=== data_bus_buffer_fifo_flat ===
<file path="src/rtl/data_bus_buffer_fifo_if.sv">
// CPU pin and internal-side bus bundle for data_bus_buffer_fifo.
// The parity signals exist only when DATA_BUS_BUFFER_PARITY_EN is defined.
interface data_bus_buffer_fifo_if #(
    parameter int unsigned DATA_W = 8,
    parameter int unsigned DEPTH  = 4
);
    localparam int unsigned CW = $clog2(DEPTH) + 1;

    logic              RD_N;
    logic              WR_N;
    logic [DATA_W-1:0] CPU_IN_Data;
    logic [DATA_W-1:0] CPU_OUT_Data;
    logic              CPU_OUT_En;
    logic              Flag_From_Cascade;
    logic [DATA_W-1:0] IN_InternalD;
    logic              IN_Load;
    logic [DATA_W-1:0] OUT_InternalD;
    logic              OUT_Valid;
    logic              OUT_Ready;
    logic [CW-1:0]     Count;
    logic              Full;
    logic              Overflow;
    logic              ClrOvf;
    logic              BusErr;
`ifdef DATA_BUS_BUFFER_PARITY_EN
    logic              OUT_Parity;
    logic              ParErr;
`endif

    modport slave (
        input  RD_N, WR_N, CPU_IN_Data, Flag_From_Cascade, IN_InternalD, IN_Load,
               OUT_Ready, ClrOvf,
`ifdef DATA_BUS_BUFFER_PARITY_EN
        output OUT_Parity, ParErr,
`endif
        output CPU_OUT_Data, CPU_OUT_En, OUT_InternalD, OUT_Valid, Count, Full,
               Overflow, BusErr
    );

    modport master (
        output RD_N, WR_N, CPU_IN_Data, Flag_From_Cascade, IN_InternalD, IN_Load,
               OUT_Ready, ClrOvf,
`ifdef DATA_BUS_BUFFER_PARITY_EN
        input  OUT_Parity, ParErr,
`endif
        input  CPU_OUT_Data, CPU_OUT_En, OUT_InternalD, OUT_Valid, Count, Full,
               Overflow, BusErr
    );
endinterface

</file>
<file path="src/rtl/data_bus_buffer_fifo.sv">
// Clocked CPU data bus buffer: write strobes queue into a FIFO, read strobes snapshot a holding register.
// Optional per-entry even parity is enabled by defining DATA_BUS_BUFFER_PARITY_EN.
module data_bus_buffer_fifo #(
    parameter int unsigned DATA_W = 8,
    parameter int unsigned DEPTH  = 4
) (
    input logic                  clk,
    input logic                  rst_n,
    data_bus_buffer_fifo_if.slave bus
);
    localparam int unsigned AW = $clog2(DEPTH);
    localparam int unsigned CW = AW + 1;
`ifdef DATA_BUS_BUFFER_PARITY_EN
    localparam int unsigned EW = DATA_W + 1;
`else
    localparam int unsigned EW = DATA_W;
`endif

    typedef enum logic [1:0] {IDLE, RD_ACT, WR_ACT} state_t;

    state_t            state;
    logic              rd_q;
    logic              wr_q;
    logic [DATA_W-1:0] din_q;
    logic [DATA_W-1:0] hold;
    logic [DATA_W-1:0] out_data;
    logic              out_en;
    logic              valid;
    logic              full;
    logic              ovf;
    logic              both_q;
    logic              bus_err;
    logic [EW-1:0]     mem [DEPTH];
    logic [AW-1:0]     wr_ptr;
    logic [AW-1:0]     rd_ptr;
    logic [CW-1:0]     count;

    logic              both_c;
    logic              push_c;
    logic              rd_enter_c;
    logic              pop_c;
    logic              accept_c;
    logic [EW-1:0]     entry_c;
    logic [EW-1:0]     head_c;
    logic [CW-1:0]     count_next_c;

    // Strobe events are decoded from the registered strobe copies only
    assign both_c     = ~rd_q & ~wr_q;
    assign push_c     = (state == IDLE) && !wr_q && rd_q;
    assign rd_enter_c = (state == IDLE) && !rd_q && wr_q;
    assign pop_c      = valid & bus.OUT_Ready;
    assign accept_c   = push_c & (~full | pop_c);
    assign head_c     = mem[rd_ptr];

`ifdef DATA_BUS_BUFFER_PARITY_EN
    logic par_err;
    assign entry_c        = {^din_q, din_q};
    assign bus.OUT_Parity = head_c[DATA_W];
    assign bus.ParErr     = par_err;
    assign bus.OUT_InternalD = head_c[DATA_W-1:0];
`else
    assign entry_c           = din_q;
    assign bus.OUT_InternalD = head_c;
`endif

    always_comb begin
        count_next_c = count;
        if (accept_c && !pop_c) begin
            count_next_c = count + CW'(1);
        end else if (!accept_c && pop_c) begin
            count_next_c = count - CW'(1);
        end
    end

    always_ff @(posedge clk) begin
        if (!rst_n) begin
            state    <= IDLE;
            rd_q     <= 1'b1;
            wr_q     <= 1'b1;
            din_q    <= '0;
            hold     <= '0;
            out_data <= '0;
            out_en   <= 1'b0;
            valid    <= 1'b0;
            full     <= 1'b0;
            ovf      <= 1'b0;
            both_q   <= 1'b0;
            bus_err  <= 1'b0;
            wr_ptr   <= '0;
            rd_ptr   <= '0;
            count    <= '0;
`ifdef DATA_BUS_BUFFER_PARITY_EN
            par_err  <= 1'b0;
`endif
        end else begin
            rd_q    <= bus.RD_N;
            wr_q    <= bus.WR_N;
            din_q   <= bus.CPU_IN_Data;
            both_q  <= both_c;
            // One pulse per overlap episode, whichever strobe came first
            bus_err <= both_c & ~both_q;

            case (state)
                IDLE: begin
                    if (push_c) begin
                        state <= WR_ACT;
                    end else if (rd_enter_c) begin
                        state <= RD_ACT;
                    end
                end
                RD_ACT:  if (rd_q) state <= IDLE;
                WR_ACT:  if (wr_q) state <= IDLE;
                default: state <= IDLE;
            endcase

            // Snapshot reads the pre-load holding value when both happen together
            if (rd_enter_c) out_data <= hold;
            if (bus.IN_Load) hold <= bus.IN_InternalD;
            out_en <= (state == RD_ACT) & ~bus.Flag_From_Cascade;

            if (accept_c) begin
                mem[wr_ptr] <= entry_c;
                wr_ptr      <= wr_ptr + AW'(1);
            end
            if (pop_c) rd_ptr <= rd_ptr + AW'(1);
            count <= count_next_c;
            valid <= (count_next_c != '0);
            full  <= (count_next_c == CW'(DEPTH));

            if (push_c && full && !pop_c) begin
                ovf <= 1'b1;
            end else if (bus.ClrOvf) begin
                ovf <= 1'b0;
            end
`ifdef DATA_BUS_BUFFER_PARITY_EN
            par_err <= pop_c & (head_c[DATA_W] != ^head_c[DATA_W-1:0]);
`endif
        end
    end

    assign bus.CPU_OUT_Data = out_data;
    assign bus.CPU_OUT_En   = out_en;
    assign bus.OUT_Valid    = valid;
    assign bus.Count        = count;
    assign bus.Full         = full;
    assign bus.Overflow     = ovf;
    assign bus.BusErr       = bus_err;
endmodule

</file>
<file path="src/flat_wrapper.sv">
// flat-port wrapper written by rule: the top's interface ports become plain ports
module data_bus_buffer_fifo_flat 
#(
    parameter int unsigned DATA_W = 8,
    parameter int unsigned DEPTH  = 4
)
  (clk, rst_n, bus_RD_N, bus_WR_N, bus_CPU_IN_Data, bus_Flag_From_Cascade, bus_IN_InternalD, bus_IN_Load, bus_OUT_Ready, bus_ClrOvf, bus_CPU_OUT_Data, bus_CPU_OUT_En, bus_OUT_InternalD, bus_OUT_Valid, bus_Count, bus_Full, bus_Overflow, bus_BusErr);
  data_bus_buffer_fifo_if #(.DATA_W(DATA_W), .DEPTH(DEPTH)) bus_i ();
  input logic clk;
  input logic rst_n;
  input wire logic [$bits(bus_i.RD_N)-1:0] bus_RD_N;
  input wire logic [$bits(bus_i.WR_N)-1:0] bus_WR_N;
  input wire logic [$bits(bus_i.CPU_IN_Data)-1:0] bus_CPU_IN_Data;
  input wire logic [$bits(bus_i.Flag_From_Cascade)-1:0] bus_Flag_From_Cascade;
  input wire logic [$bits(bus_i.IN_InternalD)-1:0] bus_IN_InternalD;
  input wire logic [$bits(bus_i.IN_Load)-1:0] bus_IN_Load;
  input wire logic [$bits(bus_i.OUT_Ready)-1:0] bus_OUT_Ready;
  input wire logic [$bits(bus_i.ClrOvf)-1:0] bus_ClrOvf;
  output wire logic [$bits(bus_i.CPU_OUT_Data)-1:0] bus_CPU_OUT_Data;
  output wire logic [$bits(bus_i.CPU_OUT_En)-1:0] bus_CPU_OUT_En;
  output wire logic [$bits(bus_i.OUT_InternalD)-1:0] bus_OUT_InternalD;
  output wire logic [$bits(bus_i.OUT_Valid)-1:0] bus_OUT_Valid;
  output wire logic [$bits(bus_i.Count)-1:0] bus_Count;
  output wire logic [$bits(bus_i.Full)-1:0] bus_Full;
  output wire logic [$bits(bus_i.Overflow)-1:0] bus_Overflow;
  output wire logic [$bits(bus_i.BusErr)-1:0] bus_BusErr;
  assign bus_i.RD_N = bus_RD_N;
  assign bus_i.WR_N = bus_WR_N;
  assign bus_i.CPU_IN_Data = bus_CPU_IN_Data;
  assign bus_i.Flag_From_Cascade = bus_Flag_From_Cascade;
  assign bus_i.IN_InternalD = bus_IN_InternalD;
  assign bus_i.IN_Load = bus_IN_Load;
  assign bus_i.OUT_Ready = bus_OUT_Ready;
  assign bus_i.ClrOvf = bus_ClrOvf;
  assign bus_CPU_OUT_Data = bus_i.CPU_OUT_Data;
  assign bus_CPU_OUT_En = bus_i.CPU_OUT_En;
  assign bus_OUT_InternalD = bus_i.OUT_InternalD;
  assign bus_OUT_Valid = bus_i.OUT_Valid;
  assign bus_Count = bus_i.Count;
  assign bus_Full = bus_i.Full;
  assign bus_Overflow = bus_i.Overflow;
  assign bus_BusErr = bus_i.BusErr;
  data_bus_buffer_fifo #(.DATA_W(DATA_W), .DEPTH(DEPTH)) u_core (.clk(clk), .rst_n(rst_n), .bus(bus_i));
endmodule
</file>
<file path="config.mk">
export PLATFORM = sky130hd
export DESIGN_NAME = data_bus_buffer_fifo_flat
export DESIGN_NICKNAME = d
export VERILOG_FILES = /design/src/rtl/data_bus_buffer_fifo_if.sv /design/src/rtl/data_bus_buffer_fifo.sv /design/src/flat_wrapper.sv
export SDC_FILE = /design/constraint.sdc
export NUM_CORES = 1
export LEC_CHECK = 0
export CORE_MARGIN = 4
export CORE_UTILIZATION = 58
export CTS_BUF_LIST = sky130_fd_sc_hd__clkbuf_4 sky130_fd_sc_hd__clkbuf_8
export DETAILED_ROUTE_END_ITERATION = 7
export PLACE_DENSITY = 0.87
export SETUP_SLACK_MARGIN = 0.02
export SLEW_MARGIN = 30
export SYNTH_ARGS = -nofsm -noshare
export SYNTH_HDL_FRONTEND = slang
export SYNTH_SLANG_ARGS = --single-unit
</file>
<file path="constraint.sdc">
create_clock -name clk -period 3.23 [get_ports clk]
set_input_delay 0.646 -clock clk [delete_from_list [all_inputs] [get_ports clk]]
set_output_delay 0.646 -clock clk [all_outputs]
set_load 0.02 [all_outputs]
</file>
=== moving_avg ===
`src/rtl/rpd_pkg.sv`:
```
// Shared types and helpers for the R-peak detection datapath.
package rpd_pkg;

    // Default ECG sample width: signed, two's complement, -1024..1023.
    localparam int DEFAULT_DATA_WIDTH = 11;

    typedef logic signed [DEFAULT_DATA_WIDTH-1:0] sample_t;

    // A running sum of 2^window_log2 samples needs window_log2 extra bits.
    // Because |sum| <= 2^window_log2 * 2^(data_width-1), it never overflows.
    function automatic int sum_width(input int window_log2,
                                     input int data_width = DEFAULT_DATA_WIDTH);
        return data_width + window_log2;
    endfunction

endpackage

```
`src/rtl/sample_ring.sv`:
```
// Circular sample store with one synchronous write port and an asynchronous
// read port. It has no reset, so it can map onto distributed RAM.
module sample_ring
    import rpd_pkg::*;
#(
    parameter int DEPTH_LOG2 = 5,
    parameter int DATA_WIDTH = DEFAULT_DATA_WIDTH
) (
    input  logic                  i_clk,
    input  logic                  wr_en,
    input  logic [DEPTH_LOG2-1:0] wr_addr,
    input  logic [DATA_WIDTH-1:0] wr_data,
    input  logic [DEPTH_LOG2-1:0] rd_addr,
    output logic [DATA_WIDTH-1:0] rd_data
);

    localparam int DEPTH = 1 << DEPTH_LOG2;

    logic [DATA_WIDTH-1:0] mem [DEPTH];

    // Store the new sample in the slot chosen by the caller.
    always_ff @(posedge i_clk) begin
        if (wr_en) begin
            mem[wr_addr] <= wr_data;
        end
    end

    // The read is combinational, so a read and a write to the same slot in one
    // cycle return the old contents.
    assign rd_data = mem[rd_addr];

endmodule

```
`src/rtl/moving_avg.sv`:
```
// Boxcar moving average over the last 2^WINDOW_LOG2 accepted ECG samples.
// It keeps a running sum and a circular buffer. Division is an arithmetic
// shift that rounds toward minus infinity.
//
// Handshake: i_ce is a one-way strobe with no back-pressure. Every cycle with
// i_ce=1 consumes i_ecg_sample. o_ce is high for exactly one cycle per consumed
// sample, one cycle later, and o_ecg_sample/o_ma are valid in that cycle. The
// consumer must take them then.
module moving_avg
    import rpd_pkg::*;
#(
    parameter int DATA_WIDTH  = DEFAULT_DATA_WIDTH,
    parameter int WINDOW_LOG2 = 5
) (
    input  logic                         i_clk,
    input  logic                         i_rst,
    input  logic                         i_ce,
    input  logic signed [DATA_WIDTH-1:0] i_ecg_sample,
    output logic                         o_ce,
    output logic signed [DATA_WIDTH-1:0] o_ecg_sample,
    output logic signed [DATA_WIDTH-1:0] o_ma,
    output logic                         o_ma_valid
);

    localparam int SUM_WIDTH = sum_width(WINDOW_LOG2, DATA_WIDTH);
    // The window length W, held in a fill-counter-wide constant.
    localparam logic [WINDOW_LOG2:0] FILL_MAX = {1'b1, {WINDOW_LOG2{1'b0}}};

    logic [WINDOW_LOG2-1:0]       wr_ptr;
    logic [WINDOW_LOG2:0]         fill_cnt;
    logic signed [SUM_WIDTH-1:0]  sum;
    logic signed [SUM_WIDTH-1:0]  sum_next;
    logic signed [SUM_WIDTH-1:0]  x_ext;
    logic signed [SUM_WIDTH-1:0]  old_ext;
    logic signed [DATA_WIDTH-1:0] rd_data;
    logic signed [DATA_WIDTH-1:0] old_sample;
    logic                         full;

    sample_ring #(
        .DEPTH_LOG2 (WINDOW_LOG2),
        .DATA_WIDTH (DATA_WIDTH)
    ) u_ring (
        .i_clk   (i_clk),
        .wr_en   (i_ce && !i_rst),
        .wr_addr (wr_ptr),
        .wr_data (i_ecg_sample),
        .rd_addr (wr_ptr),
        .rd_data (rd_data)
    );

    // Leaving sample and new sample, sign-extended, and the updated running sum.
    always_comb begin
        full       = (fill_cnt == FILL_MAX);
        old_sample = full ? rd_data : '0;
        x_ext      = {{WINDOW_LOG2{i_ecg_sample[DATA_WIDTH-1]}}, i_ecg_sample};
        old_ext    = {{WINDOW_LOG2{old_sample[DATA_WIDTH-1]}}, old_sample};
        sum_next   = sum + x_ext - old_ext;
    end

    // Pointer, fill count, running sum and output registers.
    always_ff @(posedge i_clk) begin
        if (i_rst) begin
            wr_ptr       <= '0;
            fill_cnt     <= '0;
            sum          <= '0;
            o_ce         <= 1'b0;
            o_ecg_sample <= '0;
            o_ma         <= '0;
            o_ma_valid   <= 1'b0;
        end else if (i_ce) begin
            wr_ptr       <= wr_ptr + 1'b1;
            if (!full) begin
                fill_cnt <= fill_cnt + 1'b1;
            end
            sum          <= sum_next;
            o_ce         <= 1'b1;
            o_ecg_sample <= i_ecg_sample;
            // sum_next >>> WINDOW_LOG2, truncated to DATA_WIDTH, is exactly the
            // top DATA_WIDTH bits of the sum.
            o_ma         <= sum_next[SUM_WIDTH-1:WINDOW_LOG2];
            if ((fill_cnt + 1'b1) >= FILL_MAX) begin
                o_ma_valid <= 1'b1;
            end
        end else begin
            o_ce         <= 1'b0;
        end
    end

endmodule

```
`config.mk`:
```
export PLATFORM = sky130hd
export DESIGN_NAME = moving_avg
export DESIGN_NICKNAME = d
export VERILOG_FILES = /design/src/rtl/rpd_pkg.sv /design/src/rtl/sample_ring.sv /design/src/rtl/moving_avg.sv
export SDC_FILE = /design/constraint.sdc
export NUM_CORES = 1
export LEC_CHECK = 0
export CAP_MARGIN = 20
export CORE_MARGIN = 4
export CORE_UTILIZATION = 45
export CTS_CLUSTER_SIZE = 28
export DETAILED_ROUTE_END_ITERATION = 8
export GPL_ROUTABILITY_DRIVEN = 0
export PLACE_DENSITY_LB_ADDON = 0.15
export SYNTH_ARGS = -nofsm -noshare
export SYNTH_HDL_FRONTEND = slang
export SYNTH_SLANG_ARGS = --single-unit
```
`constraint.sdc`:
```
create_clock -name i_clk -period 6.2 [get_ports i_clk]
set_clock_uncertainty 0.1 [all_clocks]
set_input_delay 1.24 -clock i_clk [delete_from_list [all_inputs] [get_ports i_clk]]
set_output_delay 1.24 -clock i_clk [all_outputs]
set_load 0.005 [all_outputs]
```
=== nd_tree_pipe ===
--- config.mk ---
export PLATFORM = sky130hd
export DESIGN_NAME = nd_tree_pipe
export DESIGN_NICKNAME = d
export VERILOG_FILES = /design/src/rtl/nd_pkg.sv /design/src/rtl/nd_tree_stage.sv /design/src/rtl/nd_tree_pipe.sv
export SDC_FILE = /design/constraint.sdc
export NUM_CORES = 1
export LEC_CHECK = 0
export ABC_AREA = 1
export CORE_MARGIN = 2
export CORE_UTILIZATION = 50
export CTS_CLUSTER_SIZE = 16
export DETAILED_ROUTE_END_ITERATION = 10
export HOLD_SLACK_MARGIN = 0.15
export PLACE_DENSITY = 0.83
export SLEW_MARGIN = 20
export SYNTH_ARGS = -nofsm -noshare
export SYNTH_HDL_FRONTEND = slang
export SYNTH_SLANG_ARGS = --single-unit
export TNS_END_PERCENT = 50
--- constraint.sdc ---
create_clock -name sys_clk -period 3.8 [get_ports sys_clk]
set_input_delay 0.76 -clock sys_clk [delete_from_list [all_inputs] [get_ports sys_clk]]
set_output_delay 0.76 -clock sys_clk [all_outputs]
set_load 0.1 [all_outputs]
--- src/rtl/nd_pkg.sv ---
// rtl/nd_pkg.sv - shared types and elaboration helpers for the nd_tree_pipe reduction tree
package nd_pkg;

  typedef enum logic [2:0] {
    ND_AND  = 3'd0,
    ND_NAND = 3'd1,
    ND_OR   = 3'd2,
    ND_NOR  = 3'd3,
    ND_XOR  = 3'd4
  } nd_mode_t;

  typedef enum logic [1:0] {
    ND_BASE_AND = 2'd0,
    ND_BASE_OR  = 2'd1,
    ND_BASE_XOR = 2'd2
  } nd_base_t;

  // WIDTH=256 with GROUP=2 is the deepest legal tree
  localparam int ND_MAX_STAGES = 8;

  // Number of tree levels: smallest s with group**s >= width
  function automatic int nd_stages(input int width, input int group);
    int s;
    int p;
    s = 0;
    p = 1;
    for (int i = 0; i < ND_MAX_STAGES; i++) begin
      if (p < width) begin
        p = p * group;
        s = s + 1;
      end
    end
    return s;
  endfunction

  function automatic int nd_pow(input int base, input int e);
    int r;
    r = 1;
    for (int i = 0; i < ND_MAX_STAGES; i++) begin
      if (i < e) r = r * base;
    end
    return r;
  endfunction

  // Bit offset of tree level lvl inside the flattened level bus (level 0 = padded leaves)
  function automatic int nd_level_off(input int group, input int stages, input int lvl);
    int off;
    off = 0;
    for (int j = 0; j < ND_MAX_STAGES + 2; j++) begin
      if (j < lvl) off = off + nd_pow(group, stages - j);
    end
    return off;
  endfunction

  // Value that leaves a reduction unchanged; reserved modes behave as AND
  function automatic logic nd_identity(input nd_mode_t mode);
    case (mode)
      ND_OR, ND_NOR, ND_XOR: return 1'b0;
      default:               return 1'b1;
    endcase
  endfunction

  function automatic nd_base_t nd_base_op(input nd_mode_t mode);
    case (mode)
      ND_OR, ND_NOR: return ND_BASE_OR;
      ND_XOR:        return ND_BASE_XOR;
      default:       return ND_BASE_AND;
    endcase
  endfunction

  function automatic logic nd_invert(input nd_mode_t mode);
    case (mode)
      ND_NAND, ND_NOR: return 1'b1;
      default:         return 1'b0;
    endcase
  endfunction

endpackage

--- src/rtl/nd_tree_stage.sv ---
// rtl/nd_tree_stage.sv - one registered level of GROUP-input gates with valid/ready hand-off
module nd_tree_stage
  import nd_pkg::*;
#(
  parameter int IN_W  = 16,
  parameter int GROUP = 4,
  parameter bit LAST  = 1'b0
) (
  input  logic                  clk_i,
  input  logic                  rst_ni,
  input  logic                  valid_i,
  output logic                  ready_o,
  input  logic [IN_W-1:0]       data_i,
  input  nd_mode_t              mode_i,
  input  logic                  all_masked_i,
  output logic                  valid_o,
  input  logic                  ready_i,
  output logic [IN_W/GROUP-1:0] data_o,
  output nd_mode_t              mode_o,
  output logic                  all_masked_o
);

  localparam int OUT_W = IN_W / GROUP;

  logic             valid_q;
  logic [OUT_W-1:0] data_q;
  logic [OUT_W-1:0] node_d;
  nd_mode_t         mode_q;
  logic             all_masked_q;
  logic [GROUP-1:0] grp;
  logic             advance;

  // A stage moves when it is empty or its successor is moving; this chains back combinationally
  assign advance = ~valid_q | ready_i;
  assign ready_o = advance;

  // Node gates use the base op; the NAND/NOR inversion is folded into the last level only
  always_comb begin
    node_d = '0;
    grp    = '0;
    for (int n = 0; n < OUT_W; n++) begin
      grp = data_i[n*GROUP +: GROUP];
      case (nd_base_op(mode_i))
        ND_BASE_OR:  node_d[n] = |grp;
        ND_BASE_XOR: node_d[n] = ^grp;
        default:     node_d[n] = &grp;
      endcase
      if (LAST && nd_invert(mode_i)) node_d[n] = ~node_d[n];
    end
  end

  // Register the level; payload loads only with a real item so outputs hold between items
  always_ff @(posedge clk_i or negedge rst_ni) begin
    if (!rst_ni) begin
      valid_q      <= 1'b0;
      data_q       <= '0;
      mode_q       <= ND_AND;
      all_masked_q <= 1'b0;
    end else if (advance) begin
      valid_q <= valid_i;
      if (valid_i) begin
        data_q       <= node_d;
        mode_q       <= mode_i;
        all_masked_q <= all_masked_i;
      end
    end
  end

  assign valid_o      = valid_q;
  assign data_o       = data_q;
  assign mode_o       = mode_q;
  assign all_masked_o = all_masked_q;

endmodule

--- src/rtl/nd_tree_pipe.sv ---
// rtl/nd_tree_pipe.sv - pipelined masked AND/NAND/OR/NOR/XOR reduction of a WIDTH-bit vector
module nd_tree_pipe
  import nd_pkg::*;
#(
  parameter int WIDTH = 7,
  parameter int GROUP = 4
) (
  input  logic             sys_clk,
  input  logic             resetl,
  input  logic             in_valid,
  output logic             in_ready,
  input  logic [WIDTH-1:0] in_data,
  input  logic [WIDTH-1:0] in_mask,
  input  logic [2:0]       in_mode,
  output logic             out_valid,
  input  logic             out_ready,
  output logic             q,
  output logic             all_masked
);

  localparam int STAGES = nd_stages(WIDTH, GROUP);
  localparam int LEAF_W = nd_pow(GROUP, STAGES);
  localparam int TOT_W  = nd_level_off(GROUP, STAGES, STAGES + 1);
  localparam int Q_OFF  = nd_level_off(GROUP, STAGES, STAGES);

  // All tree levels packed end to end: leaves first, final single bit last
  logic [TOT_W-1:0]  lvl_data;
  logic [STAGES:0]   lvl_valid;
  logic [STAGES:0]   lvl_ready;
  logic [STAGES:0]   lvl_am;
  nd_mode_t          lvl_mode [STAGES+1];
  nd_mode_t          mode_in;
  logic              leaf_id;
  logic [LEAF_W-1:0] leaf;

  assign mode_in = nd_mode_t'(in_mode);
  assign leaf_id = nd_identity(mode_in);

  // Masked-out bits and the padding beyond WIDTH take the identity so they never affect the result
  always_comb begin
    leaf = {LEAF_W{leaf_id}};
    for (int b = 0; b < WIDTH; b++) begin
      leaf[b] = in_mask[b] ? in_data[b] : leaf_id;
    end
  end

  assign lvl_data[LEAF_W-1:0] = leaf;
  assign lvl_valid[0]         = in_valid;
  assign lvl_mode[0]          = mode_in;
  assign lvl_am[0]            = ~|in_mask;
  assign lvl_ready[STAGES]    = out_ready;

  for (genvar i = 0; i < STAGES; i++) begin : g_stage
    localparam int IW = nd_pow(GROUP, STAGES - i);
    localparam int OW = IW / GROUP;
    localparam int IO = nd_level_off(GROUP, STAGES, i);
    localparam int OO = nd_level_off(GROUP, STAGES, i + 1);

    nd_tree_stage #(
      .IN_W (IW),
      .GROUP(GROUP),
      .LAST (i == STAGES - 1)
    ) u_stage (
      .clk_i       (sys_clk),
      .rst_ni      (resetl),
      .valid_i     (lvl_valid[i]),
      .ready_o     (lvl_ready[i]),
      .data_i      (lvl_data[IO +: IW]),
      .mode_i      (lvl_mode[i]),
      .all_masked_i(lvl_am[i]),
      .valid_o     (lvl_valid[i+1]),
      .ready_i     (lvl_ready[i+1]),
      .data_o      (lvl_data[OO +: OW]),
      .mode_o      (lvl_mode[i+1]),
      .all_masked_o(lvl_am[i+1])
    );
  end

  // Nothing is offered upstream while the pipe is held in reset
  assign in_ready   = lvl_ready[0] & resetl;
  assign out_valid  = lvl_valid[STAGES];
  assign q          = lvl_data[Q_OFF];
  assign all_masked = lvl_am[STAGES];

endmodule

=== anim_state_ctrl ===
### config.mk
export PLATFORM = sky130hd
export DESIGN_NAME = anim_state_ctrl
export DESIGN_NICKNAME = d
export VERILOG_FILES = /design/src/rtl/anim_state_ctrl.sv
export SDC_FILE = /design/constraint.sdc
export NUM_CORES = 1
export LEC_CHECK = 0
export CORE_ASPECT_RATIO = 0.8
export CORE_MARGIN = 2
export CORE_UTILIZATION = 53
export CTS_CLUSTER_SIZE = 40
export DETAILED_ROUTE_END_ITERATION = 8
export GPL_TIMING_DRIVEN = 0
export PLACE_DENSITY = 0.76
export REMOVE_ABC_BUFFERS = 1
export SETUP_SLACK_MARGIN = 0.1
export SLEW_MARGIN = 20
export SYNTH_ARGS = -nofsm -noshare
export SYNTH_HDL_FRONTEND = slang
export SYNTH_SLANG_ARGS = --single-unit
### constraint.sdc
create_clock -name clk -period 1.8 [get_ports clk]
set_input_delay 0.27 -clock clk [delete_from_list [all_inputs] [get_ports clk]]
set_output_delay 0.27 -clock clk [all_outputs]
set_load 0.01 [all_outputs]
### src/rtl/anim_state_ctrl.sv
// anim_state_ctrl: per-player frame-timed animation sequencer producing the sprite state code
module anim_state_ctrl #(
  parameter int FACING = 0,
  parameter int STARTUP_FRAMES = 4,
  parameter int ACTIVE_FRAMES = 2,
  parameter int RECOVERY_FRAMES = 6,
  parameter int DIR_STARTUP_FRAMES = 6,
  parameter int DIR_ACTIVE_FRAMES = 3,
  parameter int DIR_RECOVERY_FRAMES = 8,
  parameter int HITSTUN_FRAMES = 10
) (
  input  logic       clk,
  input  logic       rst,
  input  logic       frame_tick,
  input  logic       btn_left,
  input  logic       btn_right,
  input  logic       btn_attack,
  input  logic       btn_dir_attack,
  input  logic       btn_block,
  input  logic       hit_in,
  output logic [3:0] player_state,
  output logic       hitbox_active,
  output logic       busy,
  output logic       hit_taken,
  output logic       hit_blocked
);
  function automatic logic [7:0] ld(input int n);
    return n <= 1 ? 8'd0 : 8'(n - 1);
  endfunction
  localparam logic [7:0] LD_ST = ld(STARTUP_FRAMES);
  localparam logic [7:0] LD_AC = ld(ACTIVE_FRAMES);
  localparam logic [7:0] LD_RC = ld(RECOVERY_FRAMES);
  localparam logic [7:0] LD_DST = ld(DIR_STARTUP_FRAMES);
  localparam logic [7:0] LD_DAC = ld(DIR_ACTIVE_FRAMES);
  localparam logic [7:0] LD_DRC = ld(DIR_RECOVERY_FRAMES);
  localparam logic [7:0] LD_HIT = ld(HITSTUN_FRAMES);
  logic [3:0] state, next_state, dec_state, seq_state;
  logic [7:0] cnt, next_cnt, dec_cnt, seq_cnt;
  logic       hit_pending, hit, timed, fwd, back, take, blk;
  assign player_state = state;
  assign hit = hit_pending | hit_in;
  always_ff @(posedge clk) begin
    if (rst) begin
      state       <= 4'd0;
      cnt         <= 8'd0;
      hit_pending <= 1'b0;
      hit_taken   <= 1'b0;
      hit_blocked <= 1'b0;
    end else if (frame_tick) begin
      state       <= next_state;
      cnt         <= next_cnt;
      hit_pending <= 1'b0;
      hit_taken   <= take;
      hit_blocked <= blk;
    end else begin
      hit_pending <= hit_pending | hit_in;
      hit_taken   <= 1'b0;
      hit_blocked <= 1'b0;
    end
  end
  always_comb begin
    fwd        = FACING != 0 ? btn_left : btn_right;
    back       = FACING != 0 ? btn_right : btn_left;
    dec_state  = btn_attack ? 4'd3 : btn_dir_attack ? 4'd6 : btn_block ? 4'd10 :
                 (fwd & ~back) ? 4'd1 : (back & ~fwd) ? 4'd2 : 4'd0;
    dec_cnt    = btn_attack ? LD_ST : btn_dir_attack ? LD_DST : 8'd0;
    seq_state  = state == 4'd3 ? 4'd4 : state == 4'd4 ? 4'd5 :
                 state == 4'd6 ? 4'd7 : state == 4'd7 ? 4'd8 : dec_state;
    seq_cnt    = state == 4'd3 ? LD_AC : state == 4'd4 ? LD_RC :
                 state == 4'd6 ? LD_DAC : state == 4'd7 ? LD_DRC : dec_cnt;
    timed      = state >= 4'd3 && state <= 4'd9;
    next_state = (hit && state != 4'd10) ? 4'd9 : hit ? 4'd10 :
                 (timed && cnt != 8'd0) ? state : timed ? seq_state : dec_state;
    next_cnt   = (hit && state != 4'd10) ? LD_HIT : hit ? cnt :
                 (timed && cnt != 8'd0) ? cnt - 8'd1 : timed ? seq_cnt : dec_cnt;
  end
  always_comb begin
    hitbox_active = state == 4'd4 || state == 4'd7;
    busy          = state >= 4'd3 && state <= 4'd9;
    take          = hit && state != 4'd10;
    blk           = hit && state == 4'd10;
  end
endmodule


==> layout pictures side by side <==
Met2 routing.
Plate I
Scale: 10 px per um.
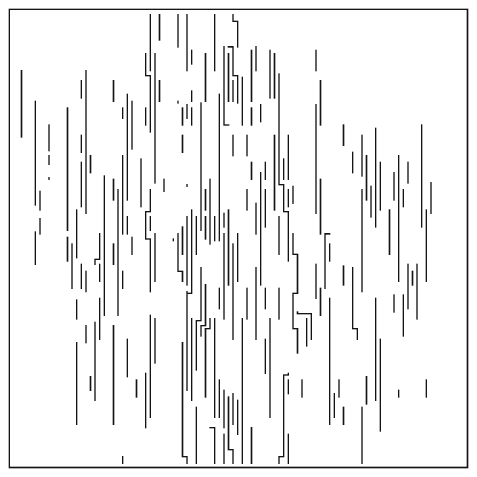
Plate II
Scale: 8 px per um.
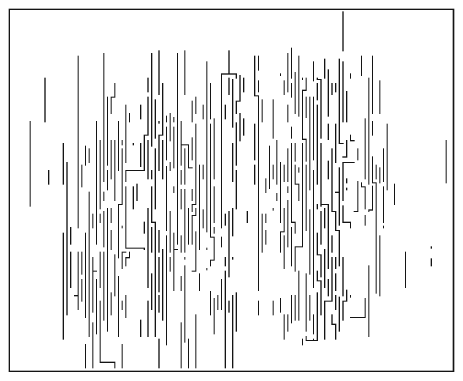
Plate III
Scale: 6 px per um.
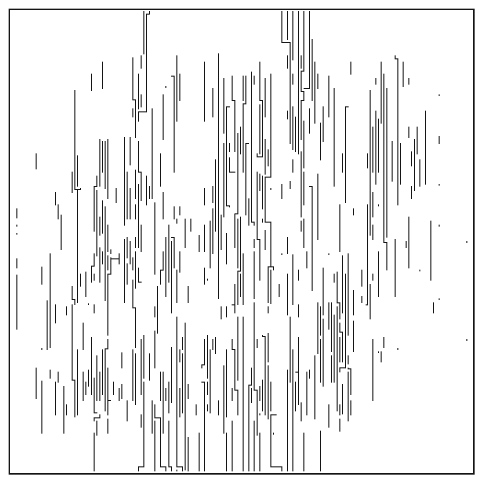
Plate IV
Scale: 2 px per um.
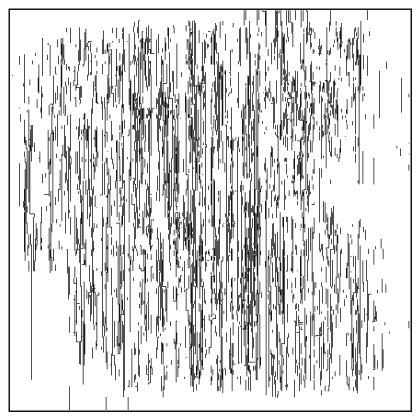
- data_bus_buffer_fifo_flat = Plate III
- anim_state_ctrl = Plate II
- moving_avg = Plate IV
- nd_tree_pipe = Plate I

==> data_bus_buffer_fifo_flat/layer_met3.png <==
Scale: 4 px per um.
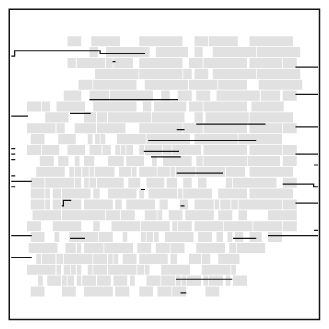
share of all routed wire: 4.9%
nets with wire on the layer: 25
wire length on this layer: 234 um

==> qor.json, data_bus_buffer_fifo_flat <==
{
  "grt.met1_usage": {"value": 0.2110},
  "initialDrtViolationCount": {"value": 118},
  "wirelength": {"value": 4803, "unit": "um"},
  "top_layer": {"value": "met4"},
  "ir_worst_vdd": {"value": 0.4635, "unit": "mV"},
  "nets": {"value": 285},
  "clock_area_frac": {"value": 0.05548},
  "power.sequential.fraction": {"value": 0.506},
  "drt_drc_violations_left": {"value": 0},
  "fillCellCount": {"value": 286},
  "setup-tns-final": {"value": 0, "unit": "ns"},
  "via_total_after_detailed_routing": {"value": 1681},
  "synth.comb.largest_family": {"value": "simple AND/OR/NAND/NOR gates"},
  "gp_routability_congestion": {"value": 0.7548},
  "grt-busiest-layer": {"value": "met2"},
  "yosys.area_share.simple": {"value": 0.1317},
  "route.detailed.wl_per_inst": {"value": 15.39, "unit": "um"},
  "regArea": {"value": 0.001822, "unit": "mm2"},
  "synth.distinct_cells": {"value": 37},
  "power.clock.total": {"value": 0.677, "unit": "mW"},
  "leakage": {"value": 1.272, "unit": "nW"},
  "mux_share": {"value": 0.09919},
  "ys_top_cells_by_area": {"value": "sky130_fd_sc_hd__edfxtp_1 (35%), sky130_fd_sc_hd__dfxtp_1 (31%), sky130_fd_sc_hd__mux4_2 (6.5%), sky130_fd_sc_hd__mux2i_1 (2.9%), sky130_fd_sc_hd__ha_1 (2.7%)"},
  "core_area": {"value": 0.004504, "unit": "mm2"},
  "p_sw": {"value": 0.5712, "unit": "mW"},
  "cts_buffer_depth": {"value": 2},
  "outcome": {"value": "finished, final reports clean"},
  "clock_power_share": {"value": 0.311},
  "cts_tree": {"value": "yes"},
  "internal_power": {"value": 1.606, "unit": "mW"},
  "post-route-period-util": {"value": 0.8577},
  "diodes": {"value": 0},
  "crit_type": {"value": "register to primary output"},
  "nClkBuffers": {"value": 9},
  "postSynthSeqShare": {"value": 0.6564},
  "seqAreaFraction": {"value": 0.5245},
  "top_area_cell_class": {"value": "flip-flops and latches"},
  "p_sw_frac": {"value": 0.2623},
  "cts_inserted_buffers": {"value": 9},
  "num_rows": {"value": 24},
  "critical_path_arrival": {"value": 2.12, "unit": "ns"},
  "die_h": {"value": 77.17, "unit": "um"},
  "met3_wirelength": {"value": 234, "unit": "um"},
  "global_route.usage.met3": {"value": 0.07260},
  "ys_sh_adder": {"value": 0.02705},
  "avg_synthesized_cell_area": {"value": 13.60, "unit": "um2"}
}
data_bus_buffer_fifo_flat: worst min path at each step:
stage / slack [ns] / cells after the start / endpoint / startpoint
finish: 0.39 / 1 / u_core.bus.BusErr / u_core.both_q
global route: 0.41 / 1 / u_core.bus.BusErr / u_core.both_q
CTS: 0.40 / 1 / u_core.bus.BusErr / u_core.both_q
detailed placement: 0.38 / 1 / u_core.bus.BusErr / u_core.both_q
global placement: 0.38 / 1 / u_core.bus.BusErr / u_core.both_q
floorplan: 0.37 / 1 / u_core.bus.BusErr / u_core.both_q
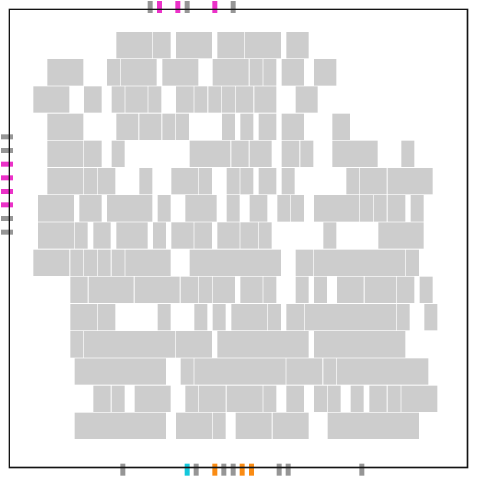
(nd_tree_pipe/io_placement.png)
Scale: 10 px per um. Pins as bars across the die edge, other pins in gray.
legend:
  cyan:
    port: resetl
    pins: 1
    direction: input
    edge: south
  orange:
    port: in_mode
    pins: 3
    direction: input
    edge: south
  magenta:
    port: in_mask
    pins: 7
    direction: input
    edge: 4 west, 3 north
all pins by edge: 11 south, 8 west, 6 north

==> qor.json, nd_tree_pipe <==
{
  "outcome": {"value": "finished, final reports clean"},
  "grt_setup_unrepaired": {"value": "false"},
  "critical_path_buf_inv_count": {"value": 3},
  "setup.reg_to_reg.worst_slack": {"value": 2.24, "unit": "ns"},
  "design_area": {"value": 0.001154, "unit": "mm2"},
  "layout.cells.most_common": {"value": "sky130_fd_sc_hd__nand2_1"},
  "synth-cells-yosys": {"value": 124},
  "placed_inst_area": {"value": 0.001127, "unit": "mm2"},
  "port-buffer-count": {"value": 24},
  "worst_setup_hold_path_clk_slew": {"value": 0.06, "unit": "ns"},
  "clock-skew-final": {"value": 0.0005613, "unit": "ns"},
  "power.clock.total": {"value": 0.0788, "unit": "mW"},
  "post-synth-top-area-cell": {"value": "sky130_fd_sc_hd__dfrtp_1"},
  "max-slew-margin-rel": {"value": 0.3492},
  "ys_seq_elements": {"value": 11},
  "ctsHoldBuffers": {"value": 0},
  "post_layout_nonfiller_instances": {"value": 169},
  "n_all_inverters": {"value": 25},
  "cts_tree": {"value": "yes"},
  "utilization_after_layout": {"value": 0.6906},
  "timing.critical_path.fanout_max": {"value": 12},
  "grt_pass1_vias": {"value": 793},
  "timing.critical_path.required": {"value": 3.04, "unit": "ns"},
  "nClkBuffers": {"value": 4},
  "cpLargestDelayFamily": {"value": "buffers and inverters"},
  "worstReg2RegStart": {"value": "g_stage[0].u_stage.mode_o[2]"},
  "yosys.area_share.simple": {"value": 0.3343},
  "timing.max_cap.violations": {"value": 0},
  "number_of_levels_the_h_tree_was_split_into": {"value": 1},
  "reg2regPathDepth": {"value": 7}
}
nd_tree_pipe: synthesized netlist by cell type, drive strengths merged:
library cell,number
nand3b,1
ha,8
nand3,8
nand2,41
a21oi,4
dfrtp,11
nor4,1
a22oi,1
xor2,1
nor2,5
nand4,1
o21ai,11
a32oi,1
or2,2
nor3,2
inv,25
xnor2,1
==> moving_avg/layer_met4.png <==
Scale: 1.5 px per um.
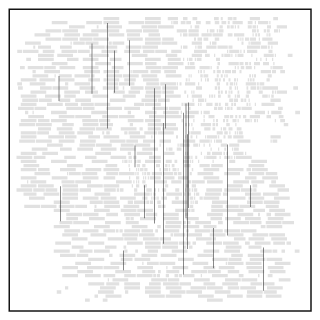
share of all routed wire: 2.4%
wire length on this layer: 909 um
main direction: vertical
nets with wire on the layer: 13
longest straight run: 107 um

==> qor.json, moving_avg <==
{
  "wirelength": {"value": 37550, "unit": "um"},
  "number_of_synthesized_flops_with_an_enable_pin": {"value": 352},
  "p_sw_frac": {"value": 0.2425},
  "globalRouteTotalUtil": {"value": 0.1870},
  "max_freq": {"value": 203.8, "unit": "MHz"},
  "ys_seq_elements": {"value": 397},
  "timing.max_cap.violations": {"value": 0},
  "drt_drc_violations_left": {"value": 0},
  "post_synth_xor_area_fraction": {"value": 0.008426},
  "ys_top_cells_by_area": {"value": "sky130_fd_sc_hd__edfxtp_1 (64%), sky130_fd_sc_hd__mux4_2 (14%), sky130_fd_sc_hd__dfxtp_1 (5.4%), sky130_fd_sc_hd__nor2_1 (1.9%), sky130_fd_sc_hd__fa_1 (1.8%)"},
  "port-buffer-count": {"value": 37},
  "post_layout_nonfiller_instances": {"value": 1534},
  "m1WireLength": {"value": 17390, "unit": "um"},
  "grt_pass1_wl": {"value": 56650, "unit": "um"},
  "synthCells": {"value": 956},
  "comb_power": {"value": 0.941, "unit": "mW"},
  "clock_area_frac": {"value": 0.07320},
  "worstHoldPathType": {"value": "register to register"},
  "top_layer": {"value": "met4"},
  "clock_power_share": {"value": 0.390},
  "cts_tree": {"value": "yes"},
  "post_synthesis_cell_area": {"value": 0.01663, "unit": "mm2"},
  "core_area": {"value": 0.03652, "unit": "mm2"},
  "antenna_found_initial": {"value": 0},
  "p_sw": {"value": 1.573, "unit": "mW"},
  "buffers": {"value": 91},
  "power.clock.total": {"value": 2.53, "unit": "mW"},
  "largest_reg_flops": {"value": 352},
  "outcome": {"value": "finished, final reports clean"},
  "critical_path_arrival": {"value": 5.24, "unit": "ns"},
  "postSynthSeqShare": {"value": 0.6897},
  "seq-power": {"value": 3.01, "unit": "mW"},
  "ir_worst_vdd": {"value": 0.2251, "unit": "mV"},
  "power.sequential.fraction": {"value": 0.465},
  "mux_share": {"value": 0.1542},
  "crit_type": {"value": "register to register"},
  "cp-end-kind": {"value": "register"},
  "reg2regPathDepth": {"value": 14},
  "dp.final_hpwl": {"value": 23430, "unit": "um"},
  "fin_crit": {"value": 4.906, "unit": "ns"},
  "grt_setup_unrepaired": {"value": "false"},
  "cts.repair_timing.setup_buffer_count": {"value": 0}
}
[moving_avg: layout by cell type, fill, tap and decap left out, drive strengths merged, types with 12 or more instances in the layout]
cell,netlist,layout
edfxtp,352,352
mux4,100,100
nor2,82,82
inv,64,66
buf,31,56
clkbuf,27,49
dfxtp,45,45
clkdlybuf4s50,0,35
mux2i,30,30
a21oi,24,24
nand2,23,23
ha,23,23
a211oi,21,21
clkinv,1,19
nand3,15,15
fa,15,15
nor2b,13,13
nor3,12,12
==> anim_state_ctrl/congestion.png <==
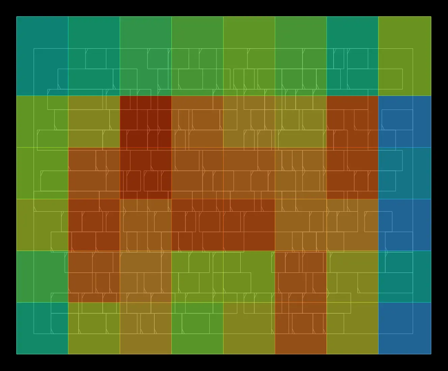
met1 usage in global routing: 0.3593
utilization after layout: 0.7455

==> qor.json, anim_state_ctrl <==
{
  "report.final.slew_viol_count": {"value": 0},
  "timing.critical_path.required": {"value": 1.98, "unit": "ns"},
  "grt_pass1_wl": {"value": 4974, "unit": "um"},
  "buffers": {"value": 33},
  "outcome": {"value": "finished, final reports clean"},
  "common_cells": {"value": "sky130_fd_sc_hd__dfxtp_1 (15), sky130_fd_sc_hd__nand2_1 (10), sky130_fd_sc_hd__nor2_1 (8), sky130_fd_sc_hd__nor3_1 (8)"},
  "power.sequential.fraction": {"value": 0.355},
  "postSynthSeqShare": {"value": 0.2688},
  "setup.reg_to_reg.worst_slack": {"value": 0.09, "unit": "ns"},
  "core_area": {"value": 0.001927, "unit": "mm2"},
  "hold_viol": {"value": 0},
  "fin_crit": {"value": 1.708, "unit": "ns"},
  "m1WireLength": {"value": 1557, "unit": "um"},
  "nonClkBufAreaFrac": {"value": 0.1986},
  "dp.final_hpwl": {"value": 2091, "unit": "um"},
  "avg_synthesized_cell_area": {"value": 8.097, "unit": "um2"},
  "gp_routability_congestion": {"value": 0.8851},
  "cts-root-buf": {"value": "sky130_fd_sc_hd__clkbuf_4"},
  "setup-tns-final": {"value": 0, "unit": "ns"},
  "pin_count_of_the_biggest_net_entering_global_routing": {"value": 15},
  "seq-power": {"value": 0.417, "unit": "mW"},
  "top_layer": {"value": "met4"},
  "max-slew-margin-rel": {"value": 0.6602}
}
anim_state_ctrl: logic make-up (layout without fill, tap and decap cells):
| logic type | Yosys count | in the layout | share of synthesized area |
|---|---|---|---|
| AND-OR/OR-AND | 45 | 45 | 0.3057 |
| XOR/XNOR | 3 | 3 | 0.02352 |
| adder cells (fa/ha/maj) | 2 | 2 | 0.02239 |
| buffers and inverters | 17 | 47 | 0.08511 |
| flip-flops | 15 | 15 | 0.2688 |
| AND/OR/NAND/NOR | 56 | 56 | 0.2945 |

=== dram_ctrl ===
==> dram_ctrl/layer_met1.png <==
Scale: 4 px per um.
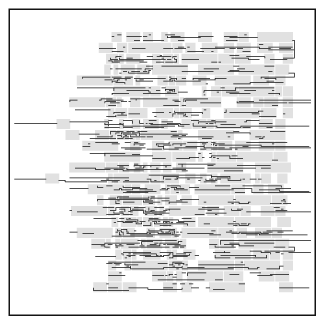

`src/rtl/dram_ctrl.sv`:
```
// dram_ctrl -- initiator-side controller for the single-port on-chip data RAM.
//
// Turns processor load/store requests (valid/ready) into RAM port activity:
// single-word writes and incrementing burst reads, and returns read words on
// a response strobe so the core never sees the RAM's registered read latency.
// This block is the only driver of the RAM port.
//
// Parameters
//   AW      address width (matches DRAM address)
//   DW      data width (matches DRAM data/q)
//   RD_LAT  cycles from an address on mem_address to its rsp_valid, 2..4
//
// Ports
//   clock        system clock, rising edge
//   reset_n      asynchronous active-low reset, released synchronously
//   req_valid    request present
//   req_ready    request can be accepted (IDLE and no reads in flight)
//   req_we       1 = write, 0 = read
//   req_addr     start address
//   req_wdata    write data (ignored for reads)
//   req_len      read burst length minus 1 (ignored for writes)
//   rsp_valid    one read word on rsp_data this cycle
//   rsp_data     read data
//   rsp_last     final word of the burst, qualified by rsp_valid
//   busy         not IDLE, or read tags still in flight
//   mem_address  to DRAM.address
//   mem_wren     to DRAM.wren
//   mem_data     to DRAM.data
//   mem_q        from DRAM.q

module dram_ctrl #(
  parameter int AW     = 8,
  parameter int DW     = 8,
  parameter int RD_LAT = 2
) (
  input  logic          clock,
  input  logic          reset_n,
  input  logic          req_valid,
  output logic          req_ready,
  input  logic          req_we,
  input  logic [AW-1:0] req_addr,
  input  logic [DW-1:0] req_wdata,
  input  logic [7:0]    req_len,
  output logic          rsp_valid,
  output logic [DW-1:0] rsp_data,
  output logic          rsp_last,
  output logic          busy,
  output logic [AW-1:0] mem_address,
  output logic          mem_wren,
  output logic [DW-1:0] mem_data,
  input  logic [DW-1:0] mem_q
);

  typedef enum logic [1:0] {
    IDLE  = 2'd0,
    WRITE = 2'd1,
    READ  = 2'd2,
    DRAIN = 2'd3
  } state_t;

  state_t        state_reg;
  logic [7:0]    count_reg;
  logic [AW-1:0] mem_address_reg;
  logic [DW-1:0] mem_data_reg;
  logic          mem_wren_reg;

  // Stage 0 of the tag pipeline is written by the FSM in the same edge that
  // puts the matching address on mem_address, so the tag and the address
  // travel together from the very first cycle.
  logic          issue_valid_reg;
  logic          issue_last_reg;

  // Stages 1 .. RD_LAT-1; the response registers form the final stage.
  logic          tag_valid_reg [1:RD_LAT-1];
  logic          tag_last_reg  [1:RD_LAT-1];

  logic          rsp_valid_reg;
  logic          rsp_last_reg;
  logic [DW-1:0] rsp_data_reg;

  logic          tags_any;
  logic          accept;

  always_comb begin
    tags_any = issue_valid_reg;
    for (int k = 1; k < RD_LAT; k++) begin
      tags_any = tags_any | tag_valid_reg[k];
    end
  end

  assign req_ready   = (state_reg == IDLE) && !tags_any;
  assign busy        = (state_reg != IDLE) || tags_any;
  assign accept      = req_valid && req_ready;

  assign mem_address = mem_address_reg;
  assign mem_data    = mem_data_reg;
  assign mem_wren    = mem_wren_reg;
  assign rsp_valid   = rsp_valid_reg;
  assign rsp_last    = rsp_last_reg;
  assign rsp_data    = rsp_data_reg;

  // Control FSM with registered RAM-port outputs.
  always_ff @(posedge clock or negedge reset_n) begin
    if (!reset_n) begin
      state_reg       <= IDLE;
      count_reg       <= 8'd0;
      mem_address_reg <= '0;
      mem_data_reg    <= '0;
      mem_wren_reg    <= 1'b0;
      issue_valid_reg <= 1'b0;
      issue_last_reg  <= 1'b0;
    end else begin
      // Write strobe and tag issue are single-cycle pulses unless re-armed.
      mem_wren_reg    <= 1'b0;
      issue_valid_reg <= 1'b0;
      issue_last_reg  <= 1'b0;
      case (state_reg)
        IDLE: begin
          if (accept) begin
            mem_address_reg <= req_addr;
            if (req_we) begin
              mem_data_reg <= req_wdata;
              mem_wren_reg <= 1'b1;
              state_reg    <= WRITE;
            end else begin
              count_reg       <= req_len;
              issue_valid_reg <= 1'b1;
              issue_last_reg  <= (req_len == 8'd0);
              state_reg       <= READ;
            end
          end
        end
        WRITE: begin
          state_reg <= IDLE;
        end
        READ: begin
          // The address with count 0 is on the port this cycle: stop issuing.
          if (count_reg == 8'd0) begin
            state_reg <= DRAIN;
          end else begin
            mem_address_reg <= mem_address_reg + AW'(1);  // wraps modulo 2^AW
            count_reg       <= count_reg - 8'd1;
            issue_valid_reg <= 1'b1;
            issue_last_reg  <= (count_reg == 8'd1);
          end
        end
        DRAIN: begin
          if (!tags_any) begin
            state_reg <= IDLE;
          end
        end
        default: begin
          state_reg <= IDLE;
        end
      endcase
    end
  end

  // Tag shift register: one {valid, last} per presented read address.
  for (genvar gi = 1; gi < RD_LAT; gi++) begin : g_tag
    if (gi == 1) begin : g_first
      always_ff @(posedge clock or negedge reset_n) begin
        if (!reset_n) begin
          tag_valid_reg[gi] <= 1'b0;
          tag_last_reg[gi]  <= 1'b0;
        end else begin
          tag_valid_reg[gi] <= issue_valid_reg;
          tag_last_reg[gi]  <= issue_last_reg;
        end
      end
    end else begin : g_rest
      always_ff @(posedge clock or negedge reset_n) begin
        if (!reset_n) begin
          tag_valid_reg[gi] <= 1'b0;
          tag_last_reg[gi]  <= 1'b0;
        end else begin
          tag_valid_reg[gi] <= tag_valid_reg[gi-1];
          tag_last_reg[gi]  <= tag_last_reg[gi-1];
        end
      end
    end
  end

  // Final stage: mem_q is sampled on the edge the tag leaves the pipeline,
  // which is exactly when the RAM has the matching word on q.
  always_ff @(posedge clock or negedge reset_n) begin
    if (!reset_n) begin
      rsp_valid_reg <= 1'b0;
      rsp_last_reg  <= 1'b0;
      rsp_data_reg  <= '0;
    end else begin
      rsp_valid_reg <= tag_valid_reg[RD_LAT-1];
      rsp_last_reg  <= tag_valid_reg[RD_LAT-1] && tag_last_reg[RD_LAT-1];
      if (tag_valid_reg[RD_LAT-1]) begin
        rsp_data_reg <= mem_q;
      end
    end
  end

endmodule

```
`config.mk`:
```
export PLATFORM = sky130hd
export DESIGN_NAME = dram_ctrl
export DESIGN_NICKNAME = d
export VERILOG_FILES = /design/src/rtl/dram_ctrl.sv
export SDC_FILE = /design/constraint.sdc
export NUM_CORES = 1
export LEC_CHECK = 0
export CAP_MARGIN = 30
export CORE_MARGIN = 5
export CORE_UTILIZATION = 45
export DETAILED_ROUTE_END_ITERATION = 16
export PLACE_DENSITY = 0.84
export SYNTH_ARGS = -nofsm -noshare
export SYNTH_HDL_FRONTEND = slang
export SYNTH_SLANG_ARGS = --single-unit
```
`constraint.sdc`:
```
create_clock -name clock -period 2.7 [get_ports clock]
set_clock_uncertainty 0.05 [all_clocks]
set_input_delay 0.27 -clock clock [delete_from_list [all_inputs] [get_ports clock]]
set_output_delay 0.27 -clock clock [all_outputs]
set_load 0.1 [all_outputs]
```
=== unfunnel_buffered ===
<file path="config.mk">
export PLATFORM = sky130hd
export DESIGN_NAME = unfunnel_buffered
export DESIGN_NICKNAME = d
export VERILOG_FILES = /design/src/rtl/unfunnel_buffered.sv
export SDC_FILE = /design/constraint.sdc
export NUM_CORES = 1
export LEC_CHECK = 0
export ABC_AREA = 1
export CAP_MARGIN = 25
export CORE_MARGIN = 5
export CORE_UTILIZATION = 49
export DETAILED_ROUTE_END_ITERATION = 12
export PLACE_DENSITY = 0.78
export SLEW_MARGIN = 20
export SYNTH_ARGS = -nofsm -noshare
export SYNTH_HDL_FRONTEND = slang
export SYNTH_SLANG_ARGS = --single-unit
</file>
<file path="constraint.sdc">
create_clock -name CLK -period 10.4 [get_ports CLK]
set_input_delay 1.56 -clock CLK [delete_from_list [all_inputs] [get_ports CLK]]
set_output_delay 1.56 -clock CLK [all_outputs]
set_load 0.05 [all_outputs]
</file>
<file path="src/rtl/unfunnel_buffered.sv">
// unfunnel_buffered: dispatches one serialized portal pipe to funnelWidth
// output pipes through a small FIFO, discarding messages with a bad dest.
module unfunnel_buffered #(
   parameter int funnelWidth = 1,
   parameter int dataWidth   = 16 + 128,
   parameter int depth       = 2
) (
   input  logic                   CLK,
   input  logic                   nRST,
   input  logic                   in_enq__ENA,
   input  logic [dataWidth-1:0]   in_enq_v,
   output logic                   in_enq__RDY,
   output logic [funnelWidth-1:0] out_enq__ENA,
   output logic [dataWidth-1:0]   out_enq_v,
   input  logic [funnelWidth-1:0] out_enq__RDY,
   output logic [15:0]            dropCount
);

   localparam int AW = $clog2(depth);
   localparam int CW = $clog2(depth) + 1;

   logic [dataWidth-1:0] mem [depth];
   logic [AW-1:0]        rd_ptr;
   logic [AW-1:0]        wr_ptr;
   logic [CW-1:0]        count;
   logic [15:0]          drop_cnt;
   logic [7:0]           dest;
   logic                 valid;
   logic                 in_range;
   logic                 push;
   logic                 pop;
   logic                 drop;

   assign out_enq_v   = mem[rd_ptr];
   assign dest        = out_enq_v[dataWidth-1 -: 8];
   assign valid       = (count != '0);
   assign in_range    = (int'(dest) < funnelWidth);
   assign in_enq__RDY = nRST && (count != CW'(depth));
   assign push        = in_enq__ENA && in_enq__RDY;
   assign drop        = valid && !in_range;
   assign pop         = drop || (|out_enq__ENA);
   assign dropCount   = drop_cnt;

   always_comb begin
      out_enq__ENA = '0;
      for (int i = 0; i < funnelWidth; i++) begin
         if (valid && int'(dest) == i) begin
            out_enq__ENA[i] = out_enq__RDY[i];
         end
      end
   end

   always_ff @(posedge CLK or negedge nRST) begin
      if (!nRST) begin
         rd_ptr   <= '0;
         wr_ptr   <= '0;
         count    <= '0;
         drop_cnt <= '0;
      end else begin
         if (push) wr_ptr <= wr_ptr + 1'b1;
         if (pop) rd_ptr <= rd_ptr + 1'b1;
         if (push && !pop) begin
            count <= count + 1'b1;
         end else if (pop && !push) begin
            count <= count - 1'b1;
         end
         if (drop && drop_cnt != 16'hFFFF) begin
            drop_cnt <= drop_cnt + 1'b1;
         end
      end
   end

   always_ff @(posedge CLK) begin
      if (push) mem[wr_ptr] <= in_enq_v;
   end

   always_ff @(posedge CLK) begin
      if (nRST) assert (!in_enq__ENA || in_enq__RDY);
   end

endmodule
</file>
=== mac_accumulator_64b ===
**src/rtl/mult_pkg.sv**
```systemverilog
`default_nettype none
// ============================================================================
// Module   : mult_pkg
// Purpose  : Shared widths, constants and FSM encodings for the multiplier path.
// Revision : 1.0
// ============================================================================
package mult_pkg;

    localparam int ACC_W = 64;

    localparam logic [ACC_W-1:0] ACC_SAT = {ACC_W{1'b1}};

    typedef enum logic [1:0] {
        IDLE  = 2'd0,
        ACCUM = 2'd1,
        HOLD  = 2'd2
    } mac_state_t;

endpackage
`default_nettype wire

```
**src/rtl/sat_adder_64b.sv**
```systemverilog
`default_nettype none
// ============================================================================
// Module   : sat_adder_64b
// Purpose  : 65-bit unsigned add with wrap or saturate result selection.
// Revision : 1.0
// ============================================================================
module sat_adder_64b
    import mult_pkg::*;
(
    input  logic [ACC_W-1:0] a,
    input  logic [ACC_W-1:0] b,
    input  logic             sat_en,
    output logic [ACC_W-1:0] sum,
    output logic             carry
);

    logic [ACC_W:0] w_full;

    assign w_full = {1'b0, a} + {1'b0, b};
    assign carry  = w_full[ACC_W];
    assign sum    = (sat_en && carry) ? ACC_SAT : w_full[ACC_W-1:0];

endmodule
`default_nettype wire

```
**src/rtl/mac_accumulator_64b.sv**
```systemverilog
`default_nettype none
// ============================================================================
// Module   : mac_accumulator_64b
// Purpose  : Accumulates a run of 64-bit products with wrap/saturate and ovf.
// Revision : 1.0
// ============================================================================
module mac_accumulator_64b
    import mult_pkg::*;
#(
    parameter int LEN_W = 8
) (
    input  logic             clk,
    input  logic             reset,
    input  logic             start,
    input  logic [LEN_W-1:0] len,
    input  logic             sat_en,
    input  logic             prod_valid,
    input  logic [ACC_W-1:0] prod,
    output logic             prod_ready,
    output logic             acc_valid,
    output logic [ACC_W-1:0] acc,
    input  logic             acc_ready,
    output logic             ovf,
    output logic             busy
);

    mac_state_t       r_state;
    logic [LEN_W-1:0] r_cnt;
    logic [LEN_W-1:0] r_len;
    logic             r_sat;
    logic [ACC_W-1:0] w_sum;
    logic             w_carry;

    sat_adder_64b u_adder (
        .a      (acc),
        .b      (prod),
        .sat_en (r_sat),
        .sum    (w_sum),
        .carry  (w_carry)
    );

    always_ff @(posedge clk or negedge reset) begin
        if (!reset) begin
            r_state <= IDLE;
            r_cnt   <= '0;
            r_len   <= '0;
            r_sat   <= 1'b0;
            acc     <= '0;
            ovf     <= 1'b0;
        end else begin
            case (r_state)
                IDLE: begin
                    if (start) begin
                        acc   <= '0;
                        ovf   <= 1'b0;
                        r_cnt <= '0;
                        if (len != '0) begin
                            r_len   <= len;
                            r_sat   <= sat_en;
                            r_state <= ACCUM;
                        end else begin
                            r_state <= HOLD;
                        end
                    end
                end
                ACCUM: begin
                    if (prod_valid) begin
                        acc   <= w_sum;
                        ovf   <= ovf | w_carry;
                        r_cnt <= r_cnt + 1'b1;
                        // Compare before increment so cnt never has to reach 2^LEN_W.
                        if (r_cnt == r_len - 1'b1) begin
                            r_state <= HOLD;
                        end
                    end
                end
                HOLD: begin
                    if (acc_ready) begin
                        r_state <= IDLE;
                    end
                end
                default: r_state <= IDLE;
            endcase
        end
    end

    assign prod_ready = (r_state == ACCUM);
    assign acc_valid  = (r_state == HOLD);
    assign busy       = (r_state != IDLE);

endmodule
`default_nettype wire
```
**config.mk**
```make
export PLATFORM = sky130hd
export DESIGN_NAME = mac_accumulator_64b
export DESIGN_NICKNAME = d
export VERILOG_FILES = /design/src/rtl/mult_pkg.sv /design/src/rtl/sat_adder_64b.sv /design/src/rtl/mac_accumulator_64b.sv
export SDC_FILE = /design/constraint.sdc
export NUM_CORES = 1
export LEC_CHECK = 0
export CAP_MARGIN = 40
export CORE_ASPECT_RATIO = 0.7
export CORE_MARGIN = 3
export CORE_UTILIZATION = 55
export CTS_BUF_LIST = sky130_fd_sc_hd__clkbuf_4 sky130_fd_sc_hd__clkbuf_8 sky130_fd_sc_hd__clkbuf_16
export CTS_CLUSTER_DIAMETER = 30
export CTS_CLUSTER_SIZE = 8
export DETAILED_ROUTE_END_ITERATION = 6
export PLACE_DENSITY_LB_ADDON = 0.15
export SETUP_SLACK_MARGIN = 0.5
export SLEW_MARGIN = 10
export SYNTH_ARGS = -nofsm -noshare
export SYNTH_HDL_FRONTEND = slang
export SYNTH_SLANG_ARGS = --single-unit
```
**constraint.sdc**
```tcl
create_clock -name clk -period 4.7 [get_ports clk]
set_clock_uncertainty 0.1 [all_clocks]
set_input_delay 0.94 -clock clk [delete_from_list [all_inputs] [get_ports clk]]
set_output_delay 0.94 -clock clk [all_outputs]
set_load 0.1 [all_outputs]
```
=== shift_reg_ctl_flat ===
File: src/rtl/shift_reg_ctl_if.sv
// Handshake/data bundle for shift_reg_ctl: command inputs plus registered status.
// The master drives commands and serial input; the slave returns register state.
interface shift_reg_ctl_if #(
  parameter int WIDTH = 8,
  parameter int AMT_W = 4
);
  logic             start;
  logic [2:0]       op;
  logic [AMT_W-1:0] amt;
  logic [WIDTH-1:0] din;
  logic             sin;
  logic             en;
  logic [WIDTH-1:0] q;
  logic             sout;
  logic             busy;
  logic             done;

  modport master (
    output start, op, amt, din, sin, en,
    input  q, sout, busy, done
  );

  modport slave (
    input  start, op, amt, din, sin, en,
    output q, sout, busy, done
  );
endinterface

File: src/rtl/shift_reg_ctl.sv
// WIDTH-bit register with load/clear and bit-serial shift/rotate operations,
// one step per enabled cycle, with busy/done handshake.
module shift_reg_ctl #(
  parameter int               WIDTH     = 8,
  parameter int               AMT_W     = 4,
  parameter logic [WIDTH-1:0] RESET_VAL = '0
) (
  input  logic           clk,
  input  logic           rst,
  shift_reg_ctl_if.slave bus
);

  typedef enum logic [2:0] {
    OP_HOLD  = 3'b000,
    OP_LOAD  = 3'b001,
    OP_SHL   = 3'b010,
    OP_SHR   = 3'b011,
    OP_ROTL  = 3'b100,
    OP_ROTR  = 3'b101,
    OP_ASR   = 3'b110,
    OP_CLEAR = 3'b111
  } op_e;

  typedef enum logic {
    IDLE = 1'b0,
    RUN  = 1'b1
  } state_e;

  state_e           state_q, state_d;
  op_e              op_q, op_d;
  logic [AMT_W-1:0] cnt_q, cnt_d;
  logic [WIDTH-1:0] q_q, q_d;
  logic             sout_q, sout_d;
  logic             done_q, done_d;

  op_e req_op;
  assign req_op = op_e'(bus.op);

  // Returns {sout, q} after one single-bit step of a multi-step op.
  function automatic logic [WIDTH:0] step(op_e o, logic [WIDTH-1:0] v,
                                          logic s, logic cur_sout);
    case (o)
      OP_SHL:  return {v[WIDTH-1], v[WIDTH-2:0], s};
      OP_SHR:  return {v[0], s, v[WIDTH-1:1]};
      OP_ROTL: return {v[WIDTH-1], v[WIDTH-2:0], v[WIDTH-1]};
      OP_ROTR: return {v[0], v[0], v[WIDTH-1:1]};
      OP_ASR:  return {v[0], v[WIDTH-1], v[WIDTH-1:1]};
      default: return {cur_sout, v};
    endcase
  endfunction

  function automatic logic is_shift(op_e o);
    return (o != OP_HOLD) && (o != OP_LOAD) && (o != OP_CLEAR);
  endfunction

  always_comb begin
    // NOTE: every signal gets a default first so no path leaves it unassigned (no latches).
    state_d = state_q;
    op_d    = op_q;
    cnt_d   = cnt_q;
    q_d     = q_q;
    sout_d  = sout_q;
    done_d  = 1'b0;

    case (state_q)
      IDLE: begin
        if (bus.start) begin
          if (is_shift(req_op) && (bus.amt != '0)) begin
            state_d = RUN;
            op_d    = req_op;
            cnt_d   = bus.amt;
          end else begin
            done_d = 1'b1;
            if (req_op == OP_LOAD) begin
              q_d = bus.din;
            end else if (req_op == OP_CLEAR) begin
              q_d    = '0;
              sout_d = 1'b0;
            end
          end
        end
      end
      RUN: begin
        if (bus.en) begin
          {sout_d, q_d} = step(op_q, q_q, bus.sin, sout_q);
          cnt_d         = cnt_q - AMT_W'(1);
          if (cnt_q == AMT_W'(1)) begin
            state_d = IDLE;
            done_d  = 1'b1;
          end
        end
      end
      default: state_d = IDLE;
    endcase
  end

  // Reset aborts any running op without a done pulse.
  always_ff @(posedge clk) begin
    // NOTE: state registers use non-blocking assignment so all flops update together.
    if (rst) begin
      state_q <= IDLE;
      op_q    <= OP_HOLD;
      cnt_q   <= '0;
      q_q     <= RESET_VAL;
      sout_q  <= 1'b0;
      done_q  <= 1'b0;
    end else begin
      state_q <= state_d;
      op_q    <= op_d;
      cnt_q   <= cnt_d;
      q_q     <= q_d;
      sout_q  <= sout_d;
      done_q  <= done_d;
    end
  end

  assign bus.q    = q_q;
  assign bus.sout = sout_q;
  assign bus.busy = (state_q == RUN);
  assign bus.done = done_q;

endmodule

File: src/flat_wrapper.sv
// flat-port wrapper written by rule: the top's interface ports become plain ports
module shift_reg_ctl_flat 
#(
  parameter int               WIDTH     = 8,
  parameter int               AMT_W     = 4,
  parameter logic [WIDTH-1:0] RESET_VAL = '0
)
  (clk, rst, bus_start, bus_op, bus_amt, bus_din, bus_sin, bus_en, bus_q, bus_sout, bus_busy, bus_done);
  shift_reg_ctl_if #(.WIDTH(WIDTH), .AMT_W(AMT_W)) bus_i ();
  input  logic clk;
  input  logic rst;
  input wire logic [$bits(bus_i.start)-1:0] bus_start;
  input wire logic [$bits(bus_i.op)-1:0] bus_op;
  input wire logic [$bits(bus_i.amt)-1:0] bus_amt;
  input wire logic [$bits(bus_i.din)-1:0] bus_din;
  input wire logic [$bits(bus_i.sin)-1:0] bus_sin;
  input wire logic [$bits(bus_i.en)-1:0] bus_en;
  output wire logic [$bits(bus_i.q)-1:0] bus_q;
  output wire logic [$bits(bus_i.sout)-1:0] bus_sout;
  output wire logic [$bits(bus_i.busy)-1:0] bus_busy;
  output wire logic [$bits(bus_i.done)-1:0] bus_done;
  assign bus_i.start = bus_start;
  assign bus_i.op = bus_op;
  assign bus_i.amt = bus_amt;
  assign bus_i.din = bus_din;
  assign bus_i.sin = bus_sin;
  assign bus_i.en = bus_en;
  assign bus_q = bus_i.q;
  assign bus_sout = bus_i.sout;
  assign bus_busy = bus_i.busy;
  assign bus_done = bus_i.done;
  shift_reg_ctl #(.WIDTH(WIDTH), .AMT_W(AMT_W), .RESET_VAL(RESET_VAL)) u_core (.clk(clk), .rst(rst), .bus(bus_i));
endmodule
File: config.mk
export PLATFORM = sky130hd
export DESIGN_NAME = shift_reg_ctl_flat
export DESIGN_NICKNAME = d
export VERILOG_FILES = /design/src/rtl/shift_reg_ctl_if.sv /design/src/rtl/shift_reg_ctl.sv /design/src/flat_wrapper.sv
export SDC_FILE = /design/constraint.sdc
export NUM_CORES = 1
export LEC_CHECK = 0
export CORE_UTILIZATION = 54
export CTS_CLUSTER_DIAMETER = 80
export DETAILED_ROUTE_END_ITERATION = 6
export GPL_TIMING_DRIVEN = 0
export PLACE_DENSITY = 0.85
export SYNTH_ARGS = -nofsm -noshare
export SYNTH_HDL_FRONTEND = slang
export SYNTH_SLANG_ARGS = --single-unit
File: constraint.sdc
create_clock -name clk -period 3.92 [get_ports clk]
set_input_delay 0.784 -clock clk [delete_from_list [all_inputs] [get_ports clk]]
set_output_delay 0.784 -clock clk [all_outputs]
set_load 0.05 [all_outputs]
==> unfunnel_buffered/layer_met2.png <==
Scale: 3 px per um.
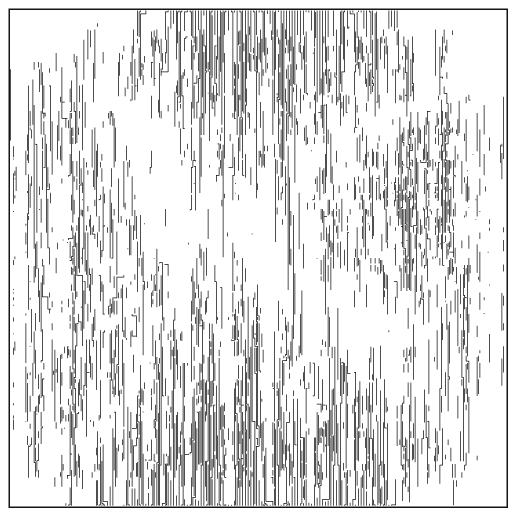
main direction: vertical
nets with wire on the layer: 1156
longest straight run: 54.9 um
share of all routed wire: 51%
wire length on this layer: 14400 um

==> unfunnel_buffered/layer_met1.png <==
Scale: 2 px per um.
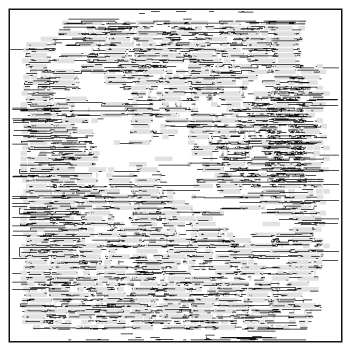
nets with wire on the layer: 1266
longest straight run: 35.9 um

==> qor.json, unfunnel_buffered <==
{
  "wirelength": {"value": 28190, "unit": "um"},
  "design.die.area": {"value": 0.02739, "unit": "mm2"},
  "outcome": {"value": "finished, final reports clean"},
  "multi_input_comb_cells": {"value": 589},
  "grt_pass1_vias": {"value": 7974},
  "number_of_levels_the_h_tree_was_split_into": {"value": 1},
  "antenna_found_initial": {"value": 4},
  "synth_top_area_share": {"value": 0.7299},
  "synthArstFlopShare": {"value": 0.06494},
  "hold_path_startpoint": {"value": "count[0]"},
  "worstHoldPathType": {"value": "register to register"},
  "floorplanUtilization": {"value": 0.4930},
  "grtUsageMet2": {"value": 0.3454},
  "post_synthesis_cell_area": {"value": 0.01185, "unit": "mm2"},
  "grt_pass1_wl": {"value": 42080, "unit": "um"},
  "critical_path_arrival": {"value": 3.88, "unit": "ns"}
}
==> unfunnel_buffered: kinds of logic (layout without fill, tap and decap cells) <==
| kind of cell | count (synthesis) | in the layout | share of synthesized area |
|---|---|---|---|
| AND-OR/OR-AND | 6 | 6 | 0.002745 |
| XOR/XNOR | 11 | 11 | 0.008131 |
| adder cells (fa/ha/maj) | 2 | 2 | 0.002112 |
| buffers and inverters | 66 | 404 | 0.02640 |
| flip-flops | 308 | 308 | 0.7721 |
| other | 0 | 2 | 0 |
| AND/OR/NAND/NOR | 570 | 570 | 0.1885 |
==> shift_reg_ctl_flat/layer_met2.png <==
Scale: 10 px per um.
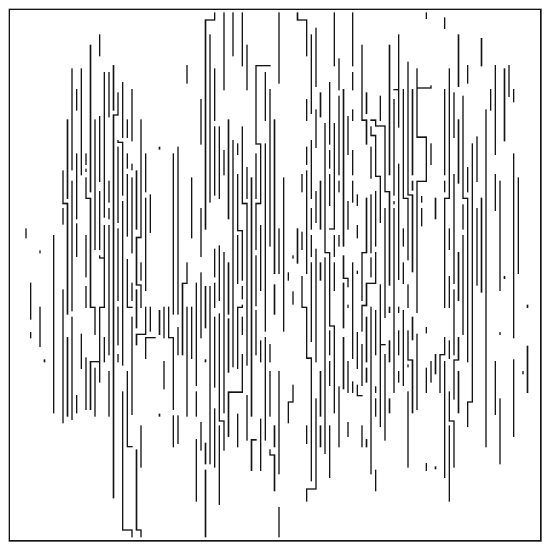
wire length on this layer: 2110 um
share of all routed wire: 54%
main direction: vertical

==> qor.json, shift_reg_ctl_flat <==
{
  "nClkBuffers": {"value": 4},
  "dp.final_hpwl": {"value": 2840, "unit": "um"},
  "hold_worst_slack": {"value": 0.4903, "unit": "ns"},
  "area.share.combinational": {"value": 0.5136},
  "openroad.warnings": {"value": 27},
  "detail_route.vias_per_cell": {"value": 6.485},
  "via_total_after_detailed_routing": {"value": 1511},
  "route.met2.wl": {"value": 2114, "unit": "um"},
  "diodes": {"value": 0},
  "antenna_found_initial": {"value": 0},
  "synth-cells-yosys": {"value": 172},
  "report.final.slew_viol_count": {"value": 0},
  "outcome": {"value": "finished, violations left"},
  "number_of_levels_the_h_tree_was_split_into": {"value": 1},
  "post_synthesis_net_count": {"value": 194},
  "post-synth-top-area-cell": {"value": "sky130_fd_sc_hd__dfxtp_1"},
  "timing.critical_path.fanout_max": {"value": 7},
  "ctsHoldBuffers": {"value": 0},
  "common_cells": {"value": "sky130_fd_sc_hd__nand2_1 (25), sky130_fd_sc_hd__a21oi_1 (18), sky130_fd_sc_hd__dfxtp_1 (18)"},
  "numClockSinks": {"value": 18},
  "mux_share": {"value": 0.02850},
  "top_layer": {"value": "met4"},
  "number_of_synthesized_flops_with_an_enable_pin": {"value": 0},
  "violations": {"value": "DRC"},
  "port-buffer-count": {"value": 27},
  "drt_drc_violations_left": {"value": 1},
  "cts_buffer_depth": {"value": 2},
  "critical_path_arrival": {"value": 1.68, "unit": "ns"}
}
shift_reg_ctl_flat: worst paths after layout:
kind | start | to | slack (ns) | depth (start not counted)
hold / removal | u_core.cnt_q[3] | u_core.cnt_q[3] | 0.49 | 2
setup reg to reg | u_core.bus.busy | u_core.bus.q[5] | 2.12 | 4
setup / recovery | u_core.bus.q[0] | bus_q[0] | 1.45 | 1
hold reg to reg | u_core.cnt_q[3] | u_core.cnt_q[3] | 0.49 | 2
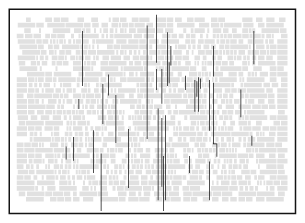
(mac_accumulator_64b/layer_met4.png)
Scale: 2 px per um.
share of all routed wire: 2.7%
longest straight run: 56.4 um
wire length on this layer: 677 um
nets with wire on the layer: 29
main direction: vertical

==> mac_accumulator_64b/layer_met1.png <==
Scale: 3 px per um.
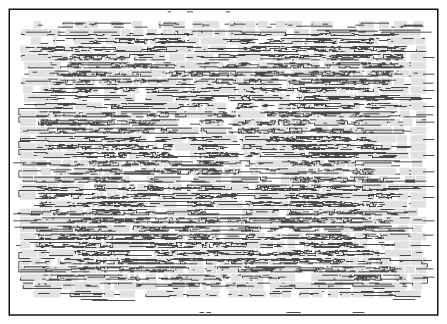
wire length on this layer: 10800 um
nets with wire on the layer: 1150
share of all routed wire: 43%
main direction: horizontal
longest straight run: 35.0 um

==> qor.json, mac_accumulator_64b <==
{
  "grt_pass1_vias": {"value": 7653},
  "max-slew-margin-rel": {"value": 0.4592},
  "synth.yosys.chip_area": {"value": 0.007154, "unit": "mm2"},
  "synthFlopType": {"value": "sky130_fd_sc_hd__dfrtp_1"},
  "avg_synthesized_cell_area": {"value": 8.084, "unit": "um2"},
  "final-comb-area": {"value": 0.004876, "unit": "mm2"},
  "synth.distinct_cells": {"value": 63},
  "regArea": {"value": 0.002102, "unit": "mm2"},
  "diodes": {"value": 0},
  "nets": {"value": 1240},
  "post-route-period-util": {"value": 0.8645},
  "worstHoldPathType": {"value": "register to register"},
  "antenna_found_initial": {"value": 0},
  "report.final.slew_viol_count": {"value": 0},
  "outcome": {"value": "finished, final reports clean"},
  "cts_buffer_depth": {"value": 2},
  "number_of_synthesized_flops_with_an_enable_pin": {"value": 0},
  "grtUsageMet2": {"value": 0.5241},
  "reg2regPathDepth": {"value": 12},
  "worst_setup_path_startpoint": {"value": "prod[0]"},
  "fillCellCount": {"value": 821},
  "design.die.area": {"value": 0.01443, "unit": "mm2"},
  "initialDrtViolationCount": {"value": 773},
  "setup-tns-final": {"value": 0, "unit": "ns"},
  "gp_routability_congestion": {"value": 1.023},
  "mux_share": {"value": 0.01242},
  "worst_hold_path.endpoint": {"value": "acc[32]"},
  "grt-busiest-layer": {"value": "met2"},
  "final-setup-viol-count": {"value": 0},
  "max_freq": {"value": 246.1, "unit": "MHz"}
}
mac_accumulator_64b: flip-flops by register name, summed over array words and instances (netlist names):
name     count
acc         64
r_cnt        8
r_len        8
r_state      2
ovf          1
r_sat        1
==> dram_ctrl/io_placement.png <==
Scale: 6 px per um. Pins as bars across the die edge, other pins in gray.
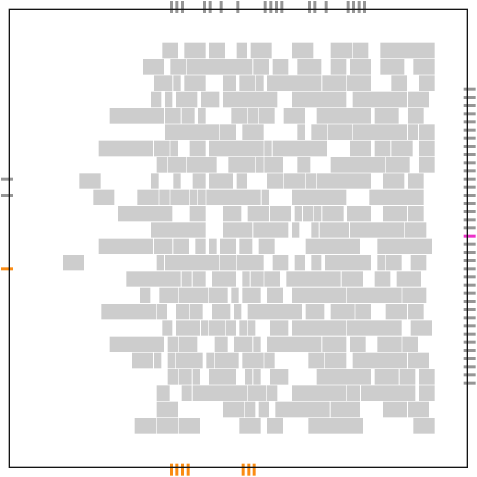
legend:
  magenta:
    port: clock
    pins: 1
    direction: input
    edge: east
  orange:
    port: req_len
    pins: 8
    direction: input
    edge: 7 south, 1 west
all pins by edge: 37 east, 18 north, 7 south, 3 west

==> dram_ctrl/layer_met3.png <==
Scale: 4 px per um.
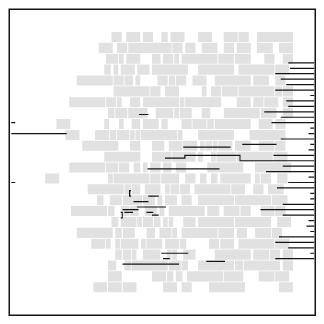
nets with wire on the layer: 51
longest straight run: 18.4 um
wire length on this layer: 359 um
share of all routed wire: 7.7%
main direction: horizontal

## Picture notes: dram_ctrl/layer_met1.png
main direction: horizontal
share of all routed wire: 44%
wire length on this layer: 2040 um
longest straight run: 22.5 um

==> qor.json, dram_ctrl <==
{
  "outcome": {"value": "finished, final reports clean"},
  "fillCellCount": {"value": 346},
  "pin_count_of_the_biggest_net_entering_global_routing": {"value": 42},
  "synthFlopType": {"value": "sky130_fd_sc_hd__dfrtp_1"},
  "worst_setup_path_startpoint": {"value": "count_reg[0]"},
  "die_width": {"value": 76.11, "unit": "um"},
  "diodes": {"value": 0},
  "numClockSinks": {"value": 41},
  "yosysWarningCount": {"value": 0},
  "cts_tree": {"value": "yes"},
  "seqAreaFraction": {"value": 0.3782},
  "synth.yosys.chip_area": {"value": 0.001967, "unit": "mm2"},
  "grt_setup_unrepaired": {"value": "false"},
  "post_synthesis_net_count": {"value": 216},
  "n_all_inverters": {"value": 6},
  "initialDrtViolationCount": {"value": 132},
  "nClkBuffers": {"value": 5},
  "postSynthSeqShare": {"value": 0.5216},
  "flops": {"value": 41},
  "design_area": {"value": 0.002713, "unit": "mm2"},
  "cp-endpoint": {"value": "mem_address[1]"}
}
## dram_ctrl: worst max-delay path, delay by kind of cell (launching register included)
kind | cells | cell delay (ns)
adders and majority gates | 1 | 0.21
AOI/OAI and AO/OA | 2 | 0.63
buffers and inverters | 1 | 0.10
and+or+nand+nor | 2 | 0.70
DFF | 1 | 0.41
## dram_ctrl: routing by layer
metal  wire length (um)  track usage  up-vias
li1                   -            -      796
met1               2035       0.2168      795
met2               2228       0.2808       71
met3                358      0.05083        5
met4                 44      0.03846        0
met5                  0            0        -

==> layout pictures side by side <==
Routing congestion map.
shot_01.png
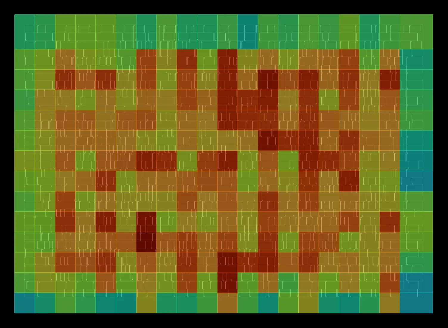
shot_02.png
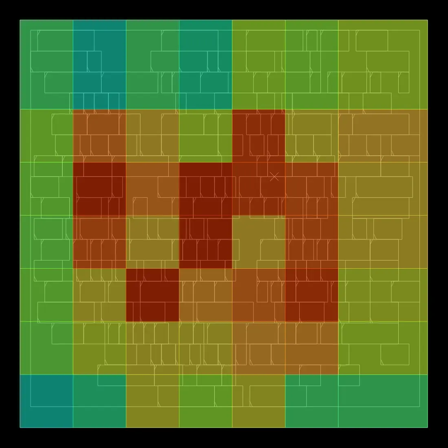
shot_03.png
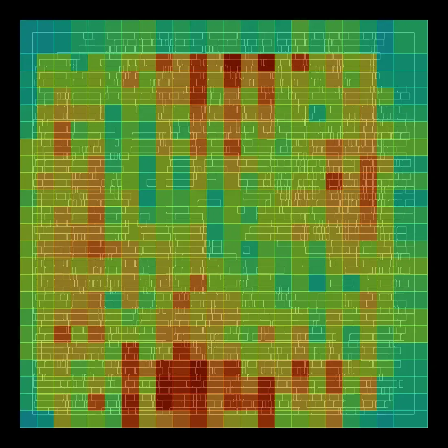
shot_04.png
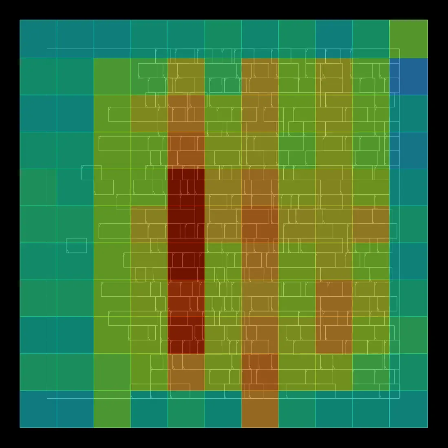
The one with the highest utilization is shot_01.png.
unfunnel_buffered -> shot_03.png
shift_reg_ctl_flat -> shot_02.png
mac_accumulator_64b -> shot_01.png
dram_ctrl -> shot_04.png


=== ropuf_eval_ctrl ===
==> ropuf_eval_ctrl/io_placement.png <==
Scale: 4 px per um. Pins as bars across the die edge, other pins in gray.
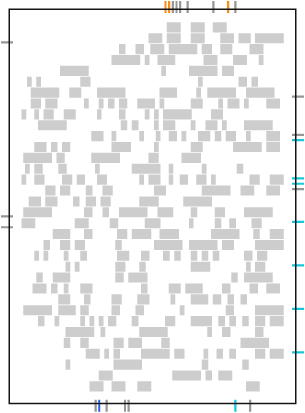

### src/rtl/ropuf_pkg.sv
// Shared types and constants for the RO-PUF evaluation controller.
package ropuf_pkg;

  typedef enum logic [2:0] {
    S_IDLE,
    S_CLEAR,
    S_MEASURE,
    S_SETTLE,
    S_CAPTURE,
    S_DONE
  } state_e;

  localparam int unsigned SETTLE_CYCLES  = 2;
  localparam int unsigned N_BITS_DEF     = 8;
  localparam int unsigned SEL_W_DEF      = 3;
  localparam int unsigned WIN_CYCLES_DEF = 16;

endpackage

### src/rtl/ropuf_window_timer.sv
// Loadable down-counter; expire_o pulses in the last enabled cycle of a window.
module ropuf_window_timer #(
  parameter int unsigned W = 8
) (
  input  logic         clk,
  input  logic         reset,
  input  logic         load_i,
  input  logic [W-1:0] load_val_i,
  input  logic         en_i,
  output logic         expire_o
);

  logic [W-1:0] count_q;

  always_ff @(posedge clk) begin
    if (reset) begin
      count_q <= '0;
    end else if (load_i) begin
      count_q <= load_val_i;
    end else if (en_i && (count_q != '0)) begin
      count_q <= count_q - W'(1);
    end
  end

  assign expire_o = en_i && (count_q == W'(1));

endmodule

### src/rtl/ropuf_eval_ctrl.sv
// RO-PUF evaluation sequencer: per bit CLEAR -> MEASURE -> SETTLE -> CAPTURE.
// Define ROPUF_MAJORITY_EN to measure each bit three times and take a majority vote.
module ropuf_eval_ctrl
  import ropuf_pkg::*;
#(
  parameter int unsigned N_BITS     = N_BITS_DEF,
  parameter int unsigned SEL_W      = SEL_W_DEF,
  parameter int unsigned WIN_CYCLES = WIN_CYCLES_DEF
) (
  input  logic               clk,
  input  logic               reset,
  input  logic               start,
  input  logic [2*SEL_W-1:0] challenge,
  input  logic               comp,
  output logic               ro_en,
  output logic               cnt_clr,
  output logic [SEL_W-1:0]   sel0,
  output logic [SEL_W-1:0]   sel1,
  output logic               busy,
  output logic [N_BITS-1:0]  resp,
  output logic               resp_valid,
  input  logic               resp_ack
);

  localparam int unsigned KW = (N_BITS > 1) ? $clog2(N_BITS) : 1;

  state_e             state_q, state_d;
  logic [KW-1:0]      k_q, k_d;
  logic [SEL_W-1:0]   off_q, off_d;
  logic [SEL_W-1:0]   sel0_q, sel0_d, sel1_q, sel1_d;
  logic [N_BITS-1:0]  resp_q, resp_d;
  logic               valid_q, valid_d;
  logic               tmr_load, tmr_en, tmr_expire;
  logic [7:0]         tmr_val;
  logic               last_pass, bit_val;
  logic [SEL_W-1:0]   ch_base, ch_off;

  assign ch_base = challenge[SEL_W-1:0];
  // A zero offset would select the same RO twice, so it is promoted to 1.
  assign ch_off  = (challenge[2*SEL_W-1:SEL_W] == '0) ? SEL_W'(1)
                                                      : challenge[2*SEL_W-1:SEL_W];

`ifdef ROPUF_MAJORITY_EN
  logic [1:0] pass_q, pass_d, votes_q, votes_d;

  assign last_pass = (pass_q == 2'd2);
  assign bit_val   = (votes_q == 2'd2) || ((votes_q == 2'd1) && comp);

  always_comb begin
    pass_d  = pass_q;
    votes_d = votes_q;
    if (state_q == S_CAPTURE) begin
      if (last_pass) begin
        pass_d  = '0;
        votes_d = '0;
      end else begin
        pass_d  = pass_q + 2'd1;
        votes_d = votes_q + {1'b0, comp};
      end
    end
  end

  always_ff @(posedge clk) begin
    if (reset) begin
      pass_q  <= '0;
      votes_q <= '0;
    end else begin
      pass_q  <= pass_d;
      votes_q <= votes_d;
    end
  end
`else
  assign last_pass = 1'b1;
  assign bit_val   = comp;
`endif

  always_comb begin
    state_d  = state_q;
    k_d      = k_q;
    off_d    = off_q;
    sel0_d   = sel0_q;
    sel1_d   = sel1_q;
    resp_d   = resp_q;
    valid_d  = 1'b0;
    tmr_load = 1'b0;
    tmr_en   = 1'b0;
    tmr_val  = 8'(WIN_CYCLES);
    unique case (state_q)
      S_IDLE: begin
        if (start) begin
          off_d   = ch_off;
          sel0_d  = ch_base;
          sel1_d  = ch_base + ch_off;
          resp_d  = '0;
          k_d     = '0;
          state_d = S_CLEAR;
        end
      end
      S_CLEAR: begin
        tmr_load = 1'b1;
        state_d  = S_MEASURE;
      end
      S_MEASURE: begin
        tmr_en = 1'b1;
        if (tmr_expire) begin
          tmr_load = 1'b1;
          tmr_val  = 8'(SETTLE_CYCLES);
          state_d  = S_SETTLE;
        end
      end
      S_SETTLE: begin
        tmr_en = 1'b1;
        if (tmr_expire) state_d = S_CAPTURE;
      end
      S_CAPTURE: begin
        state_d = S_CLEAR;
        if (last_pass) begin
          resp_d[k_q] = bit_val;
          if (k_q == KW'(N_BITS - 1)) begin
            state_d = S_DONE;
          end else begin
            k_d    = k_q + KW'(1);
            sel0_d = sel0_q + SEL_W'(1);
            sel1_d = sel0_q + SEL_W'(1) + off_q;
          end
        end
      end
      S_DONE: begin
        // resp_valid is registered, so it rises one cycle after DONE is entered.
        valid_d = 1'b1;
        if (valid_q && resp_ack) begin
          valid_d = 1'b0;
          state_d = S_IDLE;
        end
      end
      default: state_d = S_IDLE;
    endcase
  end

  always_ff @(posedge clk) begin
    if (reset) begin
      state_q <= S_IDLE;
      k_q     <= '0;
      off_q   <= '0;
      sel0_q  <= '0;
      sel1_q  <= '0;
      resp_q  <= '0;
      valid_q <= 1'b0;
    end else begin
      state_q <= state_d;
      k_q     <= k_d;
      off_q   <= off_d;
      sel0_q  <= sel0_d;
      sel1_q  <= sel1_d;
      resp_q  <= resp_d;
      valid_q <= valid_d;
    end
  end

  ropuf_window_timer #(.W(8)) u_timer (
    .clk        (clk),
    .reset      (reset),
    .load_i     (tmr_load),
    .load_val_i (tmr_val),
    .en_i       (tmr_en),
    .expire_o   (tmr_expire)
  );

  assign ro_en      = (state_q == S_MEASURE);
  assign cnt_clr    = (state_q == S_CLEAR);
  assign busy       = (state_q != S_IDLE);
  assign sel0       = sel0_q;
  assign sel1       = sel1_q;
  assign resp       = resp_q;
  assign resp_valid = valid_q;

endmodule
### config.mk
export PLATFORM = sky130hd
export DESIGN_NAME = ropuf_eval_ctrl
export DESIGN_NICKNAME = d
export VERILOG_FILES = /design/src/rtl/ropuf_pkg.sv /design/src/rtl/ropuf_window_timer.sv /design/src/rtl/ropuf_eval_ctrl.sv
export SDC_FILE = /design/constraint.sdc
export NUM_CORES = 1
export LEC_CHECK = 0
export CAP_MARGIN = 0
export CELL_PAD_IN_SITES_DETAIL_PLACEMENT = 1
export CELL_PAD_IN_SITES_GLOBAL_PLACEMENT = 2
export CORE_ASPECT_RATIO = 1.4
export CORE_MARGIN = 2
export CORE_UTILIZATION = 30
export DETAILED_ROUTE_END_ITERATION = 7
export PLACE_DENSITY_LB_ADDON = 0.1
export SYNTH_ARGS = -nofsm -noshare
export SYNTH_HDL_FRONTEND = slang
export SYNTH_HIERARCHICAL = 1
export SYNTH_SLANG_ARGS = --single-unit
### constraint.sdc
create_clock -name clk -period 2.76 [get_ports clk]
set_input_delay 0.276 -clock clk [delete_from_list [all_inputs] [get_ports clk]]
set_output_delay 0.276 -clock clk [all_outputs]
set_load 0.01 [all_outputs]
=== issue_scheduler_flat ===
[src/rtl/mips_core_pkg.sv]
// Shared types and sizing for the out-of-order core's issue stage.
// Everything issue-side imports this so tag and slot widths stay in one place.
package mips_core_pkg;

    localparam int NUM_ENTRIES   = 32;
    localparam int SLOT_W        = 5;
    localparam int PREG_W        = 6;
    localparam int AL_W          = 5;
    localparam int NUM_PHYS_REGS = 64;

    typedef logic [PREG_W-1:0] PhysReg;
    typedef logic [SLOT_W-1:0] IssueSlot;
    typedef logic [AL_W-1:0]   AlIndex;
    typedef logic [SLOT_W:0]   OccCount;

    typedef struct packed {
        logic   rdy_rs;
        logic   rdy_rt;
        PhysReg rs_tag;
        PhysReg rt_tag;
        AlIndex al_index;
    } sched_entry_t;

    // A source is ready if unused, tag 0, already written, or written back this very cycle.
    function automatic logic src_ready(input logic uses, input PhysReg tag, input logic preg_rdy,
                                       input logic wb_valid, input PhysReg wb_tag);
        return !uses || (tag == '0) || preg_rdy || (wb_valid && (wb_tag == tag));
    endfunction

endpackage

[src/rtl/issue_scheduler_if.sv]
// Allocation, writeback, issue and flush signals between rename, the FUs and the scheduler.
// master = the pipeline around the scheduler, slave = the scheduler itself.
interface issue_scheduler_if;
    import mips_core_pkg::*;

    logic     alloc_valid;
    logic     alloc_ready;
    logic     alloc_uses_rs;
    PhysReg   alloc_rs_tag;
    logic     alloc_uses_rt;
    PhysReg   alloc_rt_tag;
    logic     alloc_uses_rw;
    PhysReg   alloc_rw_tag;
    AlIndex   alloc_al_index;
    IssueSlot alloc_slot;
    logic     wb_valid;
    PhysReg   wb_tag;
    logic     issue_valid;
    logic     issue_ready;
    IssueSlot issue_slot;
    AlIndex   issue_al_index;
    logic     flush;
    OccCount  occupancy;

    modport master (
        output alloc_valid, alloc_uses_rs, alloc_rs_tag, alloc_uses_rt, alloc_rt_tag,
               alloc_uses_rw, alloc_rw_tag, alloc_al_index, wb_valid, wb_tag,
               issue_ready, flush,
        input  alloc_ready, alloc_slot, issue_valid, issue_slot, issue_al_index, occupancy
    );

    modport slave (
        input  alloc_valid, alloc_uses_rs, alloc_rs_tag, alloc_uses_rt, alloc_rt_tag,
               alloc_uses_rw, alloc_rw_tag, alloc_al_index, wb_valid, wb_tag,
               issue_ready, flush,
        output alloc_ready, alloc_slot, issue_valid, issue_slot, issue_al_index, occupancy
    );

endinterface

[src/rtl/age_select.sv]
// Oldest-first select: age[i][j] set means slot j was allocated before slot i.
module age_select
    import mips_core_pkg::*;
(
    input  logic [NUM_ENTRIES-1:0]                  eligible,
    input  logic [NUM_ENTRIES-1:0][NUM_ENTRIES-1:0] age,
    output logic [NUM_ENTRIES-1:0]                  grant,
    output IssueSlot                                grant_idx
);

    // The age matrix is a total order over valid slots, so at most one grant bit is set.
    always_comb begin
        grant = '0;
        for (int i = 0; i < NUM_ENTRIES; i++) begin
            grant[i] = eligible[i] & ~|(age[i] & eligible);
        end
    end

    priority_encoder #(.WIDTH(NUM_ENTRIES)) u_grant_enc (
        .req (grant),
        .idx (grant_idx)
    );

endmodule

[src/rtl/priority_encoder.sv]
// Binary index of the lowest set request bit; returns 0 when nothing is requested.
module priority_encoder #(
    parameter int WIDTH = 32,
    parameter int IDX_W = $clog2(WIDTH)
) (
    input  logic [WIDTH-1:0] req,
    output logic [IDX_W-1:0] idx
);

    always_comb begin
        // NOTE: default first so every path assigns idx and no latch is inferred.
        idx = '0;
        for (int i = WIDTH - 1; i >= 0; i--) begin
            if (req[i]) idx = IDX_W'(i);
        end
    end

endmodule

[src/rtl/issue_scheduler.sv]
// Wakeup/select bookkeeping for the issue queue: physical-register readiness, per-slot
// source readiness and age order. The payload RAM lives outside and follows alloc_slot/issue_slot.
module issue_scheduler
    import mips_core_pkg::*;
(
    input  logic             clk,
    input  logic             rst_n,
    issue_scheduler_if.slave sched
);

    logic [NUM_ENTRIES-1:0]                  valid_q;
    sched_entry_t                            entry_q [NUM_ENTRIES];
    logic [NUM_ENTRIES-1:0][NUM_ENTRIES-1:0] age_q;
    logic [NUM_PHYS_REGS-1:0]                preg_ready_q;
    OccCount                                 occupancy_q;
    OccCount                                 occupancy_d;

    logic [NUM_ENTRIES-1:0] eligible;
    logic [NUM_ENTRIES-1:0] grant;
    logic [NUM_ENTRIES-1:0] issue_onehot;
    IssueSlot               sel_slot;
    IssueSlot               free_slot;
    logic                   any_eligible;
    logic                   alloc_fire;
    logic                   issue_fire;

    always_comb begin
        eligible = '0;
        for (int i = 0; i < NUM_ENTRIES; i++) begin
            eligible[i] = valid_q[i] & entry_q[i].rdy_rs & entry_q[i].rdy_rt;
        end
    end

    age_select u_age_select (
        .eligible  (eligible),
        .age       (age_q),
        .grant     (grant),
        .grant_idx (sel_slot)
    );

    priority_encoder #(.WIDTH(NUM_ENTRIES)) u_free_enc (
        .req (~valid_q),
        .idx (free_slot)
    );

    // No credit for a same-cycle issue: a full queue stays full for this cycle.
    assign sched.alloc_ready    = (occupancy_q < OccCount'(NUM_ENTRIES)) & ~sched.flush;
    assign sched.alloc_slot     = free_slot;
    assign any_eligible         = |eligible;
    assign sched.issue_valid    = any_eligible & ~sched.flush;
    assign sched.issue_slot     = sel_slot;
    assign sched.issue_al_index = any_eligible ? entry_q[sel_slot].al_index : '0;
    assign sched.occupancy      = occupancy_q;

    assign alloc_fire   = sched.alloc_valid & sched.alloc_ready;
    assign issue_fire   = sched.issue_valid & sched.issue_ready;
    assign issue_onehot = issue_fire ? grant : '0;

    always_comb begin
        occupancy_d = occupancy_q;
        if (alloc_fire && !issue_fire)      occupancy_d = occupancy_q + OccCount'(1);
        else if (issue_fire && !alloc_fire) occupancy_d = occupancy_q - OccCount'(1);
    end

    // NOTE: these arrays are flops rather than a RAM, so they take the async reset with the rest.
    always_ff @(posedge clk or negedge rst_n) begin
        if (!rst_n) begin
            valid_q      <= '0;
            age_q        <= '0;
            preg_ready_q <= '1;
            occupancy_q  <= '0;
            for (int i = 0; i < NUM_ENTRIES; i++) entry_q[i] <= '0;
        end else if (sched.flush) begin
            valid_q      <= '0;
            age_q        <= '0;
            preg_ready_q <= '1;
            occupancy_q  <= '0;
        end else begin
            occupancy_q <= occupancy_d;

            // NOTE: non-blocking only; the later destination clear below overrides the wakeup set.
            if (sched.wb_valid) begin
                preg_ready_q[sched.wb_tag] <= 1'b1;
                for (int i = 0; i < NUM_ENTRIES; i++) begin
                    if (valid_q[i] && entry_q[i].rs_tag == sched.wb_tag) entry_q[i].rdy_rs <= 1'b1;
                    if (valid_q[i] && entry_q[i].rt_tag == sched.wb_tag) entry_q[i].rdy_rt <= 1'b1;
                end
            end

            if (issue_fire) valid_q[sel_slot] <= 1'b0;

            if (alloc_fire) begin
                valid_q[free_slot] <= 1'b1;
                entry_q[free_slot] <= '{
                    rdy_rs:   src_ready(sched.alloc_uses_rs, sched.alloc_rs_tag,
                                        preg_ready_q[sched.alloc_rs_tag], sched.wb_valid, sched.wb_tag),
                    rdy_rt:   src_ready(sched.alloc_uses_rt, sched.alloc_rt_tag,
                                        preg_ready_q[sched.alloc_rt_tag], sched.wb_valid, sched.wb_tag),
                    rs_tag:   sched.alloc_rs_tag,
                    rt_tag:   sched.alloc_rt_tag,
                    al_index: sched.alloc_al_index
                };
                // New slot is younger than every survivor; nobody may still count it as older.
                for (int r = 0; r < NUM_ENTRIES; r++) age_q[r][free_slot] <= 1'b0;
                age_q[free_slot] <= valid_q & ~issue_onehot;
                if (sched.alloc_uses_rw && sched.alloc_rw_tag != '0) begin
                    preg_ready_q[sched.alloc_rw_tag] <= 1'b0;
                end
            end
        end
    end

endmodule

[src/flat_wrapper.sv]
// flat-port wrapper written by rule: the top's interface ports become plain ports
module issue_scheduler_flat import mips_core_pkg::*;
  (clk, rst_n, sched_alloc_valid, sched_alloc_uses_rs, sched_alloc_rs_tag, sched_alloc_uses_rt, sched_alloc_rt_tag, sched_alloc_uses_rw, sched_alloc_rw_tag, sched_alloc_al_index, sched_wb_valid, sched_wb_tag, sched_issue_ready, sched_flush, sched_alloc_ready, sched_alloc_slot, sched_issue_valid, sched_issue_slot, sched_issue_al_index, sched_occupancy);
  issue_scheduler_if sched_i ();
  input  logic clk;
  input  logic rst_n;
  input wire logic [$bits(sched_i.alloc_valid)-1:0] sched_alloc_valid;
  input wire logic [$bits(sched_i.alloc_uses_rs)-1:0] sched_alloc_uses_rs;
  input wire logic [$bits(sched_i.alloc_rs_tag)-1:0] sched_alloc_rs_tag;
  input wire logic [$bits(sched_i.alloc_uses_rt)-1:0] sched_alloc_uses_rt;
  input wire logic [$bits(sched_i.alloc_rt_tag)-1:0] sched_alloc_rt_tag;
  input wire logic [$bits(sched_i.alloc_uses_rw)-1:0] sched_alloc_uses_rw;
  input wire logic [$bits(sched_i.alloc_rw_tag)-1:0] sched_alloc_rw_tag;
  input wire logic [$bits(sched_i.alloc_al_index)-1:0] sched_alloc_al_index;
  input wire logic [$bits(sched_i.wb_valid)-1:0] sched_wb_valid;
  input wire logic [$bits(sched_i.wb_tag)-1:0] sched_wb_tag;
  input wire logic [$bits(sched_i.issue_ready)-1:0] sched_issue_ready;
  input wire logic [$bits(sched_i.flush)-1:0] sched_flush;
  output wire logic [$bits(sched_i.alloc_ready)-1:0] sched_alloc_ready;
  output wire logic [$bits(sched_i.alloc_slot)-1:0] sched_alloc_slot;
  output wire logic [$bits(sched_i.issue_valid)-1:0] sched_issue_valid;
  output wire logic [$bits(sched_i.issue_slot)-1:0] sched_issue_slot;
  output wire logic [$bits(sched_i.issue_al_index)-1:0] sched_issue_al_index;
  output wire logic [$bits(sched_i.occupancy)-1:0] sched_occupancy;
  assign sched_i.alloc_valid = sched_alloc_valid;
  assign sched_i.alloc_uses_rs = sched_alloc_uses_rs;
  assign sched_i.alloc_rs_tag = sched_alloc_rs_tag;
  assign sched_i.alloc_uses_rt = sched_alloc_uses_rt;
  assign sched_i.alloc_rt_tag = sched_alloc_rt_tag;
  assign sched_i.alloc_uses_rw = sched_alloc_uses_rw;
  assign sched_i.alloc_rw_tag = sched_alloc_rw_tag;
  assign sched_i.alloc_al_index = sched_alloc_al_index;
  assign sched_i.wb_valid = sched_wb_valid;
  assign sched_i.wb_tag = sched_wb_tag;
  assign sched_i.issue_ready = sched_issue_ready;
  assign sched_i.flush = sched_flush;
  assign sched_alloc_ready = sched_i.alloc_ready;
  assign sched_alloc_slot = sched_i.alloc_slot;
  assign sched_issue_valid = sched_i.issue_valid;
  assign sched_issue_slot = sched_i.issue_slot;
  assign sched_issue_al_index = sched_i.issue_al_index;
  assign sched_occupancy = sched_i.occupancy;
  issue_scheduler u_core (.clk(clk), .rst_n(rst_n), .sched(sched_i));
endmodule
[config.mk]
export PLATFORM = sky130hd
export DESIGN_NAME = issue_scheduler_flat
export DESIGN_NICKNAME = d
export VERILOG_FILES = /design/src/rtl/mips_core_pkg.sv /design/src/rtl/issue_scheduler_if.sv /design/src/rtl/age_select.sv /design/src/rtl/priority_encoder.sv /design/src/rtl/issue_scheduler.sv /design/src/flat_wrapper.sv
export SDC_FILE = /design/constraint.sdc
export NUM_CORES = 2
export LEC_CHECK = 0
export CAP_MARGIN = 15
export CORE_MARGIN = 5
export CORE_UTILIZATION = 28
export DETAILED_ROUTE_END_ITERATION = 6
export PLACE_DENSITY = 0.44
export SLEW_MARGIN = 5
export SYNTH_ARGS = -nofsm -noshare
export SYNTH_HDL_FRONTEND = slang
export SYNTH_SLANG_ARGS = --single-unit
[constraint.sdc]
create_clock -name clk -period 4.39 [get_ports clk]
set_input_delay 0.878 -clock clk [delete_from_list [all_inputs] [get_ports clk]]
set_output_delay 0.878 -clock clk [all_outputs]
set_load 0.02 [all_outputs]
=== alu_cmd_issuer ===
## src/rtl/alu_cmd_issuer.sv

```systemverilog
// Issue stage for the 4-bit ALU: buffers commands, drives the ALU from the FIFO head and registers each answer into a valid/ready slot.
// Push-to-result latency is 2 edges at 1 result/cycle; a held result stalls issue, and a full FIFO drops in_ready.

module alu_cmd_issuer #(
    parameter int DEPTH = 4,
    parameter int CNT_W = 8
) (
    input  logic                   clk,
    input  logic                   reset,
    input  logic                   in_valid,
    output logic                   in_ready,
    input  logic [1:0]             in_op,
    input  logic [3:0]             in_A,
    input  logic [3:0]             in_B,
    input  logic [1:0]             in_C,
    input  logic                   in_use_prev,
    output logic [1:0]             alu_op,
    output logic [3:0]             alu_inA,
    output logic [3:0]             alu_inB,
    output logic [1:0]             alu_inC,
    input  logic [3:0]             alu_ans,
    output logic                   out_valid,
    input  logic                   out_ready,
    output logic [3:0]             out_ans,
    output logic [1:0]             out_op,
    output logic [$clog2(DEPTH):0] fifo_count,
    output logic [CNT_W-1:0]       issue_count
);

    localparam int AW = $clog2(DEPTH);

    typedef struct packed {
        logic [1:0] op;
        logic [3:0] a;
        logic [3:0] b;
        logic [1:0] c;
        logic       use_prev;
    } cmd_t;

    typedef enum logic [1:0] {IDLE, RUN, STALL} state_t;

    cmd_t             r_mem [DEPTH];
    logic [AW-1:0]    r_wr_ptr;
    logic [AW-1:0]    r_rd_ptr;
    logic [AW:0]      r_count;
    logic             r_out_valid;
    logic [3:0]       r_out_ans;
    logic [1:0]       r_out_op;
    logic [3:0]       r_last_ans;
    logic [CNT_W-1:0] r_issue_count;
    state_t           r_state;

    cmd_t             w_in_cmd;
    cmd_t             w_head;
    logic             w_empty;
    logic             w_full;
    logic             w_push;
    logic             w_issue;
    logic             w_out_vld_nxt;
    logic [AW:0]      w_cnt_nxt;
    state_t           w_state_nxt;

    assign w_in_cmd = {in_op, in_A, in_B, in_C, in_use_prev};
    assign w_head   = r_mem[r_rd_ptr];
    assign w_empty  = (r_count == '0);
    assign w_full   = (r_count == (AW+1)'(DEPTH));

    // A push while full is dropped even if the head pops on the same edge.
    assign w_push        = in_valid && !w_full;
    assign w_issue       = !w_empty && (!r_out_valid || out_ready);
    assign w_out_vld_nxt = w_issue || (r_out_valid && !out_ready);

    always_comb begin
        w_cnt_nxt = r_count;
        if (w_push && !w_issue) begin
            w_cnt_nxt = r_count + (AW+1)'(1);
        end else if (!w_push && w_issue) begin
            w_cnt_nxt = r_count - (AW+1)'(1);
        end
    end

    always_ff @(posedge clk) begin
        if (w_push) begin
            r_mem[r_wr_ptr] <= w_in_cmd;
        end
    end

    always_ff @(posedge clk or posedge reset) begin
        if (reset) begin
            r_wr_ptr      <= '0;
            r_rd_ptr      <= '0;
            r_count       <= '0;
            r_out_valid   <= 1'b0;
            r_out_ans     <= '0;
            r_out_op      <= '0;
            r_last_ans    <= '0;
            r_issue_count <= '0;
        end else begin
            r_count <= w_cnt_nxt;
            if (w_push) begin
                r_wr_ptr <= r_wr_ptr + AW'(1);
            end
            // last_ans moves with the issue so a chained head sees it next cycle.
            if (w_issue) begin
                r_rd_ptr      <= r_rd_ptr + AW'(1);
                r_out_valid   <= 1'b1;
                r_out_ans     <= alu_ans;
                r_out_op      <= w_head.op;
                r_last_ans    <= alu_ans;
                r_issue_count <= r_issue_count + CNT_W'(1);
            end else if (out_ready) begin
                r_out_valid <= 1'b0;
            end
        end
    end

    always_ff @(posedge clk or posedge reset) begin
        if (reset) begin
            r_state <= IDLE;
        end else begin
            r_state <= w_state_nxt;
        end
    end

    always_comb begin
        w_state_nxt = r_state;
        case (r_state)
            IDLE: begin
                if (w_push) begin
                    w_state_nxt = RUN;
                end
            end
            RUN, STALL: begin
                if (w_cnt_nxt == '0 && !w_out_vld_nxt) begin
                    w_state_nxt = IDLE;
                end else if (w_out_vld_nxt && !out_ready && w_cnt_nxt != '0) begin
                    w_state_nxt = STALL;
                end else begin
                    w_state_nxt = RUN;
                end
            end
            default: w_state_nxt = IDLE;
        endcase
    end

    always_comb begin
        in_ready = !w_full;
        alu_op   = '0;
        alu_inA  = '0;
        alu_inB  = '0;
        alu_inC  = '0;
        if (!w_empty) begin
            alu_op  = w_head.op;
            alu_inA = w_head.use_prev ? r_last_ans : w_head.a;
            alu_inB = w_head.b;
            alu_inC = w_head.c;
        end
    end

    assign out_valid   = r_out_valid;
    assign out_ans     = r_out_ans;
    assign out_op      = r_out_op;
    assign fifo_count  = r_count;
    assign issue_count = r_issue_count;

endmodule

```

## config.mk

```make
export PLATFORM = sky130hd
export DESIGN_NAME = alu_cmd_issuer
export DESIGN_NICKNAME = d
export VERILOG_FILES = /design/src/rtl/alu_cmd_issuer.sv
export SDC_FILE = /design/constraint.sdc
export NUM_CORES = 1
export LEC_CHECK = 0
export ABC_AREA = 1
export CORE_ASPECT_RATIO = 0.5
export CORE_MARGIN = 2
export CORE_UTILIZATION = 30
export DETAILED_ROUTE_END_ITERATION = 10
export PLACE_DENSITY = 0.51
export REMOVE_ABC_BUFFERS = 1
export SLEW_MARGIN = 20
export SYNTH_ARGS = -nofsm -noshare
export SYNTH_HDL_FRONTEND = slang
export SYNTH_SLANG_ARGS = --single-unit
```

## constraint.sdc

```tcl
create_clock -name clk -period 1.95 [get_ports clk]
set_input_delay 0.39 -clock clk [delete_from_list [all_inputs] [get_ports clk]]
set_output_delay 0.39 -clock clk [all_outputs]
set_load 0.1 [all_outputs]
```

==> ropuf_eval_ctrl/layer_met2.png <==
Scale: 4 px per um.
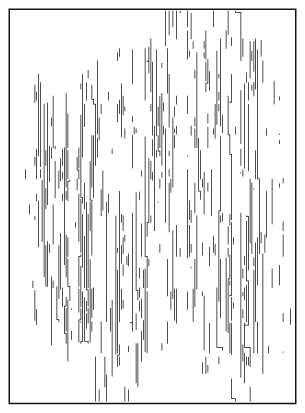
nets with wire on the layer: 244
wire length on this layer: 2820 um
longest straight run: 43.2 um
share of all routed wire: 54%

Notes on ropuf_eval_ctrl/io_placement.png above:
legend:
  cyan:
    port: resp
    pins: 8
    direction: output
    edge: 7 east, 1 south
  blue:
    port: cnt_clr
    pins: 1
    direction: output
    edge: south
  orange:
    port: sel0
    pins: 3
    direction: output
    edge: north

==> qor.json, ropuf_eval_ctrl <==
{
  "synthFlopType": {"value": "sky130_fd_sc_hd__dfxtp_1"},
  "synth-cells-yosys": {"value": 231},
  "design_area": {"value": 0.002364, "unit": "mm2"},
  "outcome": {"value": "finished, final reports clean"},
  "nClkBuffers": {"value": 8},
  "yosysMostFrequentCell": {"value": "sky130_fd_sc_hd__dfxtp_1"},
  "number_of_levels_the_h_tree_was_split_into": {"value": 2},
  "reg2regPathDepth": {"value": 8},
  "initialDrtViolationCount": {"value": 40},
  "multi_input_comb_cells": {"value": 176},
  "dp_slack": {"value": 0.2733, "unit": "ns"},
  "dp.final_hpwl": {"value": 4058, "unit": "um"},
  "placed_cells_incl_taps": {"value": 328},
  "critical_path.slowest_cell": {"value": "sky130_fd_sc_hd__nor4_1"},
  "port-buffer-count": {"value": 28},
  "setup-tns-final": {"value": 0, "unit": "ns"},
  "clock_area_frac": {"value": 0.03812},
  "worstReg2RegStart": {"value": "u_timer/count_q[2]"}
}
ropuf_eval_ctrl: metal layers:
layer	part of all wire	up-vias	global-route usage
li1	-	887	-
met1	0.40	840	0.1662
met2	0.54	29	0.2942
met3	0.027	11	0.03612
met4	0.031	0	0.07257
met5	0	-	0
ropuf_eval_ctrl: sequential cells by signal, summed over array words and instances, names as in the netlist:
name / count
resp: 8
sel0: 3
state_q: 3
k_q: 3
off_q: 3
u_timer/count_q: 8
sel1: 3
resp_valid: 1
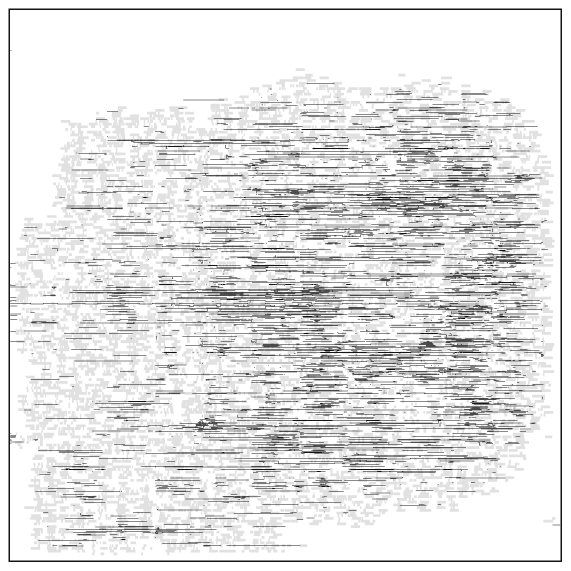
(issue_scheduler_flat/layer_met3.png)
Scale: 1 px per um.
main direction: horizontal
nets with wire on the layer: 1392
wire length on this layer: 47.5 mm
share of all routed wire: 9.6%
longest straight run: 219 um

==> issue_scheduler_flat/layer_met1.png <==
Scale: 1 px per um.
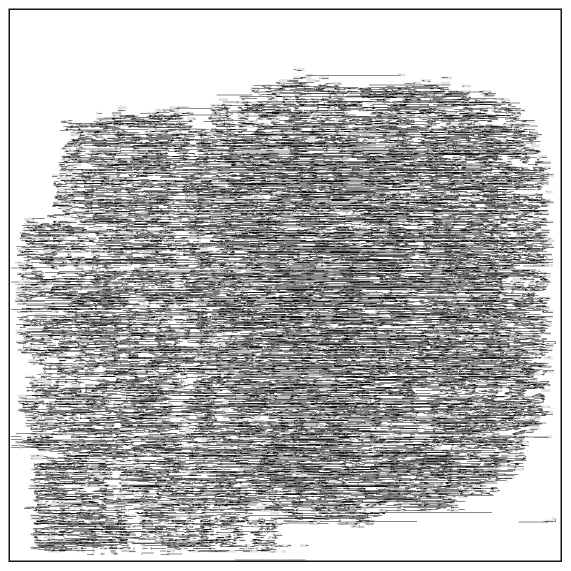
nets with wire on the layer: 9342
share of all routed wire: 40%
longest straight run: 151 um
wire length on this layer: 199 mm
main direction: horizontal

==> qor.json, issue_scheduler_flat <==
{
  "outcome": {"value": "finished, violations left"},
  "violations": {"value": "setup timing"},
  "synth-cells-yosys": {"value": 9032},
  "clock-skew-final": {"value": 0.05052, "unit": "ns"},
  "clock_area_frac": {"value": 0.06254},
  "design_area": {"value": 0.1077, "unit": "mm2"},
  "globalRouteTotalUtil": {"value": 0.3137},
  "layout_setup_ws": {"value": -2.005, "unit": "ns"},
  "final-setup-viol-count": {"value": 27},
  "grtUsageMet2": {"value": 0.4657},
  "timing.critical_path.required": {"value": 3.51, "unit": "ns"},
  "post-synth-top-area-cell": {"value": "sky130_fd_sc_hd__dfrtp_1"},
  "critical_path_buf_inv_count": {"value": 7},
  "placed_inst_area": {"value": 0.09823, "unit": "mm2"},
  "timing.max_cap.violations": {"value": 0},
  "synth.yosys.chip_area": {"value": 0.08183, "unit": "mm2"},
  "cts.repair_timing.setup_buffer_count": {"value": 49},
  "grt_setup_unrepaired": {"value": "true"}
}
[issue_scheduler_flat: stage by stage]
stage,setup slack [ns],util,TNS [ns]
after CTS,-1.900,0.3655,-16.31
after global placement,-1.887,0.3374,-39.33
final,-2.005,0.3701,-15.34
after detailed placement,-1.856,0.3375,-40.04
after global routing,-2.064,0.3700,-16.45
after floorplan,-0.1226,-,-0.4127
==> alu_cmd_issuer/congestion.png <==
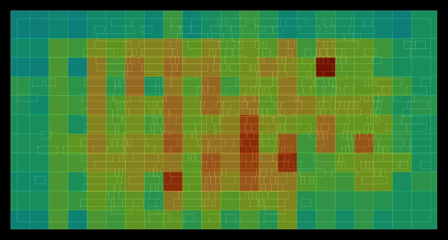
utilization after layout: 0.4654
GR Util met3: 0.04476

==> alu_cmd_issuer/io_placement.png <==
Scale: 4 px per um. Pins as bars across the die edge, other pins in gray.
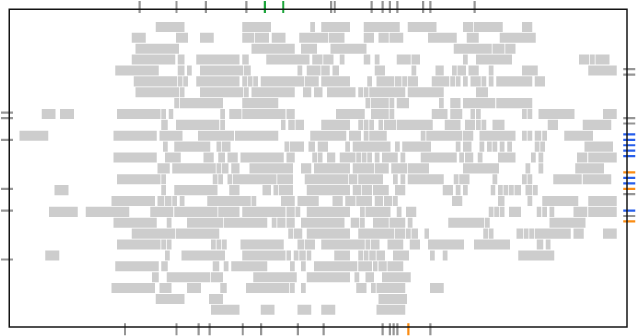
legend:
  orange:
    port: out_ans
    pins: 4
    direction: output
    edge: 3 east, 1 south
  green:
    port: in_op
    pins: 2
    direction: input
    edge: north
  blue:
    port: issue_count
    pins: 8
    direction: output
    edge: east
all pins by edge: 17 east, 15 north, 14 south, 6 west

==> qor.json, alu_cmd_issuer <==
{
  "route.met2.wl": {"value": 3498, "unit": "um"},
  "setup-tns-final": {"value": -0.8636, "unit": "ns"},
  "worstReg2RegStart": {"value": "fifo_count[2]"},
  "timing.critical_path.fanout_max": {"value": 7},
  "layout-drive-gt1-share": {"value": 0.3396},
  "dp.final_hpwl": {"value": 4895, "unit": "um"},
  "worst_setup_hold_path_clk_slew": {"value": 0.06, "unit": "ns"},
  "number_of_levels_the_h_tree_was_split_into": {"value": 3},
  "nonClkBufAreaFrac": {"value": 0.2226},
  "yosysWarningCount": {"value": 0},
  "final_antenna_net_count": {"value": 0},
  "detail_route.vias_per_cell": {"value": 4.357},
  "max-slew-margin-rel": {"value": 0.7963},
  "layout_setup_ws": {"value": -0.1426, "unit": "ns"},
  "grt_setup_unrepaired": {"value": "true"},
  "fin_crit": {"value": 2.093, "unit": "ns"},
  "cts_buffer_depth": {"value": 2},
  "delay_of_the_slowest_cell_on_the_worst_path": {"value": 0.44, "unit": "ns"},
  "yosysMostFrequentCell": {"value": "sky130_fd_sc_hd__nand2_1"},
  "flops": {"value": 74},
  "openroad.warnings": {"value": 30},
  "violations": {"value": "setup timing"},
  "gp_routability_congestion": {"value": 0.7294},
  "post_cts.resized_instances": {"value": 39},
  "synth_top_area_share": {"value": 0.4622},
  "m1WireLength": {"value": 3910, "unit": "um"},
  "worst_setup_path_startpoint": {"value": "r_rd_ptr[0]"},
  "grt-busiest-layer": {"value": "met2"},
  "grt.met1_usage": {"value": 0.1755},
  "final-setup-viol-count": {"value": 12},
  "reg2regPathDepth": {"value": 11},
  "worstHoldPathType": {"value": "input port to async pin"},
  "globalRouteTotalUtil": {"value": 0.1311},
  "post_layout_nonfiller_instances": {"value": 572},
  "die_h": {"value": 79.04, "unit": "um"},
  "die_width": {"value": 154.1, "unit": "um"},
  "cts_inserted_buffers": {"value": 9},
  "buffers": {"value": 87},
  "top_layer": {"value": "met4"},
  "floorplanUtilization": {"value": 0.3077},
  "outcome": {"value": "finished, violations left"},
  "synth.distinct_cells": {"value": 26},
  "cts_tree": {"value": "yes"},
  "timing.max_cap.violations": {"value": 0},
  "top_area_cell_class": {"value": "flip-flops and latches"},
  "fillCellCount": {"value": 986},
  "pin_count_of_the_biggest_net_entering_global_routing": {"value": 23}
}
==> alu_cmd_issuer: logic make-up (layout without fill, tap and decap cells) <==
group | after synthesis | count (layout) | synth area share
xor+xnor | 5 | 5 | 0.01297
simple gates | 172 | 172 | 0.2167
flops | 74 | 74 | 0.6252
fa+ha+maj | 7 | 7 | 0.02815
buf+inv | 51 | 143 | 0.07740
compound gates | 26 | 26 | 0.03963
==> alu_cmd_issuer: worst max-delay path, delay by kind of cell, from the launching register on <==
family	cells	cell delay [ns]
buf+inv	3	0.50
flops	1	0.44
simple gates	5	0.42

=== sa_interval_collector ===
==> sa_interval_collector/layer_met3.png <==
Scale: 2 px per um.
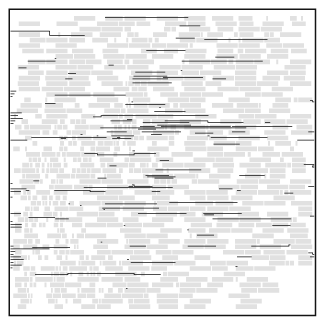

File: src/rtl/sa_interval_collector.sv
// Interval collector: filters completed suffix-array intervals into a FWFT FIFO
// and streams them to the host, signalling done once the run has drained.
module sa_interval_collector #(
   parameter int DEPTH = 16,
   parameter int KW    = 8
) (
   input  logic          clk,
   input  logic          rst_n,
   input  logic          start_i,
   input  logic          hit_i,
   input  logic [KW-1:0] hit_k_i,
   input  logic [KW-1:0] hit_l_i,
   input  logic          finish_i,
   output logic          out_valid_o,
   input  logic          out_ready_i,
   output logic [KW-1:0] out_k_o,
   output logic [KW-1:0] out_l_o,
   output logic [7:0]    count_o,
   output logic          overflow_o,
   output logic          full_o,
   output logic          empty_o,
   output logic          busy_o,
   output logic          done_o
);
   localparam int AW = $clog2(DEPTH);
   localparam logic [AW:0] OCC_FULL = (AW+1)'(DEPTH);

   typedef enum logic [1:0] {S_IDLE, S_COLLECT, S_DRAIN, S_DONE} state_t;

   state_t            state_q, state_d;
   logic [AW-1:0]     wr_ptr_q, wr_ptr_d;
   logic [AW-1:0]     rd_ptr_q, rd_ptr_d;
   logic [AW:0]       occ_q, occ_d;
   logic [7:0]        count_q, count_d;
   logic              ovf_q, ovf_d;
   logic              last_vld_q, last_vld_d;
   logic [2*KW-1:0]   last_q, last_d;
   logic [2*KW-1:0]   mem_q [DEPTH];

   logic              fifo_full, fifo_empty, active, out_valid;
   logic              hit_ok, push, pop;
   logic [2*KW-1:0]   hit_kl;

   always_comb begin
      hit_kl     = {hit_k_i, hit_l_i};
      fifo_full  = (occ_q == OCC_FULL);
      fifo_empty = (occ_q == '0);
      active     = (state_q == S_COLLECT) || (state_q == S_DRAIN);
      out_valid  = active && !fifo_empty;
      // start_i discards any pop or hit presented in the same cycle
      pop        = out_valid && out_ready_i && !start_i;
      hit_ok     = (state_q == S_COLLECT) && hit_i && !start_i &&
                   (hit_k_i <= hit_l_i) && !(last_vld_q && (last_q == hit_kl));
      push       = hit_ok && (!fifo_full || pop);
   end

   always_comb begin
      state_d    = state_q;
      wr_ptr_d   = wr_ptr_q;
      rd_ptr_d   = rd_ptr_q;
      occ_d      = occ_q;
      count_d    = count_q;
      ovf_d      = ovf_q;
      last_vld_d = last_vld_q;
      last_d     = last_q;
      if (start_i) begin
         state_d    = S_COLLECT;
         wr_ptr_d   = '0;
         rd_ptr_d   = '0;
         occ_d      = '0;
         count_d    = '0;
         ovf_d      = 1'b0;
         last_vld_d = 1'b0;
      end else begin
         if (push) begin
            wr_ptr_d   = wr_ptr_q + AW'(1);
            last_d     = hit_kl;
            last_vld_d = 1'b1;
            if (count_q != 8'hFF) count_d = count_q + 8'd1;
         end
         if (hit_ok && !push) ovf_d = 1'b1;
         if (pop) rd_ptr_d = rd_ptr_q + AW'(1);
         occ_d = occ_q + {{AW{1'b0}}, push} - {{AW{1'b0}}, pop};
         case (state_q)
            S_COLLECT: if (finish_i) state_d = S_DRAIN;
            S_DRAIN:   if (fifo_empty) state_d = S_DONE;
            default:   state_d = state_q;
         endcase
      end
   end

   always_ff @(posedge clk) begin
      if (!rst_n) begin
         state_q    <= S_IDLE;
         wr_ptr_q   <= '0;
         rd_ptr_q   <= '0;
         occ_q      <= '0;
         count_q    <= '0;
         ovf_q      <= 1'b0;
         last_vld_q <= 1'b0;
      end else begin
         state_q    <= state_d;
         wr_ptr_q   <= wr_ptr_d;
         rd_ptr_q   <= rd_ptr_d;
         occ_q      <= occ_d;
         count_q    <= count_d;
         ovf_q      <= ovf_d;
         last_vld_q <= last_vld_d;
      end
   end

   // Storage carries no reset; validity is tracked by last_vld_q and occupancy
   always_ff @(posedge clk) begin
      last_q <= last_d;
      if (push) mem_q[wr_ptr_q] <= hit_kl;
   end

   assign out_valid_o = out_valid;
   assign out_k_o     = out_valid ? mem_q[rd_ptr_q][2*KW-1:KW] : '0;
   assign out_l_o     = out_valid ? mem_q[rd_ptr_q][KW-1:0]    : '0;
   assign count_o     = count_q;
   assign overflow_o  = ovf_q;
   assign full_o      = fifo_full;
   assign empty_o     = fifo_empty;
   assign busy_o      = active;
   assign done_o      = (state_q == S_DONE);
endmodule

File: config.mk
export PLATFORM = sky130hd
export DESIGN_NAME = sa_interval_collector
export DESIGN_NICKNAME = d
export VERILOG_FILES = /design/src/rtl/sa_interval_collector.sv
export SDC_FILE = /design/constraint.sdc
export NUM_CORES = 1
export LEC_CHECK = 0
export CAP_MARGIN = 20
export CORE_UTILIZATION = 54
export CTS_CLUSTER_DIAMETER = 100
export DETAILED_ROUTE_END_ITERATION = 10
export PLACE_DENSITY_LB_ADDON = 0.05
export RECOVER_POWER = 25
export SYNTH_ARGS = -nofsm -noshare
export SYNTH_HDL_FRONTEND = slang
export SYNTH_SLANG_ARGS = --single-unit
File: constraint.sdc
create_clock -name clk -period 3.49 [get_ports clk]
set_clock_uncertainty 0.1 [all_clocks]
set_input_delay 0.698 -clock clk [delete_from_list [all_inputs] [get_ports clk]]
set_output_delay 0.698 -clock clk [all_outputs]
set_load 0.05 [all_outputs]
=== ahb_lite_master_flat ===
[src/rtl/ahb_lite_master_if.sv]
// ahb_lite_master_if: command port and AHB-lite bus signals of the ahb_lite_master block
interface ahb_lite_master_if;
  logic        cmd_valid;
  logic        cmd_ready;
  logic        cmd_write;
  logic [31:0] cmd_addr;
  logic [2:0]  cmd_size;
  logic        cmd_burst;
  logic [31:0] wr_data;
  logic        wr_pop;
  logic        rd_valid;
  logic [31:0] rd_data;
  logic        done;
  logic        err;
  logic [31:0] HADDR;
  logic        HWRITE;
  logic [2:0]  HSIZE;
  logic [2:0]  HBURST;
  logic [1:0]  HTRANS;
  logic [3:0]  HPROT;
  logic [31:0] HWDATA;
  logic [31:0] HRDATA;
  logic        HREADY;
  logic        HRESP;
  modport master (
    input  cmd_valid, cmd_write, cmd_addr, cmd_size, cmd_burst, wr_data, HRDATA, HREADY, HRESP,
    output cmd_ready, wr_pop, rd_valid, rd_data, done, err,
           HADDR, HWRITE, HSIZE, HBURST, HTRANS, HPROT, HWDATA
  );
  modport slave (
    output cmd_valid, cmd_write, cmd_addr, cmd_size, cmd_burst, wr_data, HRDATA, HREADY, HRESP,
    input  cmd_ready, wr_pop, rd_valid, rd_data, done, err,
           HADDR, HWRITE, HSIZE, HBURST, HTRANS, HPROT, HWDATA
  );
endinterface

[src/rtl/ahb_lite_master.sv]
// ahb_lite_master: AHB-lite master running SINGLE commands, plus INCR4 bursts when AHB_MASTER_INCR4_EN is defined
module ahb_lite_master #(
  parameter logic [3:0] HPROT_VAL = 4'b0011
) (
  input logic HCLK,
  input logic HRESET,
  ahb_lite_master_if.master bus
);
  localparam logic [1:0] IDLE = 2'd0;
  localparam logic [1:0] ADDR = 2'd1;
  localparam logic [1:0] DATA = 2'd2;
  localparam logic [1:0] ERR  = 2'd3;
  localparam logic [1:0] TR_IDLE   = 2'b00;
  localparam logic [1:0] TR_NONSEQ = 2'b10;
  localparam logic [1:0] TR_SEQ    = 2'b11;
  logic [1:0]  state;
  logic [1:0]  htrans;
  logic [1:0]  beats_left;
  logic [31:0] haddr;
  logic [31:0] hwdata;
  logic [31:0] rd_data;
  logic        hwrite;
  logic [2:0]  hsize;
  logic [2:0]  hburst;
  logic        wr_pop;
  logic        rd_valid;
  logic        done;
  logic        err;
  logic        burst;
  logic        err_first;
  logic [31:0] inc;
`ifdef AHB_MASTER_INCR4_EN
  assign burst = bus.cmd_burst;
`else
  logic unused_burst;
  assign unused_burst = bus.cmd_burst;
  assign burst = 1'b0;
`endif
  assign inc       = 32'd1 << hsize;
  assign err_first = state == DATA && bus.HRESP && !bus.HREADY;
  assign bus.cmd_ready = HRESET && state == IDLE;
  assign bus.HTRANS    = err_first ? TR_IDLE : htrans;
  assign bus.HADDR     = haddr;
  assign bus.HWRITE    = hwrite;
  assign bus.HSIZE     = hsize;
  assign bus.HBURST    = hburst;
  assign bus.HPROT     = HPROT_VAL;
  assign bus.HWDATA    = hwdata;
  assign bus.wr_pop    = wr_pop;
  assign bus.rd_valid  = rd_valid;
  assign bus.rd_data   = rd_data;
  assign bus.done      = done;
  assign bus.err       = err;
  // command sequencing: address phase of the next beat overlaps the data phase of the current one
  always_ff @(posedge HCLK or negedge HRESET)
    if (!HRESET) begin
      state      <= IDLE;
      htrans     <= TR_IDLE;
      beats_left <= 2'd0;
      haddr      <= 32'd0;
      hwdata     <= 32'd0;
      rd_data    <= 32'd0;
      hwrite     <= 1'b0;
      hsize      <= 3'd0;
      hburst     <= 3'd0;
      wr_pop     <= 1'b0;
      rd_valid   <= 1'b0;
      done       <= 1'b0;
      err        <= 1'b0;
    end else begin
      wr_pop   <= 1'b0;
      rd_valid <= 1'b0;
      done     <= 1'b0;
      err      <= 1'b0;
      if (state == IDLE) begin
        if (bus.cmd_valid) begin
          state      <= ADDR;
          htrans     <= TR_NONSEQ;
          haddr      <= bus.cmd_addr;
          hwrite     <= bus.cmd_write;
          hsize      <= bus.cmd_size > 3'd2 ? 3'd2 : bus.cmd_size;
          hburst     <= burst ? 3'b011 : 3'b000;
          beats_left <= burst ? 2'd3 : 2'd0;
        end
      end else if (state == ERR) begin
        if (bus.HREADY) begin
          state <= IDLE;
          done  <= 1'b1;
          err   <= 1'b1;
        end
      end else if (err_first) begin
        state  <= ERR;
        htrans <= TR_IDLE;
      end else if (state == DATA && bus.HRESP && bus.HREADY) begin
        state  <= IDLE;
        htrans <= TR_IDLE;
        done   <= 1'b1;
        err    <= 1'b1;
      end else if (bus.HREADY) begin
        if (state == DATA && !hwrite) begin
          rd_valid <= 1'b1;
          rd_data  <= bus.HRDATA;
        end
        if (htrans != TR_IDLE) begin
          state      <= DATA;
          htrans     <= beats_left != 2'd0 ? TR_SEQ : TR_IDLE;
          haddr      <= beats_left != 2'd0 ? haddr + inc : haddr;
          beats_left <= beats_left != 2'd0 ? beats_left - 2'd1 : 2'd0;
          if (hwrite) begin
            hwdata <= bus.wr_data;
            wr_pop <= 1'b1;
          end
        end else begin
          state <= IDLE;
          done  <= 1'b1;
        end
      end
    end
endmodule

[src/flat_wrapper.sv]
// flat-port wrapper written by rule: the top's interface ports become plain ports
module ahb_lite_master_flat 
#(
  parameter logic [3:0] HPROT_VAL = 4'b0011
)
  (HCLK, HRESET, bus_cmd_valid, bus_cmd_write, bus_cmd_addr, bus_cmd_size, bus_cmd_burst, bus_wr_data, bus_HRDATA, bus_HREADY, bus_HRESP, bus_cmd_ready, bus_wr_pop, bus_rd_valid, bus_rd_data, bus_done, bus_err, bus_HADDR, bus_HWRITE, bus_HSIZE, bus_HBURST, bus_HTRANS, bus_HPROT, bus_HWDATA);
  ahb_lite_master_if bus_i ();
  input logic HCLK;
  input logic HRESET;
  input wire logic [$bits(bus_i.cmd_valid)-1:0] bus_cmd_valid;
  input wire logic [$bits(bus_i.cmd_write)-1:0] bus_cmd_write;
  input wire logic [$bits(bus_i.cmd_addr)-1:0] bus_cmd_addr;
  input wire logic [$bits(bus_i.cmd_size)-1:0] bus_cmd_size;
  input wire logic [$bits(bus_i.cmd_burst)-1:0] bus_cmd_burst;
  input wire logic [$bits(bus_i.wr_data)-1:0] bus_wr_data;
  input wire logic [$bits(bus_i.HRDATA)-1:0] bus_HRDATA;
  input wire logic [$bits(bus_i.HREADY)-1:0] bus_HREADY;
  input wire logic [$bits(bus_i.HRESP)-1:0] bus_HRESP;
  output wire logic [$bits(bus_i.cmd_ready)-1:0] bus_cmd_ready;
  output wire logic [$bits(bus_i.wr_pop)-1:0] bus_wr_pop;
  output wire logic [$bits(bus_i.rd_valid)-1:0] bus_rd_valid;
  output wire logic [$bits(bus_i.rd_data)-1:0] bus_rd_data;
  output wire logic [$bits(bus_i.done)-1:0] bus_done;
  output wire logic [$bits(bus_i.err)-1:0] bus_err;
  output wire logic [$bits(bus_i.HADDR)-1:0] bus_HADDR;
  output wire logic [$bits(bus_i.HWRITE)-1:0] bus_HWRITE;
  output wire logic [$bits(bus_i.HSIZE)-1:0] bus_HSIZE;
  output wire logic [$bits(bus_i.HBURST)-1:0] bus_HBURST;
  output wire logic [$bits(bus_i.HTRANS)-1:0] bus_HTRANS;
  output wire logic [$bits(bus_i.HPROT)-1:0] bus_HPROT;
  output wire logic [$bits(bus_i.HWDATA)-1:0] bus_HWDATA;
  assign bus_i.cmd_valid = bus_cmd_valid;
  assign bus_i.cmd_write = bus_cmd_write;
  assign bus_i.cmd_addr = bus_cmd_addr;
  assign bus_i.cmd_size = bus_cmd_size;
  assign bus_i.cmd_burst = bus_cmd_burst;
  assign bus_i.wr_data = bus_wr_data;
  assign bus_i.HRDATA = bus_HRDATA;
  assign bus_i.HREADY = bus_HREADY;
  assign bus_i.HRESP = bus_HRESP;
  assign bus_cmd_ready = bus_i.cmd_ready;
  assign bus_wr_pop = bus_i.wr_pop;
  assign bus_rd_valid = bus_i.rd_valid;
  assign bus_rd_data = bus_i.rd_data;
  assign bus_done = bus_i.done;
  assign bus_err = bus_i.err;
  assign bus_HADDR = bus_i.HADDR;
  assign bus_HWRITE = bus_i.HWRITE;
  assign bus_HSIZE = bus_i.HSIZE;
  assign bus_HBURST = bus_i.HBURST;
  assign bus_HTRANS = bus_i.HTRANS;
  assign bus_HPROT = bus_i.HPROT;
  assign bus_HWDATA = bus_i.HWDATA;
  ahb_lite_master #(.HPROT_VAL(HPROT_VAL)) u_core (.HCLK(HCLK), .HRESET(HRESET), .bus(bus_i));
endmodule
[config.mk]
export PLATFORM = sky130hd
export DESIGN_NAME = ahb_lite_master_flat
export DESIGN_NICKNAME = d
export VERILOG_FILES = /design/src/rtl/ahb_lite_master_if.sv /design/src/rtl/ahb_lite_master.sv /design/src/flat_wrapper.sv
export SDC_FILE = /design/constraint.sdc
export NUM_CORES = 1
export LEC_CHECK = 0
export CORE_MARGIN = 3
export CORE_UTILIZATION = 47
export DETAILED_ROUTE_END_ITERATION = 16
export HOLD_SLACK_MARGIN = 0.03
export PLACE_DENSITY = 0.89
export SLEW_MARGIN = 25
export SYNTH_ARGS = -nofsm -noshare
export SYNTH_HDL_FRONTEND = slang
export SYNTH_SLANG_ARGS = --single-unit
[constraint.sdc]
create_clock -name HCLK -period 4.3 [get_ports HCLK]
set_clock_uncertainty 0.2 [all_clocks]
set_input_delay 0.86 -clock HCLK [delete_from_list [all_inputs] [get_ports HCLK]]
set_output_delay 0.86 -clock HCLK [all_outputs]
set_load 0.01 [all_outputs]
=== multi_cycle_mul_flat ===
### config.mk
export PLATFORM = sky130hd
export DESIGN_NAME = multi_cycle_mul_flat
export DESIGN_NICKNAME = d
export VERILOG_FILES = /design/src/rtl/multi_cycle_mul_if.sv /design/src/rtl/multi_cycle_mul.sv /design/src/flat_wrapper.sv
export SDC_FILE = /design/constraint.sdc
export NUM_CORES = 1
export LEC_CHECK = 0
export ABC_AREA = 1
export CAP_MARGIN = 30
export CORE_ASPECT_RATIO = 0.7
export CORE_MARGIN = 2
export CORE_UTILIZATION = 30
export DETAILED_ROUTE_END_ITERATION = 10
export GPL_TIMING_DRIVEN = 0
export PLACE_DENSITY = 0.44
export SETUP_SLACK_MARGIN = 0.3
export SYNTH_ARGS = -nofsm -noshare
export SYNTH_HDL_FRONTEND = slang
export SYNTH_SLANG_ARGS = --single-unit
### constraint.sdc
create_clock -name clk -period 4.36 [get_ports clk]
set_input_delay 1.09 -clock clk [delete_from_list [all_inputs] [get_ports clk]]
set_output_delay 1.09 -clock clk [all_outputs]
set_load 0.02 [all_outputs]
### src/rtl/multi_cycle_mul_if.sv
// Request/response bundle between EX and the iterative multiplier.
// Same valid/ready hold handshake as the divider: EX holds valid until ready.
interface mul_if;
    logic         valid;
    logic [1:0]   mul_signed;
    logic         mul_32;
    logic [63:0]  rs1_data;
    logic [63:0]  rs2_data;
    logic         ready;
    logic [127:0] mul_result;

    modport master (
        output valid, mul_signed, mul_32, rs1_data, rs2_data,
        input  ready, mul_result
    );
    modport slave (
        input  valid, mul_signed, mul_32, rs1_data, rs2_data,
        output ready, mul_result
    );
endinterface

### src/rtl/multi_cycle_mul.sv
// Iterative radix-4 Booth multiplier, 65x65 -> 130 bit, one digit per cycle.
// Optional MUL_EARLY_OUT_EN: W operations finish after 17 digits instead of 33.
module multi_cycle_mul (
    input  logic  clk,
    input  logic  rst,
    mul_if.slave  bus
);
    localparam logic [5:0] LAST_FULL = 6'd34;
`ifdef MUL_EARLY_OUT_EN
    localparam logic [5:0] LAST_W    = 6'd18;
`endif

    typedef enum logic [1:0] {PH_LOAD, PH_STEP, PH_DONE} phase_e;

    logic [5:0]   counter_q, counter_d;
    logic [129:0] acc_q, acc_d;
    logic [129:0] mcand_q, mcand_d;
    logic [66:0]  mplier_q, mplier_d;
`ifdef MUL_EARLY_OUT_EN
    logic         w_q, w_d;
`endif

    logic [5:0]   last_cnt;
    phase_e       phase;
    logic [64:0]  ext_a, ext_b;
    logic         s1, s2;
    logic         bneg, bone, btwo;
    logic [129:0] mag, pp;

    // Operand extension: W mode takes the low word and extends per signedness.
    always_comb begin
        s1 = bus.mul_signed[1];
        s2 = bus.mul_signed[0];
        if (bus.mul_32) begin
            ext_a = {{33{s1 & bus.rs1_data[31]}}, bus.rs1_data[31:0]};
            ext_b = {{33{s2 & bus.rs2_data[31]}}, bus.rs2_data[31:0]};
        end else begin
            ext_a = {s1 & bus.rs1_data[63], bus.rs1_data};
            ext_b = {s2 & bus.rs2_data[63], bus.rs2_data};
        end
    end

    always_comb begin
`ifdef MUL_EARLY_OUT_EN
        last_cnt = w_q ? LAST_W : LAST_FULL;
`else
        last_cnt = LAST_FULL;
`endif
        if (counter_q == 6'd0)          phase = PH_LOAD;
        else if (counter_q == last_cnt) phase = PH_DONE;
        else                            phase = PH_STEP;
    end

    // Booth digit from {b[2k+1], b[2k], b[2k-1]}; negation is invert + carry-in.
    always_comb begin
        bneg = 1'b0;
        bone = 1'b0;
        btwo = 1'b0;
        case (mplier_q[2:0])
            3'b001, 3'b010: bone = 1'b1;
            3'b011:         btwo = 1'b1;
            3'b100:         begin btwo = 1'b1; bneg = 1'b1; end
            3'b101, 3'b110: begin bone = 1'b1; bneg = 1'b1; end
            default:        ;
        endcase
        if (btwo)      mag = {mcand_q[128:0], 1'b0};
        else if (bone) mag = mcand_q;
        else           mag = '0;
        pp = bneg ? ~mag : mag;
    end

    always_comb begin
        counter_d = counter_q;
        acc_d     = acc_q;
        mcand_d   = mcand_q;
        mplier_d  = mplier_q;
`ifdef MUL_EARLY_OUT_EN
        w_d       = w_q;
`endif
        if (!bus.valid) begin
            counter_d = 6'd0;
            acc_d     = '0;
        end else begin
            case (phase)
                PH_LOAD: begin
                    counter_d = 6'd1;
                    acc_d     = '0;
                    mcand_d   = {{65{ext_a[64]}}, ext_a};
                    mplier_d  = {ext_b[64], ext_b, 1'b0};
`ifdef MUL_EARLY_OUT_EN
                    w_d       = bus.mul_32;
`endif
                end
                PH_STEP: begin
                    counter_d = counter_q + 6'd1;
                    acc_d     = acc_q + pp + {129'd0, bneg};
                    mcand_d   = {mcand_q[127:0], 2'b00};
                    mplier_d  = {{2{mplier_q[66]}}, mplier_q[66:2]};
                end
                default: counter_d = 6'd0;
            endcase
        end
    end

    always_ff @(posedge clk) begin
        if (rst) begin
            counter_q <= 6'd0;
            acc_q     <= '0;
            mcand_q   <= '0;
            mplier_q  <= '0;
`ifdef MUL_EARLY_OUT_EN
            w_q       <= 1'b0;
`endif
        end else begin
            counter_q <= counter_d;
            acc_q     <= acc_d;
            mcand_q   <= mcand_d;
            mplier_q  <= mplier_d;
`ifdef MUL_EARLY_OUT_EN
            w_q       <= w_d;
`endif
        end
    end

    assign bus.ready      = ~rst & bus.valid & (phase == PH_DONE);
    assign bus.mul_result = rst ? 128'd0 : acc_q[127:0];
endmodule

### src/flat_wrapper.sv
// flat-port wrapper written by rule: the top's interface ports become plain ports
module multi_cycle_mul_flat 
  (clk, rst, bus_valid, bus_mul_signed, bus_mul_32, bus_rs1_data, bus_rs2_data, bus_ready, bus_mul_result);
  mul_if bus_i ();
  input  logic clk;
  input  logic rst;
  input wire logic [$bits(bus_i.valid)-1:0] bus_valid;
  input wire logic [$bits(bus_i.mul_signed)-1:0] bus_mul_signed;
  input wire logic [$bits(bus_i.mul_32)-1:0] bus_mul_32;
  input wire logic [$bits(bus_i.rs1_data)-1:0] bus_rs1_data;
  input wire logic [$bits(bus_i.rs2_data)-1:0] bus_rs2_data;
  output wire logic [$bits(bus_i.ready)-1:0] bus_ready;
  output wire logic [$bits(bus_i.mul_result)-1:0] bus_mul_result;
  assign bus_i.valid = bus_valid;
  assign bus_i.mul_signed = bus_mul_signed;
  assign bus_i.mul_32 = bus_mul_32;
  assign bus_i.rs1_data = bus_rs1_data;
  assign bus_i.rs2_data = bus_rs2_data;
  assign bus_ready = bus_i.ready;
  assign bus_mul_result = bus_i.mul_result;
  multi_cycle_mul u_core (.clk(clk), .rst(rst), .bus(bus_i));
endmodule
=== pac_motion_ctrl_flat ===
File: config.mk
export PLATFORM = sky130hd
export DESIGN_NAME = pac_motion_ctrl_flat
export DESIGN_NICKNAME = d
export VERILOG_FILES = /design/src/rtl/pac_motion_if.sv /design/src/rtl/pac_motion_ctrl.sv /design/src/flat_wrapper.sv
export SDC_FILE = /design/constraint.sdc
export NUM_CORES = 1
export LEC_CHECK = 0
export CELL_PAD_IN_SITES_DETAIL_PLACEMENT = 1
export CELL_PAD_IN_SITES_GLOBAL_PLACEMENT = 1
export CORE_ASPECT_RATIO = 0.5
export CORE_MARGIN = 2
export CORE_UTILIZATION = 44
export CTS_CLUSTER_DIAMETER = 200
export CTS_CLUSTER_SIZE = 24
export DETAILED_ROUTE_END_ITERATION = 12
export GPL_ROUTABILITY_DRIVEN = 0
export PLACE_DENSITY_LB_ADDON = 0.1
export RECOVER_POWER = 25
export SLEW_MARGIN = 20
export SYNTH_ARGS = -nofsm -noshare
export SYNTH_HDL_FRONTEND = slang
export SYNTH_SLANG_ARGS = --single-unit
File: constraint.sdc
create_clock -name clk -period 3.8 [get_ports clk]
set_input_delay 1.14 -clock clk [delete_from_list [all_inputs] [get_ports clk]]
set_output_delay 1.14 -clock clk [all_outputs]
set_load 0.01 [all_outputs]
File: src/rtl/pac_motion_if.sv
// pac_motion_if: PS/2 byte input, maze-map lookup and sprite placement signals of the Pac motion controller
interface pac_motion_if;
  logic [7:0] i_ps2_byte;
  logic       i_ps2_ready;
  logic [8:0] o_map_addr;
  logic       i_map_wall;
  logic [9:0] o_pac_x;
  logic [8:0] o_pac_y;
  logic [1:0] o_facing;
  logic       o_moving;
  logic       o_step;
  logic       o_bump;
  modport master (
    output i_ps2_byte, i_ps2_ready, i_map_wall,
    input  o_map_addr, o_pac_x, o_pac_y, o_facing, o_moving, o_step, o_bump
  );
  modport slave (
    input  i_ps2_byte, i_ps2_ready, i_map_wall,
    output o_map_addr, o_pac_x, o_pac_y, o_facing, o_moving, o_step, o_bump
  );
endinterface

File: src/rtl/pac_motion_ctrl.sv
// pac_motion_ctrl: arrow-key decoder and tile-grid stepper with maze wall lookup for the Pac sprite
module pac_motion_ctrl #(
  parameter int STEP_DIV  = 12_500_000,
  parameter int START_COL = 10,
  parameter int START_ROW = 7
) (
  input logic         clk,
  input logic         rst_n,
  pac_motion_if.slave bus
);
  localparam int CW = $clog2(STEP_DIV);
  typedef enum logic [1:0] {IDLE, LOOKUP, CHECK} state_t;
  state_t          r_state, w_next;
  logic            r_rdy, w_stb;
  logic            r_ext, r_brk, r_valid;
  logic [1:0]      r_facing, w_code;
  logic            w_arrow;
  logic [CW-1:0]   r_cnt;
  logic            w_tick;
  logic [4:0]      w_col, w_tcol, r_tcol;
  logic [3:0]      w_row, w_trow, r_trow;
  logic [8:0]      w_taddr, r_addr;
  logic [9:0]      r_px;
  logic [8:0]      r_py;
  logic            w_edge, w_launch, w_step, w_bump, r_step, r_bump;
  // delayed copy of ps2_ready so its rising edge yields a one-cycle byte strobe
  always_ff @(posedge clk or negedge rst_n)
    if (!rst_n) r_rdy <= 1'b0;
    else r_rdy <= bus.i_ps2_ready;
  assign w_stb = bus.i_ps2_ready & ~r_rdy;
  // map extended arrow codes onto the facing encoding (up, down, left, right)
  always_comb begin
    w_arrow = 1'b1;
    w_code  = 2'b00;
    case (bus.i_ps2_byte)
      8'h75:   w_code = 2'b00;
      8'h72:   w_code = 2'b01;
      8'h6B:   w_code = 2'b10;
      8'h74:   w_code = 2'b11;
      default: w_arrow = 1'b0;
    endcase
  end
  // make/break decoder; the held direction and facing share one register
  always_ff @(posedge clk or negedge rst_n)
    if (!rst_n) begin
      r_ext    <= 1'b0;
      r_brk    <= 1'b0;
      r_valid  <= 1'b0;
      r_facing <= 2'b10;
    end else if (w_stb) begin
      if (bus.i_ps2_byte == 8'hE0) r_ext <= 1'b1;
      else if (bus.i_ps2_byte == 8'hF0) r_brk <= 1'b1;
      else begin
        if (r_ext && w_arrow && !r_brk) begin
          r_facing <= w_code;
          r_valid  <= 1'b1;
        end else if (r_ext && w_arrow && w_code == r_facing) r_valid <= 1'b0;
        r_ext <= 1'b0;
        r_brk <= 1'b0;
      end
    end
  // free-running step divider
  always_ff @(posedge clk or negedge rst_n)
    if (!rst_n) r_cnt <= '0;
    else r_cnt <= w_tick ? '0 : r_cnt + 1'b1;
  assign w_tick = r_cnt == CW'(STEP_DIV - 1);
  assign w_col   = r_px[9:5];
  assign w_row   = r_py[8:5];
  assign w_tcol  = r_facing == 2'b10 ? w_col - 5'd1 : r_facing == 2'b11 ? w_col + 5'd1 : w_col;
  assign w_trow  = r_facing == 2'b00 ? w_row - 4'd1 : r_facing == 2'b01 ? w_row + 4'd1 : w_row;
  assign w_edge  = r_facing == 2'b00 ? w_row == 4'd0 : r_facing == 2'b01 ? w_row == 4'd14 :
                   r_facing == 2'b10 ? w_col == 5'd0 : w_col == 5'd19;
  assign w_taddr = {1'b0, w_trow, 4'b0} + {3'b0, w_trow, 2'b0} + {4'b0, w_tcol};
  // FSM state register
  always_ff @(posedge clk or negedge rst_n)
    if (!rst_n) r_state <= IDLE;
    else r_state <= w_next;
  // FSM next state: a lookup always takes exactly IDLE -> LOOKUP -> CHECK -> IDLE
  always_comb
    w_next = r_state == IDLE ? (w_launch ? LOOKUP : IDLE) : r_state == LOOKUP ? CHECK : IDLE;
  // FSM outputs: edge refusals resolve in IDLE, wall refusals in CHECK
  always_comb begin
    w_launch = r_state == IDLE && w_tick && r_valid && !w_edge;
    w_bump   = (r_state == IDLE && w_tick && r_valid && w_edge) || (r_state == CHECK && bus.i_map_wall);
    w_step   = r_state == CHECK && !bus.i_map_wall;
  end
  // latch the target tile on launch and commit it as pixel position when the tile is open
  always_ff @(posedge clk or negedge rst_n)
    if (!rst_n) begin
      r_tcol <= '0;
      r_trow <= '0;
      r_addr <= '0;
      r_px   <= 10'(START_COL * 32);
      r_py   <= 9'(START_ROW * 32);
      r_step <= 1'b0;
      r_bump <= 1'b0;
    end else begin
      r_step <= w_step;
      r_bump <= w_bump;
      if (w_launch) begin
        r_tcol <= w_tcol;
        r_trow <= w_trow;
        r_addr <= w_taddr;
      end
      if (w_step) begin
        r_px <= {r_tcol, 5'b0};
        r_py <= {r_trow, 5'b0};
      end
    end
  assign bus.o_map_addr = r_addr;
  assign bus.o_pac_x    = r_px;
  assign bus.o_pac_y    = r_py;
  assign bus.o_facing   = r_facing;
  assign bus.o_moving   = r_valid;
  assign bus.o_step     = r_step;
  assign bus.o_bump     = r_bump;
endmodule

File: src/flat_wrapper.sv
// flat-port wrapper written by rule: the top's interface ports become plain ports
module pac_motion_ctrl_flat 
#(
  parameter int STEP_DIV  = 12_500_000,
  parameter int START_COL = 10,
  parameter int START_ROW = 7
)
  (clk, rst_n, bus_i_ps2_byte, bus_i_ps2_ready, bus_i_map_wall, bus_o_map_addr, bus_o_pac_x, bus_o_pac_y, bus_o_facing, bus_o_moving, bus_o_step, bus_o_bump);
  pac_motion_if bus_i ();
  input logic clk;
  input logic rst_n;
  input wire logic [$bits(bus_i.i_ps2_byte)-1:0] bus_i_ps2_byte;
  input wire logic [$bits(bus_i.i_ps2_ready)-1:0] bus_i_ps2_ready;
  input wire logic [$bits(bus_i.i_map_wall)-1:0] bus_i_map_wall;
  output wire logic [$bits(bus_i.o_map_addr)-1:0] bus_o_map_addr;
  output wire logic [$bits(bus_i.o_pac_x)-1:0] bus_o_pac_x;
  output wire logic [$bits(bus_i.o_pac_y)-1:0] bus_o_pac_y;
  output wire logic [$bits(bus_i.o_facing)-1:0] bus_o_facing;
  output wire logic [$bits(bus_i.o_moving)-1:0] bus_o_moving;
  output wire logic [$bits(bus_i.o_step)-1:0] bus_o_step;
  output wire logic [$bits(bus_i.o_bump)-1:0] bus_o_bump;
  assign bus_i.i_ps2_byte = bus_i_ps2_byte;
  assign bus_i.i_ps2_ready = bus_i_ps2_ready;
  assign bus_i.i_map_wall = bus_i_map_wall;
  assign bus_o_map_addr = bus_i.o_map_addr;
  assign bus_o_pac_x = bus_i.o_pac_x;
  assign bus_o_pac_y = bus_i.o_pac_y;
  assign bus_o_facing = bus_i.o_facing;
  assign bus_o_moving = bus_i.o_moving;
  assign bus_o_step = bus_i.o_step;
  assign bus_o_bump = bus_i.o_bump;
  pac_motion_ctrl #(.STEP_DIV(STEP_DIV), .START_COL(START_COL), .START_ROW(START_ROW)) u_core (.clk(clk), .rst_n(rst_n), .bus(bus_i));
endmodule
==> pac_motion_ctrl_flat/congestion.png <==
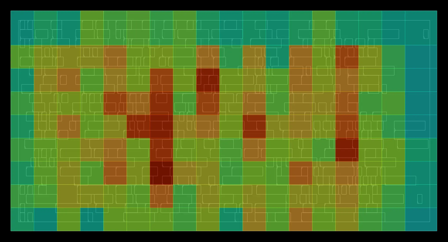
post-detailed-route wirelength per cell: 16.23 um
GR Util All Layers: 0.1926
utilization after layout: 0.5446
layer with the highest usage after global routing: met2

==> pac_motion_ctrl_flat/layer_met2.png <==
Scale: 4 px per um.
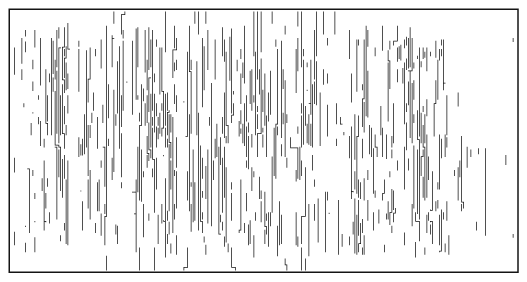
share of all routed wire: 51%
main direction: vertical
nets with wire on the layer: 334

==> qor.json, pac_motion_ctrl_flat <==
{
  "common_cells": {"value": "sky130_fd_sc_hd__dfrtp_1 (53), sky130_fd_sc_hd__nor2_1 (28), sky130_fd_sc_hd__xor2_1 (21)"},
  "leakage": {"value": 1.881, "unit": "nW"},
  "area.share.combinational": {"value": 0.4242},
  "core_area": {"value": 0.007322, "unit": "mm2"},
  "grt_setup_unrepaired": {"value": "false"},
  "largest-register": {"value": "u_core.r_cnt"},
  "outcome": {"value": "finished, violations left"},
  "diodes": {"value": 0},
  "worst_setup_hold_path_clk_slew": {"value": 0.05, "unit": "ns"},
  "rr_endpoint": {"value": "u_core.bus.o_map_addr[7]"},
  "die_width": {"value": 126.8, "unit": "um"},
  "met3_wirelength": {"value": 267, "unit": "um"},
  "comb_power": {"value": 0.0869, "unit": "mW"},
  "worstReg2RegStart": {"value": "u_core.bus.o_facing[1]"},
  "ys_sh_adder": {"value": 0.06865},
  "postSynthSeqShare": {"value": 0.4474},
  "seqAreaFraction": {"value": 0.3721},
  "hold_viol": {"value": 0},
  "violations": {"value": "capacitance limit, slew limit"},
  "report.final.slew_viol_count": {"value": 33},
  "min_path_cells": {"value": 1},
  "fin_crit": {"value": 3.228, "unit": "ns"},
  "timing.max_cap.violations": {"value": 1},
  "grt.met1_usage": {"value": 0.2147},
  "dp.final_hpwl": {"value": 4991, "unit": "um"},
  "initialDrtViolationCount": {"value": 92},
  "clock_area_frac": {"value": 0.07280},
  "design.die.area": {"value": 0.008291, "unit": "mm2"}
}
-- pac_motion_ctrl_flat: cell families (layout without fill, tap and decap cells) --
| family | Yosys count | in the layout |
|---|---|---|
| flip-flops | 59 | 59 |
| buffers and inverters | 30 | 65 |
| AND/OR/NAND/NOR | 107 | 107 |
| other | 1 | 10 |
| XOR/XNOR | 34 | 34 |
| adder cells (fa/ha/maj) | 17 | 17 |
| multiplexers | 25 | 25 |
| AND-OR/OR-AND | 29 | 29 |
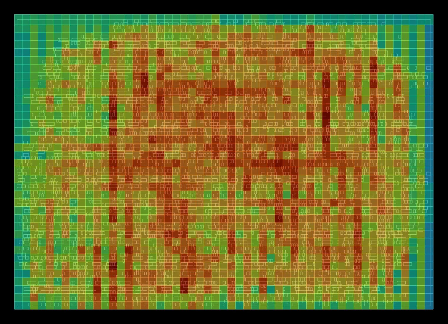
(multi_cycle_mul_flat/congestion.png)
GR Util All Layers: 0.3020
met1 usage in global routing: 0.4717
GR Util met3: 0.09138

==> multi_cycle_mul_flat/layer_met3.png <==
Scale: 1 px per um.
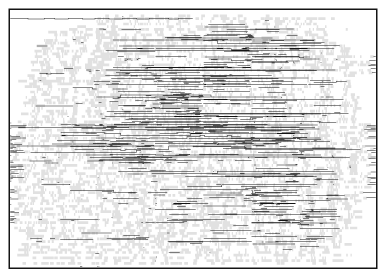
main direction: horizontal
wire length on this layer: 16400 um

==> qor.json, multi_cycle_mul_flat <==
{
  "outcome": {"value": "finished, final reports clean"},
  "list_of_cells_traversed_by_the_critical_path": {"value": "clkbuf_2 -> clkbuf_16 -> buf_2 -> nor2_2 -> clkdlybuf4s50_1"},
  "synth_top_area_share": {"value": 0.2392},
  "crit_type": {"value": "input port to primary output"},
  "die_h": {"value": 257.5, "unit": "um"},
  "port-buffer-count": {"value": 260},
  "dp_slack": {"value": -1.281, "unit": "ns"},
  "fin_crit": {"value": 4.033, "unit": "ns"},
  "cts_inserted_buffers": {"value": 41},
  "layout_setup_ws": {"value": 0.3265, "unit": "ns"},
  "openroad.warnings": {"value": 56},
  "ys_seq_elements": {"value": 329},
  "power.clock.total": {"value": 3.62, "unit": "mW"},
  "p_sw_frac": {"value": 0.3592},
  "critical_path_buf_inv_count": {"value": 4},
  "utilization_after_layout": {"value": 0.4008},
  "route.detailed.wl_per_inst": {"value": 24.30, "unit": "um"},
  "detail_route.vias_per_cell": {"value": 5.223},
  "grt_overflow": {"value": 0},
  "area.share.combinational": {"value": 0.5410},
  "synth-cells-yosys": {"value": 4491},
  "placed_cells_incl_taps": {"value": 5980},
  "grtUsageMet2": {"value": 0.3992},
  "multi_input_comb_cells": {"value": 3124},
  "cts-root-buf": {"value": "sky130_fd_sc_hd__clkbuf_16"},
  "internal_power": {"value": 6.071, "unit": "mW"},
  "cp-end-kind": {"value": "primary output"},
  "area_delta_synth_final": {"value": 31.73, "unit": "%"},
  "synth.cellmix.compoundShare": {"value": 0.2639},
  "m1WireLength": {"value": 74140, "unit": "um"},
  "critical_path.slowest_cell": {"value": "sky130_fd_sc_hd__clkdlybuf4s50_1"},
  "nClkBuffers": {"value": 58},
  "antenna_found_initial": {"value": 11},
  "start_kind": {"value": "input port"},
  "diodes": {"value": 3},
  "dp.final_hpwl": {"value": 124700, "unit": "um"},
  "insertion_delay": {"value": 0.65, "unit": "ns"},
  "setup.reg_to_reg.worst_slack": {"value": 0.37, "unit": "ns"},
  "core_area": {"value": 0.09048, "unit": "mm2"},
  "dominant_power_group": {"value": "the clock network"},
  "max_freq": {"value": 247.9, "unit": "MHz"},
  "met3_wirelength": {"value": 16430, "unit": "um"}
}
==> multi_cycle_mul_flat: repair_timing <==
| action | in CTS | in global routing |
|---|---|---|
| buffers inserted | 27 | 14 |
| endpoints found under the setup margin | 196 | 119 |
| hold buffers | 0 | 0 |
| gates cloned | 0 | 0 |
| pin swaps | 18 | 19 |
| gates resized | 354 | 298 |
==> multi_cycle_mul_flat: sequential cells by signal, indices dropped and copies added, names as in the netlist <==
name,cells
u_core.mplier_q,67
u_core.mcand_q,128
u_core.acc_q,128
u_core.counter_q,6
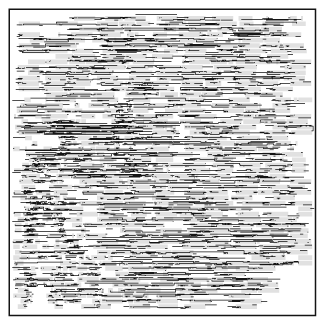
(sa_interval_collector/layer_met1.png)
Scale: 2 px per um.
longest straight run: 41.9 um
share of all routed wire: 43%
wire length on this layer: 11600 um
nets with wire on the layer: 763
main direction: horizontal

==> sa_interval_collector/layer_met4.png <==
Scale: 2 px per um.
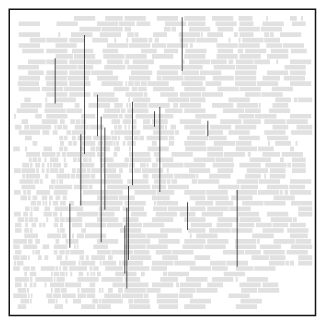
share of all routed wire: 2.0%
main direction: vertical
longest straight run: 62.6 um
nets with wire on the layer: 12
wire length on this layer: 540 um

About sa_interval_collector/layer_met3.png:
main direction: horizontal
wire length on this layer: 1580 um
longest straight run: 72.7 um
nets with wire on the layer: 87
share of all routed wire: 5.8%

==> qor.json, sa_interval_collector <==
{
  "clock_power_share": {"value": 0.422},
  "layout_setup_ws": {"value": 0.06586, "unit": "ns"},
  "n_all_inverters": {"value": 22},
  "power.sequential.fraction": {"value": 0.545},
  "dp.final_hpwl": {"value": 15940, "unit": "um"},
  "min_path_cells": {"value": 2},
  "placed_cells_incl_taps": {"value": 999},
  "layout-drive-gt1-share": {"value": 0.2870},
  "route.met2.wl": {"value": 13600, "unit": "um"},
  "outcome": {"value": "finished, violations left"},
  "drt_drc_violations_left": {"value": 3},
  "fillCellCount": {"value": 1424},
  "hold_path_startpoint": {"value": "overflow_o"},
  "start_kind": {"value": "register"},
  "violations": {"value": "DRC"},
  "met3_wirelength": {"value": 1576, "unit": "um"},
  "worstHoldPathType": {"value": "register to register"},
  "post-synth-top-area-cell": {"value": "sky130_fd_sc_hd__edfxtp_1"},
  "final-setup-viol-count": {"value": 0},
  "leakage": {"value": 4.942, "unit": "nW"},
  "reg2regPathDepth": {"value": 15},
  "synth_top_area_share": {"value": 0.6687}
}
-- sa_interval_collector: cell families (layout without fill, tap and decap cells) --
logic type               after synthesis  after routing
multiplexers                          82             82
AND/OR/NAND/NOR                      108            108
buffers and inverters                 47            210
adder cells (fa/ha/maj)               23             23
flip-flops                           301            301
XOR/XNOR                              23             23
AND-OR/OR-AND                         44             44
-- sa_interval_collector: worst max-delay path: cells and delay by family (launching register included) --
| family | cells | cell delay, ns |
|---|---|---|
| mux | 2 | 1.03 |
| buf+inv | 3 | 0.49 |
| flops | 1 | 0.35 |
| simple gates | 1 | 0.21 |
==> ahb_lite_master_flat/layer_met1.png <==
Scale: 3 px per um.
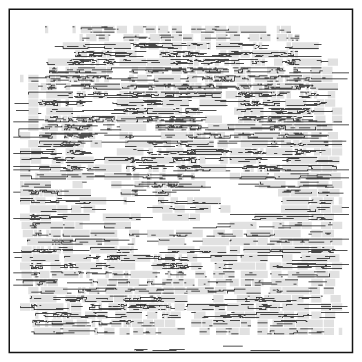
nets with wire on the layer: 752
wire length on this layer: 6150 um

==> qor.json, ahb_lite_master_flat <==
{
  "post_cts.resized_instances": {"value": 0},
  "grt_pass1_wl": {"value": 24920, "unit": "um"},
  "clock_area_frac": {"value": 0.03701},
  "clock_power_share": {"value": 0.151},
  "cp-endpoint": {"value": "bus_HTRANS[1]"},
  "grt_setup_unrepaired": {"value": "false"},
  "dominant_power_group": {"value": "combinational logic"},
  "core_area": {"value": 0.01113, "unit": "mm2"},
  "top_area_cell_class": {"value": "flip-flops and latches"},
  "worst_setup_path_startpoint": {"value": "bus_HRESP"},
  "critical_path_arrival": {"value": 2.35, "unit": "ns"},
  "critical_path.slowest_cell": {"value": "sky130_fd_sc_hd__clkdlybuf4s50_1"},
  "synth.yosys.chip_area": {"value": 0.005477, "unit": "mm2"},
  "critical_path_buf_inv_count": {"value": 3},
  "synth-cells-yosys": {"value": 556},
  "outcome": {"value": "finished, final reports clean"},
  "cts.repair_timing.setup_buffer_count": {"value": 0},
  "timing_worst_slew_pin_value": {"value": 0.9384, "unit": "ns"},
  "area.share.combinational": {"value": 0.3181},
  "ctsHoldBuffers": {"value": 0},
  "internal_power": {"value": 3.318, "unit": "mW"},
  "dp.final_hpwl": {"value": 11300, "unit": "um"},
  "buffers": {"value": 217},
  "timing.critical_path.fanout_max": {"value": 4},
  "synthFlopType": {"value": "sky130_fd_sc_hd__dfrtp_1"},
  "grt.met1_usage": {"value": 0.2999},
  "global_route.usage.met3": {"value": 0.04615},
  "critical-path-top-cell-by-count": {"value": "sky130_fd_sc_hd__clkdlybuf4s50_1"},
  "layout.cells.most_common": {"value": "sky130_fd_sc_hd__clkdlybuf4s50_1"},
  "grt_pass1_vias": {"value": 4973},
  "synth.distinct_cells": {"value": 66},
  "final-comb-area": {"value": 0.002516, "unit": "mm2"},
  "rr_endpoint": {"value": "u_core.bus.HADDR[18]"},
  "regArea": {"value": 0.002753, "unit": "mm2"},
  "hold_viol": {"value": 0},
  "start_kind": {"value": "input port"}
}
ahb_lite_master_flat: layer usage:
layer | wire, um | vias up
met5 | 0 | -
met4 | 190 | 0
met3 | 1160 | 16
met2 | 7826 | 208
met1 | 6152 | 2379
li1 | - | 2332
ahb_lite_master_flat: kinds of logic (layout without fill, tap and decap cells):
logic type,after synthesis,in the layout,share of synthesized area
AND-OR/OR-AND,107,107,0.1364
XOR/XNOR,6,6,0.009596
adder cells (fa/ha/maj),9,9,0.02193
buffers and inverters,40,238,0.04249
flip-flops,110,110,0.5026
multiplexers,33,33,0.06786
other,2,7,0.001371
AND/OR/NAND/NOR,249,249,0.2177


==> gallery <==
Pin map.
panel A
Scale: 4 px per um. Pins as bars across the die edge, other pins in gray.
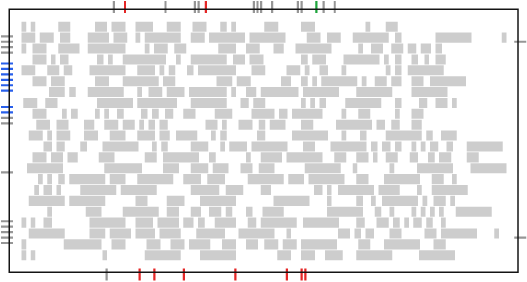
panel B
Scale: 10 px per um. Pins as bars across the die edge, other pins in gray.
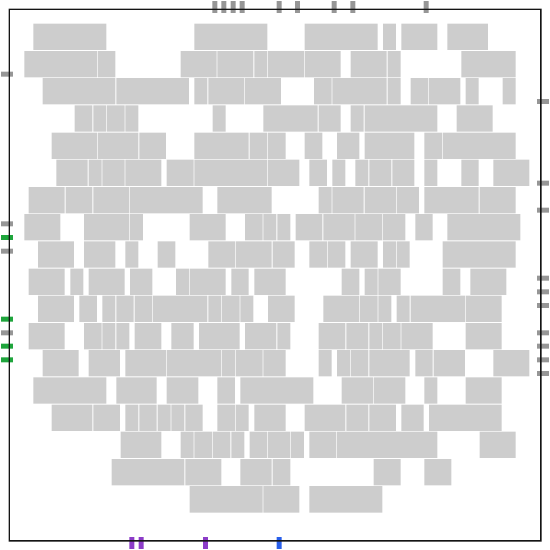
panel C
Scale: 8 px per um. Pins as bars across the die edge, other pins in gray.
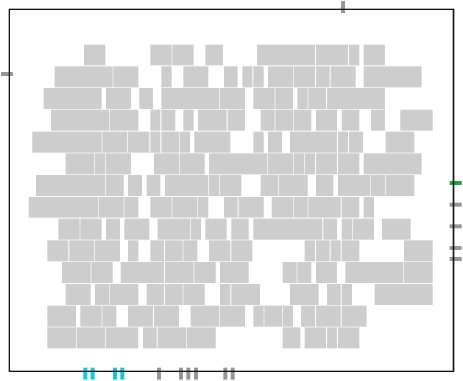
- fewest pins: panel C
- largest die: panel A
| picture | from |
|---|---|
| panel B | shift_reg_ctl_flat |
| panel C | anim_state_ctrl |
| panel A | pac_motion_ctrl_flat |


==> screenshots <==
The metal 4 layer.
image #1
Scale: 1 px per um.
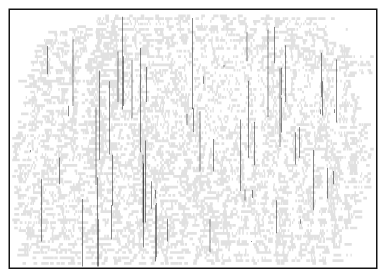
image #2
Scale: 2 px per um.
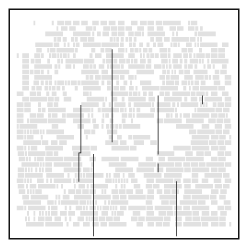
image #3
Scale: 1 px per um.
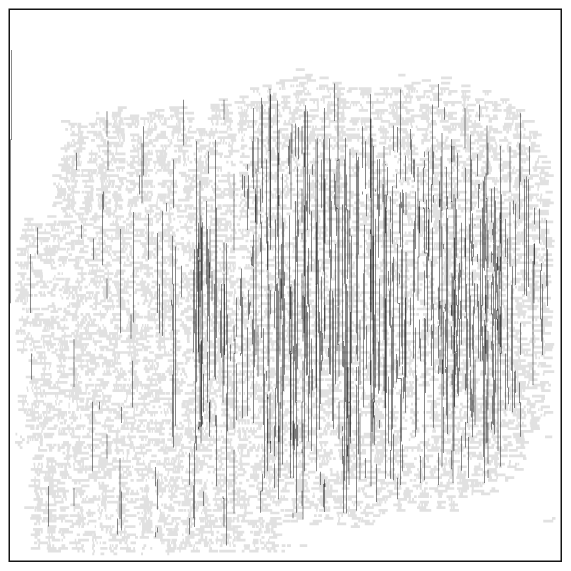
image #4
Scale: 4 px per um.
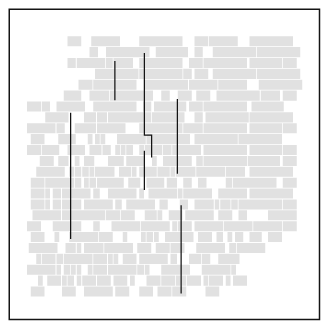
image #5
Scale: 1.5 px per um.
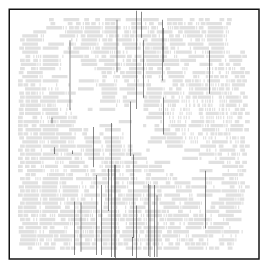
Of these, largest die: image #3
Of these, smallest die: image #4
Image #3 is issue_scheduler_flat.
Image #2 is ahb_lite_master_flat.
Image #1 is multi_cycle_mul_flat.
Image #5 is unfunnel_buffered.
Image #4 is data_bus_buffer_fifo_flat.

Key to image #4:
wire length on this layer: 118 um
share of all routed wire: 2.5%
nets with wire on the layer: 4
longest straight run: 31.3 um

Power figures rest on the tool's default switching activity, not on a simulated workload.
